==================== block 1
block_1/port_nets.png
Scale: 6 px per µm.
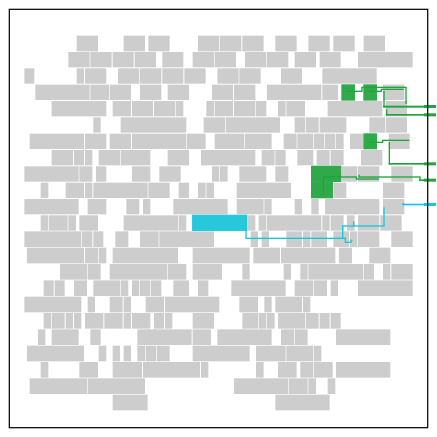
block_1/final_placement.png
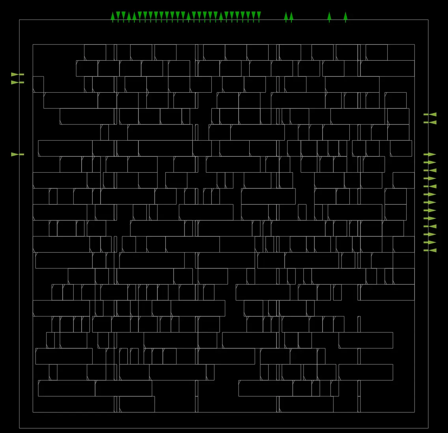
block_1/registers.png
Scale: 4 px per µm. Other sequential cells in the stronger grey, the rest of the logic in the fainter grey.
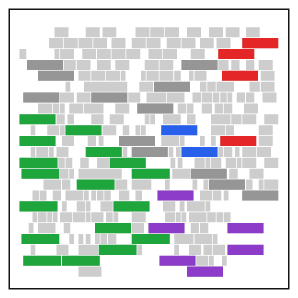
==> src/rtl/gold_pkg.sv <==
// Shared types and default sizing for the Gold-code shift scheduler.
package gold_pkg;

   localparam int NUM_REQ      = 4;
   localparam int SHIFT_W      = 6;
   localparam int CODE_LEN     = 63;
   localparam int EPOCH_CYCLES = 100000;

   typedef enum logic [1:0] {
      ST_IDLE = 2'd0,
      ST_SEND = 2'd1,
      ST_BUSY = 2'd2
   } sched_state_t;

endpackage

==> src/rtl/gold_shift_sched_rr_arbiter.sv <==
// Round-robin pick: first eligible channel at or above rr_ptr, wrapping upward.
module rr_arbiter #(
   parameter int NUM_REQ = 4,
   parameter int IDX_W   = $clog2(NUM_REQ)
) (
   input  logic [NUM_REQ-1:0] eligible,
   input  logic [IDX_W-1:0]   rr_ptr,
   output logic               valid,
   output logic [IDX_W-1:0]   idx
);

   int               cand;
   logic [IDX_W-1:0] cand_idx;

   // Walk from the farthest offset down so the nearest eligible channel wins.
   always_comb begin
      valid    = 1'b0;
      idx      = '0;
      cand     = 0;
      cand_idx = '0;
      for (int k = NUM_REQ - 1; k >= 0; k--) begin
         cand = int'(rr_ptr) + k;
         if (cand >= NUM_REQ) cand = cand - NUM_REQ;
         cand_idx = cand[IDX_W-1:0];
         if (eligible[cand_idx]) begin
            valid = 1'b1;
            idx   = cand_idx;
         end
      end
   end

endmodule

==> src/rtl/gold_shift_sched.sv <==
// Shares one Gold-code generator among NUM_REQ channels, one code per channel per epoch.
//
// state   | meaning
// --------+---------------------------------------------------------
// ST_IDLE | waiting for an eligible (requesting, unserved) channel
// ST_SEND | offering the latched shift until the generator accepts it
// ST_BUSY | generator producing the code, CODE_LEN cycles
module gold_shift_sched #(
   parameter int NUM_REQ      = gold_pkg::NUM_REQ,
   parameter int SHIFT_W      = gold_pkg::SHIFT_W,
   parameter int CODE_LEN     = gold_pkg::CODE_LEN,
   parameter int EPOCH_CYCLES = gold_pkg::EPOCH_CYCLES
) (
   input  logic                       clkin,
   input  logic                       rstn,
   input  logic [NUM_REQ-1:0]         req,
   input  logic [NUM_REQ*SHIFT_W-1:0] req_shift,
   output logic                       m_tvalid,
   input  logic                       m_tready,
   output logic [SHIFT_W-1:0]         m_tdata,
   output logic [NUM_REQ-1:0]         gnt,
   output logic                       epoch_tick,
   output logic [NUM_REQ-1:0]         served,
   output logic                       busy,
   output logic                       miss_err,
   input  logic                       err_clr
);
   import gold_pkg::*;

   localparam int IDX_W   = $clog2(NUM_REQ);
   localparam int EPOCH_W = $clog2(EPOCH_CYCLES);
   localparam int BUSY_W  = $clog2(CODE_LEN + 1);

   sched_state_t        state_q, state_d;
   logic [EPOCH_W-1:0]  epoch_cnt_q;
   logic                epoch_tick_q;
   logic [BUSY_W-1:0]   busy_cnt_q;
   logic [IDX_W-1:0]    rr_ptr_q, winner_q, next_ptr, arb_idx;
   logic [SHIFT_W-1:0]  shift_q;
   logic [NUM_REQ-1:0]  served_q, served_d, eligible, winner_oh;
   logic                miss_err_q, arb_valid, hs;

   assign eligible = req & ~served_q;

   rr_arbiter #(.NUM_REQ(NUM_REQ), .IDX_W(IDX_W)) u_arb (
      .eligible (eligible),
      .rr_ptr   (rr_ptr_q),
      .valid    (arb_valid),
      .idx      (arb_idx)
   );

   assign hs       = (state_q == ST_SEND) && m_tready;
   assign next_ptr = (winner_q == IDX_W'(NUM_REQ - 1)) ? '0 : winner_q + 1'b1;

   always_comb begin
      winner_oh           = '0;
      winner_oh[winner_q] = 1'b1;
   end

   assign gnt        = hs ? winner_oh : '0;
   assign m_tvalid   = (state_q == ST_SEND);
   assign m_tdata    = shift_q;
   assign busy       = (state_q != ST_IDLE);
   assign epoch_tick = epoch_tick_q;
   assign served     = served_q;
   assign miss_err   = miss_err_q;

   // A grant landing on the epoch boundary survives the clear.
   assign served_d = (epoch_tick_q ? '0 : served_q) | gnt;

   always_ff @(posedge clkin or negedge rstn) begin
      if (!rstn) state_q <= ST_IDLE;
      else       state_q <= state_d;
   end

   always_comb begin
      state_d = state_q;
      unique case (state_q)
         ST_IDLE: if (arb_valid)           state_d = ST_SEND;
         ST_SEND: if (m_tready)            state_d = ST_BUSY;
         ST_BUSY: if (busy_cnt_q == '0)    state_d = ST_IDLE;
         default:                          state_d = ST_IDLE;
      endcase
   end

   always_ff @(posedge clkin or negedge rstn) begin
      if (!rstn) begin
         winner_q   <= '0;
         shift_q    <= '0;
         rr_ptr_q   <= '0;
         busy_cnt_q <= '0;
         served_q   <= '0;
      end else begin
         served_q <= served_d;
         if (state_q == ST_IDLE && arb_valid) begin
            winner_q <= arb_idx;
            shift_q  <= req_shift[arb_idx*SHIFT_W +: SHIFT_W];
         end
         if (hs) begin
            busy_cnt_q <= BUSY_W'(CODE_LEN - 1);
            rr_ptr_q   <= next_ptr;
         end else if (state_q == ST_BUSY && busy_cnt_q != '0) begin
            busy_cnt_q <= busy_cnt_q - 1'b1;
         end
      end
   end

   // Free-running epoch timer; the tick is registered so it appears EPOCH_CYCLES edges after reset.
   always_ff @(posedge clkin or negedge rstn) begin
      if (!rstn) begin
         epoch_cnt_q  <= EPOCH_W'(EPOCH_CYCLES - 1);
         epoch_tick_q <= 1'b0;
      end else if (epoch_cnt_q == '0) begin
         epoch_cnt_q  <= EPOCH_W'(EPOCH_CYCLES - 1);
         epoch_tick_q <= 1'b1;
      end else begin
         epoch_cnt_q  <= epoch_cnt_q - 1'b1;
         epoch_tick_q <= 1'b0;
      end
   end

   always_ff @(posedge clkin or negedge rstn) begin
      if (!rstn)                               miss_err_q <= 1'b0;
      else if (epoch_tick_q && |(req & ~served_q)) miss_err_q <= 1'b1;
      else if (err_clr)                        miss_err_q <= 1'b0;
   end

endmodule

==> config.mk <==
export PLATFORM = sky130hd
export DESIGN_NAME = gold_shift_sched
export DESIGN_NICKNAME = d
export VERILOG_FILES = /design/src/rtl/gold_pkg.sv /design/src/rtl/gold_shift_sched_rr_arbiter.sv /design/src/rtl/gold_shift_sched.sv
export SDC_FILE = /design/constraint.sdc
export NUM_CORES = 1
export LEC_CHECK = 0
export CORE_MARGIN = 2
export CORE_UTILIZATION = 50
export DETAILED_ROUTE_END_ITERATION = 8
export PLACE_DENSITY = 0.79
export SLEW_MARGIN = 20
export SYNTH_ARGS = -nofsm -noshare
export SYNTH_HDL_FRONTEND = slang
export SYNTH_SLANG_ARGS = --single-unit
==> constraint.sdc <==
create_clock -name clkin -period 4 [get_ports clkin]
set_input_delay 0.8 -clock clkin [delete_from_list [all_inputs] [get_ports clkin]]
set_output_delay 0.8 -clock clkin [all_outputs]
set_load 0.05 [all_outputs]
==> out/metrics.cfg <==
[floorplan]
core_mm2=0.00406
initCoreUtil=0.529
num_rows=23

[drt]
vias_per_cell=5.39
dr_wl_met2_mm=2.20
antenna_left=0
wl_met1_mm=2.06

[final_timing]
finalSetupViolCount=0
finalCritPeriodShare=0.808
max-slew-margin-rel=0.405
tightest_slew_ns=0.892
fin_ws_ns=0.769

[synth]
synthArstFlopShare=1.00
logic_family=simple AND/OR/NAND/NOR gates
ys_seq_frac=0.484
common_cells=nand2_1 (33), dfrtp_1 (31), nor2_1 (13)
syn_inst=210
yosys-top-cells-area=dfrtp_1 (36%), dfstp_2 (12%), nand2_1 (5.8%)
syn_nets=250
yosys_cells=210
ys_sh_mux=0.0560
top_area_cell=dfrtp_1

[power]
clkPwrFrac=0.220
clk-power_uw=396
combinationalPower_uw=806

[hold_path]
hold-path-endpoint=epoch_cnt_q[0]

[placement]
dp_slack_ns=0.771
dp_hpwl_mm=3.27

[global_route]
grtUsageMet2=0.334
grtUsageMet1=0.250
grt_usage=0.198

[cts]
cts-resized-gates=0
cts_buffers=5

[cells_and_area]
num-multi-input-gates=153
lay_top_cells=clkdlybuf4s50_1 (48), nand2_1 (33), dfrtp_1 (31)

[job]
cap_violations=0

[run_status]
status=finished, final reports clean

[setup_path]
path_delay_family=buffers and inverters
crit_cells=3
cpMaxStageDelayCell=clkdlybuf4s50_1
crit_path_end_kind=output pin

About block_1/port_nets.png:
- req: green (bits 4; direction input; end cells 5; wire 76.7 µm)
- epoch_tick: cyan (bits 1; direction output; end cells 1; wire 36.8 µm)
# IOs: 50
PortBufs: 49

About block_1/final_placement.png:
flop count: 41
post-route insts no fill: 313

About block_1/registers.png:
- rr_ptr_q: blue (placed flops 2)
- busy_cnt_q: purple (placed flops 6)
- epoch_cnt_q: green (placed flops 17)
- served: red (placed flops 4; where top right)
P_seq: 595 µW
Flop area: 0.00104 mm²
register share of the cell area: 0.372


==================== block 2
### src/rtl/mem_port_arbiter.sv
// Arbiter for the shared Y86 instruction/data memory port: serialises fetch and
// data accesses, holds a registered memory request until ack, flags sticky timeouts.
module mem_port_arbiter #(
  parameter int unsigned ADDR_W     = 32,
  parameter int unsigned DATA_W     = 48,
  parameter int unsigned TIMEOUT    = 15,
  parameter int unsigned STARVE_MAX = 2
) (
  input  logic              clk,
  input  logic              rst,
  input  logic              f_req_i,
  input  logic [ADDR_W-1:0] f_addr_i,
  input  logic              m_req_i,
  input  logic              m_we_i,
  input  logic [ADDR_W-1:0] m_addr_i,
  input  logic [DATA_W-1:0] m_wdata_i,
  output logic              mem_req_o,
  output logic              mem_we_o,
  output logic [ADDR_W-1:0] mem_addr_o,
  output logic [DATA_W-1:0] mem_wdata_o,
  input  logic              mem_ack_i,
  input  logic [DATA_W-1:0] mem_rdata_i,
  output logic              f_ack_o,
  output logic [DATA_W-1:0] f_rdata_o,
  output logic              m_ack_o,
  output logic [DATA_W-1:0] m_rdata_o,
  output logic              F_stall_o,
  output logic              M_stall_o,
  output logic              err_o
);

  localparam int unsigned WAIT_W   = (TIMEOUT < 1) ? 1 : $clog2(TIMEOUT + 1);
  localparam int unsigned STARVE_W = (STARVE_MAX < 1) ? 1 : $clog2(STARVE_MAX + 1);

  typedef enum logic [2:0] {IDLE, F_BUSY, M_BUSY, RESP, ERR} state_t;

  state_t              state;
  logic [WAIT_W-1:0]   wait_cnt;
  logic [STARVE_W-1:0] starve_cnt;
  logic                m_grant;

  // Data wins unless fetch has already waited through STARVE_MAX data grants.
  always_comb begin
    m_grant = m_req_i && (!f_req_i || (starve_cnt < STARVE_W'(STARVE_MAX)));
  end

  assign F_stall_o = f_req_i & ~f_ack_o;
  assign M_stall_o = m_req_i & ~m_ack_o;

  always_ff @(posedge clk) begin
    if (rst) begin
      state       <= IDLE;
      wait_cnt    <= '0;
      starve_cnt  <= '0;
      mem_req_o   <= 1'b0;
      mem_we_o    <= 1'b0;
      mem_addr_o  <= '0;
      mem_wdata_o <= '0;
      f_ack_o     <= 1'b0;
      m_ack_o     <= 1'b0;
      f_rdata_o   <= '0;
      m_rdata_o   <= '0;
      err_o       <= 1'b0;
    end else begin
      f_ack_o <= 1'b0;
      m_ack_o <= 1'b0;
      case (state)
        IDLE: begin
          if (m_grant) begin
            state       <= M_BUSY;
            mem_req_o   <= 1'b1;
            mem_we_o    <= m_we_i;
            mem_addr_o  <= m_addr_i;
            mem_wdata_o <= m_wdata_i;
            wait_cnt    <= '0;
            starve_cnt  <= f_req_i ? starve_cnt + STARVE_W'(1) : '0;
          end else if (f_req_i) begin
            state       <= F_BUSY;
            mem_req_o   <= 1'b1;
            mem_we_o    <= 1'b0;
            mem_addr_o  <= f_addr_i;
            mem_wdata_o <= '0;
            wait_cnt    <= '0;
            starve_cnt  <= '0;
          end
        end
        F_BUSY, M_BUSY: begin
          if (mem_ack_i) begin
            if (state == F_BUSY) begin
              f_rdata_o <= mem_rdata_i;
              f_ack_o   <= 1'b1;
            end else begin
              m_rdata_o <= mem_rdata_i;
              m_ack_o   <= 1'b1;
            end
            mem_req_o <= 1'b0;
            state     <= RESP;
          end else begin
            wait_cnt <= wait_cnt + WAIT_W'(1);
            // This is the TIMEOUT-th BUSY cycle without an ack.
            if (wait_cnt == WAIT_W'(TIMEOUT - 1)) begin
              state     <= ERR;
              mem_req_o <= 1'b0;
              err_o     <= 1'b1;
            end
          end
        end
        RESP:    state <= IDLE;
        ERR:     state <= ERR;
        default: state <= IDLE;
      endcase
    end
  end

endmodule

### config.mk
export PLATFORM = sky130hd
export DESIGN_NAME = mem_port_arbiter
export DESIGN_NICKNAME = d
export VERILOG_FILES = /design/src/rtl/mem_port_arbiter.sv
export SDC_FILE = /design/constraint.sdc
export NUM_CORES = 1
export LEC_CHECK = 0
export CAP_MARGIN = 40
export CORE_AREA = 2 2 134 136
export DETAILED_ROUTE_END_ITERATION = 8
export DIE_AREA = 0 0 136 138
export DONT_BUFFER_PORTS = 1
export GPL_ROUTABILITY_DRIVEN = 0
export HOLD_SLACK_MARGIN = 0.15
export PLACE_DENSITY = 0.57
export SETUP_SLACK_MARGIN = 0.3
export SYNTH_ARGS = -nofsm -noshare
export SYNTH_HDL_FRONTEND = slang
export SYNTH_SLANG_ARGS = --single-unit
### constraint.sdc
create_clock -name clk -period 2.1 [get_ports clk]
set_clock_uncertainty 0.2 [all_clocks]
set_input_delay 0.315 -clock clk [delete_from_list [all_inputs] [get_ports clk]]
set_output_delay 0.315 -clock clk [all_outputs]
set_load 0.02 [all_outputs]
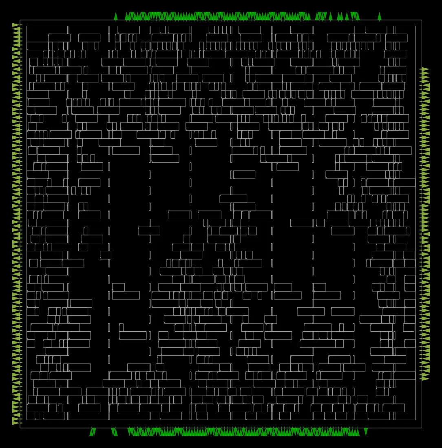
block_2/final_placement.png
post-route insts no fill: 1,014
Final Util: 0.447
TAP cells: 229

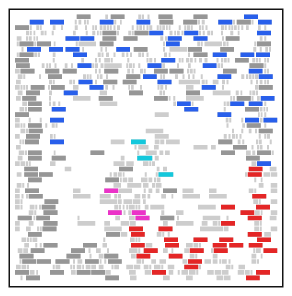
block_2/registers.png
Scale: 2 px per µm. Other sequential cells in the stronger grey, the rest of the logic in the fainter grey.
- wait_cnt: magenta (placed flops 4; where bottom middle)
- state: cyan (placed flops 3)
- f_rdata_o: blue (placed flops 48)
- mem_addr_o: red (placed flops 32)
Flop area: 0.00381 mm²
P_seq: 4.70 mW

==> out/metrics.cfg <==
[run_status]
status=finished with violations
violations=hold timing

[final_timing]
max-slew-margin-rel=0.689
hold_violations=184
whs_ns=-0.241

[drt]
vias_per_cell=5.43
dr_wl_met2_mm=9.42

[cells_and_area]
nonClkBufAreaFrac=0.0321
layout_top_cell=nand2_1

[hold_path]
min_path_cells=1

[cts]
clk_path_buf_depth=2
ctsHtreeMaxLevel=4
cts-hold-fix-buffers=1

[job]
warnings=33

[power]
swShare=0.326

[global_route]
grt_pass1_vias=5329

[setup_path]
r2r_end=wait_cnt[3]

[synth]
ys_sh_simple=0.179
common_cells=nand2_1 (198), dfxtp_1 (190), a21oi_1 (100)
ys_seq_frac=0.546


==================== block 3
$ cat src/rtl/noise_pkg.sv
// noise_pkg: shared types, default constants and helper functions for the
// noise conditioner (pair-FSM state enum, LFSR defaults, Galois step).
package noise_pkg;

  typedef enum logic {
    EMPTY,
    HAVE_FIRST
  } pair_state_t;

  localparam logic [15:0] DEFAULT_SEED = 16'hACE1;
  localparam logic [15:0] DEFAULT_TAPS = 16'hB400;

  // Width of a counter that must be able to hold the value 'limit'.
  function automatic int rep_cnt_width(input int limit);
    return $clog2(limit + 1);
  endfunction

  // One Galois step on a zero-extended state: shift right, apply taps when
  // the bit shifted out is 1, optionally flip the top bit with entropy, and
  // fall back to the seed if the result would be the all-zero lock-up state.
  function automatic logic [31:0] lfsr_advance(input logic [31:0] cur,
                                               input logic [31:0] taps,
                                               input logic [31:0] seed,
                                               input logic [4:0]  msb,
                                               input logic        mix);
    logic [31:0] nxt;
    nxt = (cur >> 1) ^ (cur[0] ? taps : 32'd0);
    nxt[msb] = nxt[msb] ^ mix;
    if (nxt == 32'd0) begin
      nxt = seed;
    end
    return nxt;
  endfunction

  // Bit 0 of the next state, used to load the output register on the same
  // edge the LFSR advances.
  function automatic logic lfsr_next_lsb(input logic [31:0] cur,
                                         input logic [31:0] taps,
                                         input logic [31:0] seed,
                                         input logic [4:0]  msb,
                                         input logic        mix);
    logic [31:0] nxt;
    nxt = lfsr_advance(cur, taps, seed, msb, mix);
    return nxt[0];
  endfunction

endpackage

$ cat src/rtl/noise_lfsr.sv
// noise_lfsr: Galois LFSR with single-bit entropy XOR into the top bit and a
// zero-state guard that reloads the seed.
module noise_lfsr
  import noise_pkg::*;
#(
  parameter int               WIDTH = 16,
  parameter logic [WIDTH-1:0] TAPS  = DEFAULT_TAPS,
  parameter logic [WIDTH-1:0] SEED  = DEFAULT_SEED
) (
  input  logic             clk,
  input  logic             rst,
  input  logic             step,
  input  logic             load_seed,
  input  logic             mix_bit,
  input  logic             mix_valid,
  output logic [WIDTH-1:0] state
);

  logic [WIDTH-1:0] next_state;

  // Next state: shift, taps, optional entropy flip, lock-up guard.
  always_comb begin
    next_state = WIDTH'(lfsr_advance(32'(state), 32'(TAPS), 32'(SEED),
                                     5'(WIDTH - 1), mix_bit & mix_valid));
  end

  // State register: seed reload wins over an ordinary step.
  always_ff @(posedge clk or posedge rst) begin
    if (rst) begin
      state <= SEED;
    end else if (load_seed) begin
      state <= SEED;
    end else if (step) begin
      state <= next_state;
    end
  end

endmodule

$ cat src/rtl/noise_conditioner.sv
// noise_conditioner: synchronises a raw noise pin, debiases it, stirs it into
// an LFSR and hands out one conditioned bit per valid/ready transfer, with a
// repetition-count health test for a stuck source.
// Build option: define VN_DEBIAS_EN to enable the von Neumann pair debiaser;
// without it every sampled raw bit is mixed directly.
module noise_conditioner
  import noise_pkg::*;
#(
  parameter int                    LFSR_WIDTH = 16,
  parameter logic [LFSR_WIDTH-1:0] LFSR_TAPS  = DEFAULT_TAPS,
  parameter logic [LFSR_WIDTH-1:0] SEED       = DEFAULT_SEED,
  parameter int                    REP_LIMIT  = 32
) (
  input  logic clk,
  input  logic rst,
  input  logic en,
  input  logic raw_noise,
  input  logic reseed,
  output logic noise_bit,
  output logic noise_valid,
  input  logic noise_ready,
  output logic health_fail
);

  localparam int CW = rep_cnt_width(REP_LIMIT);

  logic [1:0]            sync_q;
  logic                  raw_s;
  logic                  step;
  logic                  vn_bit;
  logic                  vn_valid;
  logic                  mix_valid;
  logic                  next_bit;
  logic [LFSR_WIDTH-1:0] lfsr_state;
  logic [CW-1:0]         rep_cnt;
  logic [CW-1:0]         rep_next;
  logic                  last_raw;

  assign raw_s     = sync_q[1];
  assign step      = en & ~reseed;
  assign mix_valid = vn_valid & ~health_fail;

  // Two-flop synchroniser for the asynchronous noise pin.
  always_ff @(posedge clk or posedge rst) begin
    if (rst) begin
      sync_q <= 2'b00;
    end else begin
      sync_q <= {sync_q[0], raw_noise};
    end
  end

`ifdef VN_DEBIAS_EN
  pair_state_t pair_state;
  pair_state_t pair_next;
  logic        first_bit;
  logic        first_next;

  // Pair FSM register; reseed discards any half-collected pair.
  always_ff @(posedge clk or posedge rst) begin
    if (rst) begin
      pair_state <= EMPTY;
      first_bit  <= 1'b0;
    end else if (reseed) begin
      pair_state <= EMPTY;
    end else begin
      pair_state <= pair_next;
      first_bit  <= first_next;
    end
  end

  // Von Neumann pairing: 01 gives 0, 10 gives 1, equal pairs are dropped.
  always_comb begin
    pair_next  = pair_state;
    first_next = first_bit;
    vn_bit     = first_bit;
    vn_valid   = 1'b0;
    if (step) begin
      case (pair_state)
        EMPTY: begin
          first_next = raw_s;
          pair_next  = HAVE_FIRST;
        end
        HAVE_FIRST: begin
          vn_valid  = (first_bit != raw_s);
          pair_next = EMPTY;
        end
        default: pair_next = EMPTY;
      endcase
    end
  end
`else
  assign vn_bit   = raw_s;
  assign vn_valid = step;
`endif

  noise_lfsr #(
    .WIDTH(LFSR_WIDTH),
    .TAPS (LFSR_TAPS),
    .SEED (SEED)
  ) u_lfsr (
    .clk      (clk),
    .rst      (rst),
    .step     (step),
    .load_seed(reseed),
    .mix_bit  (vn_bit),
    .mix_valid(mix_valid),
    .state    (lfsr_state)
  );

  // Lowest bit of the state the LFSR moves to on this edge.
  always_comb begin
    next_bit = lfsr_next_lsb(32'(lfsr_state), 32'(LFSR_TAPS), 32'(SEED),
                             5'(LFSR_WIDTH - 1), vn_bit & mix_valid);
  end

  // Output register: reload on a step when empty or being consumed.
  always_ff @(posedge clk or posedge rst) begin
    if (rst) begin
      noise_bit   <= 1'b0;
      noise_valid <= 1'b0;
    end else if (reseed) begin
      noise_valid <= 1'b0;
    end else if (step && (!noise_valid || noise_ready)) begin
      noise_bit   <= next_bit;
      noise_valid <= 1'b1;
    end else if (noise_ready) begin
      noise_valid <= 1'b0;
    end
  end

  // Saturating run length of identical raw samples.
  always_comb begin
    if (raw_s == last_raw) begin
      rep_next = (rep_cnt == '1) ? rep_cnt : rep_cnt + 1'b1;
    end else begin
      rep_next = CW'(1);
    end
  end

  // Repetition-count health test with a sticky failure flag.
  always_ff @(posedge clk or posedge rst) begin
    if (rst) begin
      rep_cnt     <= '0;
      last_raw    <= 1'b0;
      health_fail <= 1'b0;
    end else if (reseed) begin
      rep_cnt     <= '0;
      health_fail <= 1'b0;
    end else if (step) begin
      rep_cnt  <= rep_next;
      last_raw <= raw_s;
      if (rep_next == CW'(REP_LIMIT)) begin
        health_fail <= 1'b1;
      end
    end
  end

endmodule

$ cat config.mk
export PLATFORM = sky130hd
export DESIGN_NAME = noise_conditioner
export DESIGN_NICKNAME = d
export VERILOG_FILES = /design/src/rtl/noise_pkg.sv /design/src/rtl/noise_lfsr.sv /design/src/rtl/noise_conditioner.sv
export SDC_FILE = /design/constraint.sdc
export NUM_CORES = 1
export LEC_CHECK = 0
export ABC_AREA = 1
export CAP_MARGIN = 10
export CORE_ASPECT_RATIO = 1.75
export CORE_MARGIN = 3
export CORE_UTILIZATION = 25
export CTS_CLUSTER_SIZE = 12
export DETAILED_ROUTE_END_ITERATION = 8
export PLACE_DENSITY = 0.36
export RECOVER_POWER = 25
export SLEW_MARGIN = 10
export SYNTH_ARGS = -nofsm -noshare
export SYNTH_HDL_FRONTEND = slang
export SYNTH_SLANG_ARGS = --single-unit
$ cat constraint.sdc
create_clock -name clk -period 3.2 [get_ports clk]
set_input_delay 0.64 -clock clk [delete_from_list [all_inputs] [get_ports clk]]
set_output_delay 0.64 -clock clk [all_outputs]
set_load 0.02 [all_outputs]
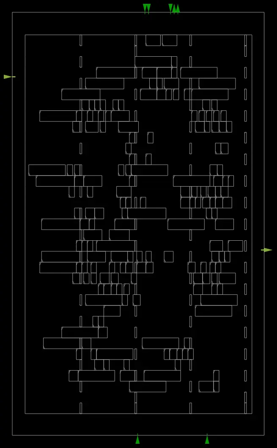
block_3/final_placement.png
register share of the cell area: 0.432
TAP cells: 74

==> out/metrics.cfg <==
[run_status]
violations=capacitance limit, slew limit
status=finished with violations

[cells_and_area]
nets=195
layout.cells.non_filler=261
n_antenna_cell=0
nonClkBufAreaFrac=0.0510

[synth]
ys_ff=28
yosys-top-cells-area=dfrtp_1 (35%), dfstp_2 (15%), nand2_1 (12%)

[drt]
vias_per_cell=4.38
drtIter0Drc=52
routed_wl_mm=3.32

[final_timing]
slew_viol_final=29
tightest_slew_ns=1.59
finalSetupViolCount=0

[global_route]
grt_usage=0.107

[job]
cap_violations=1

[hold_path]
hp-class=flop to flop

[cts]
cts-resized-gates=0

[power]
swShare=0.267
p_switching_uw=181
power_frac_comb=0.126

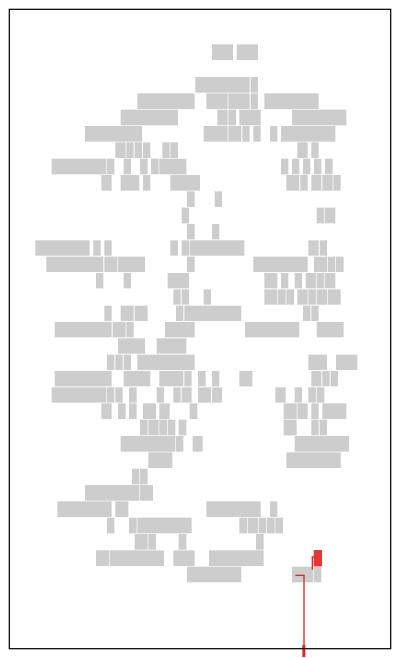
block_3/port_nets.png
Scale: 6 px per µm.
- rst: red (bits 1; direction input; end cells 1; wire 15.8 µm)
PortBufs: 8
# IOs: 9


==================== block 4
===== src/rtl/fetch_pkg.sv =====
// fetch_pkg: shared types and constants for the instruction fetch queue.
//   XLEN          : datapath / address width
//   PC_STEP       : byte increment between sequential fetches
//   fetch_entry_t : {pc, instr} pair carried through the fetch FIFO
//   align_pc()    : force a byte address onto a word boundary
package fetch_pkg;

  localparam int XLEN = 32;
  localparam logic [XLEN-1:0] PC_STEP = 32'd4;

  typedef struct packed {
    logic [XLEN-1:0] pc;
    logic [XLEN-1:0] instr;
  } fetch_entry_t;

  function automatic logic [XLEN-1:0] align_pc(input logic [XLEN-1:0] addr);
    return {addr[XLEN-1:2], 2'b00};
  endfunction

endpackage


===== src/rtl/fetch_fifo.sv =====
// fetch_fifo: small FIFO of {pc, instr} entries between imem and the core.
// Ports:
//   clk, reset   : clock, synchronous active-high reset
//   push/push_data : write an entry at the tail
//   pop          : release the head entry (ignored when empty)
//   flush        : drop every entry; wins over push and pop
//   head         : head entry, zero when empty
//   full/empty   : status flags
//   count        : current number of stored entries (0..DEPTH)
module fetch_fifo
  import fetch_pkg::*;
#(
  parameter int DEPTH = 4
) (
  input  logic                       clk,
  input  logic                       reset,
  input  logic                       push,
  input  fetch_entry_t               push_data,
  input  logic                       pop,
  input  logic                       flush,
  output fetch_entry_t               head,
  output logic                       full,
  output logic                       empty,
  output logic [$clog2(DEPTH):0]     count
);

  localparam int AW = $clog2(DEPTH);

  if (DEPTH < 2 || (DEPTH & (DEPTH - 1)) != 0) begin : g_bad_depth
    $error("fetch_fifo: DEPTH must be a power of two >= 2");
  end

  fetch_entry_t mem [DEPTH];

  // Pointers carry one extra wrap bit so full and empty differ only by it.
  logic [AW:0] wr_ptr;
  logic [AW:0] rd_ptr;
  logic        do_push;
  logic        do_pop;

  assign empty   = (wr_ptr == rd_ptr);
  assign full    = (wr_ptr[AW] != rd_ptr[AW]) && (wr_ptr[AW-1:0] == rd_ptr[AW-1:0]);
  assign count   = wr_ptr - rd_ptr;
  assign do_pop  = pop && !empty;
  // A push into a full FIFO is legal only when the head leaves the same cycle.
  assign do_push = push && (!full || do_pop);

  always_ff @(posedge clk) begin
    if (reset || flush) begin
      wr_ptr <= '0;
      rd_ptr <= '0;
    end else begin
      if (do_push) wr_ptr <= wr_ptr + 1'b1;
      if (do_pop)  rd_ptr <= rd_ptr + 1'b1;
    end
  end

  // Storage is not reset; the head is masked to zero whenever empty.
  always_ff @(posedge clk) begin
    if (do_push && !flush && !reset) mem[wr_ptr[AW-1:0]] <= push_data;
  end

  assign head = empty ? '0 : mem[rd_ptr[AW-1:0]];

endmodule


===== src/rtl/instr_fetch_queue.sv =====
// instr_fetch_queue: fetch stage in front of the single-cycle core.
// Owns the fetch PC, issues word reads to a synchronous instruction memory
// (data returns one cycle after the request), buffers {pc, instr} pairs and
// presents the head to the core over valid/ready. A redirect flushes every
// buffered and in-flight fetch and restarts from redirect_pc.
// Ports:
//   clk, reset            : clock, synchronous active-high reset
//   imem_req/imem_addr    : read strobe and word-aligned byte address
//   imem_rdata            : read data, valid the cycle after imem_req
//   out_valid/out_ready   : head handshake to the core
//   out_pc/out_instr      : head entry (zero when empty)
//   redirect/redirect_pc  : flush and restart fetch (low 2 bits ignored)
//   fetch_count           : pop counter, only when FETCH_STATS_EN is defined
// Build option: `define FETCH_STATS_EN to add the fetch_count port/counter.
module instr_fetch_queue
  import fetch_pkg::*;
#(
  parameter int              DEPTH    = 4,
  parameter logic [XLEN-1:0] RESET_PC = 32'h0000_0000
) (
  input  logic            clk,
  input  logic            reset,
  output logic            imem_req,
  output logic [XLEN-1:0] imem_addr,
  input  logic [XLEN-1:0] imem_rdata,
  output logic            out_valid,
  input  logic            out_ready,
  output logic [XLEN-1:0] out_pc,
  output logic [XLEN-1:0] out_instr,
  input  logic            redirect,
  input  logic [XLEN-1:0] redirect_pc
`ifdef FETCH_STATS_EN
  ,
  output logic [XLEN-1:0] fetch_count
`endif
);

  localparam int CW = $clog2(DEPTH) + 1;
  localparam logic [CW:0] DEPTH_L = (CW + 1)'(DEPTH);

  logic [XLEN-1:0] fetch_pc;
  logic [XLEN-1:0] inflight_pc;
  logic            inflight;

  logic [CW-1:0]   occupancy;
  logic [CW:0]     committed;
  logic            fifo_full;
  logic            fifo_empty;
  logic            push;
  logic            pop;
  fetch_entry_t    push_data;
  fetch_entry_t    head;

  // Slots already promised: stored entries plus the response still in the
  // memory pipe. Issuing only below DEPTH means a push never finds it full.
  assign committed = {1'b0, occupancy} + {{CW{1'b0}}, inflight};

  assign imem_req  = !reset && !redirect && !fifo_full && (committed < DEPTH_L);
  assign imem_addr = fetch_pc;

  // The response arriving in a redirect cycle belongs to the old stream.
  assign push      = inflight && !redirect && !reset;
  assign push_data = '{pc: inflight_pc, instr: imem_rdata};

  // Flush wins over a pop handshake in the same cycle.
  assign pop       = out_valid && out_ready && !redirect;

  always_ff @(posedge clk) begin
    if (reset) begin
      fetch_pc    <= RESET_PC;
      inflight    <= 1'b0;
      inflight_pc <= '0;
    end else if (redirect) begin
      fetch_pc    <= align_pc(redirect_pc);
      inflight    <= 1'b0;
    end else begin
      inflight <= imem_req;
      if (imem_req) begin
        fetch_pc    <= fetch_pc + PC_STEP;
        inflight_pc <= fetch_pc;
      end
    end
  end

  fetch_fifo #(
    .DEPTH(DEPTH)
  ) u_fifo (
    .clk      (clk),
    .reset    (reset),
    .push     (push),
    .push_data(push_data),
    .pop      (pop),
    .flush    (redirect),
    .head     (head),
    .full     (fifo_full),
    .empty    (fifo_empty),
    .count    (occupancy)
  );

  assign out_valid = !fifo_empty;
  assign out_pc    = head.pc;
  assign out_instr = head.instr;

`ifdef FETCH_STATS_EN
  // Counts only instructions actually handed to the core.
  always_ff @(posedge clk) begin
    if (reset)    fetch_count <= '0;
    else if (pop) fetch_count <= fetch_count + 1'b1;
  end
`endif

endmodule


===== config.mk =====
export PLATFORM = sky130hd
export DESIGN_NAME = instr_fetch_queue
export DESIGN_NICKNAME = d
export VERILOG_FILES = /design/src/rtl/fetch_pkg.sv /design/src/rtl/fetch_fifo.sv /design/src/rtl/instr_fetch_queue.sv
export SDC_FILE = /design/constraint.sdc
export NUM_CORES = 1
export LEC_CHECK = 0
export ABC_AREA = 1
export ABC_CLOCK_PERIOD_IN_PS = 8100
export CORE_ASPECT_RATIO = 1.2
export CORE_MARGIN = 1
export CORE_UTILIZATION = 60
export DETAILED_ROUTE_END_ITERATION = 8
export PLACE_DENSITY = 0.86
export SLEW_MARGIN = 40
export SYNTH_ARGS = -nofsm -noshare
export SYNTH_HDL_FRONTEND = slang
export SYNTH_SLANG_ARGS = --single-unit

===== constraint.sdc =====
create_clock -name clk -period 8.1 [get_ports clk]
set_input_delay 1.62 -clock clk [delete_from_list [all_inputs] [get_ports clk]]
set_output_delay 1.62 -clock clk [all_outputs]
set_load 0.02 [all_outputs]

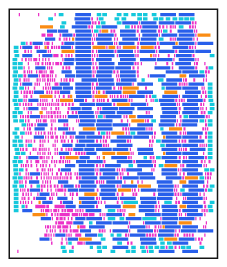
block_4/cell_classes.png
Scale: 1.5 px per µm.
- clock drivers and dummy loads: orange (cells 52)
- all other logic: magenta (cells 928)
- other buffers and delay cells: cyan (cells 176)
- flops: blue (cells 317)
Final Util: 0.740
Final Cell Area: 0.0161 mm²
register share of the cell area: 0.550
Cell Rows: 59
Core Region: 0.0217 mm²

==> out/metrics.cfg <==
[cts]
postCtsSetupBuffers=0
cts_buffers=28
ctsHtreeMaxLevel=1

[drt]
antenna_left=0
drc=0
vias=9740

[cells_and_area]
num-multi-input-gates=860
layout_top_cell=nor2_1
flop-count=317
nonClkBufAreaFrac=0.111
nClkBuffers=45

[synth]
yosys_warnings=0
synth.most_common_cell=nor2_1
synthArstFlopShare=0
logic_family=simple AND/OR/NAND/NOR gates
syn_inst=1314
ys_sh_simple=0.169
common_cells=nor2_1 (322), edfxtp_1 (248), o21ai_0 (164)
yosys_cells=1314
xor_share=0.00659
ys.flop_type=edfxtp_1

[setup_path]
critPathRequiredTime_ns=6.48
path_delay_family=buffers and inverters
r2r_setup_slack_ns=5.01
path_buffers=4
worst-setup-path-type=primary input to output pin
worstPathCellList=clkdlybuf4s50_1 -> buf_4 -> nor2_8 -> nand2_1 -> clkinv_1 -> nand2_2 -> nor2_8 -> clkdlybuf4s50_1

[global_route]
grt_most_used_layer=met2
grt-ovfl-total=0
antenna_found_initial=0

[run_status]
status=finished, final reports clean

[power]
seq-power_mw=1.82
clk-power_mw=1.29
pwr-share-seq=0.539
combinationalPower_uw=262
top_power_group=registers

[placement]
dp_slack_ns=3.03

[final_timing]
slew_viol_final=0
fin_ws_ns=3.03

[job]
cap_violations=0

[hold_path]
hp-class=flop to flop
min_from=inflight_pc[10]

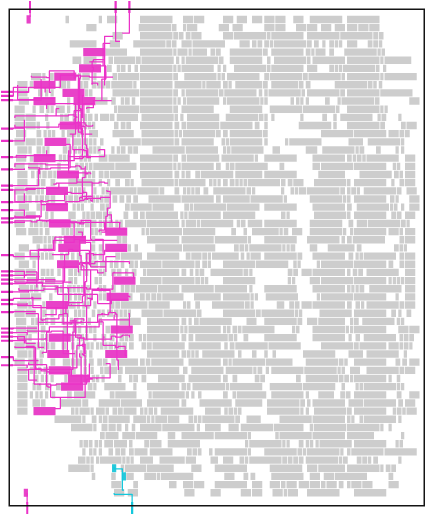
block_4/port_nets.png
Scale: 3 px per µm.
- out_ready: cyan (bits 1; direction input; end cells 2; wire 20.4 µm)
- imem_addr: magenta (bits 32; direction output; end cells 32; wire 1,900 µm)
# IOs: 166
PortBufs: 159


==================== block 5
block_5/cell_classes.png
Scale: 4 px per µm.
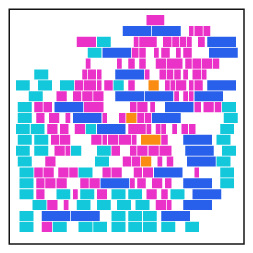
block_5/registers.png
Scale: 4 px per µm. Other sequential cells in the stronger grey, the rest of the logic in the fainter grey.
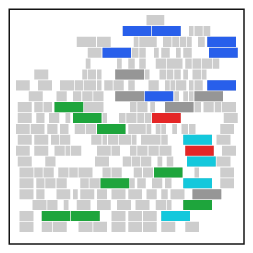
block_5/final_placement.png
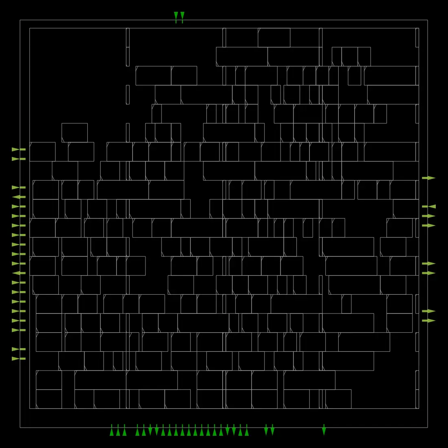
--- src/rtl/uart_pkg.sv ---
// Shared types and constants for the UART transmit arbiter slice.
package uart_pkg;

    typedef enum logic {IDLE, SEND} tx_arb_state_t;

    localparam int FRAME_BITS_DEFAULT = 10;
    localparam int BYTE_W             = 8;

endpackage

--- src/rtl/uart_rr_pick.sv ---
// Combinational round-robin picker: returns the first set request at or after
// the pointer, wrapping around the request vector.
module uart_rr_pick #(
    parameter int N_REQ = 4,
    parameter int IDW   = 2
) (
    input  logic [N_REQ-1:0] req,
    input  logic [IDW-1:0]   pointer,
    output logic             valid,
    output logic [IDW-1:0]   index
);

    logic [2*N_REQ-1:0] doubled;
    logic [N_REQ-1:0]   rotated;
    logic [IDW:0]       sum;

    // Rotate the request vector so that bit 0 is the requester at the pointer.
    assign doubled = {req, req};
    assign rotated = doubled[pointer +: N_REQ];

    // Scan from the highest offset down so the lowest set offset wins, then
    // map that offset back to an absolute requester index modulo N_REQ.
    always_comb begin
        valid = 1'b0;
        sum   = '0;
        for (int k = N_REQ - 1; k >= 0; k--) begin
            if (rotated[k]) begin
                valid = 1'b1;
                sum   = {1'b0, pointer} + (IDW+1)'(k);
            end
        end
        if (sum >= (IDW+1)'(N_REQ)) begin
            sum = sum - (IDW+1)'(N_REQ);
        end
        index = sum[IDW-1:0];
    end

endmodule

--- src/rtl/uart_tx_arbiter.sv ---
// Round-robin scheduler sharing one tx_fsm transmitter among N_REQ byte
// requesters. Since tx_fsm has no busy/done, the frame length is timed here.
module uart_tx_arbiter
    import uart_pkg::*;
#(
    parameter  int N_REQ        = 4,
    parameter  int CLKS_PER_BIT = 10,
    parameter  int FRAME_BITS   = FRAME_BITS_DEFAULT,
    localparam int IDW          = (N_REQ > 1) ? $clog2(N_REQ) : 1,
    localparam int FRAME_CYCLES = FRAME_BITS * CLKS_PER_BIT,
    localparam int CNT_W        = $clog2(FRAME_CYCLES + 1)
) (
    input  logic                          clk,
    input  logic                          RST,
    input  logic [N_REQ-1:0]              req,
    input  logic [N_REQ-1:0][BYTE_W-1:0]  req_data,
    output logic [N_REQ-1:0]              ack,
    output logic                          tx_start,
    output logic [BYTE_W-1:0]             tx_data,
    output logic                          busy,
    output logic [IDW-1:0]                grant_id
);

    tx_arb_state_t  state;
    logic [CNT_W-1:0] cnt;
    logic [IDW-1:0] rr_ptr;
    logic           pick_valid;
    logic [IDW-1:0] pick_idx;
    logic [IDW:0]   ptr_inc;
    logic [IDW-1:0] next_ptr;

    uart_rr_pick #(
        .N_REQ (N_REQ),
        .IDW   (IDW)
    ) u_pick (
        .req     (req),
        .pointer (rr_ptr),
        .valid   (pick_valid),
        .index   (pick_idx)
    );

    // After a grant, the requester just served drops to lowest priority.
    assign ptr_inc  = {1'b0, pick_idx} + (IDW+1)'(1);
    assign next_ptr = (ptr_inc >= (IDW+1)'(N_REQ)) ? '0 : ptr_inc[IDW-1:0];

    // FSM, frame timer and registered outputs; requests are only looked at in IDLE.
    always_ff @(posedge clk) begin
        if (RST) begin
            state    <= IDLE;
            cnt      <= '0;
            rr_ptr   <= '0;
            ack      <= '0;
            tx_start <= 1'b0;
            tx_data  <= '0;
            busy     <= 1'b0;
            grant_id <= '0;
        end else begin
            ack      <= '0;
            tx_start <= 1'b0;
            case (state)
                IDLE: begin
                    if (pick_valid) begin
                        tx_data  <= req_data[pick_idx];
                        grant_id <= pick_idx;
                        ack      <= N_REQ'(1) << pick_idx;
                        tx_start <= 1'b1;
                        busy     <= 1'b1;
                        cnt      <= CNT_W'(1);
                        rr_ptr   <= next_ptr;
                        state    <= SEND;
                    end
                end
                SEND: begin
                    if (cnt == CNT_W'(FRAME_CYCLES)) begin
                        busy  <= 1'b0;
                        cnt   <= '0;
                        state <= IDLE;
                    end else begin
                        cnt <= cnt + CNT_W'(1);
                    end
                end
                default: begin
                    state <= IDLE;
                end
            endcase
        end
    end

endmodule

--- config.mk ---
export PLATFORM = sky130hd
export DESIGN_NAME = uart_tx_arbiter
export DESIGN_NICKNAME = d
export VERILOG_FILES = /design/src/rtl/uart_pkg.sv /design/src/rtl/uart_rr_pick.sv /design/src/rtl/uart_tx_arbiter.sv
export SDC_FILE = /design/constraint.sdc
export NUM_CORES = 1
export LEC_CHECK = 0
export CORE_UTILIZATION = 43
export DETAILED_ROUTE_END_ITERATION = 12
export PLACE_DENSITY = 0.91
export REMOVE_ABC_BUFFERS = 1
export SLEW_MARGIN = 20
export SYNTH_ARGS = -nofsm -noshare
export SYNTH_HDL_FRONTEND = slang
export SYNTH_SLANG_ARGS = --single-unit
--- constraint.sdc ---
create_clock -name clk -period 2.66 [get_ports clk]
set_input_delay 0.266 -clock clk [delete_from_list [all_inputs] [get_ports clk]]
set_output_delay 0.266 -clock clk [all_outputs]
set_load 0.02 [all_outputs]
==> out/metrics.cfg <==
[run_status]
status=finished, final reports clean

[setup_path]
crit_start=req[0]
worst-setup-path-type=primary input to flop
critical_path.startpoint_type=primary input

[drt]
dr_wl_met3_um=139
drc=0

[cts]
postCtsSetupBuffers=0

[synth]
syn_inst=166
ys_sh_simple=0.273
ys_sh_mux=0
synth.distinct_cells=32
yosys_cells=166

[global_route]
grt_pass1_wl_mm=5.59

[job]
cap_violations=0

[power]
p_total_mw=1.08

[final_timing]
setup_tns_ns=0

About block_5/cell_classes.png:
- other buffers and delay cells: cyan (cells 56)
- clock drivers and dummy loads: orange (cells 4)
- flops: blue (cells 26)
- all other logic: magenta (cells 129)
Cell Rows: 20
Final Cell Area: 0.00194 mm²
Core Region: 0.00303 mm²
Final Util: 0.639
register share of the cell area: 0.269

About block_5/registers.png:
- ack: cyan (placed flops 4)
- cnt: blue (placed flops 7)
- grant_id: red (placed flops 2)
- tx_data: green (placed flops 8)
Flop area: 520 µm²
P_seq: 473 µW

About block_5/final_placement.png:
flop count: 26
post-route insts no fill: 259
TAP cells: 44
fill cell count: 262


==================== block 6
block_6/cell_classes.png
Scale: 4 px per µm.
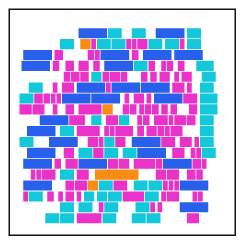
block_6/registers.png
Scale: 4 px per µm. Other sequential cells in the stronger grey, the rest of the logic in the fainter grey.
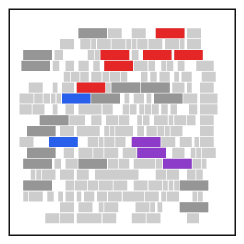
**config.mk**
```make
export PLATFORM = sky130hd
export DESIGN_NAME = alu_adder_sequencer
export DESIGN_NICKNAME = d
export VERILOG_FILES = /design/src/rtl/alu_seq_pkg.sv /design/src/rtl/alu_adder_sequencer_arb.sv /design/src/rtl/alu_adder_sequencer.sv
export SDC_FILE = /design/constraint.sdc
export NUM_CORES = 1
export LEC_CHECK = 0
export CORE_MARGIN = 2
export CORE_UTILIZATION = 49
export DETAILED_ROUTE_END_ITERATION = 8
export PLACE_DENSITY = 0.84
export SYNTH_ARGS = -nofsm -noshare
export SYNTH_HDL_FRONTEND = slang
export SYNTH_SLANG_ARGS = --single-unit
```
**constraint.sdc**
```tcl
create_clock -name clk -period 2.78 [get_ports clk]
set_input_delay 0.556 -clock clk [delete_from_list [all_inputs] [get_ports clk]]
set_output_delay 0.556 -clock clk [all_outputs]
set_load 0.03 [all_outputs]
```
**src/rtl/alu_seq_pkg.sv**
```systemverilog
// Shared types and constants for the ALU adder sequencer.
package alu_seq_pkg;

  typedef enum logic [1:0] {
    OP_ADD  = 2'b00,
    OP_SUB  = 2'b01,
    OP_MUL  = 2'b10,
    OP_PASS = 2'b11
  } op_e;

  typedef enum logic [1:0] {
    IDLE = 2'b00,
    EXEC = 2'b01,
    RESP = 2'b10
  } state_e;

  localparam int MUL_STEPS = 3;
  localparam int STEP_W    = 2;

endpackage

```
**src/rtl/alu_adder_sequencer_arb.sv**
```systemverilog
// Two-input round-robin arbiter; the pointer flips away from each winner on advance.
module rr_arbiter_2 #(
  parameter int unsigned RESET_PRIO = 0
) (
  input  logic       clk,
  input  logic       rst,
  input  logic       en,
  input  logic [1:0] req,
  input  logic       advance,
  output logic [1:0] grant,
  output logic       gnt_id
);

  logic ptr;

  always_comb begin
    grant  = 2'b00;
    gnt_id = 1'b0;
    if (en) begin
      if (req == 2'b11) begin
        gnt_id = ptr;
        grant  = ptr ? 2'b10 : 2'b01;
      end else if (req[0]) begin
        grant = 2'b01;
      end else if (req[1]) begin
        grant  = 2'b10;
        gnt_id = 1'b1;
      end
    end
  end

  always_ff @(posedge clk) begin
    if (rst) begin
      ptr <= 1'(RESET_PRIO);
    end else if (advance) begin
      ptr <= ~gnt_id;
    end
  end

endmodule

```
**src/rtl/alu_adder_sequencer.sv**
```systemverilog
// Shares one external 3-bit ripple adder between two requesters (ADD/SUB/MUL/PASS).
// Optional signed-overflow flag output rsp_ovf when ALU_SIGNED_OVF_EN is defined.
//
// state | meaning
// IDLE  | arbitrate and accept one request
// EXEC  | drive adder from registered operands, step counter counts down
// RESP  | hold result until rsp_ready
module alu_adder_sequencer
  import alu_seq_pkg::*;
#(
  parameter int unsigned RESET_PRIO = 0
) (
  input  logic       clk,
  input  logic       rst,
  input  logic [1:0] req_valid,
  output logic [1:0] req_ready,
  input  logic [3:0] req_op,
  input  logic [5:0] req_a,
  input  logic [5:0] req_b,
  output logic [2:0] add_a,
  output logic [2:0] add_b,
  output logic       add_cin,
  input  logic [2:0] add_sum,
  input  logic       add_cout,
  output logic       rsp_valid,
  input  logic       rsp_ready,
  output logic       rsp_id,
  output logic [5:0] rsp_data,
`ifdef ALU_SIGNED_OVF_EN
  output logic       rsp_ovf,
`endif
  output logic       rsp_carry
);

  state_e            state, state_nxt;
  op_e               op_q;
  logic [2:0]        a_q, b_q, acc_q;
  logic              id_q;
  logic [STEP_W-1:0] cnt_q;

  logic              gnt_id, accept, step_done;
  logic [1:0]        sel_op;
  logic [2:0]        sel_a, sel_b;
  logic [5:0]        mul_nxt;

  rr_arbiter_2 #(.RESET_PRIO(RESET_PRIO)) u_arb (
    .clk    (clk),
    .rst    (rst),
    .en     (state == IDLE),
    .req    (req_valid),
    .advance(accept),
    .grant  (req_ready),
    .gnt_id (gnt_id)
  );

  assign accept    = |req_ready;
  assign sel_op    = gnt_id ? req_op[3:2] : req_op[1:0];
  assign sel_a     = gnt_id ? req_a[5:3]  : req_a[2:0];
  assign sel_b     = gnt_id ? req_b[5:3]  : req_b[2:0];
  assign step_done = (state == EXEC) && (cnt_q == '0);
  // Shift-add step: new partial product bits enter ACC, multiplier shifts out of M.
  assign mul_nxt   = {add_cout, add_sum, b_q[2:1]};

  always_comb begin
    state_nxt = state;
    case (state)
      IDLE:    if (accept) state_nxt = EXEC;
      EXEC:    if (cnt_q == '0) state_nxt = RESP;
      RESP:    if (rsp_ready) state_nxt = IDLE;
      default: state_nxt = IDLE;
    endcase
  end

  always_comb begin
    add_a   = 3'b000;
    add_b   = 3'b000;
    add_cin = 1'b0;
    if (state == EXEC) begin
      case (op_q)
        OP_ADD: begin
          add_a = a_q;
          add_b = b_q;
        end
        OP_SUB: begin
          add_a   = a_q;
          add_b   = ~b_q;
          add_cin = 1'b1;
        end
        OP_MUL: begin
          add_a = acc_q;
          add_b = b_q[0] ? a_q : 3'b000;
        end
        default: ;
      endcase
    end
  end

  always_ff @(posedge clk) begin
    if (rst) begin
      state     <= IDLE;
      op_q      <= OP_ADD;
      a_q       <= '0;
      b_q       <= '0;
      acc_q     <= '0;
      id_q      <= 1'b0;
      cnt_q     <= '0;
      rsp_valid <= 1'b0;
      rsp_id    <= 1'b0;
      rsp_data  <= '0;
      rsp_carry <= 1'b0;
`ifdef ALU_SIGNED_OVF_EN
      rsp_ovf   <= 1'b0;
`endif
    end else begin
      state <= state_nxt;
      if (accept) begin
        op_q  <= op_e'(sel_op);
        a_q   <= sel_a;
        b_q   <= sel_b;
        acc_q <= '0;
        id_q  <= gnt_id;
        cnt_q <= (op_e'(sel_op) == OP_MUL) ? STEP_W'(MUL_STEPS - 1) : '0;
      end
      if (state == EXEC) begin
        if (op_q == OP_MUL) {acc_q, b_q} <= mul_nxt;
        if (cnt_q != '0) cnt_q <= cnt_q - STEP_W'(1);
      end
      if (step_done) begin
        rsp_valid <= 1'b1;
        rsp_id    <= id_q;
        case (op_q)
          OP_ADD, OP_SUB: begin
            rsp_data  <= {3'b000, add_sum};
            rsp_carry <= add_cout;
          end
          OP_MUL: begin
            rsp_data  <= mul_nxt;
            rsp_carry <= 1'b0;
          end
          default: begin
            rsp_data  <= {3'b000, a_q};
            rsp_carry <= 1'b0;
          end
        endcase
`ifdef ALU_SIGNED_OVF_EN
        rsp_ovf <= ((op_q == OP_ADD) || (op_q == OP_SUB)) &&
                   (add_a[2] == add_b[2]) && (add_sum[2] != add_a[2]);
`endif
      end else if (rsp_valid && rsp_ready) begin
        rsp_valid <= 1'b0;
      end
    end
  end

endmodule

```
==> out/metrics.cfg <==
[cells_and_area]
nNonClkInverters=2
fillers=191
logic_area_um2=738

[synth]
ys.flop_type=dfxtp_1
ys_sh_simple=0.249
syn_area_per_cell_um2=8.59
yosys_warnings=0

[final_timing]
rsz0062_at_grt=false

[setup_path]
critPathMostFrequentCell=clkdlybuf4s50_1
r2r_setup_slack_ns=1.23
worstPathCellList=clkdlybuf4s50_1 -> nand2b_1 -> nand3_4 -> inv_2 -> clkdlybuf4s50_1
worst-setup-path-type=primary input to output pin
path_buffers=3
reg2reg_depth=5
slowest_delay_ns=0.66
cp_data_arrival_time_ns=2.09

[cts]
cts_buffers=3

[global_route]
grtUsageMet1=0.247
grtUsageMet2=0.397

[floorplan]
die_w_um=56.1

[run_status]
status=finished, final reports clean

## Picture notes: block_6/cell_classes.png
- other buffers and delay cells: cyan (cells 48)
- flops: blue (cells 26)
- clock drivers and dummy loads: orange (cells 4)
- all other logic: magenta (cells 119)
Final Util: 0.725
Core Region: 0.00252 mm²
Cell Rows: 18
register share of the cell area: 0.285
Final Cell Area: 0.00183 mm²

## Picture notes: block_6/registers.png
- cnt_q: blue (placed flops 2)
- b_q: purple (placed flops 3)
- rsp_data: red (placed flops 6)
- not coloured: 15
P_seq: 435 µW
Flop area: 520 µm²


==================== block 7
block_7/registers.png
Scale: 3 px per µm. Other sequential cells in the stronger grey, the rest of the logic in the fainter grey.
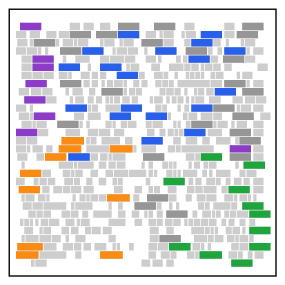
block_7/port_nets.png
Scale: 6 px per µm.
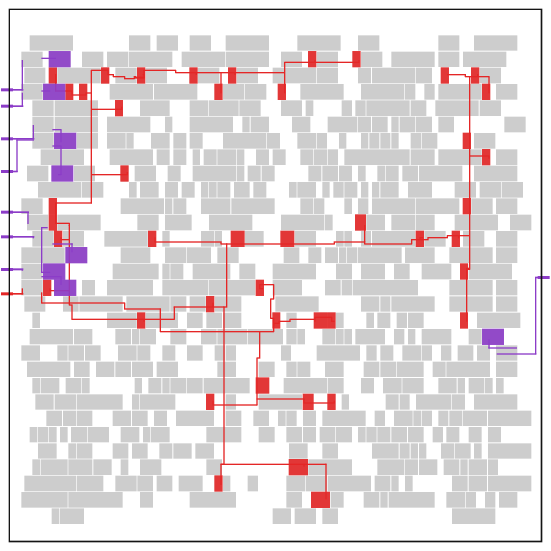
`config.mk`:
```
export PLATFORM = sky130hd
export DESIGN_NAME = vga_input_decoder_flat
export DESIGN_NICKNAME = d
export VERILOG_FILES = /design/src/rtl/vga_input_decoder_if.sv /design/src/rtl/vga_input_decoder.sv /design/src/flat_wrapper.sv
export SDC_FILE = /design/constraint.sdc
export NUM_CORES = 1
export LEC_CHECK = 0
export CAP_MARGIN = 15
export CORE_MARGIN = 1.5
export CORE_UTILIZATION = 50
export DETAILED_ROUTE_END_ITERATION = 10
export PLACE_DENSITY_LB_ADDON = 0.08
export SETUP_SLACK_MARGIN = 0.3
export SYNTH_ARGS = -nofsm -noshare
export SYNTH_HDL_FRONTEND = slang
export SYNTH_SLANG_ARGS = --single-unit
```
`constraint.sdc`:
```
create_clock -name clk -period 3.1 [get_ports clk]
set_input_delay 0.62 -clock clk [delete_from_list [all_inputs] [get_ports clk]]
set_output_delay 0.62 -clock clk [all_outputs]
set_load 0.005 [all_outputs]
```
`src/rtl/vga_input_decoder_if.sv`:
```
// Video capture bundle: sampled VGA input toward the decoder, frame-buffer
// write requests and lock status back from it.
interface vga_input_decoder_if #(
    parameter int DATA_W = 8
);
    logic              pixel_en;
    logic              n_hsync;
    logic              n_vsync;
    logic [DATA_W-1:0] pixel_data;
    logic              wr_en;
    logic [18:0]       wr_addr;
    logic [DATA_W-1:0] wr_data;
    logic              locked;
    logic              frame_done;
    logic              timing_error;

    // Video source / capture consumer side.
    modport master (
        output pixel_en, n_hsync, n_vsync, pixel_data,
        input  wr_en, wr_addr, wr_data, locked, frame_done, timing_error
    );

    // Decoder side.
    modport slave (
        input  pixel_en, n_hsync, n_vsync, pixel_data,
        output wr_en, wr_addr, wr_data, locked, frame_done, timing_error
    );
endinterface

```
`src/rtl/vga_input_decoder.sv`:
```
// Receive-side VGA decoder: recovers h/v position from active-low syncs,
// verifies frame timing and, once locked, issues linear frame-buffer writes.
module vga_input_decoder #(
    parameter int H_ACTIVE = 640,
    parameter int H_FP     = 16,
    parameter int H_SYNC   = 96,
    parameter int H_BP     = 48,
    parameter int V_ACTIVE = 480,
    parameter int V_FP     = 10,
    parameter int V_SYNC   = 2,
    parameter int V_BP     = 33,
    parameter int DATA_W   = 8
) (
    input logic               clk,
    input logic               rst,
    vga_input_decoder_if.slave bus
);
    localparam int H_TOTAL = H_ACTIVE + H_FP + H_SYNC + H_BP;
    localparam int V_TOTAL = V_ACTIVE + V_FP + V_SYNC + V_BP;

    localparam logic [10:0] H_LAST   = 11'(H_TOTAL - 1);
    localparam logic [10:0] H_TMO    = 11'(2 * H_TOTAL - 1);
    localparam logic [10:0] H_ACT_LO = 11'(H_SYNC + H_BP);
    localparam logic [10:0] H_ACT_HI = 11'(H_SYNC + H_BP + H_ACTIVE - 1);
    localparam logic [9:0]  V_LAST   = 10'(V_TOTAL - 1);
    localparam logic [9:0]  V_MAX    = '1;
    localparam logic [9:0]  V_ACT_LO = 10'(V_SYNC + V_BP);
    localparam logic [9:0]  V_ACT_HI = 10'(V_SYNC + V_BP + V_ACTIVE - 1);
    localparam logic [18:0] ADDR_LAST = 19'(H_ACTIVE * V_ACTIVE - 1);

    typedef enum logic [1:0] {SEARCH, ALIGN, LOCKED} state_t;

    state_t      state, state_n;
    logic [10:0] hcount, hcount_n;
    logic [9:0]  vcount, vcount_n;
    logic [18:0] addr, addr_n;
    logic        h_seen;
    logic        prev_h, prev_v;
    logic        h_fall, v_fall;
    logic        line_err, tmo_err, frame_err, err;
    logic        active, wr_now, last_wr;

    // Sync edge detection, position counters and timing checks.
    always_comb begin
        h_fall    = bus.pixel_en && prev_h && !bus.n_hsync;
        v_fall    = bus.pixel_en && prev_v && !bus.n_vsync;
        hcount_n  = hcount;
        vcount_n  = vcount;
        line_err  = 1'b0;
        tmo_err   = 1'b0;
        frame_err = 1'b0;
        if (h_fall) begin
            line_err = h_seen && (hcount != H_LAST);
            hcount_n = '0;
            if (vcount != V_MAX)
                vcount_n = vcount + 10'd1;
        end else if (bus.pixel_en) begin
            // Saturate at the timeout value; reaching it is the error.
            if (hcount >= H_TMO - 11'd1) begin
                hcount_n = H_TMO;
                tmo_err  = 1'b1;
            end else begin
                hcount_n = hcount + 11'd1;
            end
        end
        // vsync edge wins over the hsync vcount increment; the check uses the
        // count of the line that just ended.
        if (v_fall) begin
            frame_err = (state != SEARCH) && (vcount != V_LAST);
            vcount_n  = '0;
        end
        err = (line_err || tmo_err || frame_err) && (state != SEARCH);
    end

    // Lock state machine: one clean vsync-to-vsync frame is required to lock.
    always_comb begin
        state_n = state;
        if (bus.pixel_en) begin
            case (state)
                SEARCH:  if (v_fall) state_n = ALIGN;
                ALIGN:   if (err) state_n = SEARCH;
                         else if (v_fall) state_n = LOCKED;
                LOCKED:  if (err) state_n = SEARCH;
                default: state_n = SEARCH;
            endcase
        end
    end

    // Write request generation for pixels inside the visible window.
    always_comb begin
        active  = (hcount_n >= H_ACT_LO) && (hcount_n <= H_ACT_HI) &&
                  (vcount_n >= V_ACT_LO) && (vcount_n <= V_ACT_HI);
        wr_now  = bus.pixel_en && (state == LOCKED) && !err && active;
        last_wr = wr_now && (addr == ADDR_LAST);
        addr_n  = addr;
        if (v_fall)
            addr_n = '0;
        else if (wr_now && (addr != ADDR_LAST))
            addr_n = addr + 19'd1;
    end

    // Timing state registers; only a pixel strobe changes counters and edges.
    always_ff @(posedge clk) begin
        if (rst) begin
            state  <= SEARCH;
            hcount <= '0;
            vcount <= '0;
            h_seen <= 1'b0;
            prev_h <= 1'b1;
            prev_v <= 1'b1;
            addr   <= '0;
        end else begin
            state  <= state_n;
            hcount <= hcount_n;
            vcount <= vcount_n;
            addr   <= addr_n;
            if (h_fall)
                h_seen <= 1'b1;
            if (bus.pixel_en) begin
                prev_h <= bus.n_hsync;
                prev_v <= bus.n_vsync;
            end
        end
    end

    // Registered write port and status pulses, one clock after the sample.
    always_ff @(posedge clk) begin
        if (rst) begin
            bus.wr_en        <= 1'b0;
            bus.wr_addr      <= '0;
            bus.wr_data      <= '0;
            bus.frame_done   <= 1'b0;
            bus.timing_error <= 1'b0;
        end else begin
            bus.wr_en        <= wr_now;
            bus.frame_done   <= last_wr;
            bus.timing_error <= err;
            if (wr_now) begin
                bus.wr_addr <= addr;
                bus.wr_data <= bus.pixel_data;
            end
        end
    end

    assign bus.locked = (state == LOCKED);
endmodule
```
`src/flat_wrapper.sv`:
```
// flat-port wrapper written by rule: the top's interface ports become plain ports
module vga_input_decoder_flat 
#(
    parameter int H_ACTIVE = 640,
    parameter int H_FP     = 16,
    parameter int H_SYNC   = 96,
    parameter int H_BP     = 48,
    parameter int V_ACTIVE = 480,
    parameter int V_FP     = 10,
    parameter int V_SYNC   = 2,
    parameter int V_BP     = 33,
    parameter int DATA_W   = 8
)
  (clk, rst, bus_pixel_en, bus_n_hsync, bus_n_vsync, bus_pixel_data, bus_wr_en, bus_wr_addr, bus_wr_data, bus_locked, bus_frame_done, bus_timing_error);
  vga_input_decoder_if #(.DATA_W(DATA_W)) bus_i ();
  input logic clk;
  input logic rst;
  input wire logic [$bits(bus_i.pixel_en)-1:0] bus_pixel_en;
  input wire logic [$bits(bus_i.n_hsync)-1:0] bus_n_hsync;
  input wire logic [$bits(bus_i.n_vsync)-1:0] bus_n_vsync;
  input wire logic [$bits(bus_i.pixel_data)-1:0] bus_pixel_data;
  output wire logic [$bits(bus_i.wr_en)-1:0] bus_wr_en;
  output wire logic [$bits(bus_i.wr_addr)-1:0] bus_wr_addr;
  output wire logic [$bits(bus_i.wr_data)-1:0] bus_wr_data;
  output wire logic [$bits(bus_i.locked)-1:0] bus_locked;
  output wire logic [$bits(bus_i.frame_done)-1:0] bus_frame_done;
  output wire logic [$bits(bus_i.timing_error)-1:0] bus_timing_error;
  assign bus_i.pixel_en = bus_pixel_en;
  assign bus_i.n_hsync = bus_n_hsync;
  assign bus_i.n_vsync = bus_n_vsync;
  assign bus_i.pixel_data = bus_pixel_data;
  assign bus_wr_en = bus_i.wr_en;
  assign bus_wr_addr = bus_i.wr_addr;
  assign bus_wr_data = bus_i.wr_data;
  assign bus_locked = bus_i.locked;
  assign bus_frame_done = bus_i.frame_done;
  assign bus_timing_error = bus_i.timing_error;
  vga_input_decoder #(.H_ACTIVE(H_ACTIVE), .H_FP(H_FP), .H_SYNC(H_SYNC), .H_BP(H_BP), .V_ACTIVE(V_ACTIVE), .V_FP(V_FP), .V_SYNC(V_SYNC), .V_BP(V_BP), .DATA_W(DATA_W)) u_core (.clk(clk), .rst(rst), .bus(bus_i));
endmodule
```
==> out/metrics.cfg <==
[run_status]
status=finished, final reports clean

[hold_path]
min_from=u_core.h_seen
hold-path-endpoint=u_core.h_seen
min_path_cells=2

[global_route]
antenna_found_initial=0
grt_most_used_layer=met2

[setup_path]
crit_end=u_core.addr[15]
r2r_end=u_core.addr[15]
path_buffers=2
crit_cells=10
crit_path_end_kind=flop
slowest_delay_ns=0.53
cp_data_arrival_time_ns=3.04

[power]
pwr-share-seq=0.499
p_switching_uw=422
swShare=0.215
power_frac_comb=0.057
combinationalPower_uw=111
peakVddDrop_v=0.000279

[cells_and_area]
logic_area_mm2=0.00214
lay_top_cells=nor2_1 (68), dfxtp_1 (67), buf_4 (49)
num-multi-input-gates=314
nonClkBufAreaFrac=0.173
nNonClkInverters=8
layout_top_cell=nor2_1
largestRegisters=u_core.addr x19, u_core.bus.wr_addr x19, u_core.hcount x11

[synth]
ys.flop_type=dfxtp_1
syn_inst=422
syn_area_per_cell_um2=8.65
edf_count=0
yosysChipArea_mm2=0.00365
synthAdderAreaFrac=0.0171

[drt]
dr_wl_met3_um=392
firstDrtPassIters=4
routed_wl_mm=9.09
wl_per_cell_um=15.0

[final_timing]
max-slew-margin-rel=0.633
setup_tns_ns=0
slew_viol_final=0
hold_violations=0

[cts]
tritoncts=done
cts.sinks=75

[placement]
dpl_cell_area_mm2=0.00441

[floorplan]
chip_area_mm2=0.00782

## Picture notes: block_7/registers.png
- u_core.hcount: green (placed flops 11; where bottom right)
- u_core.vcount: orange (placed flops 10)
- u_core.bus.wr_data: purple (placed flops 8)
- u_core.addr: blue (placed flops 19)
- not coloured: 27
P_seq: 979 µW
Flop area: 0.00151 mm²
register share of the cell area: 0.310
Final Util: 0.702

## Picture notes: block_7/port_nets.png
- bus_pixel_data: purple (bits 8; direction input; end cells 8; wire 92.6 µm)
- rst: red (bits 1; direction input; end cells 44; wire 450 µm)
PortBufs: 43
# IOs: 44


==================== block 8
block_8/final_placement.png
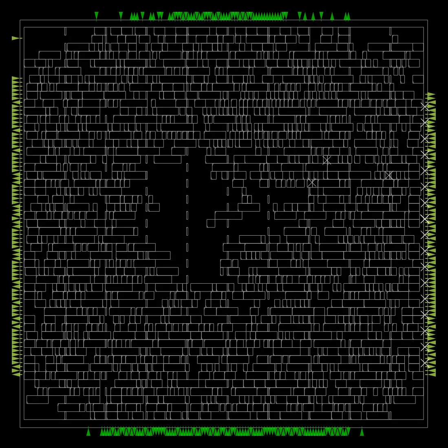
block_8/clock_map.png
Scale: 2 px per µm.
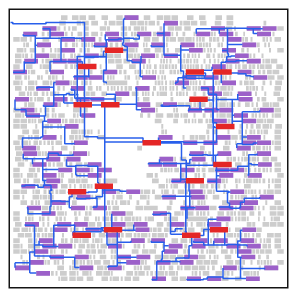
### src/rtl/ama_riscv_id_ex_stage_if.sv
// ID/EX boundary bundle: decoded ID fields and ALU result in, EX operands and
// registered control out. The stage is the slave; decode/ALU side is the master.
interface ama_riscv_id_ex_stage_if #(
  parameter int XLEN  = 32,
  parameter int CNT_W = 16
);
  logic             stall_ex;
  logic             flush_ex;
  logic             valid_id;
  logic [XLEN-1:0]  pc_id;
  logic [XLEN-1:0]  rs1_data_id;
  logic [XLEN-1:0]  rs2_data_id;
  logic [XLEN-1:0]  imm_id;
  logic [1:0]       alu_a_sel_fwd_id;
  logic [1:0]       alu_b_sel_fwd_id;
  logic [3:0]       alu_op_id;
  logic [4:0]       rd_id;
  logic             reg_we_id;
  logic [XLEN-1:0]  alu_result_ex;
  logic [XLEN-1:0]  alu_in_a;
  logic [XLEN-1:0]  alu_in_b;
  logic [3:0]       alu_op_ex;
  logic [4:0]       rd_ex;
  logic             reg_we_ex;
  logic             valid_ex;
  logic [XLEN-1:0]  alu_result_mem;
  logic [CNT_W-1:0] fwd_cnt;

  modport master (
    output stall_ex, flush_ex, valid_id, pc_id, rs1_data_id, rs2_data_id, imm_id,
           alu_a_sel_fwd_id, alu_b_sel_fwd_id, alu_op_id, rd_id, reg_we_id, alu_result_ex,
    input  alu_in_a, alu_in_b, alu_op_ex, rd_ex, reg_we_ex, valid_ex, alu_result_mem, fwd_cnt
  );

  modport slave (
    input  stall_ex, flush_ex, valid_id, pc_id, rs1_data_id, rs2_data_id, imm_id,
           alu_a_sel_fwd_id, alu_b_sel_fwd_id, alu_op_id, rd_id, reg_we_id, alu_result_ex,
    output alu_in_a, alu_in_b, alu_op_ex, rd_ex, reg_we_ex, valid_ex, alu_result_mem, fwd_cnt
  );
endinterface

### src/rtl/ama_riscv_id_ex_stage.sv
// ID/EX pipeline register with EX operand muxing, a one-deep ALU result
// register for back-to-back forwarding, and a saturating forward-use counter.
module ama_riscv_id_ex_stage #(
  parameter int XLEN  = 32,
  parameter int CNT_W = 16
) (
  input logic                    clk,
  input logic                    rst,
  ama_riscv_id_ex_stage_if.slave bus
);

  localparam logic [1:0] SEL_FWD = 2'd2;

  typedef struct packed {
    logic            valid;
    logic            reg_we;
    logic [4:0]      rd;
    logic [3:0]      alu_op;
    logic [1:0]      sel_a;
    logic [1:0]      sel_b;
    logic [XLEN-1:0] pc;
    logic [XLEN-1:0] rs1;
    logic [XLEN-1:0] rs2;
    logic [XLEN-1:0] imm;
  } ex_pkt_t;

  ex_pkt_t          ex_d, ex_q;
  logic [XLEN-1:0]  res_d, res_q;
  logic [CNT_W-1:0] cnt_d, cnt_q;
  logic             advance;
  logic             uses_fwd;

  always_comb begin
    ex_d     = ex_q;
    res_d    = res_q;
    cnt_d    = cnt_q;
    // A flush retires the EX instruction even while stalled.
    advance  = bus.flush_ex | ~bus.stall_ex;
    uses_fwd = (ex_q.sel_a == SEL_FWD) | (ex_q.sel_b == SEL_FWD);

    if (advance && ex_q.valid) begin
      res_d = bus.alu_result_ex;
      if (uses_fwd && (cnt_q != {CNT_W{1'b1}})) cnt_d = cnt_q + 1'b1;
    end

    if (bus.flush_ex) begin
      ex_d = '0;
    end else if (!bus.stall_ex) begin
      ex_d.valid  = bus.valid_id;
      ex_d.reg_we = bus.reg_we_id & bus.valid_id;
      ex_d.rd     = bus.rd_id;
      ex_d.alu_op = bus.alu_op_id;
      ex_d.sel_a  = bus.alu_a_sel_fwd_id;
      ex_d.sel_b  = bus.alu_b_sel_fwd_id;
      ex_d.pc     = bus.pc_id;
      ex_d.rs1    = bus.rs1_data_id;
      ex_d.rs2    = bus.rs2_data_id;
      ex_d.imm    = bus.imm_id;
    end
  end

  always_ff @(posedge clk) begin
    if (rst) begin
      ex_q  <= '0;
      res_q <= '0;
      cnt_q <= '0;
    end else begin
      ex_q  <= ex_d;
      res_q <= res_d;
      cnt_q <= cnt_d;
    end
  end

  always_comb begin
    unique case (ex_q.sel_a)
      2'd0:    bus.alu_in_a = ex_q.rs1;
      2'd1:    bus.alu_in_a = ex_q.pc;
      2'd2:    bus.alu_in_a = res_q;
      default: bus.alu_in_a = '0;
    endcase
    unique case (ex_q.sel_b)
      2'd0:    bus.alu_in_b = ex_q.rs2;
      2'd1:    bus.alu_in_b = ex_q.imm;
      2'd2:    bus.alu_in_b = res_q;
      default: bus.alu_in_b = '0;
    endcase
  end

  assign bus.alu_op_ex      = ex_q.alu_op;
  assign bus.rd_ex          = ex_q.rd;
  assign bus.reg_we_ex      = ex_q.reg_we;
  assign bus.valid_ex       = ex_q.valid;
  assign bus.alu_result_mem = res_q;
  assign bus.fwd_cnt        = cnt_q;

endmodule

### src/flat_wrapper.sv
// flat-port wrapper written by rule: the top's interface ports become plain ports
module ama_riscv_id_ex_stage_flat 
#(
  parameter int XLEN  = 32,
  parameter int CNT_W = 16
)
  (clk, rst, bus_stall_ex, bus_flush_ex, bus_valid_id, bus_pc_id, bus_rs1_data_id, bus_rs2_data_id, bus_imm_id, bus_alu_a_sel_fwd_id, bus_alu_b_sel_fwd_id, bus_alu_op_id, bus_rd_id, bus_reg_we_id, bus_alu_result_ex, bus_alu_in_a, bus_alu_in_b, bus_alu_op_ex, bus_rd_ex, bus_reg_we_ex, bus_valid_ex, bus_alu_result_mem, bus_fwd_cnt);
  ama_riscv_id_ex_stage_if #(.XLEN(XLEN), .CNT_W(CNT_W)) bus_i ();
  input logic clk;
  input logic rst;
  input wire logic [$bits(bus_i.stall_ex)-1:0] bus_stall_ex;
  input wire logic [$bits(bus_i.flush_ex)-1:0] bus_flush_ex;
  input wire logic [$bits(bus_i.valid_id)-1:0] bus_valid_id;
  input wire logic [$bits(bus_i.pc_id)-1:0] bus_pc_id;
  input wire logic [$bits(bus_i.rs1_data_id)-1:0] bus_rs1_data_id;
  input wire logic [$bits(bus_i.rs2_data_id)-1:0] bus_rs2_data_id;
  input wire logic [$bits(bus_i.imm_id)-1:0] bus_imm_id;
  input wire logic [$bits(bus_i.alu_a_sel_fwd_id)-1:0] bus_alu_a_sel_fwd_id;
  input wire logic [$bits(bus_i.alu_b_sel_fwd_id)-1:0] bus_alu_b_sel_fwd_id;
  input wire logic [$bits(bus_i.alu_op_id)-1:0] bus_alu_op_id;
  input wire logic [$bits(bus_i.rd_id)-1:0] bus_rd_id;
  input wire logic [$bits(bus_i.reg_we_id)-1:0] bus_reg_we_id;
  input wire logic [$bits(bus_i.alu_result_ex)-1:0] bus_alu_result_ex;
  output wire logic [$bits(bus_i.alu_in_a)-1:0] bus_alu_in_a;
  output wire logic [$bits(bus_i.alu_in_b)-1:0] bus_alu_in_b;
  output wire logic [$bits(bus_i.alu_op_ex)-1:0] bus_alu_op_ex;
  output wire logic [$bits(bus_i.rd_ex)-1:0] bus_rd_ex;
  output wire logic [$bits(bus_i.reg_we_ex)-1:0] bus_reg_we_ex;
  output wire logic [$bits(bus_i.valid_ex)-1:0] bus_valid_ex;
  output wire logic [$bits(bus_i.alu_result_mem)-1:0] bus_alu_result_mem;
  output wire logic [$bits(bus_i.fwd_cnt)-1:0] bus_fwd_cnt;
  assign bus_i.stall_ex = bus_stall_ex;
  assign bus_i.flush_ex = bus_flush_ex;
  assign bus_i.valid_id = bus_valid_id;
  assign bus_i.pc_id = bus_pc_id;
  assign bus_i.rs1_data_id = bus_rs1_data_id;
  assign bus_i.rs2_data_id = bus_rs2_data_id;
  assign bus_i.imm_id = bus_imm_id;
  assign bus_i.alu_a_sel_fwd_id = bus_alu_a_sel_fwd_id;
  assign bus_i.alu_b_sel_fwd_id = bus_alu_b_sel_fwd_id;
  assign bus_i.alu_op_id = bus_alu_op_id;
  assign bus_i.rd_id = bus_rd_id;
  assign bus_i.reg_we_id = bus_reg_we_id;
  assign bus_i.alu_result_ex = bus_alu_result_ex;
  assign bus_alu_in_a = bus_i.alu_in_a;
  assign bus_alu_in_b = bus_i.alu_in_b;
  assign bus_alu_op_ex = bus_i.alu_op_ex;
  assign bus_rd_ex = bus_i.rd_ex;
  assign bus_reg_we_ex = bus_i.reg_we_ex;
  assign bus_valid_ex = bus_i.valid_ex;
  assign bus_alu_result_mem = bus_i.alu_result_mem;
  assign bus_fwd_cnt = bus_i.fwd_cnt;
  ama_riscv_id_ex_stage #(.XLEN(XLEN), .CNT_W(CNT_W)) u_core (.clk(clk), .rst(rst), .bus(bus_i));
endmodule
### config.mk
export PLATFORM = sky130hd
export DESIGN_NAME = ama_riscv_id_ex_stage_flat
export DESIGN_NICKNAME = d
export VERILOG_FILES = /design/src/rtl/ama_riscv_id_ex_stage_if.sv /design/src/rtl/ama_riscv_id_ex_stage.sv /design/src/flat_wrapper.sv
export SDC_FILE = /design/constraint.sdc
export NUM_CORES = 1
export LEC_CHECK = 0
export ABC_AREA = 1
export ABC_CLOCK_PERIOD_IN_PS = 4190
export CAP_MARGIN = 20
export CORE_UTILIZATION = 44
export DETAILED_ROUTE_END_ITERATION = 7
export PLACE_DENSITY_LB_ADDON = 0.25
export SLEW_MARGIN = 10
export SYNTH_ARGS = -nofsm -noshare
export SYNTH_HDL_FRONTEND = slang
export SYNTH_SLANG_ARGS = --single-unit
export TNS_END_PERCENT = 1
### constraint.sdc
create_clock -name clk -period 4.19 [get_ports clk]
set_input_delay 1.0475 -clock clk [delete_from_list [all_inputs] [get_ports clk]]
set_output_delay 1.0475 -clock clk [all_outputs]
set_load 0.02 [all_outputs]
==> out/metrics.cfg <==
[synth]
yosys-top-cells-area=dfxtp_1 (47%), nand2_1 (18%), a21oi_1 (11%)
ys_ff=191
yosysChipArea_mm2=0.00819
syn_inst=1162
ys_sh_simple=0.259
logic_family=simple AND/OR/NAND/NOR gates

[final_timing]
tightest_slew_ns=0.817
rsz0062_at_grt=false

[cells_and_area]
seq_area_mm2=0.00382
flop-count=191
final_area_mm2=0.0118
n_antenna_cell=1
num-nonclk-buffers=316

[power]
p_switching_mw=1.02
peakVddDrop_v=0.000298
seq-power_mw=1.90
top_power_group=registers

[setup_path]
crit_cells=4
path_delay_family=buffers and inverters
worst-path-max-fanout=23
cpMaxStageDelayCell=dfxtp_1
worst-setup-path-type=flop to output pin
reg2reg_depth=7

[global_route]
antenna_found_initial=3
grt_pass1_wl_mm=44.2
grt_usage=0.296

[floorplan]
chip_area_mm2=0.0192
initCoreUtil=0.453
num_rows=49
io_pins=302
fp.dieH_um=138
core_mm2=0.0181

[drt]
wl_met1_mm=12.6
drc=38
firstDrtPassIters=8
dr_wl_met3_mm=2.33
vias_per_cell=5.31

[hold_path]
min_path_cells=2

[run_status]
violations=DRC
status=finished with violations

[placement]
dpl_cell_area_mm2=0.0112
dp_slack_ns=1.07

About block_8/final_placement.png:
register share of the cell area: 0.325
Final Util: 0.651
fill cell count: 1,581
TAP cells: 229
post-route insts no fill: 1,640

About block_8/clock_map.png:
- clock wires: blue (length 2,210 µm)
- cells driving clock nets: red (count 17)
- flip-flops: purple (count 191)
- routed clock nets: 18
latest clock arrival within the worst-skew pair: 0.43 ns
Clock power frac: 0.389
Power Clock: 1.57 mW
Final Skew: 0.00769 ns


==================== block 9
## src/rtl/ram_fifo_bridge_pkg.sv

```systemverilog
// rtl/ram_fifo_bridge_pkg.sv - shared state encoding and line/word geometry for the RAM FIFO bridge
package ram_fifo_bridge_pkg;

  typedef enum logic [1:0] {
    S_IDLE     = 2'd0,
    S_WR       = 2'd1,
    S_RD_ISSUE = 2'd2,
    S_RD_PUSH  = 2'd3
  } state_t;

  localparam int DEF_ADDR_SIZE      = 13;
  localparam int DEF_CASH_STR_WIDTH = 64;
  localparam int DEF_WORD_W         = 16;

  function automatic int beats_of(input int line_w, input int word_w);
    return line_w / word_w;
  endfunction

  // A single-beat line still gets a 1-bit counter so vectors never collapse to zero width.
  function automatic int beat_w_of(input int beats);
    return (beats > 1) ? $clog2(beats) : 1;
  endfunction

endpackage

```

## src/rtl/ram_fifo_bridge.sv

```systemverilog
// rtl/ram_fifo_bridge.sv - moves one cache line between the data FIFOs and a synchronous single-port SRAM
module ram_fifo_bridge
  import ram_fifo_bridge_pkg::*;
#(
  parameter int  ADDR_SIZE      = DEF_ADDR_SIZE,
  parameter int  CASH_STR_WIDTH = DEF_CASH_STR_WIDTH,
  parameter int  WORD_W         = DEF_WORD_W,
  localparam int BEATS          = beats_of(CASH_STR_WIDTH, WORD_W),
  localparam int BEAT_W         = beat_w_of(BEATS),
  localparam int MEM_AW         = ADDR_SIZE + BEAT_W
) (
  input  logic                 clk,
  input  logic                 reset,
  input  logic                 ram_avalid,
  input  logic [ADDR_SIZE-1:0] ram_addr,
  input  logic                 ram_rnw,
  input  logic                 wf_empty,
  input  logic [WORD_W-1:0]    wf_rdata,
  output logic                 wf_rd,
  input  logic                 rf_full,
  output logic                 rf_wr,
  output logic [WORD_W-1:0]    rf_wdata,
  output logic [MEM_AW-1:0]    mem_addr,
  output logic                 mem_we,
  output logic                 mem_re,
  output logic [WORD_W-1:0]    mem_wdata,
  input  logic [WORD_W-1:0]    mem_rdata,
  output logic                 busy,
  output logic                 err_overflow
);

  localparam logic [BEAT_W-1:0] LAST_BEAT = BEAT_W'(BEATS - 1);

  state_t               r_state;
  logic [BEAT_W-1:0]    r_beat;
  logic [ADDR_SIZE-1:0] r_line_addr;
  logic                 r_hold_valid;
  logic [WORD_W-1:0]    r_hold_data;
  logic                 r_err_overflow;

  logic                 w_last_beat;
  logic [BEAT_W-1:0]    w_next_beat;
  logic                 w_wr_xfer;
  logic                 w_rd_push;

  assign w_last_beat = (r_beat == LAST_BEAT);
  assign w_next_beat = w_last_beat ? '0 : r_beat + 1'b1;
  assign w_wr_xfer   = (r_state == S_WR) && !wf_empty;
  assign w_rd_push   = (r_state == S_RD_PUSH) && !rf_full;

  assign wf_rd        = w_wr_xfer;
  assign mem_we       = w_wr_xfer;
  assign mem_re       = (r_state == S_RD_ISSUE);
  assign rf_wr        = w_rd_push;
  assign mem_addr     = {r_line_addr, r_beat};
  assign mem_wdata    = wf_rdata;
  // Once a word has been parked by backpressure the SRAM output is stale, so the hold copy wins.
  assign rf_wdata     = r_hold_valid ? r_hold_data : mem_rdata;
  assign busy         = (r_state != S_IDLE);
  assign err_overflow = r_err_overflow;

  always_ff @(posedge clk or posedge reset) begin
    if (reset) begin
      r_state        <= S_IDLE;
      r_beat         <= '0;
      r_line_addr    <= '0;
      r_hold_valid   <= 1'b0;
      r_hold_data    <= '0;
      r_err_overflow <= 1'b0;
    end else begin
      if (ram_avalid && (r_state != S_IDLE)) begin
        r_err_overflow <= 1'b1;
      end
      case (r_state)
        S_IDLE: begin
          if (ram_avalid) begin
            r_line_addr <= ram_addr;
            r_beat      <= '0;
            r_state     <= ram_rnw ? S_RD_ISSUE : S_WR;
          end
        end
        S_WR: begin
          if (w_wr_xfer) begin
            r_beat <= w_next_beat;
            if (w_last_beat) begin
              r_state <= S_IDLE;
            end
          end
        end
        S_RD_ISSUE: begin
          r_state <= S_RD_PUSH;
        end
        S_RD_PUSH: begin
          if (!rf_full) begin
            r_hold_valid <= 1'b0;
            r_beat       <= w_next_beat;
            r_state      <= w_last_beat ? S_IDLE : S_RD_ISSUE;
          end else if (!r_hold_valid) begin
            r_hold_data  <= mem_rdata;
            r_hold_valid <= 1'b1;
          end
        end
        default: begin
          r_state <= S_IDLE;
        end
      endcase
    end
  end

endmodule

```

## config.mk

```make
export PLATFORM = sky130hd
export DESIGN_NAME = ram_fifo_bridge
export DESIGN_NICKNAME = d
export VERILOG_FILES = /design/src/rtl/ram_fifo_bridge_pkg.sv /design/src/rtl/ram_fifo_bridge.sv
export SDC_FILE = /design/constraint.sdc
export NUM_CORES = 1
export LEC_CHECK = 0
export CAP_MARGIN = 20
export CORE_MARGIN = 2
export CORE_UTILIZATION = 39
export DETAILED_ROUTE_END_ITERATION = 7
export PLACE_DENSITY = 0.82
export SYNTH_ARGS = -nofsm -noshare
export SYNTH_HDL_FRONTEND = slang
export SYNTH_SLANG_ARGS = --single-unit
export TNS_END_PERCENT = 20
```

## constraint.sdc

```tcl
create_clock -name clk -period 4.3 [get_ports clk]
set_input_delay 0.86 -clock clk [delete_from_list [all_inputs] [get_ports clk]]
set_output_delay 0.86 -clock clk [all_outputs]
set_load 0.02 [all_outputs]
```

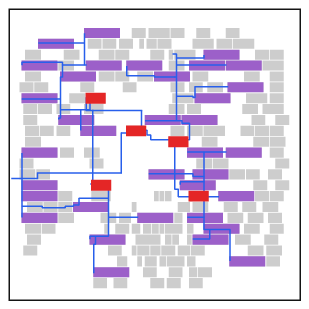
block_9/clock_map.png
Scale: 4 px per µm.
- flip-flops: purple (count 35)
- cells driving clock nets: red (count 5)
- clock wires: blue (length 427 µm)
- routed clock nets: 6
latest clock arrival within the worst-skew pair: 0.28 ns
Power Clock: 255 µW
Final Skew: 0.00305 ns
Clock power frac: 0.135

==> out/metrics.cfg <==
[global_route]
grt_pass1_vias=1288
grt_pass1_wl_mm=5.82
grt_most_used_layer=met2
grt-ovfl-total=0

[synth]
yosys_cells=135
xor_share=0
synthArstFlopShare=1.00
ys_ff=35
yosys_warnings=0
yosys-top-cells-area=dfrtp_1 (48%), mux2_2 (22%), buf_4 (7.4%)
ys_seq_frac=0.480
syn-cell-area_mm2=0.00182

[job]
cap_violations=0

[hold_path]
min_from=err_overflow
hold-path-endpoint=err_overflow
hp-class=flop to flop

[cells_and_area]
nClkBuffers=8
n_antenna_cell=0
lay_top_cells=clkdlybuf4s50_1 (71), mux2_2 (35), dfrtp_1 (35)
nNonClkInverters=3
syn_to_final_growth_pct=38.1
fillers=392
logic_area_um2=747
layout_top_cell=clkdlybuf4s50_1

[drt]
dr_wl_met2_mm=1.75
top_layer=met4
vias_per_cell=5.10
firstDrtPassIters=4

[setup_path]
crit_start=rf_full
crit_cells=3
cp_data_arrival_time_ns=2.24
slowest_delay_ns=0.61

[floorplan]
chip_area_mm2=0.00524
num_rows=24
tap_cells=52
initCoreUtil=0.413

[power]
p_total_mw=1.89
seq-power_uw=637
combinationalPower_uw=995

[cts]
cts_buffers=5
clockRootBuffer=clkbuf_8

[placement]
place_congestion=0.697
numPortBuffers=71

[final_timing]
whs_ns=0.465

[run_status]
status=finished, final reports clean


==================== block 10
block_10/clock_map.png
Scale: 4 px per µm.
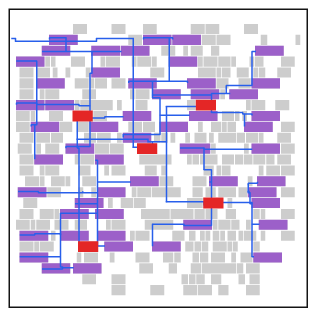
block_10/registers.png
Scale: 4 px per µm. Other sequential cells in the stronger grey, the rest of the logic in the fainter grey.
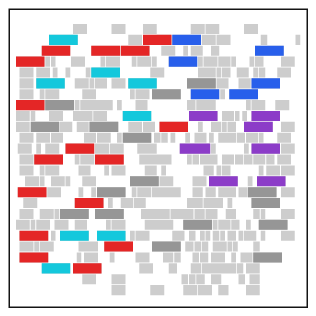
block_10/port_nets.png
Scale: 6 px per µm.
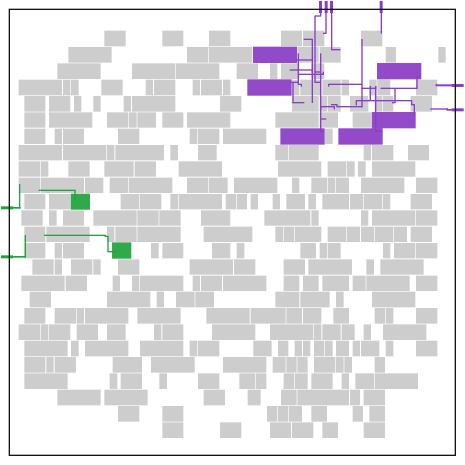
==> config.mk <==
export PLATFORM = sky130hd
export DESIGN_NAME = ddr_rx_word_assembler
export DESIGN_NICKNAME = d
export VERILOG_FILES = /design/src/rtl/ddr_rx_word_assembler.sv
export SDC_FILE = /design/constraint.sdc
export NUM_CORES = 1
export LEC_CHECK = 0
export CORE_UTILIZATION = 45
export CTS_CLUSTER_DIAMETER = 40
export DETAILED_ROUTE_END_ITERATION = 8
export HOLD_SLACK_MARGIN = 0.08
export PLACE_DENSITY_LB_ADDON = 0.25
export SYNTH_ARGS = -nofsm -noshare
export SYNTH_HDL_FRONTEND = slang
export SYNTH_SLANG_ARGS = --single-unit
==> constraint.sdc <==
create_clock -name i_sys_clk -period 1.9 [get_ports i_sys_clk]
set_input_delay 0.19 -clock i_sys_clk [delete_from_list [all_inputs] [get_ports i_sys_clk]]
set_output_delay 0.19 -clock i_sys_clk [all_outputs]
set_load 0.01 [all_outputs]
==> src/rtl/ddr_rx_word_assembler.sv <==
// HDR-DDR RX word assembler: packs byte pairs into parity-checked 16-bit words for the register file.
// Optional CRC5 engine built when DDR_RX_ASM_CRC_EN is defined; otherwise o_crc_err is tied 0.
module ddr_rx_word_assembler #(
  parameter int unsigned ADDR_W    = 6,
  parameter int unsigned BASE_ADDR = 0,
  parameter int unsigned MAX_WORDS = 32
) (
  input  logic              i_sys_clk,
  input  logic              i_sys_rst,
  input  logic              i_frame_start,
  input  logic              i_rx_byte_valid,
  input  logic [7:0]        i_rx_byte,
  input  logic              i_rx_par_valid,
  input  logic [1:0]        i_rx_par,
  input  logic              i_rx_crc_valid,
  input  logic [4:0]        i_rx_crc,
  output logic              o_regf_wr_en,
  output logic [ADDR_W-1:0] o_regf_addr,
  output logic [15:0]       o_regf_wr_data,
  output logic [ADDR_W:0]   o_word_count,
  output logic              o_frame_done,
  output logic              o_par_err,
  output logic              o_crc_err,
  output logic              o_seq_err,
  output logic              o_ovf
);

  localparam logic [ADDR_W-1:0] LP_BASE = ADDR_W'(BASE_ADDR);
  localparam logic [ADDR_W:0]   LP_MAX  = (ADDR_W + 1)'(MAX_WORDS);
  localparam logic [ADDR_W-1:0] LP_ADDR_ONE = {{(ADDR_W - 1){1'b0}}, 1'b1};
  localparam logic [ADDR_W:0]   LP_CNT_ONE  = {{ADDR_W{1'b0}}, 1'b1};

  typedef enum logic [2:0] {StIdle, StHi, StLo, StPar, StDone} state_t;

  state_t              r_state;
  logic [7:0]          r_hi;
  logic [7:0]          r_lo;
  logic                r_wr_en;
  logic [ADDR_W-1:0]   r_addr;
  logic [15:0]         r_wr_data;
  logic [ADDR_W:0]     r_count;
  logic                r_frame_done;
  logic                r_par_err;
  logic                r_seq_err;
  logic                r_ovf;

  logic                w_multi;
  logic                w_any;
  logic [15:0]         w_word;
  logic [1:0]          w_calc_par;

  assign w_any   = i_rx_byte_valid | i_rx_par_valid | i_rx_crc_valid;
  assign w_multi = (i_rx_byte_valid & i_rx_par_valid) | (i_rx_byte_valid & i_rx_crc_valid) |
                   (i_rx_par_valid & i_rx_crc_valid);

  assign w_word     = {r_hi, r_lo};
  assign w_calc_par = {^(w_word & 16'hAAAA), ~^(w_word & 16'h5555)};

`ifdef DDR_RX_ASM_CRC_EN
  logic [4:0] r_crc;
  logic [7:0] r_fold_byte;
  logic       r_fold_pend;
  logic       r_crc_err;
  logic [4:0] w_crc_next;

  // x^5+x^2+1, byte fed MSB first, all 8 steps in one cycle
  always_comb begin
    w_crc_next = r_crc;
    for (int i = 7; i >= 0; i--) begin
      w_crc_next = {w_crc_next[3:0], 1'b0} ^ ({5{w_crc_next[4] ^ r_fold_byte[i]}} & 5'h05);
    end
  end

  always_ff @(posedge i_sys_clk) begin
    if (i_sys_rst) begin
      r_crc       <= 5'h1F;
      r_fold_byte <= 8'h00;
      r_fold_pend <= 1'b0;
      r_crc_err   <= 1'b0;
    end else if (i_frame_start) begin
      r_crc       <= 5'h1F;
      r_fold_pend <= 1'b0;
      r_crc_err   <= 1'b0;
    end else begin
      r_fold_pend <= 1'b0;
      if (r_fold_pend) r_crc <= w_crc_next;
      if (!w_multi && i_rx_byte_valid && (r_state == StHi || r_state == StLo)) begin
        r_fold_byte <= i_rx_byte;
        r_fold_pend <= 1'b1;
      end
      if (!w_multi && i_rx_crc_valid && r_state == StHi && i_rx_crc != r_crc) begin
        r_crc_err <= 1'b1;
      end
    end
  end

  assign o_crc_err = r_crc_err;
`else
  logic w_unused_crc;
  assign w_unused_crc = ^i_rx_crc;
  assign o_crc_err    = 1'b0;
`endif

  always_ff @(posedge i_sys_clk) begin
    if (i_sys_rst) begin
      r_state      <= StIdle;
      r_hi         <= 8'h00;
      r_lo         <= 8'h00;
      r_wr_en      <= 1'b0;
      r_addr       <= LP_BASE;
      r_wr_data    <= 16'h0000;
      r_count      <= '0;
      r_frame_done <= 1'b0;
      r_par_err    <= 1'b0;
      r_seq_err    <= 1'b0;
      r_ovf        <= 1'b0;
    end else if (i_frame_start) begin
      // Aborts any partial word; nothing is written for it
      r_state      <= StHi;
      r_wr_en      <= 1'b0;
      r_addr       <= LP_BASE;
      r_count      <= '0;
      r_frame_done <= 1'b0;
      r_par_err    <= 1'b0;
      r_seq_err    <= 1'b0;
      r_ovf        <= 1'b0;
    end else begin
      r_wr_en      <= 1'b0;
      r_frame_done <= 1'b0;
      if (r_wr_en) r_addr <= r_addr + LP_ADDR_ONE;
      if (w_multi) begin
        r_seq_err <= 1'b1;
      end else begin
        unique case (r_state)
          StIdle: if (w_any) r_seq_err <= 1'b1;
          StHi: begin
            if (i_rx_byte_valid) begin
              r_hi    <= i_rx_byte;
              r_state <= StLo;
            end else if (i_rx_crc_valid) begin
              r_frame_done <= 1'b1;
              r_state      <= StDone;
            end else if (i_rx_par_valid) begin
              r_seq_err <= 1'b1;
            end
          end
          StLo: begin
            if (i_rx_byte_valid) begin
              r_lo    <= i_rx_byte;
              r_state <= StPar;
            end else if (w_any) begin
              r_seq_err <= 1'b1;
            end
          end
          StPar: begin
            if (i_rx_par_valid) begin
              if (r_count == LP_MAX) begin
                r_ovf <= 1'b1;
              end else begin
                if (w_calc_par != i_rx_par) r_par_err <= 1'b1;
                r_wr_en   <= 1'b1;
                r_wr_data <= w_word;
                r_count   <= r_count + LP_CNT_ONE;
              end
              r_state <= StHi;
            end else if (w_any) begin
              r_seq_err <= 1'b1;
            end
          end
          StDone: begin
            if (w_any) r_seq_err <= 1'b1;
            r_state <= StIdle;
          end
          default: r_state <= StIdle;
        endcase
      end
    end
  end

  assign o_regf_wr_en   = r_wr_en;
  assign o_regf_addr    = r_addr;
  assign o_regf_wr_data = r_wr_data;
  assign o_word_count   = r_count;
  assign o_frame_done   = r_frame_done;
  assign o_par_err      = r_par_err;
  assign o_seq_err      = r_seq_err;
  assign o_ovf          = r_ovf;

endmodule

==> out/metrics.cfg <==
[synth]
syn_nets=265
yosys_cells=241
syn_inst=241
ys_ff=53

[global_route]
grt_pass1_wl_mm=7.38
use_met3=0.0623
grt_most_used_layer=met2
grt_usage=0.179

[cts]
cts-resized-gates=0
cts-hold-fix-buffers=0
ctsHtreeMaxLevel=2

[final_timing]
setup_tns_ns=0
whs_ns=0.451
slew_viol_final=0

[run_status]
status=finished, final reports clean

[job]
cap_violations=0

[hold_path]
min_from=o_seq_err
hp-class=flop to flop

[setup_path]
worst-path-max-fanout=16
path_delay_family=simple AND/OR/NAND/NOR gates
r2r_end=o_regf_wr_data[7]
worst-setup-path-type=flop to flop
r2r_setup_slack_ns=0.21

[floorplan]
core_mm2=0.00485

[drt]
drc=0

[cells_and_area]
num-multi-input-gates=168

About block_10/clock_map.png:
- cells driving clock nets: red (count 5)
- flip-flops: purple (count 53)
- clock wires: blue (length 608 µm)
- routed clock nets: 6
Final Skew: 0.00614 ns
latest clock arrival within the worst-skew pair: 0.30 ns
Clock power frac: 0.330
Power Clock: 614 µW

About block_10/registers.png:
- r_lo: cyan (placed flops 8)
- o_word_count: purple (placed flops 7; where right middle)
- o_regf_wr_data: red (placed flops 16)
- o_regf_addr: blue (placed flops 6)
- not coloured: 16
P_seq: 1.12 mW
Final Util: 0.625
register share of the cell area: 0.350
Flop area: 0.00106 mm²

About block_10/port_nets.png:
- i_rx_par: green (bits 2; direction input; end cells 2; wire 33.1 µm)
- o_regf_addr: purple (bits 6; direction output; end cells 6; wire 149 µm)
# IOs: 56
PortBufs: 49


==================== block 11
**config.mk**
```make
export PLATFORM = sky130hd
export DESIGN_NAME = pipe_hazard_ctrl
export DESIGN_NICKNAME = d
export VERILOG_FILES = /design/src/rtl/pipe_hazard_ctrl.sv
export SDC_FILE = /design/constraint.sdc
export NUM_CORES = 1
export LEC_CHECK = 0
export ABC_AREA = 1
export CAP_MARGIN = 20
export CORE_MARGIN = 2
export CORE_UTILIZATION = 35
export CTS_CLUSTER_SIZE = 20
export DETAILED_ROUTE_END_ITERATION = 6
export PLACE_DENSITY_LB_ADDON = 0.3
export SYNTH_ARGS = -nofsm -noshare
export SYNTH_HDL_FRONTEND = slang
export SYNTH_SLANG_ARGS = --single-unit
```
**constraint.sdc**
```tcl
create_clock -name clk -period 1.24 [get_ports clk]
set_input_delay 0.248 -clock clk [delete_from_list [all_inputs] [get_ports clk]]
set_output_delay 0.248 -clock clk [all_outputs]
set_load 0.1 [all_outputs]
```
**src/rtl/pipe_hazard_ctrl.sv**
```systemverilog
// pipe_hazard_ctrl: load-use/RAW stall, branch flush and operand forwarding control.
// Define PIPE_FORWARD_EN to enable forwarding (only load-use stalls remain).
module pipe_hazard_ctrl (
    input  logic       clk,
    input  logic       rst,
    input  logic [4:0] id_rs,
    input  logic [4:0] id_rt,
    input  logic       id_use_rs,
    input  logic       id_use_rt,
    input  logic [4:0] ex_wa,
    input  logic [4:0] mem_wa,
    input  logic [4:0] wb_wa,
    input  logic       ex_we,
    input  logic       mem_we,
    input  logic       wb_we,
    input  logic       ex_load,
    input  logic       br_taken,
    output logic       pc_hold,
    output logic       id_hold,
    output logic       ex_bubble,
    output logic       flush,
    output logic [1:0] fwd_a,
    output logic [1:0] fwd_b,
    output logic [1:0] state,
    output logic [1:0] stall_cnt
);
    typedef enum logic [1:0] {RUN = 2'd0, STALL = 2'd1, FLUSH = 2'd2} state_t;
    state_t st;
    logic [1:0] cnt;
    logic a_ex, a_mem, a_wb, b_ex, b_mem, b_wb;
    logic ex_hit, mem_hit, stall_det, stall_long, hold;
    logic [1:0] fa_raw, fb_raw;

    // Register 0 is hardwired, so it never produces a hazard or forward.
    function automatic logic hit(input logic [4:0] src, input logic use_src,
                                 input logic [4:0] wa, input logic we);
        return use_src && we && (wa != 5'd0) && (src == wa);
    endfunction

    assign a_ex    = hit(id_rs, id_use_rs, ex_wa, ex_we);
    assign a_mem   = hit(id_rs, id_use_rs, mem_wa, mem_we);
    assign a_wb    = hit(id_rs, id_use_rs, wb_wa, wb_we);
    assign b_ex    = hit(id_rt, id_use_rt, ex_wa, ex_we);
    assign b_mem   = hit(id_rt, id_use_rt, mem_wa, mem_we);
    assign b_wb    = hit(id_rt, id_use_rt, wb_wa, wb_we);
    assign ex_hit  = a_ex | b_ex;
    assign mem_hit = a_mem | b_mem;

`ifdef PIPE_FORWARD_EN
    logic unused_ok;
    assign unused_ok  = mem_hit;
    assign stall_det  = ex_hit & ex_load;
    assign stall_long = 1'b0;
    assign fa_raw = (a_ex && !ex_load) ? 2'd1 : a_mem ? 2'd1 : a_wb ? 2'd2 : 2'd0;
    assign fb_raw = (b_ex && !ex_load) ? 2'd1 : b_mem ? 2'd1 : b_wb ? 2'd2 : 2'd0;
`else
    // Register file writes in the first half-cycle, so a MEM/WB producer is harmless.
    logic unused_ok;
    assign unused_ok  = &{1'b0, ex_load, a_wb, b_wb};
    assign stall_det  = ex_hit | mem_hit;
    assign stall_long = ex_hit;
    assign fa_raw = 2'd0;
    assign fb_raw = 2'd0;
`endif

    assign hold      = !rst && !br_taken && (st == STALL || (st == RUN && stall_det));
    assign pc_hold   = hold;
    assign id_hold   = hold;
    assign ex_bubble = hold;
    assign flush     = !rst && br_taken;
    assign fwd_a     = (!rst && (st == RUN || st == STALL)) ? fa_raw : 2'd0;
    assign fwd_b     = (!rst && (st == RUN || st == STALL)) ? fb_raw : 2'd0;
    assign state     = st;
    assign stall_cnt = cnt;

    always_ff @(posedge clk) begin
        if (rst) begin
            st  <= RUN;
            cnt <= 2'd0;
        end else if (br_taken) begin
            st  <= FLUSH;
            cnt <= 2'd0;
        end else if (st == STALL) begin
            st  <= (cnt <= 2'd1) ? RUN : STALL;
            cnt <= (cnt == 2'd0) ? 2'd0 : cnt - 2'd1;
        end else if (st == RUN && stall_long) begin
            st  <= STALL;
            cnt <= 2'd1;
        end else begin
            st  <= RUN;
            cnt <= 2'd0;
        end
    end
endmodule
```
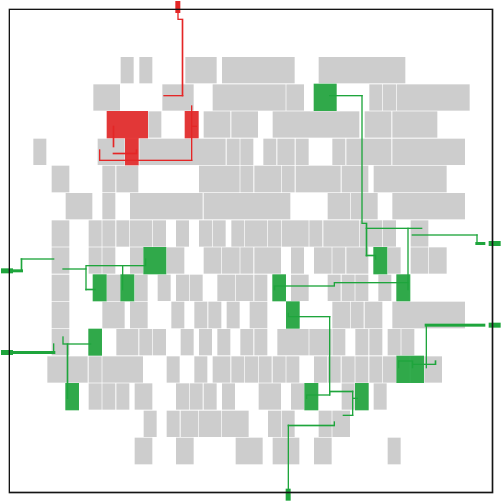
block_11/port_nets.png
Scale: 10 px per µm.
- id_rt: green (bits 5; direction input; end cells 14; wire 136 µm)
- rst: red (bits 1; direction input; end cells 3; wire 31.4 µm)
PortBufs: 34
# IOs: 46

==> out/metrics.cfg <==
[floorplan]
die_w_um=48.2
chip_area_mm2=0.00232

[global_route]
grt_most_used_layer=met2

[final_timing]
finalCritPeriodShare=1.27
finalSetupViolCount=3
fin_ws_ns=-0.338
hold_violations=0

[run_status]
violations=setup timing
status=finished with violations

[setup_path]
crit_cells=8
r2r_setup_slack_ns=0.11
cpMaxStageDelayCell=dfxtp_4

[power]
power_frac_comb=0.520

[hold_path]
hp-class=primary input to flop

[drt]
dr_wl_met3_um=155

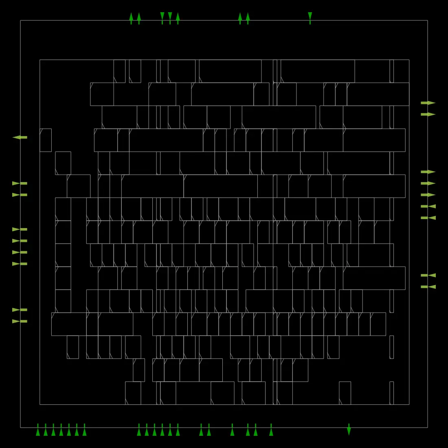
block_11/final_placement.png
flop count: 4
Core Region: 0.00178 mm²
register share of the cell area: 0.0840
Final Util: 0.635
post-route insts no fill: 209


==================== block 12
block_12/cell_classes.png
Scale: 2 px per µm.
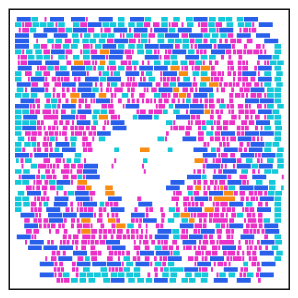
block_12/port_nets.png
Scale: 3 px per µm.
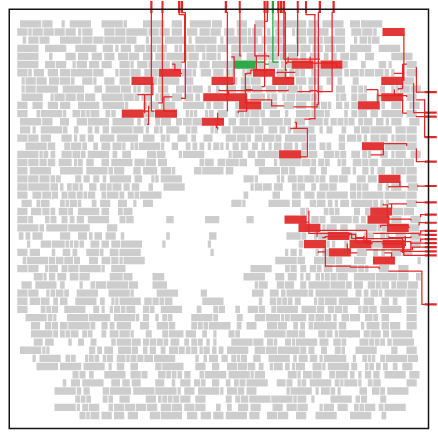
**config.mk**
```make
export PLATFORM = sky130hd
export DESIGN_NAME = if_stage
export DESIGN_NICKNAME = d
export VERILOG_FILES = /design/src/rtl/if_stage.sv
export SDC_FILE = /design/constraint.sdc
export NUM_CORES = 1
export LEC_CHECK = 0
export CAP_MARGIN = 20
export CORE_MARGIN = 2
export CORE_UTILIZATION = 50
export CTS_BUF_LIST = sky130_fd_sc_hd__clkbuf_4 sky130_fd_sc_hd__clkbuf_8
export DETAILED_ROUTE_END_ITERATION = 10
export GPL_ROUTABILITY_DRIVEN = 0
export PLACE_DENSITY = 0.83
export SETUP_SLACK_MARGIN = 0.02
export SYNTH_ARGS = -nofsm -noshare
export SYNTH_HDL_FRONTEND = slang
export SYNTH_SLANG_ARGS = --single-unit
```
**constraint.sdc**
```tcl
create_clock -name clk -period 2.8 [get_ports clk]
set_clock_uncertainty 0.2 [all_clocks]
set_input_delay 0.28 -clock clk [delete_from_list [all_inputs] [get_ports clk]]
set_output_delay 0.28 -clock clk [all_outputs]
set_load 0.01 [all_outputs]
```
**src/rtl/if_stage.sv**
```systemverilog
// Instruction-fetch stage: owns the PC, latches the fetched word into IF/ID,
// applies redirect/stall priority and keeps saturating fetch statistics.
module if_stage #(
    parameter logic [31:0] RESET_PC = 32'h0000_0000,
    parameter int unsigned CNT_W    = 32
) (
    input  logic             clk,
    input  logic             rst,
    input  logic             stall,
    input  logic             redirect,
    input  logic [31:0]      redirect_target,
    input  logic [31:0]      inst_in,
    output logic [31:0]      pc_out,
    output logic [31:0]      if_id_inst,
    output logic [31:0]      if_id_pc4,
    output logic             if_id_valid,
    output logic             misaligned_flag,
    output logic [CNT_W-1:0] fetch_count,
    output logic [CNT_W-1:0] stall_count,
    output logic [CNT_W-1:0] flush_count
);

    localparam int unsigned     XLEN    = 32;
    localparam logic [XLEN-1:0] PC_STEP = XLEN'(4);
    localparam logic [XLEN-1:0] NOP     = XLEN'(0);
    localparam logic [CNT_W-1:0] CNT_MAX = {CNT_W{1'b1}};

    typedef enum logic [1:0] {
        ACT_NORMAL   = 2'd0,
        ACT_STALL    = 2'd1,
        ACT_REDIRECT = 2'd2
    } fetch_act_e;

    typedef struct packed {
        logic [XLEN-1:0] inst;
        logic [XLEN-1:0] pc4;
        logic            valid;
    } if_id_t;

    logic [XLEN-1:0]  r_pc;
    if_id_t           r_if_id;
    logic             r_misaligned;
    logic [CNT_W-1:0] r_fetch_cnt;
    logic [CNT_W-1:0] r_stall_cnt;
    logic [CNT_W-1:0] r_flush_cnt;

    fetch_act_e       w_act;
    logic [XLEN-1:0]  w_pc_plus4;
    logic [XLEN-1:0]  w_pc_nxt;
    if_id_t           w_if_id_nxt;
    logic             w_misaligned_nxt;
    logic             w_fetch_inc;
    logic             w_stall_inc;
    logic             w_flush_inc;

    function automatic logic [CNT_W-1:0] sat_inc(input logic [CNT_W-1:0] v);
        return (v == CNT_MAX) ? v : v + CNT_W'(1);
    endfunction

    assign w_pc_plus4 = r_pc + PC_STEP;

    // Redirect outranks stall; stall outranks a normal fetch.
    always_comb begin
        w_act = ACT_NORMAL;
        if (redirect) begin
            w_act = ACT_REDIRECT;
        end else if (stall) begin
            w_act = ACT_STALL;
        end
    end

    always_comb begin
        w_pc_nxt         = r_pc;
        w_if_id_nxt      = r_if_id;
        w_misaligned_nxt = r_misaligned;
        w_fetch_inc      = 1'b0;
        w_stall_inc      = 1'b0;
        w_flush_inc      = 1'b0;
        case (w_act)
            ACT_NORMAL: begin
                w_pc_nxt          = w_pc_plus4;
                w_if_id_nxt.inst  = inst_in;
                w_if_id_nxt.pc4   = w_pc_plus4;
                w_if_id_nxt.valid = 1'b1;
                w_fetch_inc       = 1'b1;
            end
            ACT_STALL: begin
                w_stall_inc = 1'b1;
            end
            ACT_REDIRECT: begin
                // Target is word-aligned by dropping the low bits; the word fetched now is discarded.
                w_pc_nxt          = {redirect_target[XLEN-1:2], 2'b00};
                w_if_id_nxt.inst  = NOP;
                w_if_id_nxt.pc4   = NOP;
                w_if_id_nxt.valid = 1'b0;
                w_flush_inc       = 1'b1;
                if (redirect_target[1:0] != 2'b00) begin
                    w_misaligned_nxt = 1'b1;
                end
            end
            default: begin
                w_pc_nxt = r_pc;
            end
        endcase
    end

    always_ff @(posedge clk) begin
        if (rst) begin
            r_pc         <= RESET_PC;
            r_if_id      <= '0;
            r_misaligned <= 1'b0;
            r_fetch_cnt  <= '0;
            r_stall_cnt  <= '0;
            r_flush_cnt  <= '0;
        end else begin
            r_pc         <= w_pc_nxt;
            r_if_id      <= w_if_id_nxt;
            r_misaligned <= w_misaligned_nxt;
            if (w_fetch_inc) begin
                r_fetch_cnt <= sat_inc(r_fetch_cnt);
            end
            if (w_stall_inc) begin
                r_stall_cnt <= sat_inc(r_stall_cnt);
            end
            if (w_flush_inc) begin
                r_flush_cnt <= sat_inc(r_flush_cnt);
            end
        end
    end

    assign pc_out          = r_pc;
    assign if_id_inst      = r_if_id.inst;
    assign if_id_pc4       = r_if_id.pc4;
    assign if_id_valid     = r_if_id.valid;
    assign misaligned_flag = r_misaligned;
    assign fetch_count     = r_fetch_cnt;
    assign stall_count     = r_stall_cnt;
    assign flush_count     = r_flush_cnt;

endmodule

```
==> out/metrics.cfg <==
[placement]
dpl_cell_area_mm2=0.0120

[final_timing]
fmax_mhz=384
setup_tns_ns=0
rsz0062_at_grt=false
max-slew-margin-rel=0.455

[cells_and_area]
lay_top_cells=clkdlybuf4s50_1 (256), dfxtp_1 (191), nor2_1 (120)
flop-count=191
layout_top_cell=clkdlybuf4s50_1
seq_area_mm2=0.00382
fillers=1459
nets=1405

[run_status]
status=finished, final reports clean

[power]
top_power_group=registers

[drt]
dr_wl_met3_mm=1.77
vias_per_cell=5.78
drc=0
wl_per_cell_um=16.8
dr_wl_met2_mm=12.8

[floorplan]
tap_cells=229

[hold_path]
hold-path-endpoint=misaligned_flag
hp-class=primary input to flop
min_from=redirect

[setup_path]
r2r_setup_slack_ns=0.20

[job]
cap_violations=0

[synth]
synthAdderAreaFrac=0.00547
synth.distinct_cells=61
synthArstFlopShare=0
ys_sh_aoi=0.149
ys_sh_mux=0.0466
syn_area_per_cell_um2=8.41
yosysChipArea_mm2=0.00915

[cts]
tritoncts=done
cts.sinks=191

Notes on block_12/cell_classes.png above:
- clock drivers and dummy loads: orange (cells 32)
- all other logic: magenta (cells 833)
- flops: blue (cells 191)
- other buffers and delay cells: cyan (cells 290)
Final Cell Area: 0.0124 mm²
Cell Rows: 49
Core Region: 0.0180 mm²
register share of the cell area: 0.308

Notes on block_12/port_nets.png above:
- if_id_pc4: red (bits 32; direction output; end cells 31; wire 1,060 µm)
- if_id_valid: green (bits 1; direction output; end cells 1; wire 24.3 µm)
PortBufs: 259
# IOs: 262


==================== block 13
block_13/final_placement.png
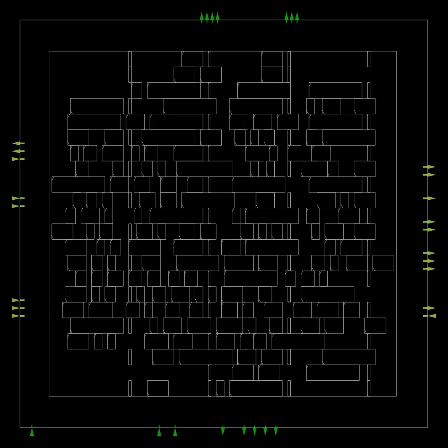
block_13/registers.png
Scale: 4 px per µm. Other sequential cells in the stronger grey, the rest of the logic in the fainter grey.
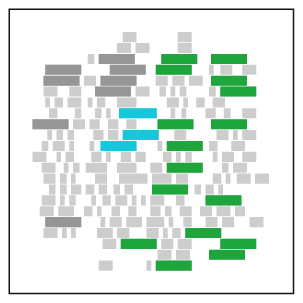
## src/rtl/stage_sequencer.sv

```systemverilog
// Four-stage instruction sequencer with blanked ready handshakes.
// Optional stage timeout / FAULT state enabled by STAGE_TIMEOUT_EN.
module stage_sequencer #(
  parameter int TIMEOUT = 16,
  parameter int CNT_W   = 16
) (
  input  logic             clk,
  input  logic             rst_n,
  input  logic             run,
  input  logic             halt_req,
  input  logic             fetch_ready,
  input  logic             decode_ready,
  input  logic             exec_ready,
  input  logic             wb_ready,
  input  logic [1:0]       op,
  output logic             fetch_en,
  output logic             decode_en,
  output logic             exec_en,
  output logic             wb_en,
  output logic             busy,
  output logic             halted,
  output logic             fault,
  output logic [CNT_W-1:0] instr_count
);

`ifdef STAGE_TIMEOUT_EN
  typedef enum logic [2:0] {
    IDLE, FETCH, DECODE, EXEC, WB, HALT, FAULT
  } state_t;
  localparam logic [7:0] TLIM = 8'(TIMEOUT - 1);
  logic [7:0] tcnt;
`else
  typedef enum logic [2:0] {
    IDLE, FETCH, DECODE, EXEC, WB, HALT
  } state_t;
`endif

  state_t state, nxt;
  logic   first;
  logic   pend;
  logic   stage;
  logic   rdy;
  logic   q;
  logic   retire;
  logic   unused_op;

  assign unused_op = op[1];

  always_comb begin
    nxt    = state;
    retire = 1'b0;
    stage  = (state == FETCH) || (state == DECODE) ||
             (state == EXEC)  || (state == WB);
    rdy    = 1'b0;
    unique case (1'b1)
      (state == FETCH):  rdy = fetch_ready;
      (state == DECODE): rdy = decode_ready;
      (state == EXEC):   rdy = exec_ready;
      (state == WB):     rdy = wb_ready;
      default:           rdy = 1'b0;
    endcase
    // first cycle of every stage discards ready
    q = rdy && !first;
    case (state)
      IDLE:   if (run) nxt = FETCH;
      FETCH:  if (q) nxt = DECODE;
      DECODE: if (q) nxt = EXEC;
      EXEC: begin
        if (q) begin
          if (op[0]) nxt = WB;
          else       retire = 1'b1;
        end
      end
      WB:     if (q) retire = 1'b1;
      HALT:   if (!run) nxt = IDLE;
      default: nxt = state;
    endcase
    if (retire) begin
      if (halt_req || pend) nxt = HALT;
      else if (run)         nxt = FETCH;
      else                  nxt = IDLE;
    end
`ifdef STAGE_TIMEOUT_EN
    if (stage && !q && tcnt == TLIM) nxt = FAULT;
`endif
  end

  always_ff @(posedge clk or negedge rst_n) begin
    if (!rst_n) begin
      state       <= IDLE;
      first       <= 1'b0;
      pend        <= 1'b0;
      fetch_en    <= 1'b0;
      decode_en   <= 1'b0;
      exec_en     <= 1'b0;
      wb_en       <= 1'b0;
      busy        <= 1'b0;
      halted      <= 1'b0;
      instr_count <= '0;
`ifdef STAGE_TIMEOUT_EN
      fault       <= 1'b0;
      tcnt        <= '0;
`endif
    end else begin
      state     <= nxt;
      first     <= (nxt != state);
      fetch_en  <= (nxt == FETCH);
      decode_en <= (nxt == DECODE);
      exec_en   <= (nxt == EXEC);
      wb_en     <= (nxt == WB);
      busy      <= (nxt != IDLE) && (nxt != HALT);
      halted    <= (nxt == HALT);
      if (retire) instr_count <= instr_count + 1'b1;
      if (nxt == HALT)           pend <= 1'b0;
      else if (stage && halt_req) pend <= 1'b1;
`ifdef STAGE_TIMEOUT_EN
      fault <= (nxt == FAULT);
      if (nxt != state) tcnt <= '0;
      else if (stage)   tcnt <= tcnt + 8'd1;
`endif
    end
  end

`ifndef STAGE_TIMEOUT_EN
  assign fault = 1'b0;
`endif

endmodule

```

## config.mk

```make
export PLATFORM = sky130hd
export DESIGN_NAME = stage_sequencer
export DESIGN_NICKNAME = d
export VERILOG_FILES = /design/src/rtl/stage_sequencer.sv
export SDC_FILE = /design/constraint.sdc
export NUM_CORES = 1
export LEC_CHECK = 0
export CAP_MARGIN = 10
export CELL_PAD_IN_SITES_DETAIL_PLACEMENT = 1
export CELL_PAD_IN_SITES_GLOBAL_PLACEMENT = 1
export CORE_MARGIN = 5
export CORE_UTILIZATION = 37
export DETAILED_ROUTE_END_ITERATION = 16
export PLACE_DENSITY = 0.83
export SLEW_MARGIN = 40
export SYNTH_ARGS = -nofsm -noshare
export SYNTH_HDL_FRONTEND = slang
export SYNTH_SLANG_ARGS = --single-unit
```

## constraint.sdc

```tcl
create_clock -name clk -period 2.32 [get_ports clk]
set_clock_uncertainty 0.05 [all_clocks]
set_input_delay 0.58 -clock clk [delete_from_list [all_inputs] [get_ports clk]]
set_output_delay 0.58 -clock clk [all_outputs]
set_load 0.01 [all_outputs]
```

==> out/metrics.cfg <==
[run_status]
status=finished, final reports clean

[cells_and_area]
layout_top_cell=clkdlybuf4s50_1
layout.cells.non_filler=222
flop-count=27
clkCellAreaFrac=0.0270
nClkBuffers=3

[final_timing]
finalCritPeriodShare=0.945
fin_crit_ns=2.19

[drt]
vias=1119

[global_route]
grt_pass1_wl_mm=5.42

[power]
peakVddDrop_v=0.000488
p_switching_uw=625
p_int_mw=1.08
clkPwrFrac=0.160

[floorplan]
io_pins=33

[synth]
yosysChipArea_mm2=0.00136
ys_ff=27
common_cells=dfrtp_1 (27), nor2_1 (12), xor2_1 (11)
yosys-top-cells-area=dfrtp_1 (50%), xor2_1 (7.1%), nor2_1 (3.3%)
synthArstFlopShare=1.00

[setup_path]
cp_data_arrival_time_ns=2.36
crit_cells=8
worst-setup-path-type=primary input to flop
cpMaxStageDelayCell=clkdlybuf4s50_1

## Picture notes: block_13/final_placement.png
register share of the cell area: 0.374
Final Util: 0.501
TAP cells: 48
Cell Rows: 22

## Picture notes: block_13/registers.png
- instr_count: green (placed flops 16)
- state: cyan (placed flops 3)
- not coloured: 8
Flop area: 677 µm²
P_seq: 670 µW


==================== block 14
block_14/final_placement.png
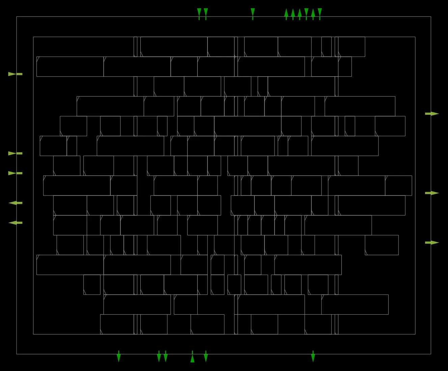
block_14/port_nets.png
Scale: 8 px per µm.
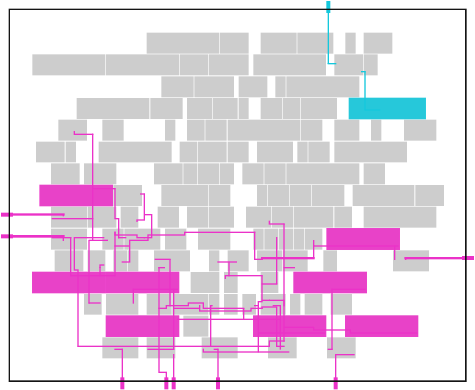
block_14/clock_map.png
Scale: 4 px per µm.
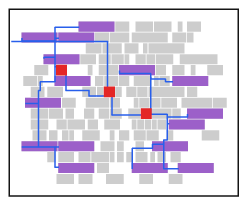
`src/rtl/wir_ctrl.sv`:
```
// IEEE 1500 WIR controller: serial instruction load/update, one-hot decode, bypass reg, WSO mux, DR shift counter.
// Latency: WIR shift/update 1 clk each; chain_done 1 clk after the terminal data shift; wso is combinational.
// Backpressure: none; every capture/shift/update strobe is acted on in the cycle it is presented.
module wir_ctrl #(
  parameter int WIR_W     = 3,
  parameter int CHAIN_LEN = 8,
  parameter int CNT_W     = 8
) (
  input  logic             clk,
  input  logic             rst,
  input  logic             select_wir,
  input  logic             capture_wr,
  input  logic             shift_wr,
  input  logic             update_wr,
  input  logic             wsi,
  input  logic             wbr_so,
  input  logic             core_so,
  output logic             wso,
  output logic             wir_bypass,
  output logic             wir_wpc,
  output logic             wir_extest,
  output logic             wir_intest,
  output logic [CNT_W-1:0] shift_cnt,
  output logic             chain_done
);

  typedef enum logic [1:0] {
    INS_BYPASS = 2'd0,
    INS_EXTEST = 2'd1,
    INS_INTEST = 2'd2,
    INS_WPC    = 2'd3
  } ins_e;

  localparam logic [CNT_W-1:0] CNT_MAX  = '1;
  localparam logic [CNT_W-1:0] CNT_TERM = CNT_W'(CHAIN_LEN - 1);
  localparam logic [WIR_W-1:0] WIR_CAP  = WIR_W'(1);

  logic [WIR_W-1:0] wir_shift;
  logic [WIR_W-1:0] wir_upd;
  logic             bypass_reg;
  ins_e             ins;

  logic wir_cap, wir_sh, wir_up;
  logic dr_cap, dr_sh;

  // Opcodes with any upper bit set are illegal and fall back to BYPASS.
  always_comb begin
    ins = INS_BYPASS;
    if (wir_upd[WIR_W-1:2] == '0) begin
      ins = ins_e'(wir_upd[1:0]);
    end
  end

  assign wir_bypass = (ins == INS_BYPASS);
  assign wir_extest = (ins == INS_EXTEST);
  assign wir_intest = (ins == INS_INTEST);
  assign wir_wpc    = (ins == INS_WPC);

  assign wir_cap = select_wir & capture_wr;
  assign wir_sh  = select_wir & shift_wr & ~capture_wr;
  assign wir_up  = select_wir & update_wr & ~capture_wr & ~shift_wr;
  assign dr_cap  = ~select_wir & capture_wr;
  assign dr_sh   = ~select_wir & shift_wr & ~capture_wr;

  always_comb begin
    wso = bypass_reg;
    if (select_wir) begin
      wso = wir_shift[0];
    end else begin
      case (ins)
        INS_EXTEST, INS_INTEST: wso = wbr_so;
        INS_WPC:                wso = core_so;
        default:                wso = bypass_reg;
      endcase
    end
  end

  always_ff @(posedge clk or posedge rst) begin
    if (rst) begin
      wir_shift  <= '0;
      wir_upd    <= '0;
      bypass_reg <= 1'b0;
      shift_cnt  <= '0;
      chain_done <= 1'b0;
    end else begin
      chain_done <= 1'b0;
      if (wir_cap) begin
        wir_shift <= WIR_CAP;
      end else if (wir_sh) begin
        wir_shift <= {wsi, wir_shift[WIR_W-1:1]};
      end else if (wir_up) begin
        wir_upd <= wir_shift;
      end

      if (dr_cap) begin
        shift_cnt <= '0;
        if (ins == INS_BYPASS) bypass_reg <= 1'b0;
      end else if (dr_sh) begin
        // The counter saturates, so the terminal count is crossed only once per capture.
        if (shift_cnt != CNT_MAX) shift_cnt <= shift_cnt + 1'b1;
        if (shift_cnt == CNT_TERM) chain_done <= 1'b1;
        if (ins == INS_BYPASS) bypass_reg <= wsi;
      end
    end
  end

endmodule

```
`config.mk`:
```
export PLATFORM = sky130hd
export DESIGN_NAME = wir_ctrl
export DESIGN_NICKNAME = d
export VERILOG_FILES = /design/src/rtl/wir_ctrl.sv
export SDC_FILE = /design/constraint.sdc
export NUM_CORES = 1
export LEC_CHECK = 0
export ABC_AREA = 0
export ABC_CLOCK_PERIOD_IN_PS = 2000
export CAP_MARGIN = 20
export CORE_ASPECT_RATIO = 0.8
export CORE_MARGIN = 2
export CORE_UTILIZATION = 43
export DETAILED_ROUTE_END_ITERATION = 10
export PLACE_DENSITY = 0.77
export SKIP_CTS_REPAIR_TIMING = 1
export SLEW_MARGIN = 20
export SYNTH_ARGS = -nofsm -noshare
export SYNTH_HDL_FRONTEND = slang
export SYNTH_SLANG_ARGS = --single-unit
```
`constraint.sdc`:
```
create_clock -name clk -period 2 [get_ports clk]
set_input_delay 0.5 -clock clk [delete_from_list [all_inputs] [get_ports clk]]
set_output_delay 0.5 -clock clk [all_outputs]
set_load 0.03 [all_outputs]
```
==> out/metrics.cfg <==
[synth]
edf_count=0
xor_share=0
yosys-top-cells-area=dfrtp_1 (42%), ha_1 (6.5%), mux2_2 (4.7%)
ys_sh_simple=0.176

[drt]
drtIter0Drc=47
top_layer=met4
wl_per_cell_um=17.0

[global_route]
antenna_found_initial=0
grt_pass1_vias=813

[power]
leakagePower_nw=0.772
peakVddDrop_v=0.000476

[cells_and_area]
drive_gt1_frac=0.310
layout_top_cell=dfrtp_1
syn_to_final_growth_pct=48.0
largest_register_ffs=8

[run_status]
violations=setup timing
status=finished with violations

[cts]
cts_buffers=3
clk_pin_slew_worst_paths_ns=0.09

[setup_path]
r2r_end=shift_cnt[6]
crit_start=wir_upd[2]
crit_cells=6

[final_timing]
finalCritPeriodShare=1.11
finalSetupViolCount=1
fin_ws_ns=-0.225
slew_viol_final=0

## Picture notes: block_14/final_placement.png
post-route insts no fill: 151
TAP cells: 25
register share of the cell area: 0.281
Core Region: 0.00214 mm²

## Picture notes: block_14/port_nets.png
- wbr_so: cyan (bits 1; direction input; end cells 1; wire 14.3 µm)
- shift_cnt: magenta (bits 8; direction output; end cells 8; wire 401 µm)
# IOs: 23
PortBufs: 22

## Picture notes: block_14/clock_map.png
- cells driving clock nets: red (count 3)
- flip-flops: purple (count 16)
- clock wires: blue (length 212 µm)
- routed clock nets: 4
- flops lie: all over the die
latest clock arrival within the worst-skew pair: 0.29 ns
Power Clock: 216 µW
Clock power frac: 0.216
Final Skew: 0.00404 ns


==================== block 15
<file path="config.mk">
export PLATFORM = sky130hd
export DESIGN_NAME = lane_serializer
export DESIGN_NICKNAME = d
export VERILOG_FILES = /design/src/rtl/lane_serializer.sv
export SDC_FILE = /design/constraint.sdc
export NUM_CORES = 1
export LEC_CHECK = 0
export CAP_MARGIN = 0
export CELL_PAD_IN_SITES_DETAIL_PLACEMENT = 1
export CELL_PAD_IN_SITES_GLOBAL_PLACEMENT = 1
export CORE_ASPECT_RATIO = 0.75
export CORE_MARGIN = 5
export CORE_UTILIZATION = 41
export CTS_BUF_LIST = sky130_fd_sc_hd__clkbuf_16
export DETAILED_ROUTE_END_ITERATION = 16
export PLACE_DENSITY_LB_ADDON = 0.1
export REMOVE_ABC_BUFFERS = 1
export SYNTH_ARGS = -nofsm -noshare
export SYNTH_HDL_FRONTEND = slang
export SYNTH_SLANG_ARGS = --single-unit
</file>
<file path="constraint.sdc">
create_clock -name CLK -period 2.14 [get_ports CLK]
set_clock_uncertainty 0.05 [all_clocks]
set_input_delay 0.428 -clock CLK [delete_from_list [all_inputs] [get_ports CLK]]
set_output_delay 0.428 -clock CLK [all_outputs]
set_load 0.01 [all_outputs]
</file>
<file path="src/rtl/lane_serializer.sv">
// Single-lane parallel-to-serial transmitter: words are shifted out LSB first with a
// qualifying enable, a done pulse on the last bit, and a fixed idle gap between frames.
module lane_serializer #(
  parameter int WIDTH = 64,
  parameter int GAP   = 32
) (
  input  logic             CLK,
  input  logic             RST,
  input  logic [WIDTH-1:0] P_DATA,
  input  logic             data_valid,
  output logic             data_ready,
  output logic             ser_out,
  output logic             ser_en,
  output logic             done,
  output logic             busy,
  output logic [1:0]       o_state
);
  localparam int CW = (WIDTH > 1) ? $clog2(WIDTH) : 1;
  localparam int GW = (GAP > 0) ? $clog2(GAP + 1) : 1;
  localparam logic [CW-1:0] BIT_LAST = CW'(WIDTH - 1);
  localparam logic [GW-1:0] GAP_LAST = GW'(GAP);

  typedef enum logic [1:0] {
    ST_IDLE  = 2'd0,
    ST_SHIFT = 2'd1,
    ST_GAP   = 2'd2
  } state_t;

  state_t           r_state, w_state_nxt;
  logic [WIDTH-1:0] r_hold;
  logic             r_hold_valid;
  logic [WIDTH-1:0] r_shift, w_shift_nxt;
  logic [CW-1:0]    r_bit_cnt, w_bit_cnt_nxt;
  logic [GW-1:0]    r_gap_cnt, w_gap_cnt_nxt;
  logic             r_ser_out, w_ser_out_nxt;
  logic             r_ser_en, w_ser_en_nxt;
  logic             r_done, w_done_nxt;
  logic             w_accept;
  logic             w_load;

  // Handshake: a word is taken on any rising edge with data_valid && data_ready;
  // data_ready depends only on the holding register being empty, never on data_valid.
  assign w_accept = data_valid && !r_hold_valid;

  always_comb begin
    w_state_nxt   = r_state;
    w_shift_nxt   = r_shift;
    w_bit_cnt_nxt = r_bit_cnt;
    w_gap_cnt_nxt = r_gap_cnt;
    w_ser_out_nxt = 1'b0;
    w_ser_en_nxt  = 1'b0;
    w_done_nxt    = 1'b0;
    w_load        = 1'b0;
    case (r_state)
      ST_IDLE: w_load = r_hold_valid;
      ST_SHIFT: begin
        if (r_done) begin
          // The last bit is on the line now; this edge closes the frame.
          w_bit_cnt_nxt = '0;
          if (GAP > 0) begin
            w_state_nxt   = ST_GAP;
            w_gap_cnt_nxt = GW'(1);
          end else if (r_hold_valid) begin
            w_load = 1'b1;
          end else begin
            w_state_nxt = ST_IDLE;
          end
        end else begin
          w_ser_out_nxt = r_shift[0];
          w_ser_en_nxt  = 1'b1;
          w_shift_nxt   = r_shift >> 1;
          if (r_bit_cnt == BIT_LAST) begin
            w_done_nxt    = 1'b1;
            w_bit_cnt_nxt = '0;
          end else begin
            w_bit_cnt_nxt = r_bit_cnt + 1'b1;
          end
        end
      end
      ST_GAP: begin
        // Gap counter holds the number of idle cycles already shown on the line.
        if (r_gap_cnt == GAP_LAST) begin
          w_gap_cnt_nxt = '0;
          if (r_hold_valid) w_load = 1'b1;
          else              w_state_nxt = ST_IDLE;
        end else begin
          w_gap_cnt_nxt = r_gap_cnt + 1'b1;
        end
      end
      default: w_state_nxt = ST_IDLE;
    endcase
    if (w_load) begin
      w_state_nxt   = ST_SHIFT;
      w_shift_nxt   = r_hold >> 1;
      w_ser_out_nxt = r_hold[0];
      w_ser_en_nxt  = 1'b1;
      w_bit_cnt_nxt = CW'(1);
      w_gap_cnt_nxt = '0;
    end
  end

  always_ff @(posedge CLK) begin
    if (RST) begin
      r_state      <= ST_IDLE;
      r_hold       <= '0;
      r_hold_valid <= 1'b0;
      r_shift      <= '0;
      r_bit_cnt    <= '0;
      r_gap_cnt    <= '0;
      r_ser_out    <= 1'b0;
      r_ser_en     <= 1'b0;
      r_done       <= 1'b0;
    end else begin
      r_state   <= w_state_nxt;
      r_shift   <= w_shift_nxt;
      r_bit_cnt <= w_bit_cnt_nxt;
      r_gap_cnt <= w_gap_cnt_nxt;
      r_ser_out <= w_ser_out_nxt;
      r_ser_en  <= w_ser_en_nxt;
      r_done    <= w_done_nxt;
      if (w_accept) begin
        r_hold       <= P_DATA;
        r_hold_valid <= 1'b1;
      end else if (w_load) begin
        r_hold_valid <= 1'b0;
      end
    end
  end

  assign data_ready = !r_hold_valid;
  assign ser_out    = r_ser_out;
  assign ser_en     = r_ser_en;
  assign done       = r_done;
  assign busy       = (r_state != ST_IDLE) || r_hold_valid;
  assign o_state    = r_state;

endmodule

</file>
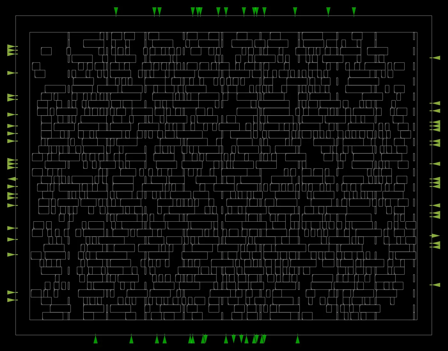
block_15/final_placement.png
fill cell count: 1,701
flop count: 145
register share of the cell area: 0.382

==> out/metrics.cfg <==
[run_status]
status=finished, final reports clean

[cells_and_area]
logic_area_mm2=0.00283
largestRegisters=r_hold x64, r_shift x63
comb_share=0.371
layout_top_cell=nand2_1
biggestCellCategory=registers
num-multi-input-gates=523
nets=852
layout.cells.non_filler=995

[setup_path]
worst-setup-path-type=flop to output pin
crit_cells=2
cp_data_arrival_time_ns=1.51
slowest_delay_ns=0.50
crit_start=r_hold_valid
reg2reg_depth=7
worst-path-max-fanout=5

[synth]
xor_share=0.00584
syn-cell-area_mm2=0.00600
ys_sh_aoi=0.200
yosys-top-cells-area=dfxtp_1 (48%), nand2_1 (16%), a311oi_2 (6.3%)
ys_ff=145
ys_seq_frac=0.484
synth.distinct_cells=37
ys_sh_mux=0

[global_route]
grt-ovfl-total=0
grt_max_degree=77
grt_most_used_layer=met2
grt_pass1_wl_mm=28.5

[drt]
vias=5345
drc=0
dr_wl_met3_um=638

[power]
p_total_mw=7.22
clkPwrFrac=0.456
combinationalPower_uw=891

[floorplan]
tap_cells=200

[placement]
placedCellCount=963
dpl_cell_area_mm2=0.00696
dp_slack_ns=0.0509

[cts]
clk_path_buf_depth=2
cts-hold-fix-buffers=0
cts.sinks=145

[final_timing]
finalCritPeriodShare=0.929
setup_tns_ns=0
rsz0062_at_grt=false

[hold_path]
hold-path-endpoint=r_hold[28]

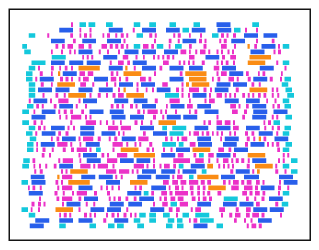
block_15/cell_classes.png
Scale: 2 px per µm.
- other buffers and delay cells: cyan (cells 90)
- flops: blue (cells 145)
- all other logic: magenta (cells 528)
- clock drivers and dummy loads: orange (cells 32)
Final Util: 0.529
Final Cell Area: 0.00761 mm²
Core Region: 0.0144 mm²


==================== block 16
block_16/port_nets.png
Scale: 3 px per µm.
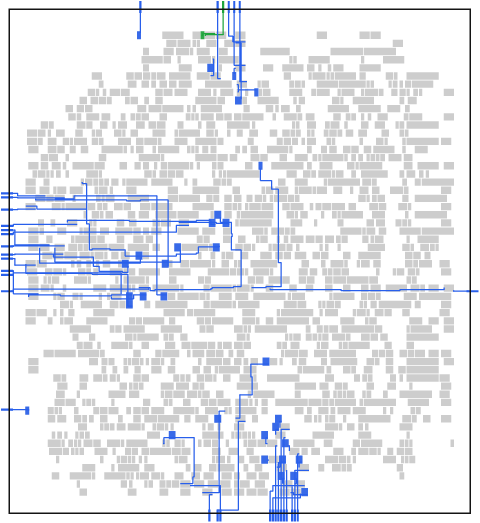
--- config.mk ---
export PLATFORM = sky130hd
export DESIGN_NAME = sw_rxbuf_len_mgr
export DESIGN_NICKNAME = d
export VERILOG_FILES = /design/src/rtl/sw_rxbuf_len_pkg.sv /design/src/rtl/rr_arbiter.sv /design/src/rtl/sw_rxbuf_len_mgr.sv
export SDC_FILE = /design/constraint.sdc
export NUM_CORES = 1
export LEC_CHECK = 0
export CORE_ASPECT_RATIO = 1.1
export CORE_MARGIN = 5
export CORE_UTILIZATION = 40
export DETAILED_ROUTE_END_ITERATION = 6
export MAX_ROUTING_LAYER = met4
export PLACE_DENSITY = 0.57
export SLEW_MARGIN = 20
export SYNTH_ARGS = -nofsm -noshare
export SYNTH_HDL_FRONTEND = slang
export SYNTH_SLANG_ARGS = --single-unit
--- constraint.sdc ---
create_clock -name CLK -period 4.7 [get_ports CLK]
set_input_delay 0.47 -clock CLK [delete_from_list [all_inputs] [get_ports CLK]]
set_output_delay 0.47 -clock CLK [all_outputs]
set_load 0.005 [all_outputs]
--- src/rtl/sw_rxbuf_len_pkg.sv ---
// Shared types and helpers for the SW RX buffer length manager.
//   state_t  : descriptor FSM states
//   ALIGN    : byte alignment of a 64-bit buffer word
//   LEN_W    : width of every byte-length field on the interface
//   roundup(): round a byte count up to a multiple of the word size
package sw_rxbuf_len_pkg;

  typedef enum logic [1:0] {IDLE, REQ, WAIT, REL} state_t;

  localparam int unsigned ALIGN = 8;
  localparam int unsigned LEN_W = 16;

  // align must be a power of two; the result carries one extra bit so that
  // a 16-bit length near 64K cannot wrap when rounded up.
  function automatic logic [LEN_W:0] roundup(input logic [LEN_W-1:0] len,
                                             input int unsigned align);
    logic [LEN_W:0] mask;
    mask = (LEN_W+1)'(align - 1);
    return ({1'b0, len} + mask) & ~mask;
  endfunction

endpackage

--- src/rtl/rr_arbiter.sv ---
// Combinational round-robin arbiter.
//   req  : per-requester request vector
//   last : index of the most recent grant; search starts at last+1
//   gnt  : one-hot grant
//   idx  : index of the granted requester
//   any  : at least one request present
// N must be a power of two so that the index arithmetic wraps on its own.
module rr_arbiter #(
  parameter int N  = 2,
  localparam int IW = (N > 1) ? $clog2(N) : 1
) (
  input  logic [N-1:0]  req,
  input  logic [IW-1:0] last,
  output logic [N-1:0]  gnt,
  output logic [IW-1:0] idx,
  output logic          any
);

  always_comb begin
    logic [IW-1:0] cand;
    gnt  = '0;
    idx  = '0;
    any  = 1'b0;
    cand = '0;
    for (int off = 1; off <= N; off++) begin
      cand = last + IW'(off);
      if (!any && req[cand]) begin
        any       = 1'b1;
        gnt[cand] = 1'b1;
        idx       = cand;
      end
    end
  end

endmodule

--- src/rtl/sw_rxbuf_len_mgr.sv ---
// Per-flow length manager behind the SW RX buffer.
// Accumulates announced packet bytes per flow, keeps a per-flow read pointer,
// issues one DMA read descriptor at a time (round-robin over flows) and hands
// the consumed space back to the buffer once the DMA reports completion.
// Ports:
//   CLK, RESET            clock, synchronous active-low reset
//   RX_NEWLEN[_DV/_RDY]   per-flow new packet length in bytes (16 bits per flow)
//   RX_RELLEN[_DV]        per-flow released length, one-cycle strobe
//   DMA_REQ/FLOW/ADDR/LEN descriptor, held stable until DMA_ACK
//   DMA_ACK, DMA_DONE     descriptor accepted / transfer finished
//   ERR                   sticky pending-counter overflow
module sw_rxbuf_len_mgr import sw_rxbuf_len_pkg::*; #(
  parameter int DATA_WIDTH      = 8 * ALIGN,
  parameter int FLOWS           = 2,
  parameter int TOTAL_FLOW_SIZE = 16384,
  parameter int MAX_XFER        = 512,
  localparam int FW = (FLOWS > 1) ? $clog2(FLOWS) : 1,
  localparam int AW = $clog2(FLOWS * TOTAL_FLOW_SIZE)
) (
  input  logic                   CLK,
  input  logic                   RESET,
  input  logic [LEN_W*FLOWS-1:0] RX_NEWLEN,
  input  logic [FLOWS-1:0]       RX_NEWLEN_DV,
  output logic [FLOWS-1:0]       RX_NEWLEN_RDY,
  output logic [LEN_W*FLOWS-1:0] RX_RELLEN,
  output logic [FLOWS-1:0]       RX_RELLEN_DV,
  output logic                   DMA_REQ,
  output logic [FW-1:0]          DMA_FLOW,
  output logic [AW-1:0]          DMA_ADDR,
  output logic [LEN_W-1:0]       DMA_LEN,
  input  logic                   DMA_ACK,
  input  logic                   DMA_DONE,
  output logic                   ERR
);

  localparam int ALIGN_B = DATA_WIDTH / 8;
  localparam int PTR_W   = $clog2(TOTAL_FLOW_SIZE);
  localparam int PW      = PTR_W + 1;
  localparam int SW      = LEN_W + 2;

  state_t          state_q, state_d;
  logic [FW-1:0]   lg_q, lg_d;
  logic            rdy_q, rdy_d;
  logic            err_q, err_d;
  logic [FW-1:0]   flow_q, flow_d;
  logic [AW-1:0]   addr_q, addr_d;
  logic [LEN_W-1:0] len_q, len_d;

  logic [PW-1:0]    pend [FLOWS];
  logic [PTR_W-1:0] rdp  [FLOWS];
  logic [FLOWS-1:0] ovf;
  logic [FLOWS-1:0] busy;
  logic [FLOWS-1:0] acc;

  logic [FLOWS-1:0] gnt;
  logic [FW-1:0]    gidx;
  logic             gany;

  assign acc = RX_NEWLEN_DV & RX_NEWLEN_RDY;

  for (genvar g = 0; g < FLOWS; g++) begin : g_flow
    logic [PW-1:0]    pend_q, pend_d;
    logic [PTR_W-1:0] rdp_q, rdp_d;
    logic [SW-1:0]    add, sub, net;
    logic             rel_here, ovf_l;

    // Add and release may hit the same flow in one cycle; apply them as one
    // net update. sub never exceeds pend_q, so net cannot underflow.
    always_comb begin
      rel_here = (state_q == REL) && (flow_q == FW'(g));
      add      = acc[g] ? SW'(roundup(RX_NEWLEN[LEN_W*g +: LEN_W], ALIGN_B)) : '0;
      sub      = rel_here ? SW'(len_q) : '0;
      net      = SW'(pend_q) + add - sub;
      ovf_l    = net > SW'(TOTAL_FLOW_SIZE);
      pend_d   = ovf_l ? PW'(TOTAL_FLOW_SIZE) : net[PW-1:0];
      // Truncation to PTR_W bits is the modulo-TFS wrap.
      rdp_d    = rel_here ? rdp_q + len_q[PTR_W-1:0] : rdp_q;
    end

    always_ff @(posedge CLK) begin
      if (!RESET) begin
        pend_q <= '0;
        rdp_q  <= '0;
      end else begin
        pend_q <= pend_d;
        rdp_q  <= rdp_d;
      end
    end

    assign pend[g] = pend_q;
    assign rdp[g]  = rdp_q;
    assign ovf[g]  = ovf_l;
    assign busy[g] = (pend_q != '0);
  end

  rr_arbiter #(.N(FLOWS)) u_arb (
    .req  (busy),
    .last (lg_q),
    .gnt  (gnt),
    .idx  (gidx),
    .any  (gany)
  );

  logic [PW-1:0]    sel_pend;
  logic [PTR_W-1:0] sel_rdp;
  logic [PW-1:0]    room;
  logic [SW-1:0]    lim;

  // Descriptor length: bounded by what is pending, by MAX_XFER and by the
  // distance to the end of the flow region so one descriptor never wraps.
  always_comb begin
    sel_pend = '0;
    sel_rdp  = '0;
    for (int i = 0; i < FLOWS; i++) begin
      if (gnt[i]) begin
        sel_pend = sel_pend | pend[i];
        sel_rdp  = sel_rdp | rdp[i];
      end
    end
    room = PW'(TOTAL_FLOW_SIZE) - {1'b0, sel_rdp};
    lim  = SW'(MAX_XFER);
    if (SW'(sel_pend) < lim) lim = SW'(sel_pend);
    if (SW'(room) < lim)     lim = SW'(room);
  end

  always_comb begin
    state_d = state_q;
    lg_d    = lg_q;
    flow_d  = flow_q;
    addr_d  = addr_q;
    len_d   = len_q;
    rdy_d   = 1'b1;
    err_d   = err_q | (|ovf);
    case (state_q)
      IDLE: begin
        if (gany) begin
          flow_d  = gidx;
          addr_d  = (AW'(gidx) << PTR_W) | AW'(sel_rdp);
          len_d   = LEN_W'(lim);
          state_d = REQ;
        end
      end
      REQ:  if (DMA_ACK)  state_d = WAIT;
      WAIT: if (DMA_DONE) state_d = REL;
      REL: begin
        lg_d    = flow_q;
        state_d = IDLE;
      end
      default: state_d = IDLE;
    endcase
  end

  always_ff @(posedge CLK) begin
    if (!RESET) begin
      state_q <= IDLE;
      lg_q    <= '0;
      rdy_q   <= 1'b0;
      err_q   <= 1'b0;
    end else begin
      state_q <= state_d;
      lg_q    <= lg_d;
      rdy_q   <= rdy_d;
      err_q   <= err_d;
    end
  end

  // Descriptor payload is only consumed while the FSM says it is valid.
  always_ff @(posedge CLK) begin
    flow_q <= flow_d;
    addr_q <= addr_d;
    len_q  <= len_d;
  end

  always_comb begin
    RX_RELLEN    = '0;
    RX_RELLEN_DV = '0;
    if (state_q == REL) begin
      for (int i = 0; i < FLOWS; i++) begin
        if (flow_q == FW'(i)) begin
          RX_RELLEN_DV[i]               = 1'b1;
          RX_RELLEN[LEN_W*i +: LEN_W]   = len_q;
        end
      end
    end
  end

  assign RX_NEWLEN_RDY = {FLOWS{rdy_q}};
  assign DMA_REQ       = (state_q == REQ);
  assign DMA_FLOW      = flow_q;
  assign DMA_ADDR      = addr_q;
  assign DMA_LEN       = len_q;
  assign ERR           = err_q;

endmodule

==> out/metrics.cfg <==
[power]
p_switching_mw=3.17
peakVddDrop_v=0.000223

[cts]
clockRootBuffer=clkbuf_16
cts_buffers=9

[floorplan]
tap_cells=295

[synth]
top_area_cell=dfxtp_1
common_cells=inv_1 (121), nand2_1 (100), ha_1 (84), nor2_1 (84), dfxtp_1 (63)
syn-cell-area_mm2=0.00902
ys_sh_simple=0.258
syn_area_per_cell_um2=8.21
xor_share=0.0602

[setup_path]
crit_cells=20
r2r_end=DMA_LEN[3]
worst-path-max-fanout=7

[placement]
dp_hpwl_mm=23.8
place_congestion=0.915

[final_timing]
max-slew-margin-rel=0.540
fin_ws_ns=0.182

[drt]
wl_met1_mm=13.1

[cells_and_area]
clkCellAreaFrac=0.0253

[job]
cap_violations=0

[run_status]
status=finished, final reports clean

[global_route]
grt_pass1_vias=8569

Notes on block_16/port_nets.png above:
- RX_RELLEN: blue (bits 32; direction output; end cells 32; wire 1,530 µm)
- DMA_DONE: green (bits 1; direction input; end cells 1; wire 19.3 µm)
PortBufs: 104
# IOs: 108


==================== block 17
<file path="src/rtl/sd_cmd_sequencer.sv">
// SD command sequencer: arbitrates register/DMA command requests round-robin,
// issues one command at a time to the CMD block and reports completion or timeout.
module sd_cmd_sequencer #(
    parameter int unsigned TIMEOUT_CYCLES = 1024
) (
    input  logic        clk_host,
    input  logic        reset_host,
    input  logic        req_reg,
    input  logic [5:0]  idx_reg,
    input  logic [31:0] arg_reg,
    output logic        grant_reg,
    input  logic        req_dma,
    input  logic [5:0]  idx_dma,
    input  logic [31:0] arg_dma,
    output logic        grant_dma,
    output logic        new_command,
    output logic [5:0]  cmd_index,
    output logic [31:0] cmd_argument,
    input  logic        cmd_complete,
    input  logic        cmd_index_error,
    output logic        busy,
    output logic        done,
    output logic [1:0]  status,
    output logic        done_owner
);

    typedef enum logic [1:0] {
        S_IDLE,
        S_ISSUE,
        S_WAIT,
        S_DONE
    } state_t;

    localparam logic [15:0] LAST_COUNT = 16'(TIMEOUT_CYCLES - 1);

    localparam logic [1:0] ST_OK      = 2'b00;
    localparam logic [1:0] ST_IDX_ERR = 2'b01;
    localparam logic [1:0] ST_TIMEOUT = 2'b10;

    state_t      state_reg;
    logic        owner_reg;       // 0 register side, 1 DMA side
    logic        last_owner_reg;
    logic [15:0] count_reg;
    logic        pick_dma;

    // DMA wins when it is the only requester, or on a tie when the register side was served last.
    always_comb begin
        pick_dma = req_dma && (!req_reg || !last_owner_reg);
    end

    always_ff @(posedge clk_host) begin
        if (reset_host) begin
            state_reg      <= S_IDLE;
            owner_reg      <= 1'b0;
            last_owner_reg <= 1'b1;
            count_reg      <= '0;
            grant_reg      <= 1'b0;
            grant_dma      <= 1'b0;
            new_command    <= 1'b0;
            cmd_index      <= '0;
            cmd_argument   <= '0;
            busy           <= 1'b0;
            done           <= 1'b0;
            status         <= ST_OK;
            done_owner     <= 1'b0;
        end else begin
            grant_reg   <= 1'b0;
            grant_dma   <= 1'b0;
            new_command <= 1'b0;
            done        <= 1'b0;
            case (state_reg)
                S_IDLE: begin
                    if (req_reg || req_dma) begin
                        state_reg      <= S_ISSUE;
                        busy           <= 1'b1;
                        owner_reg      <= pick_dma;
                        last_owner_reg <= pick_dma;
                        cmd_index      <= pick_dma ? idx_dma : idx_reg;
                        cmd_argument   <= pick_dma ? arg_dma : arg_reg;
                        grant_reg      <= !pick_dma;
                        grant_dma      <= pick_dma;
                        new_command    <= 1'b1;
                    end
                end
                S_ISSUE: begin
                    state_reg <= S_WAIT;
                    count_reg <= '0;
                end
                S_WAIT: begin
                    // Completion takes priority over a timeout landing in the same cycle.
                    if (cmd_complete) begin
                        state_reg  <= S_DONE;
                        done       <= 1'b1;
                        done_owner <= owner_reg;
                        status     <= cmd_index_error ? ST_IDX_ERR : ST_OK;
                    end else if (count_reg == LAST_COUNT) begin
                        state_reg  <= S_DONE;
                        done       <= 1'b1;
                        done_owner <= owner_reg;
                        status     <= ST_TIMEOUT;
                    end else begin
                        count_reg <= count_reg + 16'd1;
                    end
                end
                S_DONE: begin
                    state_reg <= S_IDLE;
                    busy      <= 1'b0;
                end
                default: begin
                    state_reg <= S_IDLE;
                    busy      <= 1'b0;
                end
            endcase
        end
    end

endmodule
</file>
<file path="config.mk">
export PLATFORM = sky130hd
export DESIGN_NAME = sd_cmd_sequencer
export DESIGN_NICKNAME = d
export VERILOG_FILES = /design/src/rtl/sd_cmd_sequencer.sv
export SDC_FILE = /design/constraint.sdc
export NUM_CORES = 1
export LEC_CHECK = 0
export ABC_AREA = 1
export CORE_ASPECT_RATIO = 0.9
export CORE_MARGIN = 2
export CORE_UTILIZATION = 43
export DETAILED_ROUTE_END_ITERATION = 8
export GPL_TIMING_DRIVEN = 1
export PLACE_DENSITY = 0.8
export SLEW_MARGIN = 20
export SYNTH_ARGS = -nofsm -noshare
export SYNTH_HDL_FRONTEND = slang
export SYNTH_SLANG_ARGS = --single-unit
export TNS_END_PERCENT = 1
</file>
<file path="constraint.sdc">
create_clock -name clk_host -period 2.2 [get_ports clk_host]
set_clock_uncertainty 0.2 [all_clocks]
set_input_delay 0.44 -clock clk_host [delete_from_list [all_inputs] [get_ports clk_host]]
set_output_delay 0.44 -clock clk_host [all_outputs]
set_load 0.01 [all_outputs]
</file>
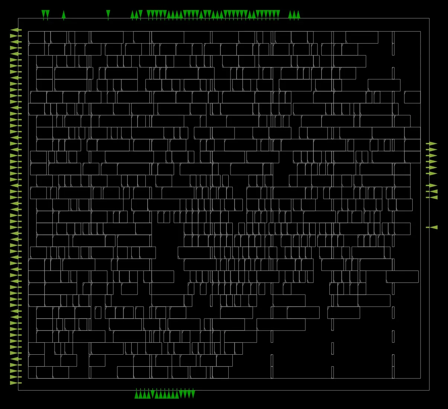
block_17/final_placement.png
Core Region: 0.00704 mm²
post-route insts no fill: 673
flop count: 66
TAP cells: 93
Cell Rows: 29

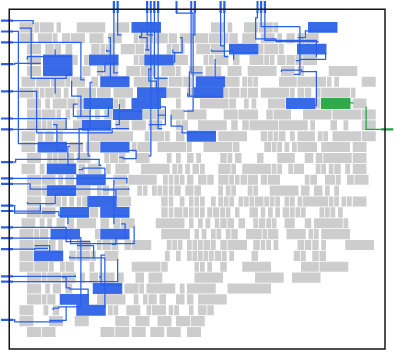
block_17/port_nets.png
Scale: 4 px per µm.
- cmd_argument: blue (bits 32; direction output; end cells 32; wire 1,130 µm)
- new_command: green (bits 1; direction output; end cells 1; wire 11.6 µm)
PortBufs: 127
# IOs: 128

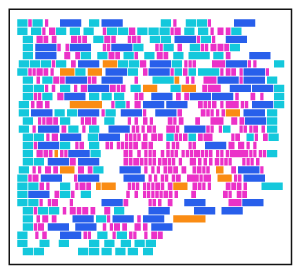
block_17/cell_classes.png
Scale: 3 px per µm.
- all other logic: magenta (cells 361)
- flops: blue (cells 66)
- other buffers and delay cells: cyan (cells 137)
- clock drivers and dummy loads: orange (cells 16)
register share of the cell area: 0.280
Final Cell Area: 0.00472 mm²
Final Util: 0.670

==> out/metrics.cfg <==
[cells_and_area]
seq_area_mm2=0.00132
comb_share=0.329
drive_gt1_frac=0.0517

[drt]
drtIter0Drc=215
wl_per_cell_um=12.9
routed_wl_mm=8.70

[power]
swShare=0.348
pwr-share-seq=0.353
peakVddDrop_v=0.000623

[cts]
cts-hold-fix-buffers=0
clk_latency_ns=0.34
clockRootBuffer=clkbuf_8
tritoncts=done
cts.sinks=66

[setup_path]
crit_cells=1
cp_data_arrival_time_ns=1.25
reg2reg_depth=8
crit_end=cmd_argument[7]
path_delay_family=buffers and inverters

[run_status]
status=finished, final reports clean

[synth]
yosys-top-cells-area=dfxtp_1 (43%), nand2_1 (17%), a31oi_1 (7.7%)
yosysTopAreaCellShare=0.426
top_area_cell=dfxtp_1
synth.most_common_cell=nand2_1
syn_area_per_cell_um2=6.86

[floorplan]
die_w_um=93.5
initCoreUtil=0.441

[global_route]
grt_max_degree=71
grtUsageMet2=0.366

[final_timing]
finalSetupViolCount=0
tightest_slew_ns=0.274
setup_tns_ns=0
slew_viol_final=0

[job]
warnings=30

[placement]
dp_hpwl_mm=6.18


==================== block 18
block_18/registers.png
Scale: 2 px per µm. Other sequential cells in the stronger grey, the rest of the logic in the fainter grey.
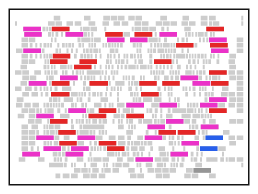
block_18/cell_classes.png
Scale: 2 px per µm.
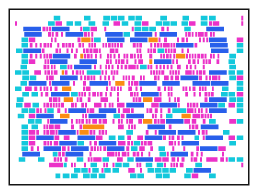
<file path="config.mk">
export PLATFORM = sky130hd
export DESIGN_NAME = pc_sequencer
export DESIGN_NICKNAME = d
export VERILOG_FILES = /design/src/rtl/pc_sequencer.sv
export SDC_FILE = /design/constraint.sdc
export NUM_CORES = 1
export LEC_CHECK = 0
export ABC_AREA = 1
export ABC_CLOCK_PERIOD_IN_PS = 2900
export CORE_AREA = 2 2 117 85
export CTS_BUF_LIST = sky130_fd_sc_hd__clkbuf_8
export CTS_CLUSTER_DIAMETER = 50
export DETAILED_ROUTE_END_ITERATION = 8
export DIE_AREA = 0 0 119 87
export PLACE_DENSITY_LB_ADDON = 0.1
export REMOVE_ABC_BUFFERS = 1
export SYNTH_ARGS = -nofsm -noshare
export SYNTH_HDL_FRONTEND = slang
export SYNTH_SLANG_ARGS = --single-unit
</file>
<file path="constraint.sdc">
create_clock -name clk -period 2.9 [get_ports clk]
set_input_delay 0.435 -clock clk [delete_from_list [all_inputs] [get_ports clk]]
set_output_delay 0.435 -clock clk [all_outputs]
set_load 0.005 [all_outputs]
</file>
<file path="src/rtl/pc_sequencer.sv">
// pc_sequencer: fetch PC sequencer with stall hold, pending redirect and branch/jump/eret/exception steering.
// Exception support (exc_req, eret, epc) is compiled in only when PC_SEQ_EXC_EN is defined.
module pc_sequencer #(
  parameter logic [31:0] RESET_PC = 32'h0000_3000,
  parameter logic [31:0] EXC_VEC  = 32'h0000_4180
) (
  input  logic        clk,
  input  logic        reset,
  input  logic        stall,
  input  logic        br_taken,
  input  logic [31:0] br_target,
  input  logic        jmp_valid,
  input  logic [31:0] jmp_target,
  input  logic        exc_req,
  input  logic        eret,
  input  logic [31:0] epc,
  output logic [31:0] pc,
  output logic [31:0] pc_plus4,
  output logic        if_valid,
  output logic        pend,
  output logic        misalign
);
  typedef enum logic [1:0] {RUN = 2'd0, HOLD = 2'd1, PEND = 2'd2} state_t;
  state_t      state_q;
  logic [31:0] pc_q, pend_q, tgt;
  logic        misalign_q, exc, er, redir;
`ifdef PC_SEQ_EXC_EN
  assign exc = exc_req;
  assign er  = eret;
`else
  logic unused_exc;
  assign exc = 1'b0;
  assign er  = 1'b0;
  assign unused_exc = exc_req ^ eret;
`endif
  assign redir    = er | jmp_valid | br_taken;
  assign tgt      = er ? epc : jmp_valid ? jmp_target : br_target;
  assign pc       = pc_q;
  assign pc_plus4 = pc_q + 32'd4;
  assign pend     = state_q == PEND;
  assign misalign = misalign_q;
  assign if_valid = (state_q == RUN) & ~stall & ~reset;
  // A HOLD exit re-presents the same pc so the stalled fetch is consumed once.
  always_ff @(posedge clk or posedge reset)
    if (reset) begin
      pc_q       <= RESET_PC;
      pend_q     <= '0;
      misalign_q <= 1'b0;
      state_q    <= RUN;
    end else if (exc) begin
      pc_q       <= {EXC_VEC[31:2], 2'b00};
      pend_q     <= '0;
      misalign_q <= |EXC_VEC[1:0];
      state_q    <= RUN;
    end else if (stall) begin
      misalign_q <= 1'b0;
      if (redir) begin
        pend_q  <= tgt;
        state_q <= PEND;
      end else if (state_q != PEND) state_q <= HOLD;
    end else begin
      state_q <= RUN;
      if (redir) begin
        pc_q       <= {tgt[31:2], 2'b00};
        misalign_q <= |tgt[1:0];
      end else if (state_q == PEND) begin
        pc_q       <= {pend_q[31:2], 2'b00};
        misalign_q <= |pend_q[1:0];
      end else begin
        pc_q       <= state_q == RUN ? pc_plus4 : pc_q;
        misalign_q <= 1'b0;
      end
    end
endmodule

</file>
==> out/metrics.cfg <==
[drt]
drc=0
top_layer=met4
dr_wl_met2_mm=5.82
routed_wl_mm=12.7

[floorplan]
die_w_um=119
io_pins=170

[cells_and_area]
layout.cells.non_filler=881
num-multi-input-gates=475
nonClkBufAreaFrac=0.229

[final_timing]
whs_ns=0.466
fmax_mhz=369

[run_status]
status=finished, final reports clean

[hold_path]
hp-class=primary input to async pin

[cts]
cts-resized-gates=0
tritoncts=done
ctsHtreeMaxLevel=3
clk_latency_ns=0.36
cts_buffers=9

[synth]
ys_sh_simple=0.317
yosysTopAreaCellShare=0.358
logic_family=simple AND/OR/NAND/NOR gates

[setup_path]
crit_start=pc[2]

[placement]
numPortBuffers=131
place_congestion=0.841

## Picture notes: block_18/registers.png
- pend_q: magenta (placed flops 32; where all over the die)
- state_q: blue (placed flops 2)
- pc: red (placed flops 30)
- not coloured: 1
Flop area: 0.00163 mm²
register share of the cell area: 0.272
P_seq: 1.15 mW

## Picture notes: block_18/cell_classes.png
- clock drivers and dummy loads: orange (cells 15)
- flops: blue (cells 65)
- all other logic: magenta (cells 537)
- other buffers and delay cells: cyan (cells 136)
Final Cell Area: 0.00598 mm²
Cell Rows: 30
Final Util: 0.640
Core Region: 0.00935 mm²


==================== block 19
File: src/rtl/alu_pkg.sv
// Shared definitions for the shared-ALU arbiter: default datapath width,
// Y86 ALU function codes and the request payload bundle.
// No logic; imported by the interface, the ALU core and the arbiter top.
package alu_pkg;

  localparam int WIDTH_DEFAULT = 64;

  localparam logic [1:0] IFUN_ADD = 2'd0;
  localparam logic [1:0] IFUN_SUB = 2'd1;
  localparam logic [1:0] IFUN_AND = 2'd2;
  localparam logic [1:0] IFUN_XOR = 2'd3;

  // One ALU request as seen after the requester mux.
  typedef struct packed {
    logic [1:0]               ifun;
    logic [WIDTH_DEFAULT-1:0] a;
    logic [WIDTH_DEFAULT-1:0] b;
    logic                     set_cc;
  } alu_op_t;

endpackage

File: src/rtl/alu_share_arb_if.sv
// Bundle of the two requester channels, the response channel and the CC flags.
// master: the requesters/consumer side. slave: the arbiter.
// Ports: req{0,1}_{valid,ready,ifun,a,b,set_cc}, rsp_{valid,ready,id,result,overflow}, cc_{zf,sf,of}.
interface alu_share_arb_if
  import alu_pkg::*;
#(
  parameter int WIDTH = WIDTH_DEFAULT
);

  logic             req0_valid;
  logic             req0_ready;
  logic [1:0]       req0_ifun;
  logic [WIDTH-1:0] req0_a;
  logic [WIDTH-1:0] req0_b;
  logic             req0_set_cc;

  logic             req1_valid;
  logic             req1_ready;
  logic [1:0]       req1_ifun;
  logic [WIDTH-1:0] req1_a;
  logic [WIDTH-1:0] req1_b;
  logic             req1_set_cc;

  logic             rsp_valid;
  logic             rsp_ready;
  logic             rsp_id;
  logic [WIDTH-1:0] rsp_result;
  logic             rsp_overflow;

  logic             cc_zf;
  logic             cc_sf;
  logic             cc_of;

  modport master (
    output req0_valid, req0_ifun, req0_a, req0_b, req0_set_cc,
    input  req0_ready,
    output req1_valid, req1_ifun, req1_a, req1_b, req1_set_cc,
    input  req1_ready,
    input  rsp_valid, rsp_id, rsp_result, rsp_overflow,
    output rsp_ready,
    input  cc_zf, cc_sf, cc_of
  );

  modport slave (
    input  req0_valid, req0_ifun, req0_a, req0_b, req0_set_cc,
    output req0_ready,
    input  req1_valid, req1_ifun, req1_a, req1_b, req1_set_cc,
    output req1_ready,
    output rsp_valid, rsp_id, rsp_result, rsp_overflow,
    input  rsp_ready,
    output cc_zf, cc_sf, cc_of
  );

endinterface

File: src/rtl/add64.sv
// Adder with carry-in and signed-overflow detect (x + y + cin).
// Purely combinational, no backpressure.
// Ports: x_i, y_i operands; cin_i carry in; sum_o result; ovf_o signed overflow.
module add64 #(
  parameter int W = 64
) (
  input  logic [W-1:0] x_i,
  input  logic [W-1:0] y_i,
  input  logic         cin_i,
  output logic [W-1:0] sum_o,
  output logic         ovf_o
);

  assign sum_o = x_i + y_i + {{(W-1){1'b0}}, cin_i};

  // Two same-signed addends producing a result of the other sign overflowed.
  assign ovf_o = (x_i[W-1] == y_i[W-1]) && (sum_o[W-1] != x_i[W-1]);

endmodule

File: src/rtl/alu_core.sv
// Y86 ALU: ADD b+a, SUB b-a, AND b&a, XOR b^a, with signed overflow.
// Purely combinational, no backpressure.
// Ports: ifun_i function code; a_i, b_i operands; result_o; overflow_o.
module alu_core
  import alu_pkg::*;
#(
  parameter int WIDTH = WIDTH_DEFAULT
) (
  input  logic [1:0]       ifun_i,
  input  logic [WIDTH-1:0] a_i,
  input  logic [WIDTH-1:0] b_i,
  output logic [WIDTH-1:0] result_o,
  output logic             overflow_o
);

  logic             is_sub;
  logic [WIDTH-1:0] add_x;
  logic [WIDTH-1:0] add_sum;
  logic             add_ovf;

  // SUB reuses the adder as b + ~a + 1. The adder's same-sign overflow test on
  // (~a, b) is exactly "a and b differ in sign and the result differs from b".
  assign is_sub = (ifun_i == IFUN_SUB);
  assign add_x  = is_sub ? ~a_i : a_i;

  add64 #(.W(WIDTH)) u_add (
    .x_i  (add_x),
    .y_i  (b_i),
    .cin_i(is_sub),
    .sum_o(add_sum),
    .ovf_o(add_ovf)
  );

  always_comb begin
    result_o   = add_sum;
    overflow_o = 1'b0;
    case (ifun_i)
      IFUN_ADD, IFUN_SUB: begin
        result_o   = add_sum;
        overflow_o = add_ovf;
      end
      IFUN_AND: result_o = b_i & a_i;
      IFUN_XOR: result_o = b_i ^ a_i;
      default:  result_o = add_sum;
    endcase
  end

endmodule

File: src/rtl/alu_share_arb.sv
// Shares one ALU between two requesters (round-robin) into a one-entry result buffer; owns ZF/SF/OF.
// Latency: result on rsp_* one cycle after the grant edge; CC flags likewise.
// Backpressure: grants only while the buffer is empty or being drained this cycle; full buffer holds.
// Ports: clk, rst_n (sync, active-low); bus (slave side of alu_share_arb_if).
module alu_share_arb
  import alu_pkg::*;
#(
  parameter int WIDTH = WIDTH_DEFAULT
) (
  input  logic            clk,
  input  logic            rst_n,
  alu_share_arb_if.slave  bus
);

  logic             can_accept;
  logic             gnt0;
  logic             gnt1;
  logic             gnt_any;
  alu_op_t          op_sel;
  logic [WIDTH-1:0] alu_result;
  logic             alu_ovf;

  logic             rsp_valid_q, rsp_valid_d;
  logic             rsp_id_q, rsp_id_d;
  logic [WIDTH-1:0] rsp_result_q, rsp_result_d;
  logic             rsp_ovf_q, rsp_ovf_d;
  logic             zf_q, zf_d;
  logic             sf_q, sf_d;
  logic             of_q, of_d;
  // prio_q: requester that wins when both are valid (1 = requester 1).
  logic             prio_q, prio_d;

  // Grant is a pure function of the valids, the pointer and buffer space.
  // rst_n gates it so nothing is accepted while reset is held.
  always_comb begin
    can_accept = !rsp_valid_q || bus.rsp_ready;
    gnt0       = rst_n && can_accept && bus.req0_valid && (!bus.req1_valid || !prio_q);
    gnt1       = rst_n && can_accept && bus.req1_valid && (!bus.req0_valid ||  prio_q);
    gnt_any    = gnt0 || gnt1;
  end

  assign bus.req0_ready = gnt0;
  assign bus.req1_ready = gnt1;

  always_comb begin
    if (gnt1) begin
      op_sel.ifun   = bus.req1_ifun;
      op_sel.a      = bus.req1_a;
      op_sel.b      = bus.req1_b;
      op_sel.set_cc = bus.req1_set_cc;
    end else begin
      op_sel.ifun   = bus.req0_ifun;
      op_sel.a      = bus.req0_a;
      op_sel.b      = bus.req0_b;
      op_sel.set_cc = bus.req0_set_cc;
    end
  end

  alu_core #(.WIDTH(WIDTH)) u_alu (
    .ifun_i    (op_sel.ifun),
    .a_i       (op_sel.a),
    .b_i       (op_sel.b),
    .result_o  (alu_result),
    .overflow_o(alu_ovf)
  );

  always_comb begin
    rsp_valid_d  = rsp_valid_q;
    rsp_id_d     = rsp_id_q;
    rsp_result_d = rsp_result_q;
    rsp_ovf_d    = rsp_ovf_q;
    zf_d         = zf_q;
    sf_d         = sf_q;
    of_d         = of_q;
    prio_d       = prio_q;
    if (gnt_any) begin
      // A grant also covers the drain-and-refill case: no bubble.
      rsp_valid_d  = 1'b1;
      rsp_id_d     = gnt1;
      rsp_result_d = alu_result;
      rsp_ovf_d    = alu_ovf;
      prio_d       = gnt0;
      // CC follows the grant, not the consumer handshake.
      if (op_sel.set_cc) begin
        zf_d = (alu_result == '0);
        sf_d = alu_result[WIDTH-1];
        of_d = alu_ovf;
      end
    end else if (bus.rsp_ready) begin
      rsp_valid_d = 1'b0;
    end
  end

  always_ff @(posedge clk) begin
    if (!rst_n) begin
      rsp_valid_q  <= 1'b0;
      rsp_id_q     <= 1'b0;
      rsp_result_q <= '0;
      rsp_ovf_q    <= 1'b0;
      zf_q         <= 1'b1;
      sf_q         <= 1'b0;
      of_q         <= 1'b0;
      prio_q       <= 1'b0;
    end else begin
      rsp_valid_q  <= rsp_valid_d;
      rsp_id_q     <= rsp_id_d;
      rsp_result_q <= rsp_result_d;
      rsp_ovf_q    <= rsp_ovf_d;
      zf_q         <= zf_d;
      sf_q         <= sf_d;
      of_q         <= of_d;
      prio_q       <= prio_d;
    end
  end

  assign bus.rsp_valid    = rsp_valid_q;
  assign bus.rsp_id       = rsp_id_q;
  assign bus.rsp_result   = rsp_result_q;
  assign bus.rsp_overflow = rsp_ovf_q;
  assign bus.cc_zf        = zf_q;
  assign bus.cc_sf        = sf_q;
  assign bus.cc_of        = of_q;

endmodule

File: src/flat_wrapper.sv
// flat-port wrapper written by rule: the top's interface ports become plain ports
module alu_share_arb_flat import alu_pkg::*;
#(
  parameter int WIDTH = WIDTH_DEFAULT
)
  (clk, rst_n, bus_req0_valid, bus_req0_ifun, bus_req0_a, bus_req0_b, bus_req0_set_cc, bus_req0_ready, bus_req1_valid, bus_req1_ifun, bus_req1_a, bus_req1_b, bus_req1_set_cc, bus_req1_ready, bus_rsp_valid, bus_rsp_id, bus_rsp_result, bus_rsp_overflow, bus_rsp_ready, bus_cc_zf, bus_cc_sf, bus_cc_of);
  alu_share_arb_if #(.WIDTH(WIDTH)) bus_i ();
  input  logic clk;
  input  logic rst_n;
  input wire logic [$bits(bus_i.req0_valid)-1:0] bus_req0_valid;
  input wire logic [$bits(bus_i.req0_ifun)-1:0] bus_req0_ifun;
  input wire logic [$bits(bus_i.req0_a)-1:0] bus_req0_a;
  input wire logic [$bits(bus_i.req0_b)-1:0] bus_req0_b;
  input wire logic [$bits(bus_i.req0_set_cc)-1:0] bus_req0_set_cc;
  output wire logic [$bits(bus_i.req0_ready)-1:0] bus_req0_ready;
  input wire logic [$bits(bus_i.req1_valid)-1:0] bus_req1_valid;
  input wire logic [$bits(bus_i.req1_ifun)-1:0] bus_req1_ifun;
  input wire logic [$bits(bus_i.req1_a)-1:0] bus_req1_a;
  input wire logic [$bits(bus_i.req1_b)-1:0] bus_req1_b;
  input wire logic [$bits(bus_i.req1_set_cc)-1:0] bus_req1_set_cc;
  output wire logic [$bits(bus_i.req1_ready)-1:0] bus_req1_ready;
  output wire logic [$bits(bus_i.rsp_valid)-1:0] bus_rsp_valid;
  output wire logic [$bits(bus_i.rsp_id)-1:0] bus_rsp_id;
  output wire logic [$bits(bus_i.rsp_result)-1:0] bus_rsp_result;
  output wire logic [$bits(bus_i.rsp_overflow)-1:0] bus_rsp_overflow;
  input wire logic [$bits(bus_i.rsp_ready)-1:0] bus_rsp_ready;
  output wire logic [$bits(bus_i.cc_zf)-1:0] bus_cc_zf;
  output wire logic [$bits(bus_i.cc_sf)-1:0] bus_cc_sf;
  output wire logic [$bits(bus_i.cc_of)-1:0] bus_cc_of;
  assign bus_i.req0_valid = bus_req0_valid;
  assign bus_i.req0_ifun = bus_req0_ifun;
  assign bus_i.req0_a = bus_req0_a;
  assign bus_i.req0_b = bus_req0_b;
  assign bus_i.req0_set_cc = bus_req0_set_cc;
  assign bus_req0_ready = bus_i.req0_ready;
  assign bus_i.req1_valid = bus_req1_valid;
  assign bus_i.req1_ifun = bus_req1_ifun;
  assign bus_i.req1_a = bus_req1_a;
  assign bus_i.req1_b = bus_req1_b;
  assign bus_i.req1_set_cc = bus_req1_set_cc;
  assign bus_req1_ready = bus_i.req1_ready;
  assign bus_rsp_valid = bus_i.rsp_valid;
  assign bus_rsp_id = bus_i.rsp_id;
  assign bus_rsp_result = bus_i.rsp_result;
  assign bus_rsp_overflow = bus_i.rsp_overflow;
  assign bus_i.rsp_ready = bus_rsp_ready;
  assign bus_cc_zf = bus_i.cc_zf;
  assign bus_cc_sf = bus_i.cc_sf;
  assign bus_cc_of = bus_i.cc_of;
  alu_share_arb #(.WIDTH(WIDTH)) u_core (.clk(clk), .rst_n(rst_n), .bus(bus_i));
endmodule
File: config.mk
export PLATFORM = sky130hd
export DESIGN_NAME = alu_share_arb_flat
export DESIGN_NICKNAME = d
export VERILOG_FILES = /design/src/rtl/alu_pkg.sv /design/src/rtl/alu_share_arb_if.sv /design/src/rtl/add64.sv /design/src/rtl/alu_core.sv /design/src/rtl/alu_share_arb.sv /design/src/flat_wrapper.sv
export SDC_FILE = /design/constraint.sdc
export NUM_CORES = 1
export LEC_CHECK = 0
export CORE_AREA = 2 2 214 216
export CTS_CLUSTER_SIZE = 28
export DETAILED_ROUTE_END_ITERATION = 16
export DIE_AREA = 0 0 216 218
export HOLD_SLACK_MARGIN = 0.02
export PLACE_DENSITY = 0.53
export REMOVE_ABC_BUFFERS = 1
export SLEW_MARGIN = 20
export SYNTH_ARGS = -nofsm -noshare
export SYNTH_HDL_FRONTEND = slang
export SYNTH_SLANG_ARGS = --single-unit
File: constraint.sdc
create_clock -name clk -period 6.5 [get_ports clk]
set_input_delay 0.65 -clock clk [delete_from_list [all_inputs] [get_ports clk]]
set_output_delay 0.65 -clock clk [all_outputs]
set_load 0.005 [all_outputs]
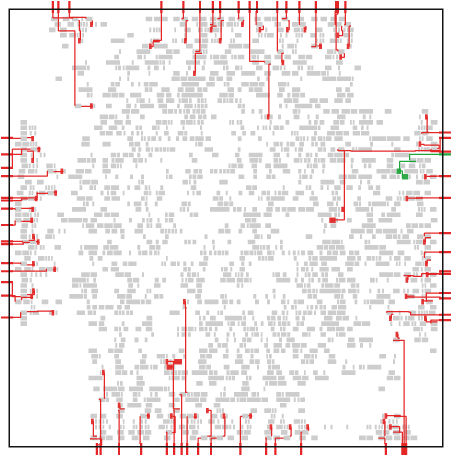
block_19/port_nets.png
Scale: 2 px per µm.
- bus_req1_a: red (bits 64; direction input; end cells 67; wire 1,430 µm)
- bus_req0_valid: green (bits 1; direction input; end cells 2; wire 37.2 µm)
PortBufs: 338
# IOs: 339

==> out/metrics.cfg <==
[power]
top_power_group=combinational cells
leakagePower_nw=6.81
swShare=0.476
p_int_mw=1.74

[setup_path]
path_delay_family=AND-OR/OR-AND gates
critPathRequiredTime_ns=6.78

[global_route]
grt_pass1_vias=12400
grt_most_used_layer=met2
grt_max_degree=66
use_met3=0.0305

[drt]
dr_wl_met3_mm=2.94
dr_wl_met2_mm=22.2

[final_timing]
fin_crit_ns=6.04
rsz0062_at_grt=false
setup_tns_ns=0

[cells_and_area]
largest_register_ffs=64
final_util=0.346
drive_gt1_frac=0.0458
seq_share=0.0915

[synth]
synth.most_common_cell=nand2_1
syn_inst=1709
ys_sh_simple=0.300
synthAdderAreaFrac=0.144

[cts]
clk_latency_ns=0.36

[floorplan]
fp.dieH_um=218
core_mm2=0.0449

[job]
warnings=25

[run_status]
status=finished, final reports clean

[placement]
dpl_cell_area_mm2=0.0151

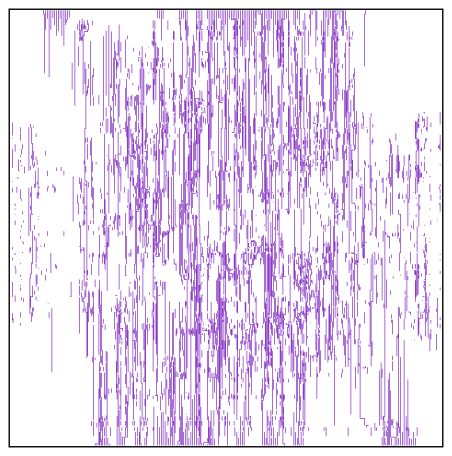
block_19/met2.png
Scale: 2 px per µm.
- nets with wire on the layer: 1,890
- main direction: vertical
detailed-route wire length: 50.8 mm
via count: 12,900
routing usage on met2: 0.332


==================== block 20
block_20/final_placement.png
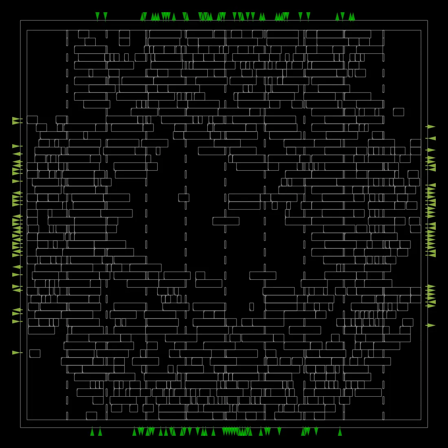
block_20/port_nets.png
Scale: 3 px per µm.
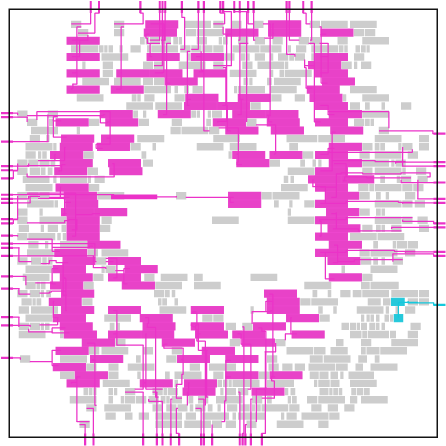
block_20/cell_classes.png
Scale: 2 px per µm.
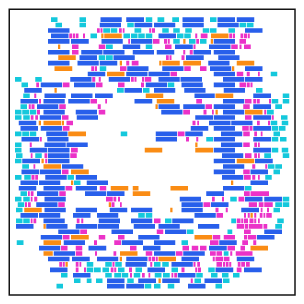
**src/rtl/chi_req_link_tx_if.sv**
```systemverilog
// ============================================================================
//  chi_req_pkg / chi_hn_req_intf
//  REQ flit type and the REQ-channel link signals between a requester and an HN.
//  Revision: 1.0
// ============================================================================
`default_nettype none

package chi_req_pkg;
  parameter int REQFLIT_W = 64;
  typedef logic [REQFLIT_W-1:0] reqflit_t;
endpackage

interface chi_hn_req_intf;
  import chi_req_pkg::*;

  logic     flitpend;
  logic     flitv;
  reqflit_t flit;
  logic     lcrdv;

  modport TX (output flitpend, output flitv, output flit, input lcrdv);
  modport RX (input flitpend, input flitv, input flit, output lcrdv);
endinterface

`default_nettype wire

```
**src/rtl/chi_req_link_tx.sv**
```systemverilog
// ============================================================================
//  chi_req_link_tx
//  CHI REQ link-layer transmitter: flit buffer, L-credit accounting and a
//  STOP/RUN/DRAIN link state machine; flitpend leads flitv by one cycle.
//  Revision: 1.0
// ============================================================================
`default_nettype none

module chi_req_link_tx
  import chi_req_pkg::*;
#(
  parameter int MAX_CRD    = 15,
  parameter int FIFO_DEPTH = 2,
  localparam int CW        = $clog2(MAX_CRD + 1)
) (
  input  logic          clk,
  input  logic          rst_n,
  input  logic          link_en_i,
  input  logic          in_valid_i,
  output logic          in_ready_o,
  input  reqflit_t      in_flit_i,
  chi_hn_req_intf.TX    tx,
  output logic [CW-1:0] crd_cnt_o,
  output logic          link_idle_o,
  output logic          crd_err_o
);

  localparam int PW = (FIFO_DEPTH > 1) ? $clog2(FIFO_DEPTH) : 1;
  localparam int OW = $clog2(FIFO_DEPTH + 1);

  localparam logic [1:0] c_st_stop  = 2'd0;
  localparam logic [1:0] c_st_run   = 2'd1;
  localparam logic [1:0] c_st_drain = 2'd2;

  localparam logic [CW-1:0] c_max_crd  = CW'(MAX_CRD);
  localparam logic [PW-1:0] c_ptr_last = PW'(FIFO_DEPTH - 1);
  localparam logic [OW-1:0] c_depth    = OW'(FIFO_DEPTH);

  logic [1:0]    state_q, state_d;
  logic [PW-1:0] wr_ptr_q, wr_ptr_d;
  logic [PW-1:0] rd_ptr_q, rd_ptr_d;
  logic [OW-1:0] occ_q, occ_d;
  logic [CW-1:0] crd_q, crd_d;
  logic          err_q, err_d;
  logic          flitv_q, flitv_d;
  reqflit_t      flit_q, flit_d;
  reqflit_t      mem_q [FIFO_DEPTH];

  logic w_send;
  logic w_push;
  logic w_fifo_empty;
  logic w_fifo_full;
  logic w_to_stop;

  function automatic logic [PW-1:0] ptr_inc(input logic [PW-1:0] p);
    return (p == c_ptr_last) ? '0 : p + PW'(1);
  endfunction

  assign w_fifo_empty = (occ_q == '0);
  assign w_fifo_full  = (occ_q == c_depth);
  assign w_push       = in_valid_i && in_ready_o;

  // Link state register
  always_ff @(posedge clk or negedge rst_n) begin
    if (!rst_n) begin
      state_q <= c_st_stop;
    end else begin
      state_q <= state_d;
    end
  end

  always_comb begin
    state_d = state_q;
    case (state_q)
      c_st_stop:  if (link_en_i) state_d = c_st_run;
      c_st_run:   if (!link_en_i) state_d = c_st_drain;
      c_st_drain: begin
        if (link_en_i) begin
          state_d = c_st_run;
        end else if (w_fifo_empty && !flitv_q) begin
          state_d = c_st_stop;
        end
      end
      default:    state_d = c_st_stop;
    endcase
  end

  // Send uses registered state only, so flitpend has no input-to-output path
  always_comb begin
    in_ready_o  = (state_q == c_st_run) && !w_fifo_full;
    link_idle_o = (state_q == c_st_stop);
    w_send      = (state_q != c_st_stop) && !w_fifo_empty && (crd_q != '0);
  end

  assign w_to_stop = (state_q == c_st_drain) && (state_d == c_st_stop);

  always_comb begin
    crd_d = crd_q;
    err_d = err_q;
    if (state_q == c_st_stop) begin
      if (tx.lcrdv) err_d = 1'b1;
    end else if (tx.lcrdv && !w_send) begin
      if (crd_q == c_max_crd) begin
        err_d = 1'b1;
      end else begin
        crd_d = crd_q + CW'(1);
      end
    end else if (!tx.lcrdv && w_send) begin
      crd_d = crd_q - CW'(1);
    end
    if (w_to_stop) crd_d = '0;
  end

  always_comb begin
    wr_ptr_d = w_push ? ptr_inc(wr_ptr_q) : wr_ptr_q;
    rd_ptr_d = w_send ? ptr_inc(rd_ptr_q) : rd_ptr_q;
    occ_d    = occ_q;
    case ({w_push, w_send})
      2'b10:   occ_d = occ_q + OW'(1);
      2'b01:   occ_d = occ_q - OW'(1);
      default: occ_d = occ_q;
    endcase
    flitv_d = w_send;
    flit_d  = w_send ? mem_q[rd_ptr_q] : flit_q;
  end

  always_ff @(posedge clk or negedge rst_n) begin
    if (!rst_n) begin
      wr_ptr_q <= '0;
      rd_ptr_q <= '0;
      occ_q    <= '0;
      crd_q    <= '0;
      err_q    <= 1'b0;
      flitv_q  <= 1'b0;
      flit_q   <= '0;
    end else begin
      wr_ptr_q <= wr_ptr_d;
      rd_ptr_q <= rd_ptr_d;
      occ_q    <= occ_d;
      crd_q    <= crd_d;
      err_q    <= err_d;
      flitv_q  <= flitv_d;
      flit_q   <= flit_d;
    end
  end

  // Storage is not reset; occupancy alone decides what is valid
  always_ff @(posedge clk) begin
    if (w_push) mem_q[wr_ptr_q] <= in_flit_i;
  end

  assign tx.flitpend = w_send;
  assign tx.flitv    = flitv_q;
  assign tx.flit     = flit_q;
  assign crd_cnt_o   = crd_q;
  assign crd_err_o   = err_q;

endmodule

`default_nettype wire

```
**src/flat_wrapper.sv**
```systemverilog
// flat-port wrapper written by rule: the top's interface ports become plain ports
module chi_req_link_tx_flat import chi_req_pkg::*;
#(
  parameter int MAX_CRD    = 15,
  parameter int FIFO_DEPTH = 2,
  localparam int CW        = $clog2(MAX_CRD + 1)
)
  (clk, rst_n, link_en_i, in_valid_i, in_ready_o, in_flit_i, crd_cnt_o, link_idle_o, crd_err_o, tx_flitpend, tx_flitv, tx_flit, tx_lcrdv);
  chi_hn_req_intf tx_i ();
  input  logic clk;
  input  logic rst_n;
  input  logic link_en_i;
  input  logic in_valid_i;
  output logic in_ready_o;
  input  reqflit_t in_flit_i;
  output logic [CW-1:0] crd_cnt_o;
  output logic link_idle_o;
  output logic crd_err_o;
  output wire logic [$bits(tx_i.flitpend)-1:0] tx_flitpend;
  output wire logic [$bits(tx_i.flitv)-1:0] tx_flitv;
  output wire logic [$bits(tx_i.flit)-1:0] tx_flit;
  input wire logic [$bits(tx_i.lcrdv)-1:0] tx_lcrdv;
  assign tx_flitpend = tx_i.flitpend;
  assign tx_flitv = tx_i.flitv;
  assign tx_flit = tx_i.flit;
  assign tx_i.lcrdv = tx_lcrdv;
  chi_req_link_tx #(.MAX_CRD(MAX_CRD), .FIFO_DEPTH(FIFO_DEPTH)) u_core (.clk(clk), .rst_n(rst_n), .link_en_i(link_en_i), .in_valid_i(in_valid_i), .in_ready_o(in_ready_o), .in_flit_i(in_flit_i), .tx(tx_i), .crd_cnt_o(crd_cnt_o), .link_idle_o(link_idle_o), .crd_err_o(crd_err_o));
endmodule
```
**config.mk**
```make
export PLATFORM = sky130hd
export DESIGN_NAME = chi_req_link_tx_flat
export DESIGN_NICKNAME = d
export VERILOG_FILES = /design/src/rtl/chi_req_link_tx_if.sv /design/src/rtl/chi_req_link_tx.sv /design/src/flat_wrapper.sv
export SDC_FILE = /design/constraint.sdc
export NUM_CORES = 1
export LEC_CHECK = 0
export CORE_MARGIN = 2
export CORE_UTILIZATION = 39
export CTS_CLUSTER_SIZE = 8
export DETAILED_ROUTE_END_ITERATION = 10
export PLACE_DENSITY = 0.71
export SKIP_LAST_GASP = 1
export SYNTH_ARGS = -nofsm -noshare
export SYNTH_HDL_FRONTEND = slang
export SYNTH_SLANG_ARGS = --single-unit
```
**constraint.sdc**
```tcl
create_clock -name clk -period 10.2 [get_ports clk]
set_input_delay 1.53 -clock clk [delete_from_list [all_inputs] [get_ports clk]]
set_output_delay 1.53 -clock clk [all_outputs]
set_load 0.02 [all_outputs]
```
==> out/metrics.cfg <==
[run_status]
status=finished, final reports clean

[floorplan]
fp.dieH_um=142
die_w_um=142

[cts]
tritoncts=done
clk_latency_ns=0.52
cts-hold-fix-buffers=0
clockRootBuffer=clkbuf_16

[final_timing]
fin_crit_ns=3.66
tightest_slew_ns=1.12
fin_ws_ns=6.54
hold_violations=0

[cells_and_area]
comb_share=0.160
nets=695
layout_top_cell=clkdlybuf4s50_1
syn_to_final_growth_pct=33.2
nNonClkInverters=5
nonClkBufAreaFrac=0.144
seq_area_mm2=0.00575
lay_top_cells=clkdlybuf4s50_1 (140), edfxtp_1 (128), dfrtp_1 (75)

[setup_path]
critPathRequiredTime_ns=8.67
r2r_setup_slack_ns=7.13
worstReg2RegStart=u_core.crd_cnt_o[0]
crit_cells=3
worst-path-max-fanout=6

[global_route]
use_met3=0.0340
grt_usage=0.144

[synth]
yosysChipArea_mm2=0.00744
ys_sh_mux=0.0889
ys_ff=204
syn_inst=467
logic_family=multiplexers

[placement]
place_congestion=0.779

[power]
combinationalPower_uw=967
leakagePower_nw=3.72
seq-power_mw=1.26
power_frac_comb=0.314

[hold_path]
min_from=u_core.crd_err_o
min_path_cells=1

[drt]
top_layer=met5
firstDrtPassIters=4

[job]
cap_violations=0

About block_20/final_placement.png:
Final Util: 0.530
post-route insts no fill: 878
TAP cells: 234
Core Region: 0.0187 mm²
flop count: 204

About block_20/port_nets.png:
- in_flit_i: magenta (bits 64; direction input; end cells 128; wire 2,580 µm)
- tx_lcrdv: cyan (bits 1; direction input; end cells 2; wire 21.8 µm)
PortBufs: 141
# IOs: 142

About block_20/cell_classes.png:
- all other logic: magenta (cells 242)
- other buffers and delay cells: cyan (cells 144)
- flops: blue (cells 204)
- clock drivers and dummy loads: orange (cells 54)
register share of the cell area: 0.580
Final Cell Area: 0.00992 mm²


==================== block 21
block_21/clock_map.png
Scale: 1 px per µm.
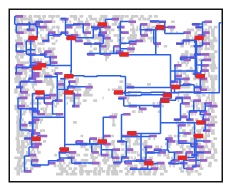
--- config.mk ---
export PLATFORM = sky130hd
export DESIGN_NAME = mem_access_unit_flat
export DESIGN_NICKNAME = d
export VERILOG_FILES = /design/src/rtl/mem_pkg.sv /design/src/rtl/mem_access_unit_if.sv /design/src/rtl/mem_access_unit.sv /design/src/flat_wrapper.sv
export SDC_FILE = /design/constraint.sdc
export NUM_CORES = 1
export LEC_CHECK = 0
export CORE_ASPECT_RATIO = 0.8
export CORE_MARGIN = 4
export CORE_UTILIZATION = 25
export CTS_BUF_LIST = sky130_fd_sc_hd__clkbuf_16
export CTS_CLUSTER_SIZE = 25
export DETAILED_ROUTE_END_ITERATION = 7
export SYNTH_ARGS = -nofsm -noshare
export SYNTH_HDL_FRONTEND = slang
export SYNTH_SLANG_ARGS = --single-unit
--- constraint.sdc ---
create_clock -name clk -period 5.2 [get_ports clk]
set_input_delay 1.04 -clock clk [delete_from_list [all_inputs] [get_ports clk]]
set_output_delay 1.04 -clock clk [all_outputs]
set_load 0.03 [all_outputs]
--- src/rtl/mem_pkg.sv ---
// Shared definitions for the memory access stage and the multicycle controller.
package mem_pkg;

  typedef enum logic [1:0] {
    IDLE = 2'd0,
    REQ  = 2'd1,
    DONE = 2'd2
  } mem_state_t;

  localparam logic [6:0]  LD        = 7'b0000011;
  localparam logic [6:0]  SD        = 7'b0100011;
  localparam logic [6:0]  BEQ       = 7'b1100011;
  localparam logic [6:0]  ALUOP     = 7'b0110011;
  localparam logic [31:0] NOP_INSTR = 32'h0000_0013;

endpackage

--- src/rtl/mem_access_unit_if.sv ---
// Request/acknowledge bus between the memory access stage and the unified memory.
interface mem_access_unit_if #(
  parameter int XLEN   = 64,
  parameter int ADDR_W = 32
);
  logic              m_req;
  logic              m_we;
  logic [ADDR_W-1:0] m_addr;
  logic [XLEN-1:0]   m_wdata;
  logic              m_ack;
  logic [XLEN-1:0]   m_rdata;

  modport master (output m_req, m_we, m_addr, m_wdata, input m_ack, m_rdata);
  modport slave  (input m_req, m_we, m_addr, m_wdata, output m_ack, m_rdata);
endinterface

--- src/rtl/mem_access_unit.sv ---
// Converts controller memory strobes into a req/ack transaction; owns IR and MDR.
// busy stalls the controller from the strobe cycle until the access completes.
module mem_access_unit
  import mem_pkg::*;
#(
  parameter int XLEN    = 64,
  parameter int ADDR_W  = 32,
  parameter int TIMEOUT = 16
) (
  input  logic              clk,
  input  logic              reset,
  input  logic              mem_read,
  input  logic              mem_write,
  input  logic              ior_d,
  input  logic              ir_write,
  input  logic [XLEN-1:0]   pc,
  input  logic [XLEN-1:0]   alu_out,
  input  logic [XLEN-1:0]   store_data,
  output logic              busy,
  output logic              err,
  output logic [31:0]       instr,
  output logic [6:0]        op,
  output logic [XLEN-1:0]   mdr,
  mem_access_unit_if.master mem
);

  localparam int CNT_W = (TIMEOUT > 0) ? $clog2(TIMEOUT + 1) : 1;

  mem_state_t        state_q, state_d;
  logic [ADDR_W-1:0] addr_q, addr_d;
  logic [XLEN-1:0]   wdata_q, wdata_d;
  logic              we_q, we_d;
  logic              irw_q, irw_d;
  logic [31:0]       instr_q, instr_d;
  logic [XLEN-1:0]   mdr_q, mdr_d;
  logic              err_q, err_d;
  logic [CNT_W-1:0]  cnt_q, cnt_d;

  logic              strobe;
  logic              illegal;
  logic              timed_out;
  logic [ADDR_W-1:0] addr_sel;
  logic              unused_addr_hi;

  assign strobe   = mem_read | mem_write;
  assign addr_sel = ior_d ? alu_out[ADDR_W-1:0] : pc[ADDR_W-1:0];
  assign unused_addr_hi = ^{pc[XLEN-1:ADDR_W], alu_out[XLEN-1:ADDR_W]};

  // Fetches need word alignment, data accesses need doubleword alignment.
  assign illegal = (mem_read & mem_write) | (ir_write & mem_write) |
                   (~ior_d & (addr_sel[1:0] != 2'b00)) |
                   ( ior_d & (addr_sel[2:0] != 3'b000));

  assign timed_out = (TIMEOUT != 0) && (cnt_q == CNT_W'(TIMEOUT - 1));

  always_comb begin
    state_d = state_q;
    addr_d  = addr_q;
    wdata_d = wdata_q;
    we_d    = we_q;
    irw_d   = irw_q;
    instr_d = instr_q;
    mdr_d   = mdr_q;
    err_d   = 1'b0;
    cnt_d   = cnt_q;
    case (state_q)
      IDLE: begin
        if (strobe) begin
          addr_d  = addr_sel;
          wdata_d = store_data;
          we_d    = mem_write;
          irw_d   = ir_write;
          cnt_d   = '0;
          if (illegal) begin
            state_d = DONE;
            err_d   = 1'b1;
          end else begin
            state_d = REQ;
          end
        end
      end
      REQ: begin
        if (mem.m_ack) begin
          if (!we_q) begin
            if (irw_q) instr_d = addr_q[2] ? mem.m_rdata[63:32] : mem.m_rdata[31:0];
            else       mdr_d   = mem.m_rdata;
          end
          state_d = DONE;
        end else if (timed_out) begin
          err_d   = 1'b1;
          state_d = DONE;
        end else begin
          cnt_d = cnt_q + CNT_W'(1);
        end
      end
      DONE:    state_d = IDLE;
      default: state_d = IDLE;
    endcase
  end

  always_ff @(posedge clk) begin
    if (reset) begin
      state_q <= IDLE;
      addr_q  <= '0;
      wdata_q <= '0;
      we_q    <= 1'b0;
      irw_q   <= 1'b0;
      instr_q <= NOP_INSTR;
      mdr_q   <= '0;
      err_q   <= 1'b0;
      cnt_q   <= '0;
    end else begin
      state_q <= state_d;
      addr_q  <= addr_d;
      wdata_q <= wdata_d;
      we_q    <= we_d;
      irw_q   <= irw_d;
      instr_q <= instr_d;
      mdr_q   <= mdr_d;
      err_q   <= err_d;
      cnt_q   <= cnt_d;
    end
  end

  assign busy        = (state_q == REQ) | ((state_q == IDLE) & strobe);
  assign err         = err_q;
  assign instr       = instr_q;
  assign op          = instr_q[6:0];
  assign mdr         = mdr_q;
  assign mem.m_req   = (state_q == REQ);
  assign mem.m_we    = we_q;
  assign mem.m_addr  = addr_q;
  assign mem.m_wdata = wdata_q;

endmodule

--- src/flat_wrapper.sv ---
// flat-port wrapper written by rule: the top's interface ports become plain ports
module mem_access_unit_flat import mem_pkg::*;
#(
  parameter int XLEN    = 64,
  parameter int ADDR_W  = 32,
  parameter int TIMEOUT = 16
)
  (clk, reset, mem_read, mem_write, ior_d, ir_write, pc, alu_out, store_data, busy, err, instr, op, mdr, mem_m_req, mem_m_we, mem_m_addr, mem_m_wdata, mem_m_ack, mem_m_rdata);
  mem_access_unit_if #(.XLEN(XLEN), .ADDR_W(ADDR_W)) mem_i ();
  input  logic clk;
  input  logic reset;
  input  logic mem_read;
  input  logic mem_write;
  input  logic ior_d;
  input  logic ir_write;
  input  logic [XLEN-1:0] pc;
  input  logic [XLEN-1:0] alu_out;
  input  logic [XLEN-1:0] store_data;
  output logic busy;
  output logic err;
  output logic [31:0] instr;
  output logic [6:0] op;
  output logic [XLEN-1:0] mdr;
  output wire logic [$bits(mem_i.m_req)-1:0] mem_m_req;
  output wire logic [$bits(mem_i.m_we)-1:0] mem_m_we;
  output wire logic [$bits(mem_i.m_addr)-1:0] mem_m_addr;
  output wire logic [$bits(mem_i.m_wdata)-1:0] mem_m_wdata;
  input wire logic [$bits(mem_i.m_ack)-1:0] mem_m_ack;
  input wire logic [$bits(mem_i.m_rdata)-1:0] mem_m_rdata;
  assign mem_m_req = mem_i.m_req;
  assign mem_m_we = mem_i.m_we;
  assign mem_m_addr = mem_i.m_addr;
  assign mem_m_wdata = mem_i.m_wdata;
  assign mem_i.m_ack = mem_m_ack;
  assign mem_i.m_rdata = mem_m_rdata;
  mem_access_unit #(.XLEN(XLEN), .ADDR_W(ADDR_W), .TIMEOUT(TIMEOUT)) u_core (.clk(clk), .reset(reset), .mem_read(mem_read), .mem_write(mem_write), .ior_d(ior_d), .ir_write(ir_write), .pc(pc), .alu_out(alu_out), .store_data(store_data), .busy(busy), .err(err), .instr(instr), .op(op), .mdr(mdr), .mem(mem_i));
endmodule
==> out/metrics.cfg <==
[setup_path]
r2r_setup_slack_ns=2.78
worst-setup-path-type=primary input to output pin
worst-path-max-fanout=5
r2r_end=u_core.state_q[1]

[power]
peakVddDrop_v=0.000175
power_frac_comb=0.208
swShare=0.290
seq-power_mw=1.67

[final_timing]
rsz0062_at_grt=false
fmax_mhz=264
fin_crit_ns=3.78
max-slew-margin-rel=0.222

[cells_and_area]
seq_area_mm2=0.00405
final_area_mm2=0.0132
nNonClkInverters=6
nonClkBufAreaFrac=0.312

[cts]
cts.sinks=202
cts_buffers=24
clk_path_buf_depth=3

[drt]
vias=8616
wl_met1_mm=14.1

[placement]
placedCellCount=1677
dpl_cell_area_mm2=0.0125

[run_status]
status=finished, final reports clean

[synth]
syn_nets=1218

[hold_path]
min_from=u_core.mem.m_wdata[58]

Notes on block_21/clock_map.png above:
- clock wires: blue (length 3,150 µm)
- cells driving clock nets: red (count 24)
- flip-flops: purple (count 202)
- flops lie: all over the die
- routed clock nets: 25
Final Skew: 0.00878 ns
latest clock arrival within the worst-skew pair: 0.52 ns
Clock power frac: 0.383
Power Clock: 1.56 mW


==================== block 22
block_22/cell_classes.png
Scale: 1.5 px per µm.
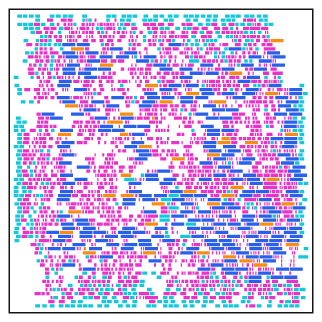
block_22/registers.png
Scale: 1.5 px per µm. Other sequential cells in the stronger grey, the rest of the logic in the fainter grey.
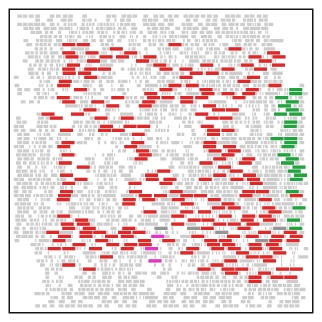
block_22/clock_map.png
Scale: 1.5 px per µm.
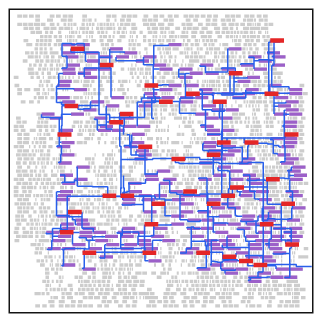
--- src/rtl/pipelined_adder_tree_if.sv ---
// Streaming valid/ready bundle for pipelined_adder_tree.
//   master : operand producer / result consumer side
//   slave  : adder tree side
// Signals:
//   in_valid, in_ready, in_signed, in_data[NUM_IN*WIDTH] : operand set channel
//   out_valid, out_ready, out_data[OW], out_signed       : result channel
interface pipelined_adder_tree_if #(
    parameter int NUM_IN = 10,
    parameter int WIDTH  = 21
);
    localparam int OW = WIDTH + $clog2(NUM_IN);

    logic                    in_valid;
    logic                    in_ready;
    logic                    in_signed;
    logic [NUM_IN*WIDTH-1:0] in_data;
    logic                    out_valid;
    logic                    out_ready;
    logic [OW-1:0]           out_data;
    logic                    out_signed;

    modport master (
        output in_valid, in_signed, in_data, out_ready,
        input  in_ready, out_valid, out_data, out_signed
    );

    modport slave (
        input  in_valid, in_signed, in_data, out_ready,
        output in_ready, out_valid, out_data, out_signed
    );
endinterface

--- src/rtl/pipelined_adder_tree.sv ---
// Pipelined multi-operand adder: sums NUM_IN lanes of WIDTH bits through a
// binary tree with one register stage per level ($clog2(NUM_IN) stages).
// Each lane is sign- or zero-extended to OW bits at entry according to the
// per-transaction mode bit, which travels alongside the partial sums.
// Ports:
//   clk   : rising-edge clock
//   rst_n : asynchronous active-low reset
//   bus   : slave side of pipelined_adder_tree_if (operand set in, sum out)
module pipelined_adder_tree #(
    parameter int NUM_IN = 10,
    parameter int WIDTH  = 21
) (
    input  logic                   clk,
    input  logic                   rst_n,
    pipelined_adder_tree_if.slave  bus
);
    localparam int LVL = $clog2(NUM_IN);
    localparam int OW  = WIDTH + LVL;

    // Number of operands present at tree level k (level 0 = extended lanes).
    function automatic int lvl_cnt(input int k);
        int n;
        n = NUM_IN;
        for (int unsigned i = 0; i < k; i++) begin
            n = (n + 1) / 2;
        end
        return n;
    endfunction

    logic stall;

    // A held result freezes the whole pipe, bubbles included.
    always_comb begin
        stall        = bus.out_valid & ~bus.out_ready;
        bus.in_ready = ~stall & rst_n;
    end

    for (genvar k = 0; k <= LVL; k++) begin : g_lvl
        localparam int CNT = lvl_cnt(k);

        logic [OW-1:0] sum [CNT];
        logic          vld;
        logic          sgn;

        if (k == 0) begin : g_ext
            always_comb begin
                vld = bus.in_valid & bus.in_ready;
                sgn = bus.in_signed;
                for (int unsigned i = 0; i < NUM_IN; i++) begin
                    sum[i] = {{(OW-WIDTH){bus.in_signed & bus.in_data[i*WIDTH + WIDTH - 1]}},
                              bus.in_data[i*WIDTH +: WIDTH]};
                end
            end
        end else begin : g_reg
            localparam int PCNT = lvl_cnt(k - 1);

            always_ff @(posedge clk or negedge rst_n) begin
                if (!rst_n) begin
                    vld <= 1'b0;
                    sgn <= 1'b0;
                    for (int unsigned j = 0; j < CNT; j++) begin
                        sum[j] <= '0;
                    end
                end else if (!stall) begin
                    vld <= g_lvl[k-1].vld;
                    sgn <= g_lvl[k-1].sgn;
                    for (int unsigned j = 0; j < PCNT / 2; j++) begin
                        sum[j] <= g_lvl[k-1].sum[2*j] + g_lvl[k-1].sum[2*j + 1];
                    end
                    // Odd leftover operand rides through this level unchanged.
                    if (PCNT % 2 == 1) begin
                        sum[CNT-1] <= g_lvl[k-1].sum[PCNT-1];
                    end
                end
            end
        end
    end

    always_comb begin
        bus.out_valid  = g_lvl[LVL].vld;
        bus.out_signed = g_lvl[LVL].sgn;
        bus.out_data   = g_lvl[LVL].sum[0];
    end
endmodule

--- src/flat_wrapper.sv ---
// flat-port wrapper written by rule: the top's interface ports become plain ports
module pipelined_adder_tree_flat 
#(
    parameter int NUM_IN = 10,
    parameter int WIDTH  = 21
)
  (clk, rst_n, bus_in_valid, bus_in_signed, bus_in_data, bus_out_ready, bus_in_ready, bus_out_valid, bus_out_data, bus_out_signed);
  pipelined_adder_tree_if #(.NUM_IN(NUM_IN), .WIDTH(WIDTH)) bus_i ();
  input  logic clk;
  input  logic rst_n;
  input wire logic [$bits(bus_i.in_valid)-1:0] bus_in_valid;
  input wire logic [$bits(bus_i.in_signed)-1:0] bus_in_signed;
  input wire logic [$bits(bus_i.in_data)-1:0] bus_in_data;
  input wire logic [$bits(bus_i.out_ready)-1:0] bus_out_ready;
  output wire logic [$bits(bus_i.in_ready)-1:0] bus_in_ready;
  output wire logic [$bits(bus_i.out_valid)-1:0] bus_out_valid;
  output wire logic [$bits(bus_i.out_data)-1:0] bus_out_data;
  output wire logic [$bits(bus_i.out_signed)-1:0] bus_out_signed;
  assign bus_i.in_valid = bus_in_valid;
  assign bus_i.in_signed = bus_in_signed;
  assign bus_i.in_data = bus_in_data;
  assign bus_i.out_ready = bus_out_ready;
  assign bus_in_ready = bus_i.in_ready;
  assign bus_out_valid = bus_i.out_valid;
  assign bus_out_data = bus_i.out_data;
  assign bus_out_signed = bus_i.out_signed;
  pipelined_adder_tree #(.NUM_IN(NUM_IN), .WIDTH(WIDTH)) u_core (.clk(clk), .rst_n(rst_n), .bus(bus_i));
endmodule
--- config.mk ---
export PLATFORM = sky130hd
export DESIGN_NAME = pipelined_adder_tree_flat
export DESIGN_NICKNAME = d
export VERILOG_FILES = /design/src/rtl/pipelined_adder_tree_if.sv /design/src/rtl/pipelined_adder_tree.sv /design/src/flat_wrapper.sv
export SDC_FILE = /design/constraint.sdc
export NUM_CORES = 1
export LEC_CHECK = 0
export CAP_MARGIN = 20
export CORE_MARGIN = 2
export CORE_UTILIZATION = 50
export CTS_CLUSTER_SIZE = 8
export DETAILED_ROUTE_END_ITERATION = 8
export PLACE_DENSITY = 0.76
export SYNTH_ARGS = -nofsm -noshare
export SYNTH_HDL_FRONTEND = slang
export SYNTH_SLANG_ARGS = --single-unit
--- constraint.sdc ---
create_clock -name clk -period 2.82 [get_ports clk]
set_input_delay 0.564 -clock clk [delete_from_list [all_inputs] [get_ports clk]]
set_output_delay 0.564 -clock clk [all_outputs]
set_load 0.02 [all_outputs]
==> out/metrics.cfg <==
[run_status]
status=finished with violations
violations=setup timing

[setup_path]
crit_end=u_core.g_lvl[3].sum[47]
worst-path-max-fanout=4
r2r_setup_slack_ns=-0.07
critical_path.startpoint_type=flop
worstReg2RegStart=u_core.g_lvl[2].sum[50]

[cells_and_area]
largest_register_ffs=236
num-multi-input-gates=1873
top_register=u_core.g_lvl.sum
layout_top_cell=nand2_1
fillers=3291

[synth]
synthArstFlopShare=1.00
ys_sh_aoi=0.241
yosys_cells=2282
synth.most_common_cell=nand2_1
common_cells=nand2_1 (365), dfrtp_1 (269), a21oi_1 (261)
ys.flop_type=dfrtp_1

[global_route]
grt_pass1_vias=17700
grt_usage=0.250
antenna_found_initial=0
grt_max_degree=149

[final_timing]
fin_ws_ns=-0.0736
finalSetupViolCount=4

[drt]
drc=0
routed_wl_mm=52.0
dr_wl_met2_mm=24.7

[power]
swShare=0.436

[floorplan]
die_w_um=201

## Picture notes: block_22/cell_classes.png
- other buffers and delay cells: cyan (cells 450)
- all other logic: magenta (cells 1,930)
- flops: blue (cells 269)
- clock drivers and dummy loads: orange (cells 45)
Cell Rows: 72
Core Region: 0.0386 mm²
Final Util: 0.655
Final Cell Area: 0.0252 mm²

## Picture notes: block_22/registers.png
- u_core.g_lvl.vld: magenta (placed flops 3)
- u_core.bus.out_data: green (placed flops 25; where right middle)
- u_core.g_lvl.sum: red (placed flops 236)
Flop area: 0.00673 mm²
register share of the cell area: 0.267
P_seq: 7.13 mW

## Picture notes: block_22/clock_map.png
- flip-flops: purple (count 269)
- cells driving clock nets: red (count 39)
- clock wires: blue (length 3,580 µm)
- routed clock nets: 40
Final Skew: 0.0137 ns
Clock power frac: 0.147
latest clock arrival within the worst-skew pair: 0.53 ns
Power Clock: 4.09 mW


==================== block 23
block_23/final_placement.png
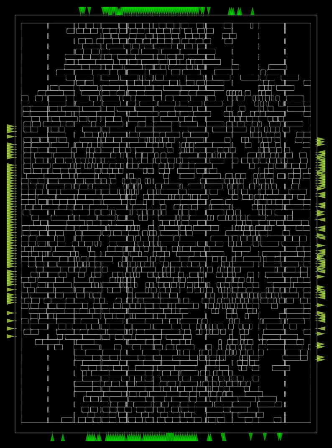
File: src/rtl/tile_grid_renderer.sv
// Tile grid pixel renderer: maps x/y to a tile hit, local offset and a per-frame snapshot value.
// Optional TILE_FLASH_EN macro adds per-tile highlight counters that flash on value changes.
module tile_grid_renderer #(
   parameter int GRID_N       = 4,
   parameter int TILE_PX      = 99,
   parameter int GAP_PX       = 11,
   parameter int ORIGIN_X     = 25,
   parameter int ORIGIN_Y     = 25,
   parameter int VAL_W        = 12,
   parameter int FLASH_FRAMES = 8
) (
   input  logic                            clk,
   input  logic                            rst_n,
   input  logic                            frame_start,
   input  logic                            de,
   input  logic [9:0]                      x,
   input  logic [9:0]                      y,
   input  logic [GRID_N*GRID_N*VAL_W-1:0]  matrix_flat,
   output logic                            tile_active,
   output logic [2:0]                      tile_row,
   output logic [2:0]                      tile_col,
   output logic [9:0]                      local_x,
   output logic [9:0]                      local_y,
   output logic [VAL_W-1:0]                tile_value,
   output logic                            highlight
);

   localparam int PITCH = TILE_PX + GAP_PX;
   localparam int NT    = GRID_N * GRID_N;
   localparam int CW    = 12;

   function automatic logic [CW-1:0] tile_edge(input int origin, input int i);
      return CW'(origin + i * PITCH);
   endfunction

   logic [CW-1:0]       x_ext, y_ext;
   logic                col_hit, row_hit, hit;
   logic [2:0]          col_sel, row_sel;
   logic [9:0]          lx_sel, ly_sel;
   logic [5:0]          idx;
   logic [VAL_W-1:0]    val_sel;

   logic [NT*VAL_W-1:0] shadow_q, shadow_d;

   logic                s1_act_q, s1_act_d;
   logic [2:0]          s1_row_q, s1_row_d;
   logic [2:0]          s1_col_q, s1_col_d;
   logic [9:0]          s1_lx_q, s1_lx_d;
   logic [9:0]          s1_ly_q, s1_ly_d;
   logic [VAL_W-1:0]    s1_val_q, s1_val_d;

   logic                act_q, act_d;
   logic [2:0]          row_q, row_d;
   logic [2:0]          col_q, col_d;
   logic [9:0]          lx_q, lx_d;
   logic [9:0]          ly_q, ly_d;
   logic [VAL_W-1:0]    val_q, val_d;

`ifdef TILE_FLASH_EN
   logic [7:0]          cnt_q [NT];
   logic [7:0]          cnt_d [NT];
   logic [7:0]          cnt_sel;
   logic                s1_hl_q, s1_hl_d;
   logic                hl_q, hl_d;
`endif

   // Column and row decode are independent; a pixel hits only if both axes land inside a tile.
   always_comb begin
      x_ext   = {2'b00, x};
      y_ext   = {2'b00, y};
      col_hit = 1'b0;
      row_hit = 1'b0;
      col_sel = '0;
      row_sel = '0;
      lx_sel  = '0;
      ly_sel  = '0;
      for (int c = 0; c < GRID_N; c++) begin
         if (x_ext >= tile_edge(ORIGIN_X, c) &&
             x_ext <  tile_edge(ORIGIN_X, c) + CW'(TILE_PX)) begin
            col_hit = 1'b1;
            col_sel = 3'(c);
            lx_sel  = 10'(x_ext - tile_edge(ORIGIN_X, c));
         end
      end
      for (int r = 0; r < GRID_N; r++) begin
         if (y_ext >= tile_edge(ORIGIN_Y, r) &&
             y_ext <  tile_edge(ORIGIN_Y, r) + CW'(TILE_PX)) begin
            row_hit = 1'b1;
            row_sel = 3'(r);
            ly_sel  = 10'(y_ext - tile_edge(ORIGIN_Y, r));
         end
      end
      hit = de & col_hit & row_hit;
      idx = 6'(row_sel) * 6'(GRID_N) + 6'(col_sel);
   end

   // The shadow is read before the frame_start edge commits, so a pixel sampled together
   // with frame_start sees the old snapshot and the next pixel sees the new one.
   always_comb begin
      val_sel = '0;
      for (int i = 0; i < NT; i++) begin
         if (idx == 6'(i)) val_sel = shadow_q[i*VAL_W +: VAL_W];
      end
   end

`ifdef TILE_FLASH_EN
   always_comb begin
      cnt_sel = '0;
      for (int i = 0; i < NT; i++) begin
         if (idx == 6'(i)) cnt_sel = cnt_q[i];
      end
   end

   // Reload on a nonzero change wins over the per-frame decrement.
   always_comb begin
      for (int i = 0; i < NT; i++) begin
         cnt_d[i] = cnt_q[i];
         if (frame_start) begin
            if (matrix_flat[i*VAL_W +: VAL_W] != shadow_q[i*VAL_W +: VAL_W] &&
                matrix_flat[i*VAL_W +: VAL_W] != '0) begin
               cnt_d[i] = 8'(FLASH_FRAMES);
            end else if (cnt_q[i] != '0) begin
               cnt_d[i] = cnt_q[i] - 8'd1;
            end
         end
      end
   end
`endif

   always_comb begin
      shadow_d = frame_start ? matrix_flat : shadow_q;

      s1_act_d = hit;
      s1_row_d = hit ? row_sel : '0;
      s1_col_d = hit ? col_sel : '0;
      s1_lx_d  = hit ? lx_sel  : '0;
      s1_ly_d  = hit ? ly_sel  : '0;
      s1_val_d = hit ? val_sel : '0;

      act_d = s1_act_q;
      row_d = s1_row_q;
      col_d = s1_col_q;
      lx_d  = s1_lx_q;
      ly_d  = s1_ly_q;
      val_d = s1_val_q;
`ifdef TILE_FLASH_EN
      s1_hl_d = hit && (cnt_sel != '0);
      hl_d    = s1_hl_q;
`endif
   end

   always_ff @(posedge clk or negedge rst_n) begin
      if (!rst_n) begin
         shadow_q <= '0;
         s1_act_q <= 1'b0;
         s1_row_q <= '0;
         s1_col_q <= '0;
         s1_lx_q  <= '0;
         s1_ly_q  <= '0;
         s1_val_q <= '0;
         act_q    <= 1'b0;
         row_q    <= '0;
         col_q    <= '0;
         lx_q     <= '0;
         ly_q     <= '0;
         val_q    <= '0;
`ifdef TILE_FLASH_EN
         for (int i = 0; i < NT; i++) cnt_q[i] <= '0;
         s1_hl_q <= 1'b0;
         hl_q    <= 1'b0;
`endif
      end else begin
         shadow_q <= shadow_d;
         s1_act_q <= s1_act_d;
         s1_row_q <= s1_row_d;
         s1_col_q <= s1_col_d;
         s1_lx_q  <= s1_lx_d;
         s1_ly_q  <= s1_ly_d;
         s1_val_q <= s1_val_d;
         act_q    <= act_d;
         row_q    <= row_d;
         col_q    <= col_d;
         lx_q     <= lx_d;
         ly_q     <= ly_d;
         val_q    <= val_d;
`ifdef TILE_FLASH_EN
         for (int i = 0; i < NT; i++) cnt_q[i] <= cnt_d[i];
         s1_hl_q <= s1_hl_d;
         hl_q    <= hl_d;
`endif
      end
   end

   assign tile_active = act_q;
   assign tile_row    = row_q;
   assign tile_col    = col_q;
   assign local_x     = lx_q;
   assign local_y     = ly_q;
   assign tile_value  = val_q;
`ifdef TILE_FLASH_EN
   assign highlight   = hl_q;
`else
   assign highlight   = 1'b0;
`endif

endmodule
File: config.mk
export PLATFORM = sky130hd
export DESIGN_NAME = tile_grid_renderer
export DESIGN_NICKNAME = d
export VERILOG_FILES = /design/src/rtl/tile_grid_renderer.sv
export SDC_FILE = /design/constraint.sdc
export NUM_CORES = 1
export LEC_CHECK = 0
export CAP_MARGIN = 20
export CORE_ASPECT_RATIO = 1.4
export CORE_MARGIN = 3
export CORE_UTILIZATION = 39
export DETAILED_ROUTE_END_ITERATION = 6
export HOLD_SLACK_MARGIN = 0.06
export PLACE_DENSITY = 0.64
export SYNTH_ARGS = -nofsm -noshare
export SYNTH_HDL_FRONTEND = slang
export SYNTH_SLANG_ARGS = --single-unit
export TNS_END_PERCENT = 5
File: constraint.sdc
create_clock -name clk -period 3.7 [get_ports clk]
set_input_delay 1.11 -clock clk [delete_from_list [all_inputs] [get_ports clk]]
set_output_delay 1.11 -clock clk [all_outputs]
set_load 0.03 [all_outputs]
==> out/metrics.cfg <==
[run_status]
status=finished, final reports clean

[setup_path]
worstReg2RegStart=shadow_q[186]
crit_end=s1_val_q[1]
critPathRequiredTime_ns=4.18
crit_cells=11
slowest_delay_ns=0.53
worst-setup-path-type=primary input to flop
worstPathCellList=clkdlybuf4s50_1 -> buf_4 -> ha_1 -> nor4_1 -> or4_4 -> and2_1 -> buf_4 -> nor4_4 -> a21oi_1 -> a211oi_1 -> o21a_1

[floorplan]
io_pins=256
num_rows=77
fp.dieH_um=219

[cells_and_area]
num-multi-input-gates=704
layout_top_cell=dfrtp_1
syn_to_final_growth_pct=40.7
fillers=2709
nClkBuffers=36
logic_area_mm2=0.00548

[power]
top_power_group=registers
combinationalPower_mw=1.22

[drt]
vias_per_cell=5.69
firstDrtPassIters=7

[placement]
dp_hpwl_mm=35.0
dpl_cell_area_mm2=0.0169

[hold_path]
min_from=lx_d[1]

[cts]
clk_pin_slew_worst_paths_ns=0.06
cts-resized-gates=0

[synth]
ys_sh_simple=0.0847
yosys-top-cells-area=dfrtp_1 (53%), mux2_2 (17%), a21oi_1 (2.3%)
synthAdderAreaFrac=0.00672

[final_timing]
finalSetupViolCount=0
setup_tns_ns=0
max-slew-margin-rel=0.438

About block_23/final_placement.png:
TAP cells: 395
post-route insts no fill: 1,873
flop count: 266


==================== block 24
block_24/final_placement.png
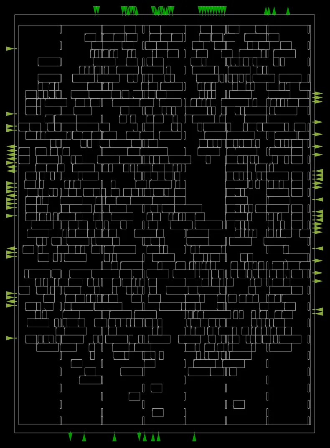
File: src/rtl/audio_pkg.sv
// Shared types and constants for the audio sample playback controller.
// Holds the controller FSM encoding and the PWM mid-scale silence level.
package audio_pkg;

    typedef enum logic [2:0] {
        IDLE,
        FETCH,
        WAIT,
        PLAY,
        PAUSE,
        DRAIN
    } state_t;

    localparam logic [15:0] SILENCE = 16'h8000;

endpackage

File: src/rtl/sample_rate_div.sv
// Sample-period counter: counts 0..CYC_PER_SAMPLE-1 while run is high.
// wrap marks the last cycle of a period; clr restarts the period.
module sample_rate_div #(
    parameter int CYC_PER_SAMPLE = 4095
) (
    input  logic pwm_clk,
    input  logic rst,
    input  logic run,
    input  logic clr,
    output logic wrap
);

    localparam int CW = (CYC_PER_SAMPLE > 1) ? $clog2(CYC_PER_SAMPLE) : 1;
    localparam logic [CW-1:0] LAST = CW'(CYC_PER_SAMPLE - 1);

    logic [CW-1:0] cnt;

    assign wrap = run && (cnt == LAST);

    always_ff @(posedge pwm_clk) begin
        if (rst || clr) begin
            cnt <= '0;
        end else if (run) begin
            cnt <= wrap ? '0 : cnt + CW'(1);
        end
    end

endmodule

File: src/rtl/audio_play_ctrl.sv
// Audio playback controller: fetches samples from memory one period ahead
// and presents them to the PWM player at a fixed sample rate.
module audio_play_ctrl
    import audio_pkg::*;
#(
    parameter int CYC_PER_SAMPLE = 4095,
    parameter int ADDR_W         = 16
) (
    input  logic              pwm_clk,
    input  logic              rst,
    input  logic              start,
    input  logic              stop,
    input  logic              pause,
    input  logic              loop_en,
    input  logic [ADDR_W-1:0] start_addr,
    input  logic [ADDR_W-1:0] end_addr,
    output logic              mem_rd,
    output logic [ADDR_W-1:0] mem_addr,
    input  logic [15:0]       mem_data,
    output logic [15:0]       pwm_data,
    output logic              sample_tick,
    output logic              busy,
    output logic              done
);

    state_t state;
    state_t state_nx;

    logic [ADDR_W-1:0] addr;
    logic [ADDR_W-1:0] start_q;
    logic [ADDR_W-1:0] end_q;
    logic              loop_q;
    logic [15:0]       prefetch;

    logic wrap;
    logic run;
    logic clr;
    logic go;
    logic abort;
    logic capture;
    logic advance;
    logic finish;
    logic at_end;

    // stop outranks everything but reset; start is only honoured from IDLE
    assign abort   = stop && (state != IDLE);
    assign go      = (state == IDLE) && start && !stop;
    assign at_end  = (addr == end_q);
    assign run     = !abort && ((state inside {FETCH, WAIT, DRAIN}) ||
                                ((state == PLAY) && !pause));
    assign clr     = go || abort;
    assign capture = (state == WAIT) && !abort;
    assign advance = (state == PLAY) && !abort && !pause && wrap;
    assign finish  = (state == DRAIN) && !abort && wrap;

    sample_rate_div #(
        .CYC_PER_SAMPLE(CYC_PER_SAMPLE)
    ) u_div (
        .pwm_clk(pwm_clk),
        .rst    (rst),
        .run    (run),
        .clr    (clr),
        .wrap   (wrap)
    );

    always_ff @(posedge pwm_clk) begin
        if (rst) begin
            state <= IDLE;
        end else begin
            state <= state_nx;
        end
    end

    always_comb begin
        state_nx = state;
        if (abort) begin
            state_nx = IDLE;
        end else begin
            unique case (state)
                IDLE:    if (go) state_nx = FETCH;
                FETCH:   state_nx = WAIT;
                WAIT:    state_nx = PLAY;
                PLAY: begin
                    if (pause) begin
                        state_nx = PAUSE;
                    end else if (wrap) begin
                        state_nx = (!at_end || loop_q) ? FETCH : DRAIN;
                    end
                end
                PAUSE:   if (!pause) state_nx = PLAY;
                DRAIN:   if (wrap) state_nx = IDLE;
                default: state_nx = IDLE;
            endcase
        end
    end

    always_comb begin
        busy     = (state != IDLE);
        mem_rd   = 1'b0;
        mem_addr = '0;
        if (state == FETCH) begin
            mem_rd   = !abort && !rst;
            mem_addr = addr;
        end
    end

    always_ff @(posedge pwm_clk) begin
        if (rst) begin
            addr        <= '0;
            start_q     <= '0;
            end_q       <= '0;
            loop_q      <= 1'b0;
            prefetch    <= SILENCE;
            pwm_data    <= SILENCE;
            sample_tick <= 1'b0;
            done        <= 1'b0;
        end else begin
            sample_tick <= advance;
            done        <= finish;
            if (go) begin
                start_q <= start_addr;
                end_q   <= end_addr;
                loop_q  <= loop_en;
                addr    <= start_addr;
            end
            if (capture) begin
                prefetch <= mem_data;
            end
            if (advance) begin
                pwm_data <= prefetch;
                if (!at_end) begin
                    addr <= addr + ADDR_W'(1);
                end else if (loop_q) begin
                    addr <= start_q;
                end
            end
            if (finish || abort) begin
                pwm_data <= SILENCE;
            end
        end
    end

endmodule

File: config.mk
export PLATFORM = sky130hd
export DESIGN_NAME = audio_play_ctrl
export DESIGN_NICKNAME = d
export VERILOG_FILES = /design/src/rtl/audio_pkg.sv /design/src/rtl/sample_rate_div.sv /design/src/rtl/audio_play_ctrl.sv
export SDC_FILE = /design/constraint.sdc
export NUM_CORES = 1
export LEC_CHECK = 0
export CORE_ASPECT_RATIO = 1.4
export CORE_UTILIZATION = 35
export DETAILED_ROUTE_END_ITERATION = 12
export PLACE_DENSITY = 0.58
export SYNTH_ARGS = -nofsm -noshare
export SYNTH_HDL_FRONTEND = slang
export SYNTH_HIERARCHICAL = 1
export SYNTH_SLANG_ARGS = --single-unit
File: constraint.sdc
create_clock -name pwm_clk -period 7.4 [get_ports pwm_clk]
set_input_delay 0.74 -clock pwm_clk [delete_from_list [all_inputs] [get_ports pwm_clk]]
set_output_delay 0.74 -clock pwm_clk [all_outputs]
set_load 0.02 [all_outputs]
==> out/metrics.cfg <==
[synth]
syn_inst=584
synthArstFlopShare=0
ys_ff=98
ys_sh_simple=0.256
ys_seq_frac=0.415
yosys_cells=584

[cts]
cts.sinks=98
clockRootBuffer=clkbuf_16
postCtsSetupBuffers=0
tritoncts=done
cts-resized-gates=0

[cells_and_area]
biggestCellCategory=logic gates
final_area_mm2=0.00590
nClkBuffers=9
clkCellAreaFrac=0.0488
nets=704

[drt]
wl_met1_mm=5.08
firstDrtPassIters=4
drc=0

[hold_path]
hp-class=flop to flop
min_from=pwm_data[5]

[run_status]
status=finished, final reports clean

[global_route]
use_met3=0.0362
antenna_found_initial=0
grt_max_degree=58

[floorplan]
fp.dieH_um=140
chip_area_mm2=0.0140

[power]
p_int_uw=869
p_total_mw=1.21
peakVddDrop_v=0.0000930
clkPwrFrac=0.374
seq-power_uw=578

[final_timing]
fmax_mhz=209
setup_tns_ns=0
max-slew-margin-rel=0.309

[placement]
dp_slack_ns=2.28
dp_hpwl_mm=8.33

[setup_path]
critical_path.startpoint_type=primary input
path_buffers=1
worstReg2RegStart=state[1]

Notes on block_24/final_placement.png above:
Final Util: 0.454
register share of the cell area: 0.332


==================== block 25
===== src/rtl/core_sequencer.sv =====
// rtl/core_sequencer.sv - multi-cycle RV32 instruction sequencer with bus watchdog
module core_sequencer #(
   parameter int MEM_TIMEOUT = 16,
   parameter int CNT_W       = 32
) (
   input  logic             clk_i,
   input  logic             rst_ni,
   input  logic             halt_i,
   output logic             imem_req_o,
   input  logic             imem_gnt_i,
   input  logic             imem_rvalid_i,
   output logic             dmem_req_o,
   output logic             dmem_we_o,
   input  logic             dmem_gnt_i,
   input  logic             dmem_rvalid_i,
   input  logic             dec_valid_i,
   input  logic             dec_we_i,
   input  logic             dec_rf_we_i,
   input  logic             dec_wb_sel_i,
   input  logic             dec_b_i,
   input  logic             dec_j_i,
   input  logic             branch_taken_i,
   output logic             ir_we_o,
   output logic             exec_en_o,
   output logic             rf_we_o,
   output logic             pc_we_o,
   output logic             pc_sel_o,
   output logic             retire_o,
   output logic             illegal_o,
   output logic             bus_err_o,
   output logic [2:0]       state_o,
   output logic [CNT_W-1:0] instret_o
);

   typedef enum logic [2:0] {
      S_FETCH_REQ  = 3'd0,
      S_FETCH_WAIT = 3'd1,
      S_DECODE     = 3'd2,
      S_EXECUTE    = 3'd3,
      S_MEM_REQ    = 3'd4,
      S_MEM_WAIT   = 3'd5,
      S_WRITEBACK  = 3'd6,
      S_HALT       = 3'd7
   } state_t;

   // Counter must be able to hold MEM_TIMEOUT-1; the timeout fires on the
   // edge that would take it to MEM_TIMEOUT.
   localparam int WAIT_W = (MEM_TIMEOUT > 1) ? $clog2(MEM_TIMEOUT + 1) : 1;
   localparam logic [WAIT_W-1:0] WAIT_LAST =
      (MEM_TIMEOUT > 0) ? WAIT_W'(MEM_TIMEOUT - 1) : '0;
   localparam bit WDOG_EN = (MEM_TIMEOUT > 0);

   state_t             state_q;
   state_t             state_d;
   logic [WAIT_W-1:0]  wait_q;
   logic               illegal_q;
   logic               bus_err_q;
   logic [CNT_W-1:0]   instret_q;
   logic               wait_active;
   logic               wait_expired;
   logic               set_illegal;
   logic               set_bus_err;

   // Next-state decode and combinational strobes; exit conditions beat the watchdog.
   always_comb begin
      state_d      = state_q;
      imem_req_o   = 1'b0;
      dmem_req_o   = 1'b0;
      dmem_we_o    = 1'b0;
      ir_we_o      = 1'b0;
      exec_en_o    = 1'b0;
      rf_we_o      = 1'b0;
      pc_we_o      = 1'b0;
      pc_sel_o     = 1'b0;
      retire_o     = 1'b0;
      wait_active  = 1'b0;
      set_illegal  = 1'b0;
      set_bus_err  = 1'b0;
      wait_expired = WDOG_EN && (wait_q == WAIT_LAST);
      case (state_q)
         S_FETCH_REQ: begin
            imem_req_o = !halt_i;
            if (!halt_i) begin
               wait_active = 1'b1;
               if (imem_gnt_i) begin
                  state_d = S_FETCH_WAIT;
               end else if (wait_expired) begin
                  state_d     = S_HALT;
                  set_bus_err = 1'b1;
               end
            end
         end
         S_FETCH_WAIT: begin
            wait_active = 1'b1;
            if (imem_rvalid_i) begin
               ir_we_o = 1'b1;
               state_d = S_DECODE;
            end else if (wait_expired) begin
               state_d     = S_HALT;
               set_bus_err = 1'b1;
            end
         end
         S_DECODE: begin
            if (!dec_valid_i) begin
               state_d     = S_HALT;
               set_illegal = 1'b1;
            end else begin
               state_d = S_EXECUTE;
            end
         end
         S_EXECUTE: begin
            exec_en_o = 1'b1;
            state_d   = (dec_we_i || dec_wb_sel_i) ? S_MEM_REQ : S_WRITEBACK;
         end
         S_MEM_REQ: begin
            dmem_req_o  = 1'b1;
            dmem_we_o   = dec_we_i;
            wait_active = 1'b1;
            if (dmem_gnt_i) begin
               state_d = S_MEM_WAIT;
            end else if (wait_expired) begin
               state_d     = S_HALT;
               set_bus_err = 1'b1;
            end
         end
         S_MEM_WAIT: begin
            wait_active = 1'b1;
            if (dmem_rvalid_i) begin
               state_d = S_WRITEBACK;
            end else if (wait_expired) begin
               state_d     = S_HALT;
               set_bus_err = 1'b1;
            end
         end
         S_WRITEBACK: begin
            rf_we_o  = dec_rf_we_i;
            pc_we_o  = 1'b1;
            pc_sel_o = dec_j_i | (dec_b_i & branch_taken_i);
            retire_o = 1'b1;
            state_d  = S_FETCH_REQ;
         end
         S_HALT: begin
            state_d = S_HALT;
         end
         default: begin
            state_d = S_HALT;
         end
      endcase
   end

   // State register.
   always_ff @(posedge clk_i or negedge rst_ni) begin
      if (!rst_ni) begin
         state_q <= S_FETCH_REQ;
      end else begin
         state_q <= state_d;
      end
   end

   // Watchdog wait counter: restarts on every state change, holds while halted in fetch.
   always_ff @(posedge clk_i or negedge rst_ni) begin
      if (!rst_ni) begin
         wait_q <= '0;
      end else if (state_d != state_q) begin
         wait_q <= '0;
      end else if (wait_active) begin
         wait_q <= wait_q + 1'b1;
      end
   end

   // Sticky fault flags, cleared only by reset.
   always_ff @(posedge clk_i or negedge rst_ni) begin
      if (!rst_ni) begin
         illegal_q <= 1'b0;
         bus_err_q <= 1'b0;
      end else begin
         if (set_illegal) illegal_q <= 1'b1;
         if (set_bus_err) bus_err_q <= 1'b1;
      end
   end

   // Retired-instruction counter, wraps naturally at 2^CNT_W.
   always_ff @(posedge clk_i or negedge rst_ni) begin
      if (!rst_ni) begin
         instret_q <= '0;
      end else if (retire_o) begin
         instret_q <= instret_q + 1'b1;
      end
   end

   assign illegal_o = illegal_q;
   assign bus_err_o = bus_err_q;
   assign instret_o = instret_q;
   assign state_o   = state_q;

endmodule


===== config.mk =====
export PLATFORM = sky130hd
export DESIGN_NAME = core_sequencer
export DESIGN_NICKNAME = d
export VERILOG_FILES = /design/src/rtl/core_sequencer.sv
export SDC_FILE = /design/constraint.sdc
export NUM_CORES = 1
export LEC_CHECK = 0
export ABC_AREA = 1
export CAP_MARGIN = 30
export CORE_MARGIN = 3
export CORE_UTILIZATION = 50
export DETAILED_ROUTE_END_ITERATION = 7
export HOLD_SLACK_MARGIN = 0.12
export PLACE_DENSITY = 0.83
export SLEW_MARGIN = 10
export SYNTH_ARGS = -nofsm -noshare
export SYNTH_HDL_FRONTEND = slang
export SYNTH_SLANG_ARGS = --single-unit

===== constraint.sdc =====
create_clock -name clk_i -period 2.5 [get_ports clk_i]
set_input_delay 0.5 -clock clk_i [delete_from_list [all_inputs] [get_ports clk_i]]
set_output_delay 0.5 -clock clk_i [all_outputs]
set_load 0.01 [all_outputs]

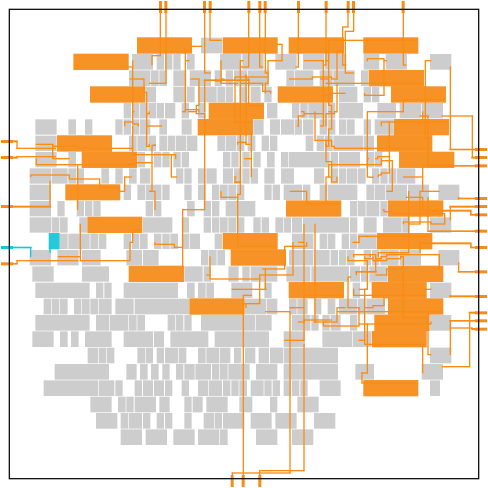
block_25/port_nets.png
Scale: 6 px per µm.
- instret_o: orange (bits 32; direction output; end cells 32; wire 1,380 µm)
- dec_j_i: cyan (bits 1; direction input; end cells 1; wire 5.90 µm)
PortBufs: 59
# IOs: 60

==> out/metrics.cfg <==
[run_status]
status=finished, final reports clean

[drt]
wl_met1_mm=2.70
dr_wl_met2_mm=2.96
dr_wl_met3_um=341
vias=2413

[power]
cellPowerDensity_mw_per_mm2=641
pwr-share-seq=0.413
combinationalPower_uw=801
top_power_group=registers

[final_timing]
hold_violations=0
clock_skew_ns=0.00496
rsz0062_at_grt=false
fin_ws_ns=0.0993

[synth]
logic_family=simple AND/OR/NAND/NOR gates
yosysTopAreaCellShare=0.406
syn_nets=374
syn_inst=357
syn_area_per_cell_um2=7.26
yosys_warnings=0
synth.most_common_cell=nand2_1
edf_count=0
common_cells=nand2_1 (121), nor2_1 (46), inv_1 (44)
ys_sh_simple=0.418

[cells_and_area]
layout.cells.non_filler=489
biggestCellCategory=logic gates
drive_gt1_frac=0.0664
comb_share=0.399
seq_area_mm2=0.00105
final_util=0.685

[setup_path]
path_buffers=3
worst-setup-path-type=flop to output pin
crit_end=ir_we_o
worstReg2RegStart=wait_q[0]
cpMaxStageDelayCell=clkdlybuf4s50_1
r2r_end=wait_q[0]

[placement]
dp_slack_ns=0.288
dpl_cell_area_mm2=0.00325

[global_route]
grt_usage=0.214

[cts]
clk_latency_ns=0.29
clk_path_buf_depth=2
ctsHtreeMaxLevel=2
cts-resized-gates=0

[floorplan]
num_rows=25
initCoreUtil=0.531
core_mm2=0.00488


==================== block 26
`src/rtl/eth_pkg.sv`:
```
// Shared definitions for the Ethernet TX path: FSM encoding, default
// sizing constants and requester indices.
package eth_pkg;

    typedef enum logic [1:0] {
        ST_IDLE  = 2'd0,
        ST_GRANT = 2'd1,
        ST_SEND  = 2'd2,
        ST_IFG   = 2'd3
    } tx_state_t;

    localparam int IFG_BYTES_DEF     = 12;
    localparam int MAX_FRAME_DEF     = 1536;
    localparam int START_TIMEOUT_DEF = 64;

    localparam int REQ_ARP = 0;
    localparam int REQ_UDP = 1;

    // Per-frame byte counter width; saturates rather than wrapping.
    localparam int BYTE_CNT_W = 11;

endpackage

```
`src/rtl/eth_tx_arbiter_rr_pick2.sv`:
```
// Two-way round-robin selector: on contention the requester that was not
// served last wins; a lone request is always picked. Purely combinational.
module rr_pick2 (
    input  logic [1:0] i_req,
    input  logic       i_last,
    output logic [1:0] o_pick
);

    // Pick the requester other than i_last on contention, else pass through.
    always_comb begin
        o_pick = i_req;
        if (i_req == 2'b11) begin
            o_pick = i_last ? 2'b01 : 2'b10;
        end
    end

endmodule

```
`src/rtl/eth_tx_arbiter.sv`:
```
// Frame-granular arbiter sharing the GMII TX byte path between the ARP
// sender (requester 0) and the UDP sender (requester 1). Whole frames are
// granted round-robin, followed by an inter-frame gap. A watchdog revokes
// grants that never start and a guard truncates oversize frames.
module eth_tx_arbiter
    import eth_pkg::*;
#(
    parameter int IFG_BYTES       = IFG_BYTES_DEF,
    parameter int START_TIMEOUT   = START_TIMEOUT_DEF,
    parameter int MAX_FRAME_BYTES = MAX_FRAME_DEF
) (
    input  logic       clk,
    input  logic       rst,
    input  logic [1:0] req,
    output logic [1:0] gnt,
    input  logic [1:0] src_tx_en,
    input  logic [7:0] src_txd0,
    input  logic [7:0] src_txd1,
    output logic       gmii_tx_en,
    output logic [7:0] gmii_txd,
    output logic       busy,
    output logic       err_timeout,
    output logic       err_trunc
);

    localparam int WAIT_W = $clog2(START_TIMEOUT + 1);
    localparam int IFG_W  = $clog2(IFG_BYTES + 1);

    tx_state_t              r_state,    w_state_nxt;
    logic [1:0]             r_gnt,      w_gnt_nxt;
    logic                   r_tx_en,    w_tx_en_nxt;
    logic [7:0]             r_txd,      w_txd_nxt;
    logic                   r_last,     w_last_nxt;
    logic                   r_err_to,   w_err_to_nxt;
    logic                   r_err_tr,   w_err_tr_nxt;
    logic [WAIT_W-1:0]      r_wait_cnt, w_wait_cnt_nxt;
    logic [BYTE_CNT_W-1:0]  r_byte_cnt, w_byte_cnt_nxt;
    logic [IFG_W-1:0]       r_ifg_cnt,  w_ifg_cnt_nxt;

    logic [1:0] w_pick;
    logic       w_sel;
    logic       w_sel_en;
    logic [7:0] w_sel_d;

    rr_pick2 u_pick (
        .i_req  (req),
        .i_last (r_last),
        .o_pick (w_pick)
    );

    // Only the granted source is looked at; the other is fully masked.
    assign w_sel    = r_gnt[REQ_UDP];
    assign w_sel_en = src_tx_en[w_sel];
    assign w_sel_d  = w_sel ? src_txd1 : src_txd0;

    assign gnt         = r_gnt;
    assign gmii_tx_en  = r_tx_en;
    assign gmii_txd    = r_txd;
    assign busy        = (r_state != ST_IDLE);
    assign err_timeout = r_err_to;
    assign err_trunc   = r_err_tr;

    // State and registered outputs; reset restarts cleanly with no gap.
    always_ff @(posedge clk) begin
        if (rst) begin
            r_state    <= ST_IDLE;
            r_gnt      <= 2'b00;
            r_tx_en    <= 1'b0;
            r_txd      <= 8'h00;
            r_last     <= 1'b1;
            r_err_to   <= 1'b0;
            r_err_tr   <= 1'b0;
            r_wait_cnt <= '0;
            r_byte_cnt <= '0;
            r_ifg_cnt  <= '0;
        end else begin
            r_state    <= w_state_nxt;
            r_gnt      <= w_gnt_nxt;
            r_tx_en    <= w_tx_en_nxt;
            r_txd      <= w_txd_nxt;
            r_last     <= w_last_nxt;
            r_err_to   <= w_err_to_nxt;
            r_err_tr   <= w_err_tr_nxt;
            r_wait_cnt <= w_wait_cnt_nxt;
            r_byte_cnt <= w_byte_cnt_nxt;
            r_ifg_cnt  <= w_ifg_cnt_nxt;
        end
    end

    // Next-state logic and the values the output registers load next.
    always_comb begin
        w_state_nxt    = r_state;
        w_gnt_nxt      = r_gnt;
        w_tx_en_nxt    = 1'b0;
        w_txd_nxt      = 8'h00;
        w_last_nxt     = r_last;
        w_err_to_nxt   = 1'b0;
        w_err_tr_nxt   = 1'b0;
        w_wait_cnt_nxt = r_wait_cnt;
        w_byte_cnt_nxt = r_byte_cnt;
        w_ifg_cnt_nxt  = r_ifg_cnt;

        unique case (r_state)
            ST_IDLE: begin
                if (|req) begin
                    w_state_nxt    = ST_GRANT;
                    w_gnt_nxt      = w_pick;
                    w_wait_cnt_nxt = '0;
                end
            end

            ST_GRANT: begin
                if (w_sel_en) begin
                    // First byte is forwarded straight away.
                    w_state_nxt    = ST_SEND;
                    w_tx_en_nxt    = 1'b1;
                    w_txd_nxt      = w_sel_d;
                    w_byte_cnt_nxt = BYTE_CNT_W'(1);
                end else if (!req[w_sel]) begin
                    // Requester withdrew before sending: nothing went out,
                    // so no gap is owed.
                    w_state_nxt = ST_IDLE;
                    w_gnt_nxt   = 2'b00;
                end else if (r_wait_cnt == WAIT_W'(START_TIMEOUT - 1)) begin
                    w_state_nxt  = ST_IDLE;
                    w_gnt_nxt    = 2'b00;
                    w_err_to_nxt = 1'b1;
                    w_last_nxt   = w_sel;
                end else begin
                    w_wait_cnt_nxt = r_wait_cnt + 1'b1;
                end
            end

            ST_SEND: begin
                if (w_sel_en && (r_byte_cnt == BYTE_CNT_W'(MAX_FRAME_BYTES))) begin
                    // Oversize frame: cut it here, the tail is dropped.
                    w_state_nxt   = ST_IFG;
                    w_gnt_nxt     = 2'b00;
                    w_err_tr_nxt  = 1'b1;
                    w_last_nxt    = w_sel;
                    w_ifg_cnt_nxt = '0;
                end else if (w_sel_en) begin
                    w_tx_en_nxt = 1'b1;
                    w_txd_nxt   = w_sel_d;
                    if (r_byte_cnt != '1) begin
                        w_byte_cnt_nxt = r_byte_cnt + 1'b1;
                    end
                end else begin
                    w_state_nxt   = ST_IFG;
                    w_gnt_nxt     = 2'b00;
                    w_last_nxt    = w_sel;
                    w_ifg_cnt_nxt = '0;
                end
            end

            ST_IFG: begin
                if (r_ifg_cnt == IFG_W'(IFG_BYTES - 1)) begin
                    // A waiting request goes straight to GRANT.
                    if (|req) begin
                        w_state_nxt    = ST_GRANT;
                        w_gnt_nxt      = w_pick;
                        w_wait_cnt_nxt = '0;
                    end else begin
                        w_state_nxt = ST_IDLE;
                    end
                end else begin
                    w_ifg_cnt_nxt = r_ifg_cnt + 1'b1;
                end
            end

            default: begin
                w_state_nxt = ST_IDLE;
                w_gnt_nxt   = 2'b00;
            end
        endcase
    end

endmodule

```
`config.mk`:
```
export PLATFORM = sky130hd
export DESIGN_NAME = eth_tx_arbiter
export DESIGN_NICKNAME = d
export VERILOG_FILES = /design/src/rtl/eth_pkg.sv /design/src/rtl/eth_tx_arbiter_rr_pick2.sv /design/src/rtl/eth_tx_arbiter.sv
export SDC_FILE = /design/constraint.sdc
export NUM_CORES = 1
export LEC_CHECK = 0
export ABC_AREA = 0
export CAP_MARGIN = 15
export CORE_ASPECT_RATIO = 0.75
export CORE_UTILIZATION = 56
export DETAILED_ROUTE_END_ITERATION = 16
export PLACE_DENSITY = 0.91
export SLEW_MARGIN = 20
export SYNTH_ARGS = -nofsm -noshare
export SYNTH_HDL_FRONTEND = slang
export SYNTH_SLANG_ARGS = --single-unit
```
`constraint.sdc`:
```
create_clock -name clk -period 4.1 [get_ports clk]
set_clock_uncertainty 0.2 [all_clocks]
set_input_delay 0.615 -clock clk [delete_from_list [all_inputs] [get_ports clk]]
set_output_delay 0.615 -clock clk [all_outputs]
set_load 0.01 [all_outputs]
```
==> out/metrics.cfg <==
[run_status]
status=finished, final reports clean

[setup_path]
worst-path-max-fanout=15
reg2reg_depth=6
cp_data_arrival_time_ns=2.68

[final_timing]
fin_ws_ns=1.38
fmax_mhz=368

[cts]
cts-resized-gates=0
postCtsSetupBuffers=0
clk_path_buf_depth=2

[floorplan]
initCoreUtil=0.609
chip_area_mm2=0.00395

[synth]
ys_sh_simple=0.243
synth.most_common_cell=dfxtp_1
logic_family=simple AND/OR/NAND/NOR gates
synthArstFlopShare=0

[placement]
place_congestion=0.924

[hold_path]
hold-path-endpoint=r_wait_cnt[6]
hp-class=flop to flop

[power]
power_frac_comb=0.265

[cells_and_area]
num-nonclk-buffers=37
comb_share=0.474
layout.cells.non_filler=327
biggestCellCategory=logic gates

[global_route]
antenna_found_initial=0

[drt]
drtIter0Drc=164

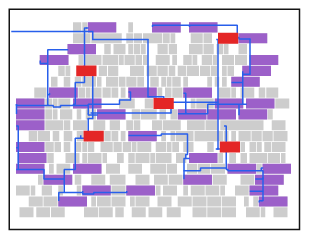
block_26/clock_map.png
Scale: 4 px per µm.
- cells driving clock nets: red (count 5)
- clock wires: blue (length 458 µm)
- flip-flops: purple (count 38)
- flops lie: all over the die
Clock power frac: 0.319
Power Clock: 312 µW
latest clock arrival within the worst-skew pair: 0.29 ns

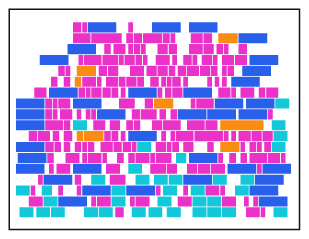
block_26/cell_classes.png
Scale: 4 px per µm.
- other buffers and delay cells: cyan (cells 37)
- flops: blue (cells 38)
- clock drivers and dummy loads: orange (cells 8)
- all other logic: magenta (cells 194)
Final Util: 0.752
Core Region: 0.00340 mm²
register share of the cell area: 0.297
Final Cell Area: 0.00256 mm²
Cell Rows: 18


==================== block 27
$ cat config.mk
export PLATFORM = sky130hd
export DESIGN_NAME = ntt_batch_ctrl
export DESIGN_NICKNAME = d
export VERILOG_FILES = /design/src/rtl/ntt_batch_ctrl.sv
export SDC_FILE = /design/constraint.sdc
export NUM_CORES = 1
export LEC_CHECK = 0
export CAP_MARGIN = 20
export CORE_AREA = 2 2 125 127
export CTS_CLUSTER_DIAMETER = 80
export DETAILED_ROUTE_END_ITERATION = 8
export DIE_AREA = 0 0 127 129
export PLACE_DENSITY = 0.63
export SLEW_MARGIN = 15
export SYNTH_ARGS = -nofsm -noshare
export SYNTH_HDL_FRONTEND = slang
export SYNTH_SLANG_ARGS = --single-unit
$ cat constraint.sdc
create_clock -name clk -period 3.6 [get_ports clk]
set_input_delay 0.9 -clock clk [delete_from_list [all_inputs] [get_ports clk]]
set_output_delay 0.9 -clock clk [all_outputs]
set_load 0.05 [all_outputs]
$ cat src/rtl/ntt_batch_ctrl.sv
// Batch sequencer for the NTT/INTT engine: loads 64 coefficients plus a seed per
// polynomial into BRAM port a, starts the engine and waits for done. Optional watchdog: NTT_WDOG_EN.
module ntt_batch_ctrl #(
    parameter int K           = 4,
    parameter int L           = 4,
    parameter int NCOEF       = 64,
    parameter int WDOG_CYCLES = 4096
) (
    input  logic         clk,
    input  logic         rst,
    input  logic         cmd_valid,
    output logic         cmd_ready,
    input  logic [2:0]   cmd_mode,
    input  logic [4:0]   cmd_count,
    input  logic         cmd_abort,
    input  logic         in_valid,
    output logic         in_ready,
    input  logic [131:0] in_data,
    output logic         ram_wea,
    output logic [5:0]   ram_addra,
    output logic [131:0] ram_dia,
    input  logic [5:0]   eng_addra,
    output logic         eng_start,
    output logic [2:0]   eng_mode,
    input  logic         eng_done,
    output logic         seed_valid,
    output logic [15:0]  seed,
    output logic [4:0]   poly_idx,
    output logic         busy,
    output logic         batch_done,
    output logic         err
);

    localparam logic [4:0] MAX_POLY = 5'(K * L);

    // Handshakes: a transfer happens in any cycle where valid and ready are both
    // high at the rising edge; valid never waits for ready, ready only reflects state.
    typedef enum logic [2:0] {
        S_IDLE,
        S_LOAD,
        S_START,
        S_RUN,
        S_DONE
`ifdef NTT_WDOG_EN
        , S_TIMEOUT
`endif
    } state_t;

    state_t      state, state_d;
    logic [6:0]  ld_cnt;
    logic [4:0]  cnt_lat;
    logic        last_poly;
    logic        abort_hit;
    logic        wdog_hit;

    assign last_poly = (poly_idx == cnt_lat - 5'd1);
    assign abort_hit = cmd_abort && (state != S_IDLE);
    assign busy      = (state != S_IDLE);
    assign ram_dia   = in_data;

`ifdef NTT_WDOG_EN
    logic [12:0] wdog_cnt;
    logic        err_q;

    assign wdog_hit = (state == S_RUN) && (wdog_cnt == 13'(WDOG_CYCLES - 1));
    assign err      = err_q;

    always_ff @(posedge clk) begin
        if (rst) begin
            wdog_cnt <= '0;
            err_q    <= 1'b0;
        end else begin
            if (state == S_START)
                wdog_cnt <= '0;
            else if (state == S_RUN)
                wdog_cnt <= wdog_cnt + 13'd1;
            // err is sticky until a new batch is accepted
            if (state == S_IDLE && cmd_valid)
                err_q <= 1'b0;
            else if (wdog_hit && !eng_done && !abort_hit)
                err_q <= 1'b1;
        end
    end
`else
    assign wdog_hit = 1'b0;
    assign err      = 1'b0;
`endif

    always_comb begin
        state_d    = state;
        cmd_ready  = 1'b0;
        in_ready   = 1'b0;
        ram_wea    = 1'b0;
        ram_addra  = '0;
        eng_start  = 1'b0;
        seed_valid = 1'b0;
        batch_done = 1'b0;
        case (state)
            S_IDLE: begin
                cmd_ready = 1'b1;
                if (cmd_valid)
                    state_d = (cmd_count == 5'd0) ? S_DONE : S_LOAD;
            end
            S_LOAD: begin
                in_ready = 1'b1;
                if (in_valid) begin
                    if (ld_cnt < 7'(NCOEF)) begin
                        ram_wea   = 1'b1;
                        ram_addra = ld_cnt[5:0];
                    end else begin
                        state_d = S_START;
                    end
                end
            end
            S_START: begin
                eng_start  = 1'b1;
                seed_valid = 1'b1;
                ram_addra  = eng_addra;
                state_d    = S_RUN;
            end
            S_RUN: begin
                ram_addra = eng_addra;
                if (eng_done)
                    state_d = last_poly ? S_DONE : S_LOAD;
`ifdef NTT_WDOG_EN
                else if (wdog_hit)
                    state_d = S_TIMEOUT;
`endif
            end
            S_DONE: begin
                batch_done = 1'b1;
                state_d    = S_IDLE;
            end
`ifdef NTT_WDOG_EN
            S_TIMEOUT: state_d = S_DONE;
`endif
            default: state_d = S_IDLE;
        endcase
        if (abort_hit)
            state_d = S_IDLE;
        // Reset wins the cycle: nothing may be written or started while it is high
        if (rst) begin
            in_ready   = 1'b0;
            ram_wea    = 1'b0;
            eng_start  = 1'b0;
            seed_valid = 1'b0;
            batch_done = 1'b0;
        end
    end

    always_ff @(posedge clk) begin
        if (rst) begin
            state    <= S_IDLE;
            ld_cnt   <= '0;
            cnt_lat  <= '0;
            poly_idx <= '0;
            seed     <= '0;
            eng_mode <= '0;
        end else begin
            state <= state_d;
            if (!abort_hit) begin
                case (state)
                    S_IDLE: if (cmd_valid) begin
                        eng_mode <= cmd_mode;
                        cnt_lat  <= (cmd_count > MAX_POLY) ? MAX_POLY : cmd_count;
                        poly_idx <= '0;
                        ld_cnt   <= '0;
                    end
                    S_LOAD: if (in_valid) begin
                        if (ld_cnt < 7'(NCOEF))
                            ld_cnt <= ld_cnt + 7'd1;
                        else
                            seed <= in_data[15:0];
                    end
                    S_RUN: if (eng_done && !last_poly) begin
                        poly_idx <= poly_idx + 5'd1;
                        ld_cnt   <= '0;
                    end
                    default: ;
                endcase
            end
        end
    end

endmodule

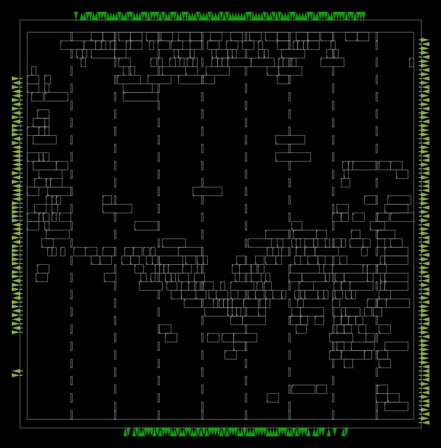
block_27/final_placement.png
TAP cells: 188
Core Region: 0.0150 mm²

==> out/metrics.cfg <==
[run_status]
status=finished, final reports clean

[setup_path]
crit_path_end_kind=output pin
path_delay_family=buffers and inverters
slowest_delay_ns=0.49
critPathRequiredTime_ns=2.70

[power]
clkPwrFrac=0.469
swShare=0.268
leakagePower_nw=1.18

[floorplan]
io_pins=322
die_w_um=127

[synth]
yosys_warnings=0
top_area_cell=buf_4
ys_seq_frac=0.257
synth.distinct_cells=54

[hold_path]
hp-class=flop to flop
min_from=seed[11]

[drt]
wl_per_cell_um=15.0
top_layer=met4

[cells_and_area]
comb_share=0.339
seq_area_um2=781

[placement]
placedCellCount=526

[final_timing]
slew_viol_final=0

[cts]
cts-hold-fix-buffers=0

[global_route]
grt-ovfl-total=0
grtUsageMet2=0.144


==================== block 28
block_28/registers.png
Scale: 2 px per µm. Other sequential cells in the stronger grey, the rest of the logic in the fainter grey.
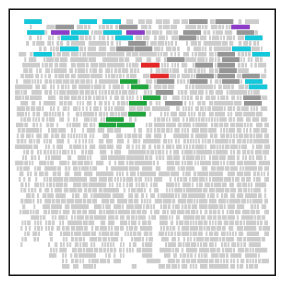
==> config.mk <==
export PLATFORM = sky130hd
export DESIGN_NAME = alarm_ctrl
export DESIGN_NICKNAME = d
export VERILOG_FILES = /design/src/rtl/alarm_ctrl.sv
export SDC_FILE = /design/constraint.sdc
export NUM_CORES = 1
export LEC_CHECK = 0
export ABC_AREA = 1
export CAP_MARGIN = 20
export CORE_MARGIN = 2
export CORE_UTILIZATION = 55
export CTS_CLUSTER_SIZE = 40
export DETAILED_ROUTE_END_ITERATION = 10
export GPL_TIMING_DRIVEN = 0
export PLACE_DENSITY = 0.77
export SYNTH_ARGS = -nofsm -noshare
export SYNTH_HDL_FRONTEND = slang
export SYNTH_SLANG_ARGS = --single-unit
export TNS_END_PERCENT = 100
==> constraint.sdc <==
create_clock -name clk -period 2.8 [get_ports clk]
set_clock_uncertainty 0.05 [all_clocks]
set_input_delay 0.28 -clock clk [delete_from_list [all_inputs] [get_ports clk]]
set_output_delay 0.28 -clock clk [all_outputs]
set_load 0.05 [all_outputs]
==> src/rtl/alarm_ctrl.sv <==
// Alarm sequencing controller: arm/disarm, ring with auto-stop, stop, and BCD snooze.
// Optional build macro ALARM_CTRL_LED_EN adds the alarm_led status output.
module alarm_ctrl #(
  parameter int DEBOUNCE_CYCLES = 20,
  parameter int RING_SECS       = 60,
  parameter int SNOOZE_MIN      = 5,
  parameter int MAX_SNOOZE      = 3
) (
  input  logic       clk,
  input  logic       rstn,
  input  logic       sec_tick,
  input  logic [3:0] h_cntH,
  input  logic [3:0] h_cntL,
  input  logic [3:0] m_cntH,
  input  logic [3:0] m_cntL,
  input  logic [3:0] s_cntH,
  input  logic [3:0] s_cntL,
  input  logic [7:0] set_hr,
  input  logic [7:0] set_min,
  input  logic       arm_key,
  input  logic       stop_key,
  input  logic       snooze_key,
  output logic       CtrlBell,
  output logic [1:0] bell_state,
  output logic [7:0] snooze_hr,
  output logic [7:0] snooze_min
`ifdef ALARM_CTRL_LED_EN
  ,
  output logic       alarm_led
`endif
);

  localparam int CNT_W = $clog2(DEBOUNCE_CYCLES + 1);
  localparam logic [CNT_W-1:0] DEB_MAX   = CNT_W'(DEBOUNCE_CYCLES);
  localparam logic [7:0]       RING_LAST = 8'(RING_SECS - 1);
  localparam logic [2:0]       SNZ_MAX   = 3'(MAX_SNOOZE);

  typedef enum logic [1:0] {
    DISARMED = 2'b00,
    ARMED    = 2'b01,
    RINGING  = 2'b10,
    SNOOZING = 2'b11
  } state_t;

  function automatic logic [7:0] bcdToBin(input logic [3:0] tens, input logic [3:0] units);
    return 8'(tens) * 8'd10 + 8'(units);
  endfunction

  function automatic logic [7:0] binToBcd(input logic [7:0] v);
    logic [3:0] tens;
    logic [7:0] rem;
    tens = '0;
    rem  = v;
    for (int i = 0; i < 9; i++) begin
      if (rem >= 8'd10) begin
        rem  = rem - 8'd10;
        tens = tens + 4'd1;
      end
    end
    return {tens, rem[3:0]};
  endfunction

  // Key conditioning: synchronizer, consecutive-high counter, single press pulse
  logic [2:0]       rawKeys, sync1, sync2, pressPulse;
  logic [CNT_W-1:0] debCnt [3];

  assign rawKeys = {snooze_key, stop_key, arm_key};

  // Synchronizers and counters start saturated so a key held across reset must be released first.
  always_ff @(posedge clk or negedge rstn) begin
    if (!rstn) begin
      sync1      <= '1;
      sync2      <= '1;
      pressPulse <= '0;
      for (int k = 0; k < 3; k++) debCnt[k] <= DEB_MAX;
    end else begin
      sync1 <= rawKeys;
      sync2 <= sync1;
      for (int k = 0; k < 3; k++) begin
        if (!sync2[k]) begin
          debCnt[k]     <= '0;
          pressPulse[k] <= 1'b0;
        end else begin
          if (debCnt[k] != DEB_MAX) debCnt[k] <= debCnt[k] + CNT_W'(1);
          pressPulse[k] <= (debCnt[k] == DEB_MAX - CNT_W'(1));
        end
      end
    end
  end

  logic armPress, stopPress, snoozePress;
  assign armPress    = pressPulse[0];
  assign stopPress   = pressPulse[1];
  assign snoozePress = pressPulse[2];

  // Alarm match and snooze target arithmetic
  state_t     state, stateNext;
  logic [7:0] tgtHr, tgtMin, minAdj, hrAdj;
  logic       match;

  assign tgtHr  = (state == SNOOZING) ? snooze_hr  : set_hr;
  assign tgtMin = (state == SNOOZING) ? snooze_min : set_min;
  assign match  = sec_tick && ({h_cntH, h_cntL} == tgtHr) && ({m_cntH, m_cntL} == tgtMin)
                  && (s_cntH == 4'd0) && (s_cntL == 4'd0);

  always_comb begin
    minAdj = bcdToBin(m_cntH, m_cntL) + 8'(SNOOZE_MIN);
    hrAdj  = bcdToBin(h_cntH, h_cntL);
    if (minAdj >= 8'd60) begin
      minAdj = minAdj - 8'd60;
      hrAdj  = (hrAdj >= 8'd23) ? 8'd0 : hrAdj + 8'd1;
    end
  end

  // Sequencing FSM
  logic [7:0] ringCnt, ringCntNext, snoozeHrNext, snoozeMinNext;
  logic [2:0] snoozeCnt, snoozeCntNext;

  always_comb begin
    stateNext     = state;
    ringCntNext   = ringCnt;
    snoozeCntNext = snoozeCnt;
    snoozeHrNext  = snooze_hr;
    snoozeMinNext = snooze_min;
    case (state)
      DISARMED: if (armPress) stateNext = ARMED;
      ARMED: begin
        if (armPress) stateNext = DISARMED;
        else if (match) begin
          stateNext     = RINGING;
          ringCntNext   = '0;
          snoozeCntNext = '0;
        end
      end
      RINGING: begin
        if (armPress) stateNext = DISARMED;
        else if (stopPress) stateNext = ARMED;
        else if (snoozePress && (snoozeCnt < SNZ_MAX)) begin
          stateNext     = SNOOZING;
          snoozeCntNext = snoozeCnt + 3'd1;
          snoozeHrNext  = binToBcd(hrAdj);
          snoozeMinNext = binToBcd(minAdj);
        end else if (sec_tick) begin
          if (ringCnt == RING_LAST) stateNext = ARMED;
          else ringCntNext = ringCnt + 8'd1;
        end
      end
      SNOOZING: begin
        if (armPress) stateNext = DISARMED;
        else if (stopPress) stateNext = ARMED;
        else if (match) begin
          stateNext   = RINGING;
          ringCntNext = '0;
        end
      end
      default: stateNext = DISARMED;
    endcase
  end

  always_ff @(posedge clk or negedge rstn) begin
    if (!rstn) begin
      state      <= DISARMED;
      ringCnt    <= '0;
      snoozeCnt  <= '0;
      snooze_hr  <= 8'h00;
      snooze_min <= 8'h00;
      CtrlBell   <= 1'b0;
    end else begin
      state      <= stateNext;
      ringCnt    <= ringCntNext;
      snoozeCnt  <= snoozeCntNext;
      snooze_hr  <= snoozeHrNext;
      snooze_min <= snoozeMinNext;
      CtrlBell   <= (stateNext == RINGING);
    end
  end

  assign bell_state = state;

`ifdef ALARM_CTRL_LED_EN
  // Blinks while snoozing, starting lit on entry.
  always_ff @(posedge clk or negedge rstn) begin
    if (!rstn) alarm_led <= 1'b0;
    else begin
      case (stateNext)
        DISARMED: alarm_led <= 1'b0;
        SNOOZING: alarm_led <= (state != SNOOZING) ? 1'b1 : (alarm_led ^ sec_tick);
        default:  alarm_led <= 1'b1;
      endcase
    end
  end
`endif

endmodule
==> out/metrics.cfg <==
[cts]
cts_buffers=5
cts-hold-fix-buffers=1

[synth]
top_area_cell=nand2_1
yosysChipArea_mm2=0.00905
ys_sh_mux=0.0158
syn-cell-area_mm2=0.00905
synthArstFlopShare=1.00

[run_status]
status=finished with violations
violations=setup timing

[floorplan]
initCoreUtil=0.566
io_pins=65
chip_area_mm2=0.0175

[final_timing]
finalSetupViolCount=20
whs_ns=0.308
fin_ws_ns=-6.40

[job]
cap_violations=0

[global_route]
grt_usage=0.300
grt-ovfl-total=0

[cells_and_area]
largest_register_ffs=15

Notes on block_28/registers.png above:
- bell_state: red (placed flops 2)
- sync2: purple (placed flops 3)
- debCnt: cyan (placed flops 15)
- snooze_min: green (placed flops 8)
- not coloured: 26
Final Util: 0.810
Flop area: 0.00137 mm²



==> layout pictures side by side <==
Cell classes on the final placement.
panel A
Scale: 1 px per µm.
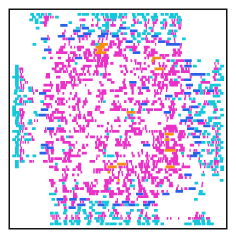
panel B
Scale: 1.5 px per µm.
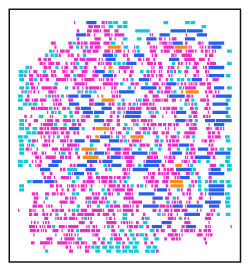
panel C
Scale: 6 px per µm.
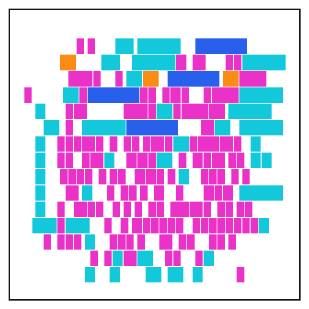
panel D
Scale: 2 px per µm.
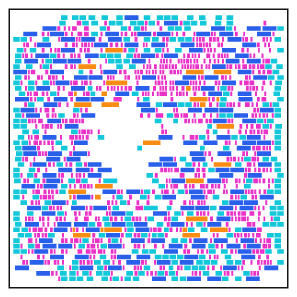
panel E
Scale: 2 px per µm.
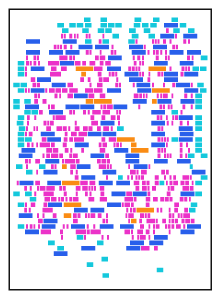
panel F
Scale: 4 px per µm.
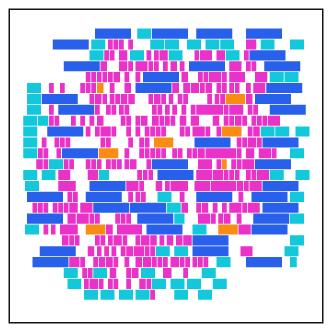
Panel E comes from block 24.
Panel B comes from block 16.
Panel C comes from block 11.
Panel D comes from block 8.
Panel A comes from block 19.
Panel F comes from block 25.


==> layout pictures side by side <==
I/O nets highlighted.
(a)
Scale: 4 px per µm.
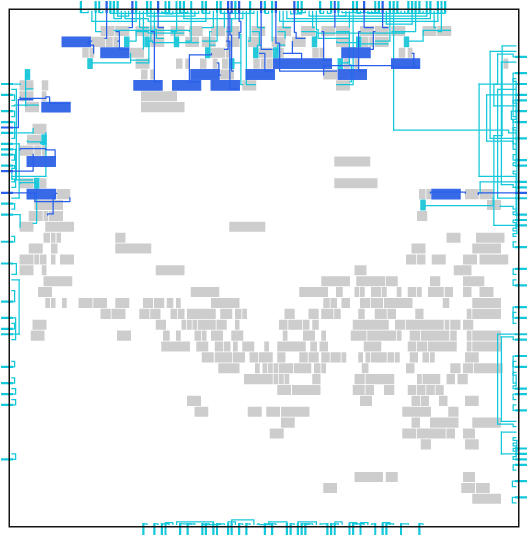
(b)
Scale: 3 px per µm.
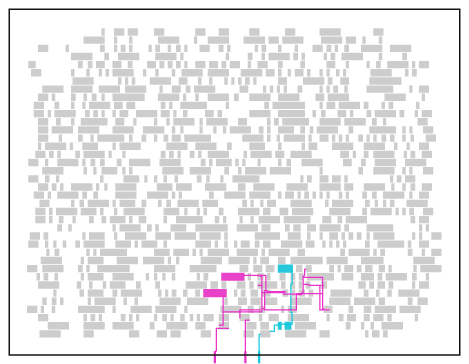
(c)
Scale: 8 px per µm.
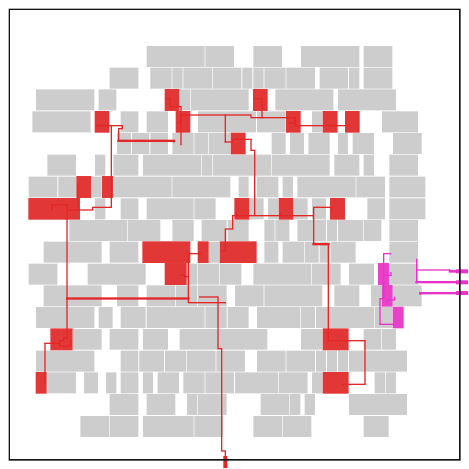
(d)
Scale: 2 px per µm.
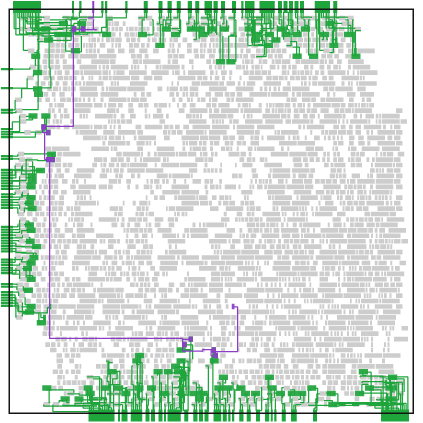
(e)
Scale: 4 px per µm.
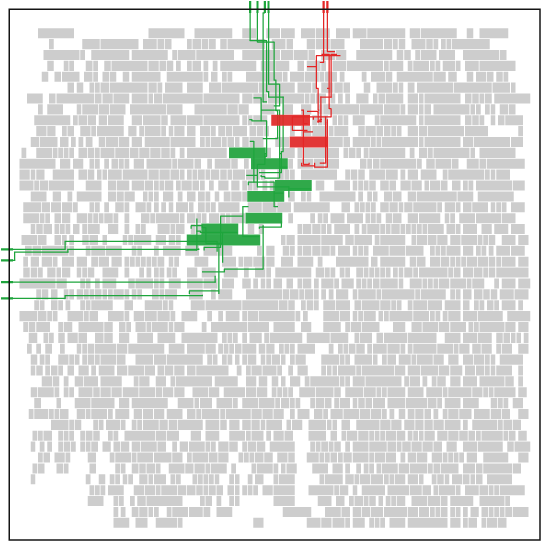
(f)
Scale: 2 px per µm.
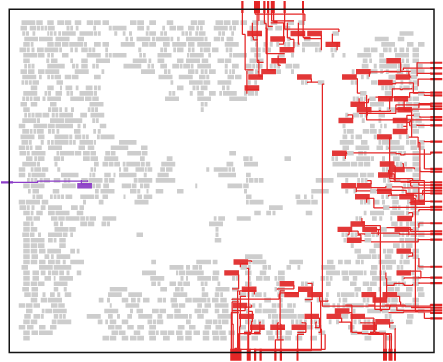
- most cells: (d)
- fewest cells: (c)
| from | picture |
|---|---|
| block 22 | (d) |
| block 27 | (a) |
| block 28 | (e) |
| block 6 | (c) |
| block 15 | (b) |
| block 21 | (f) |

Key to (b):
- data_valid: cyan (bits 1; direction input; end cells 3; wire 36.1 µm)
- o_state: magenta (bits 2; direction output; end cells 2; wire 186 µm)

Power is estimated from default activity; no workload was simulated.
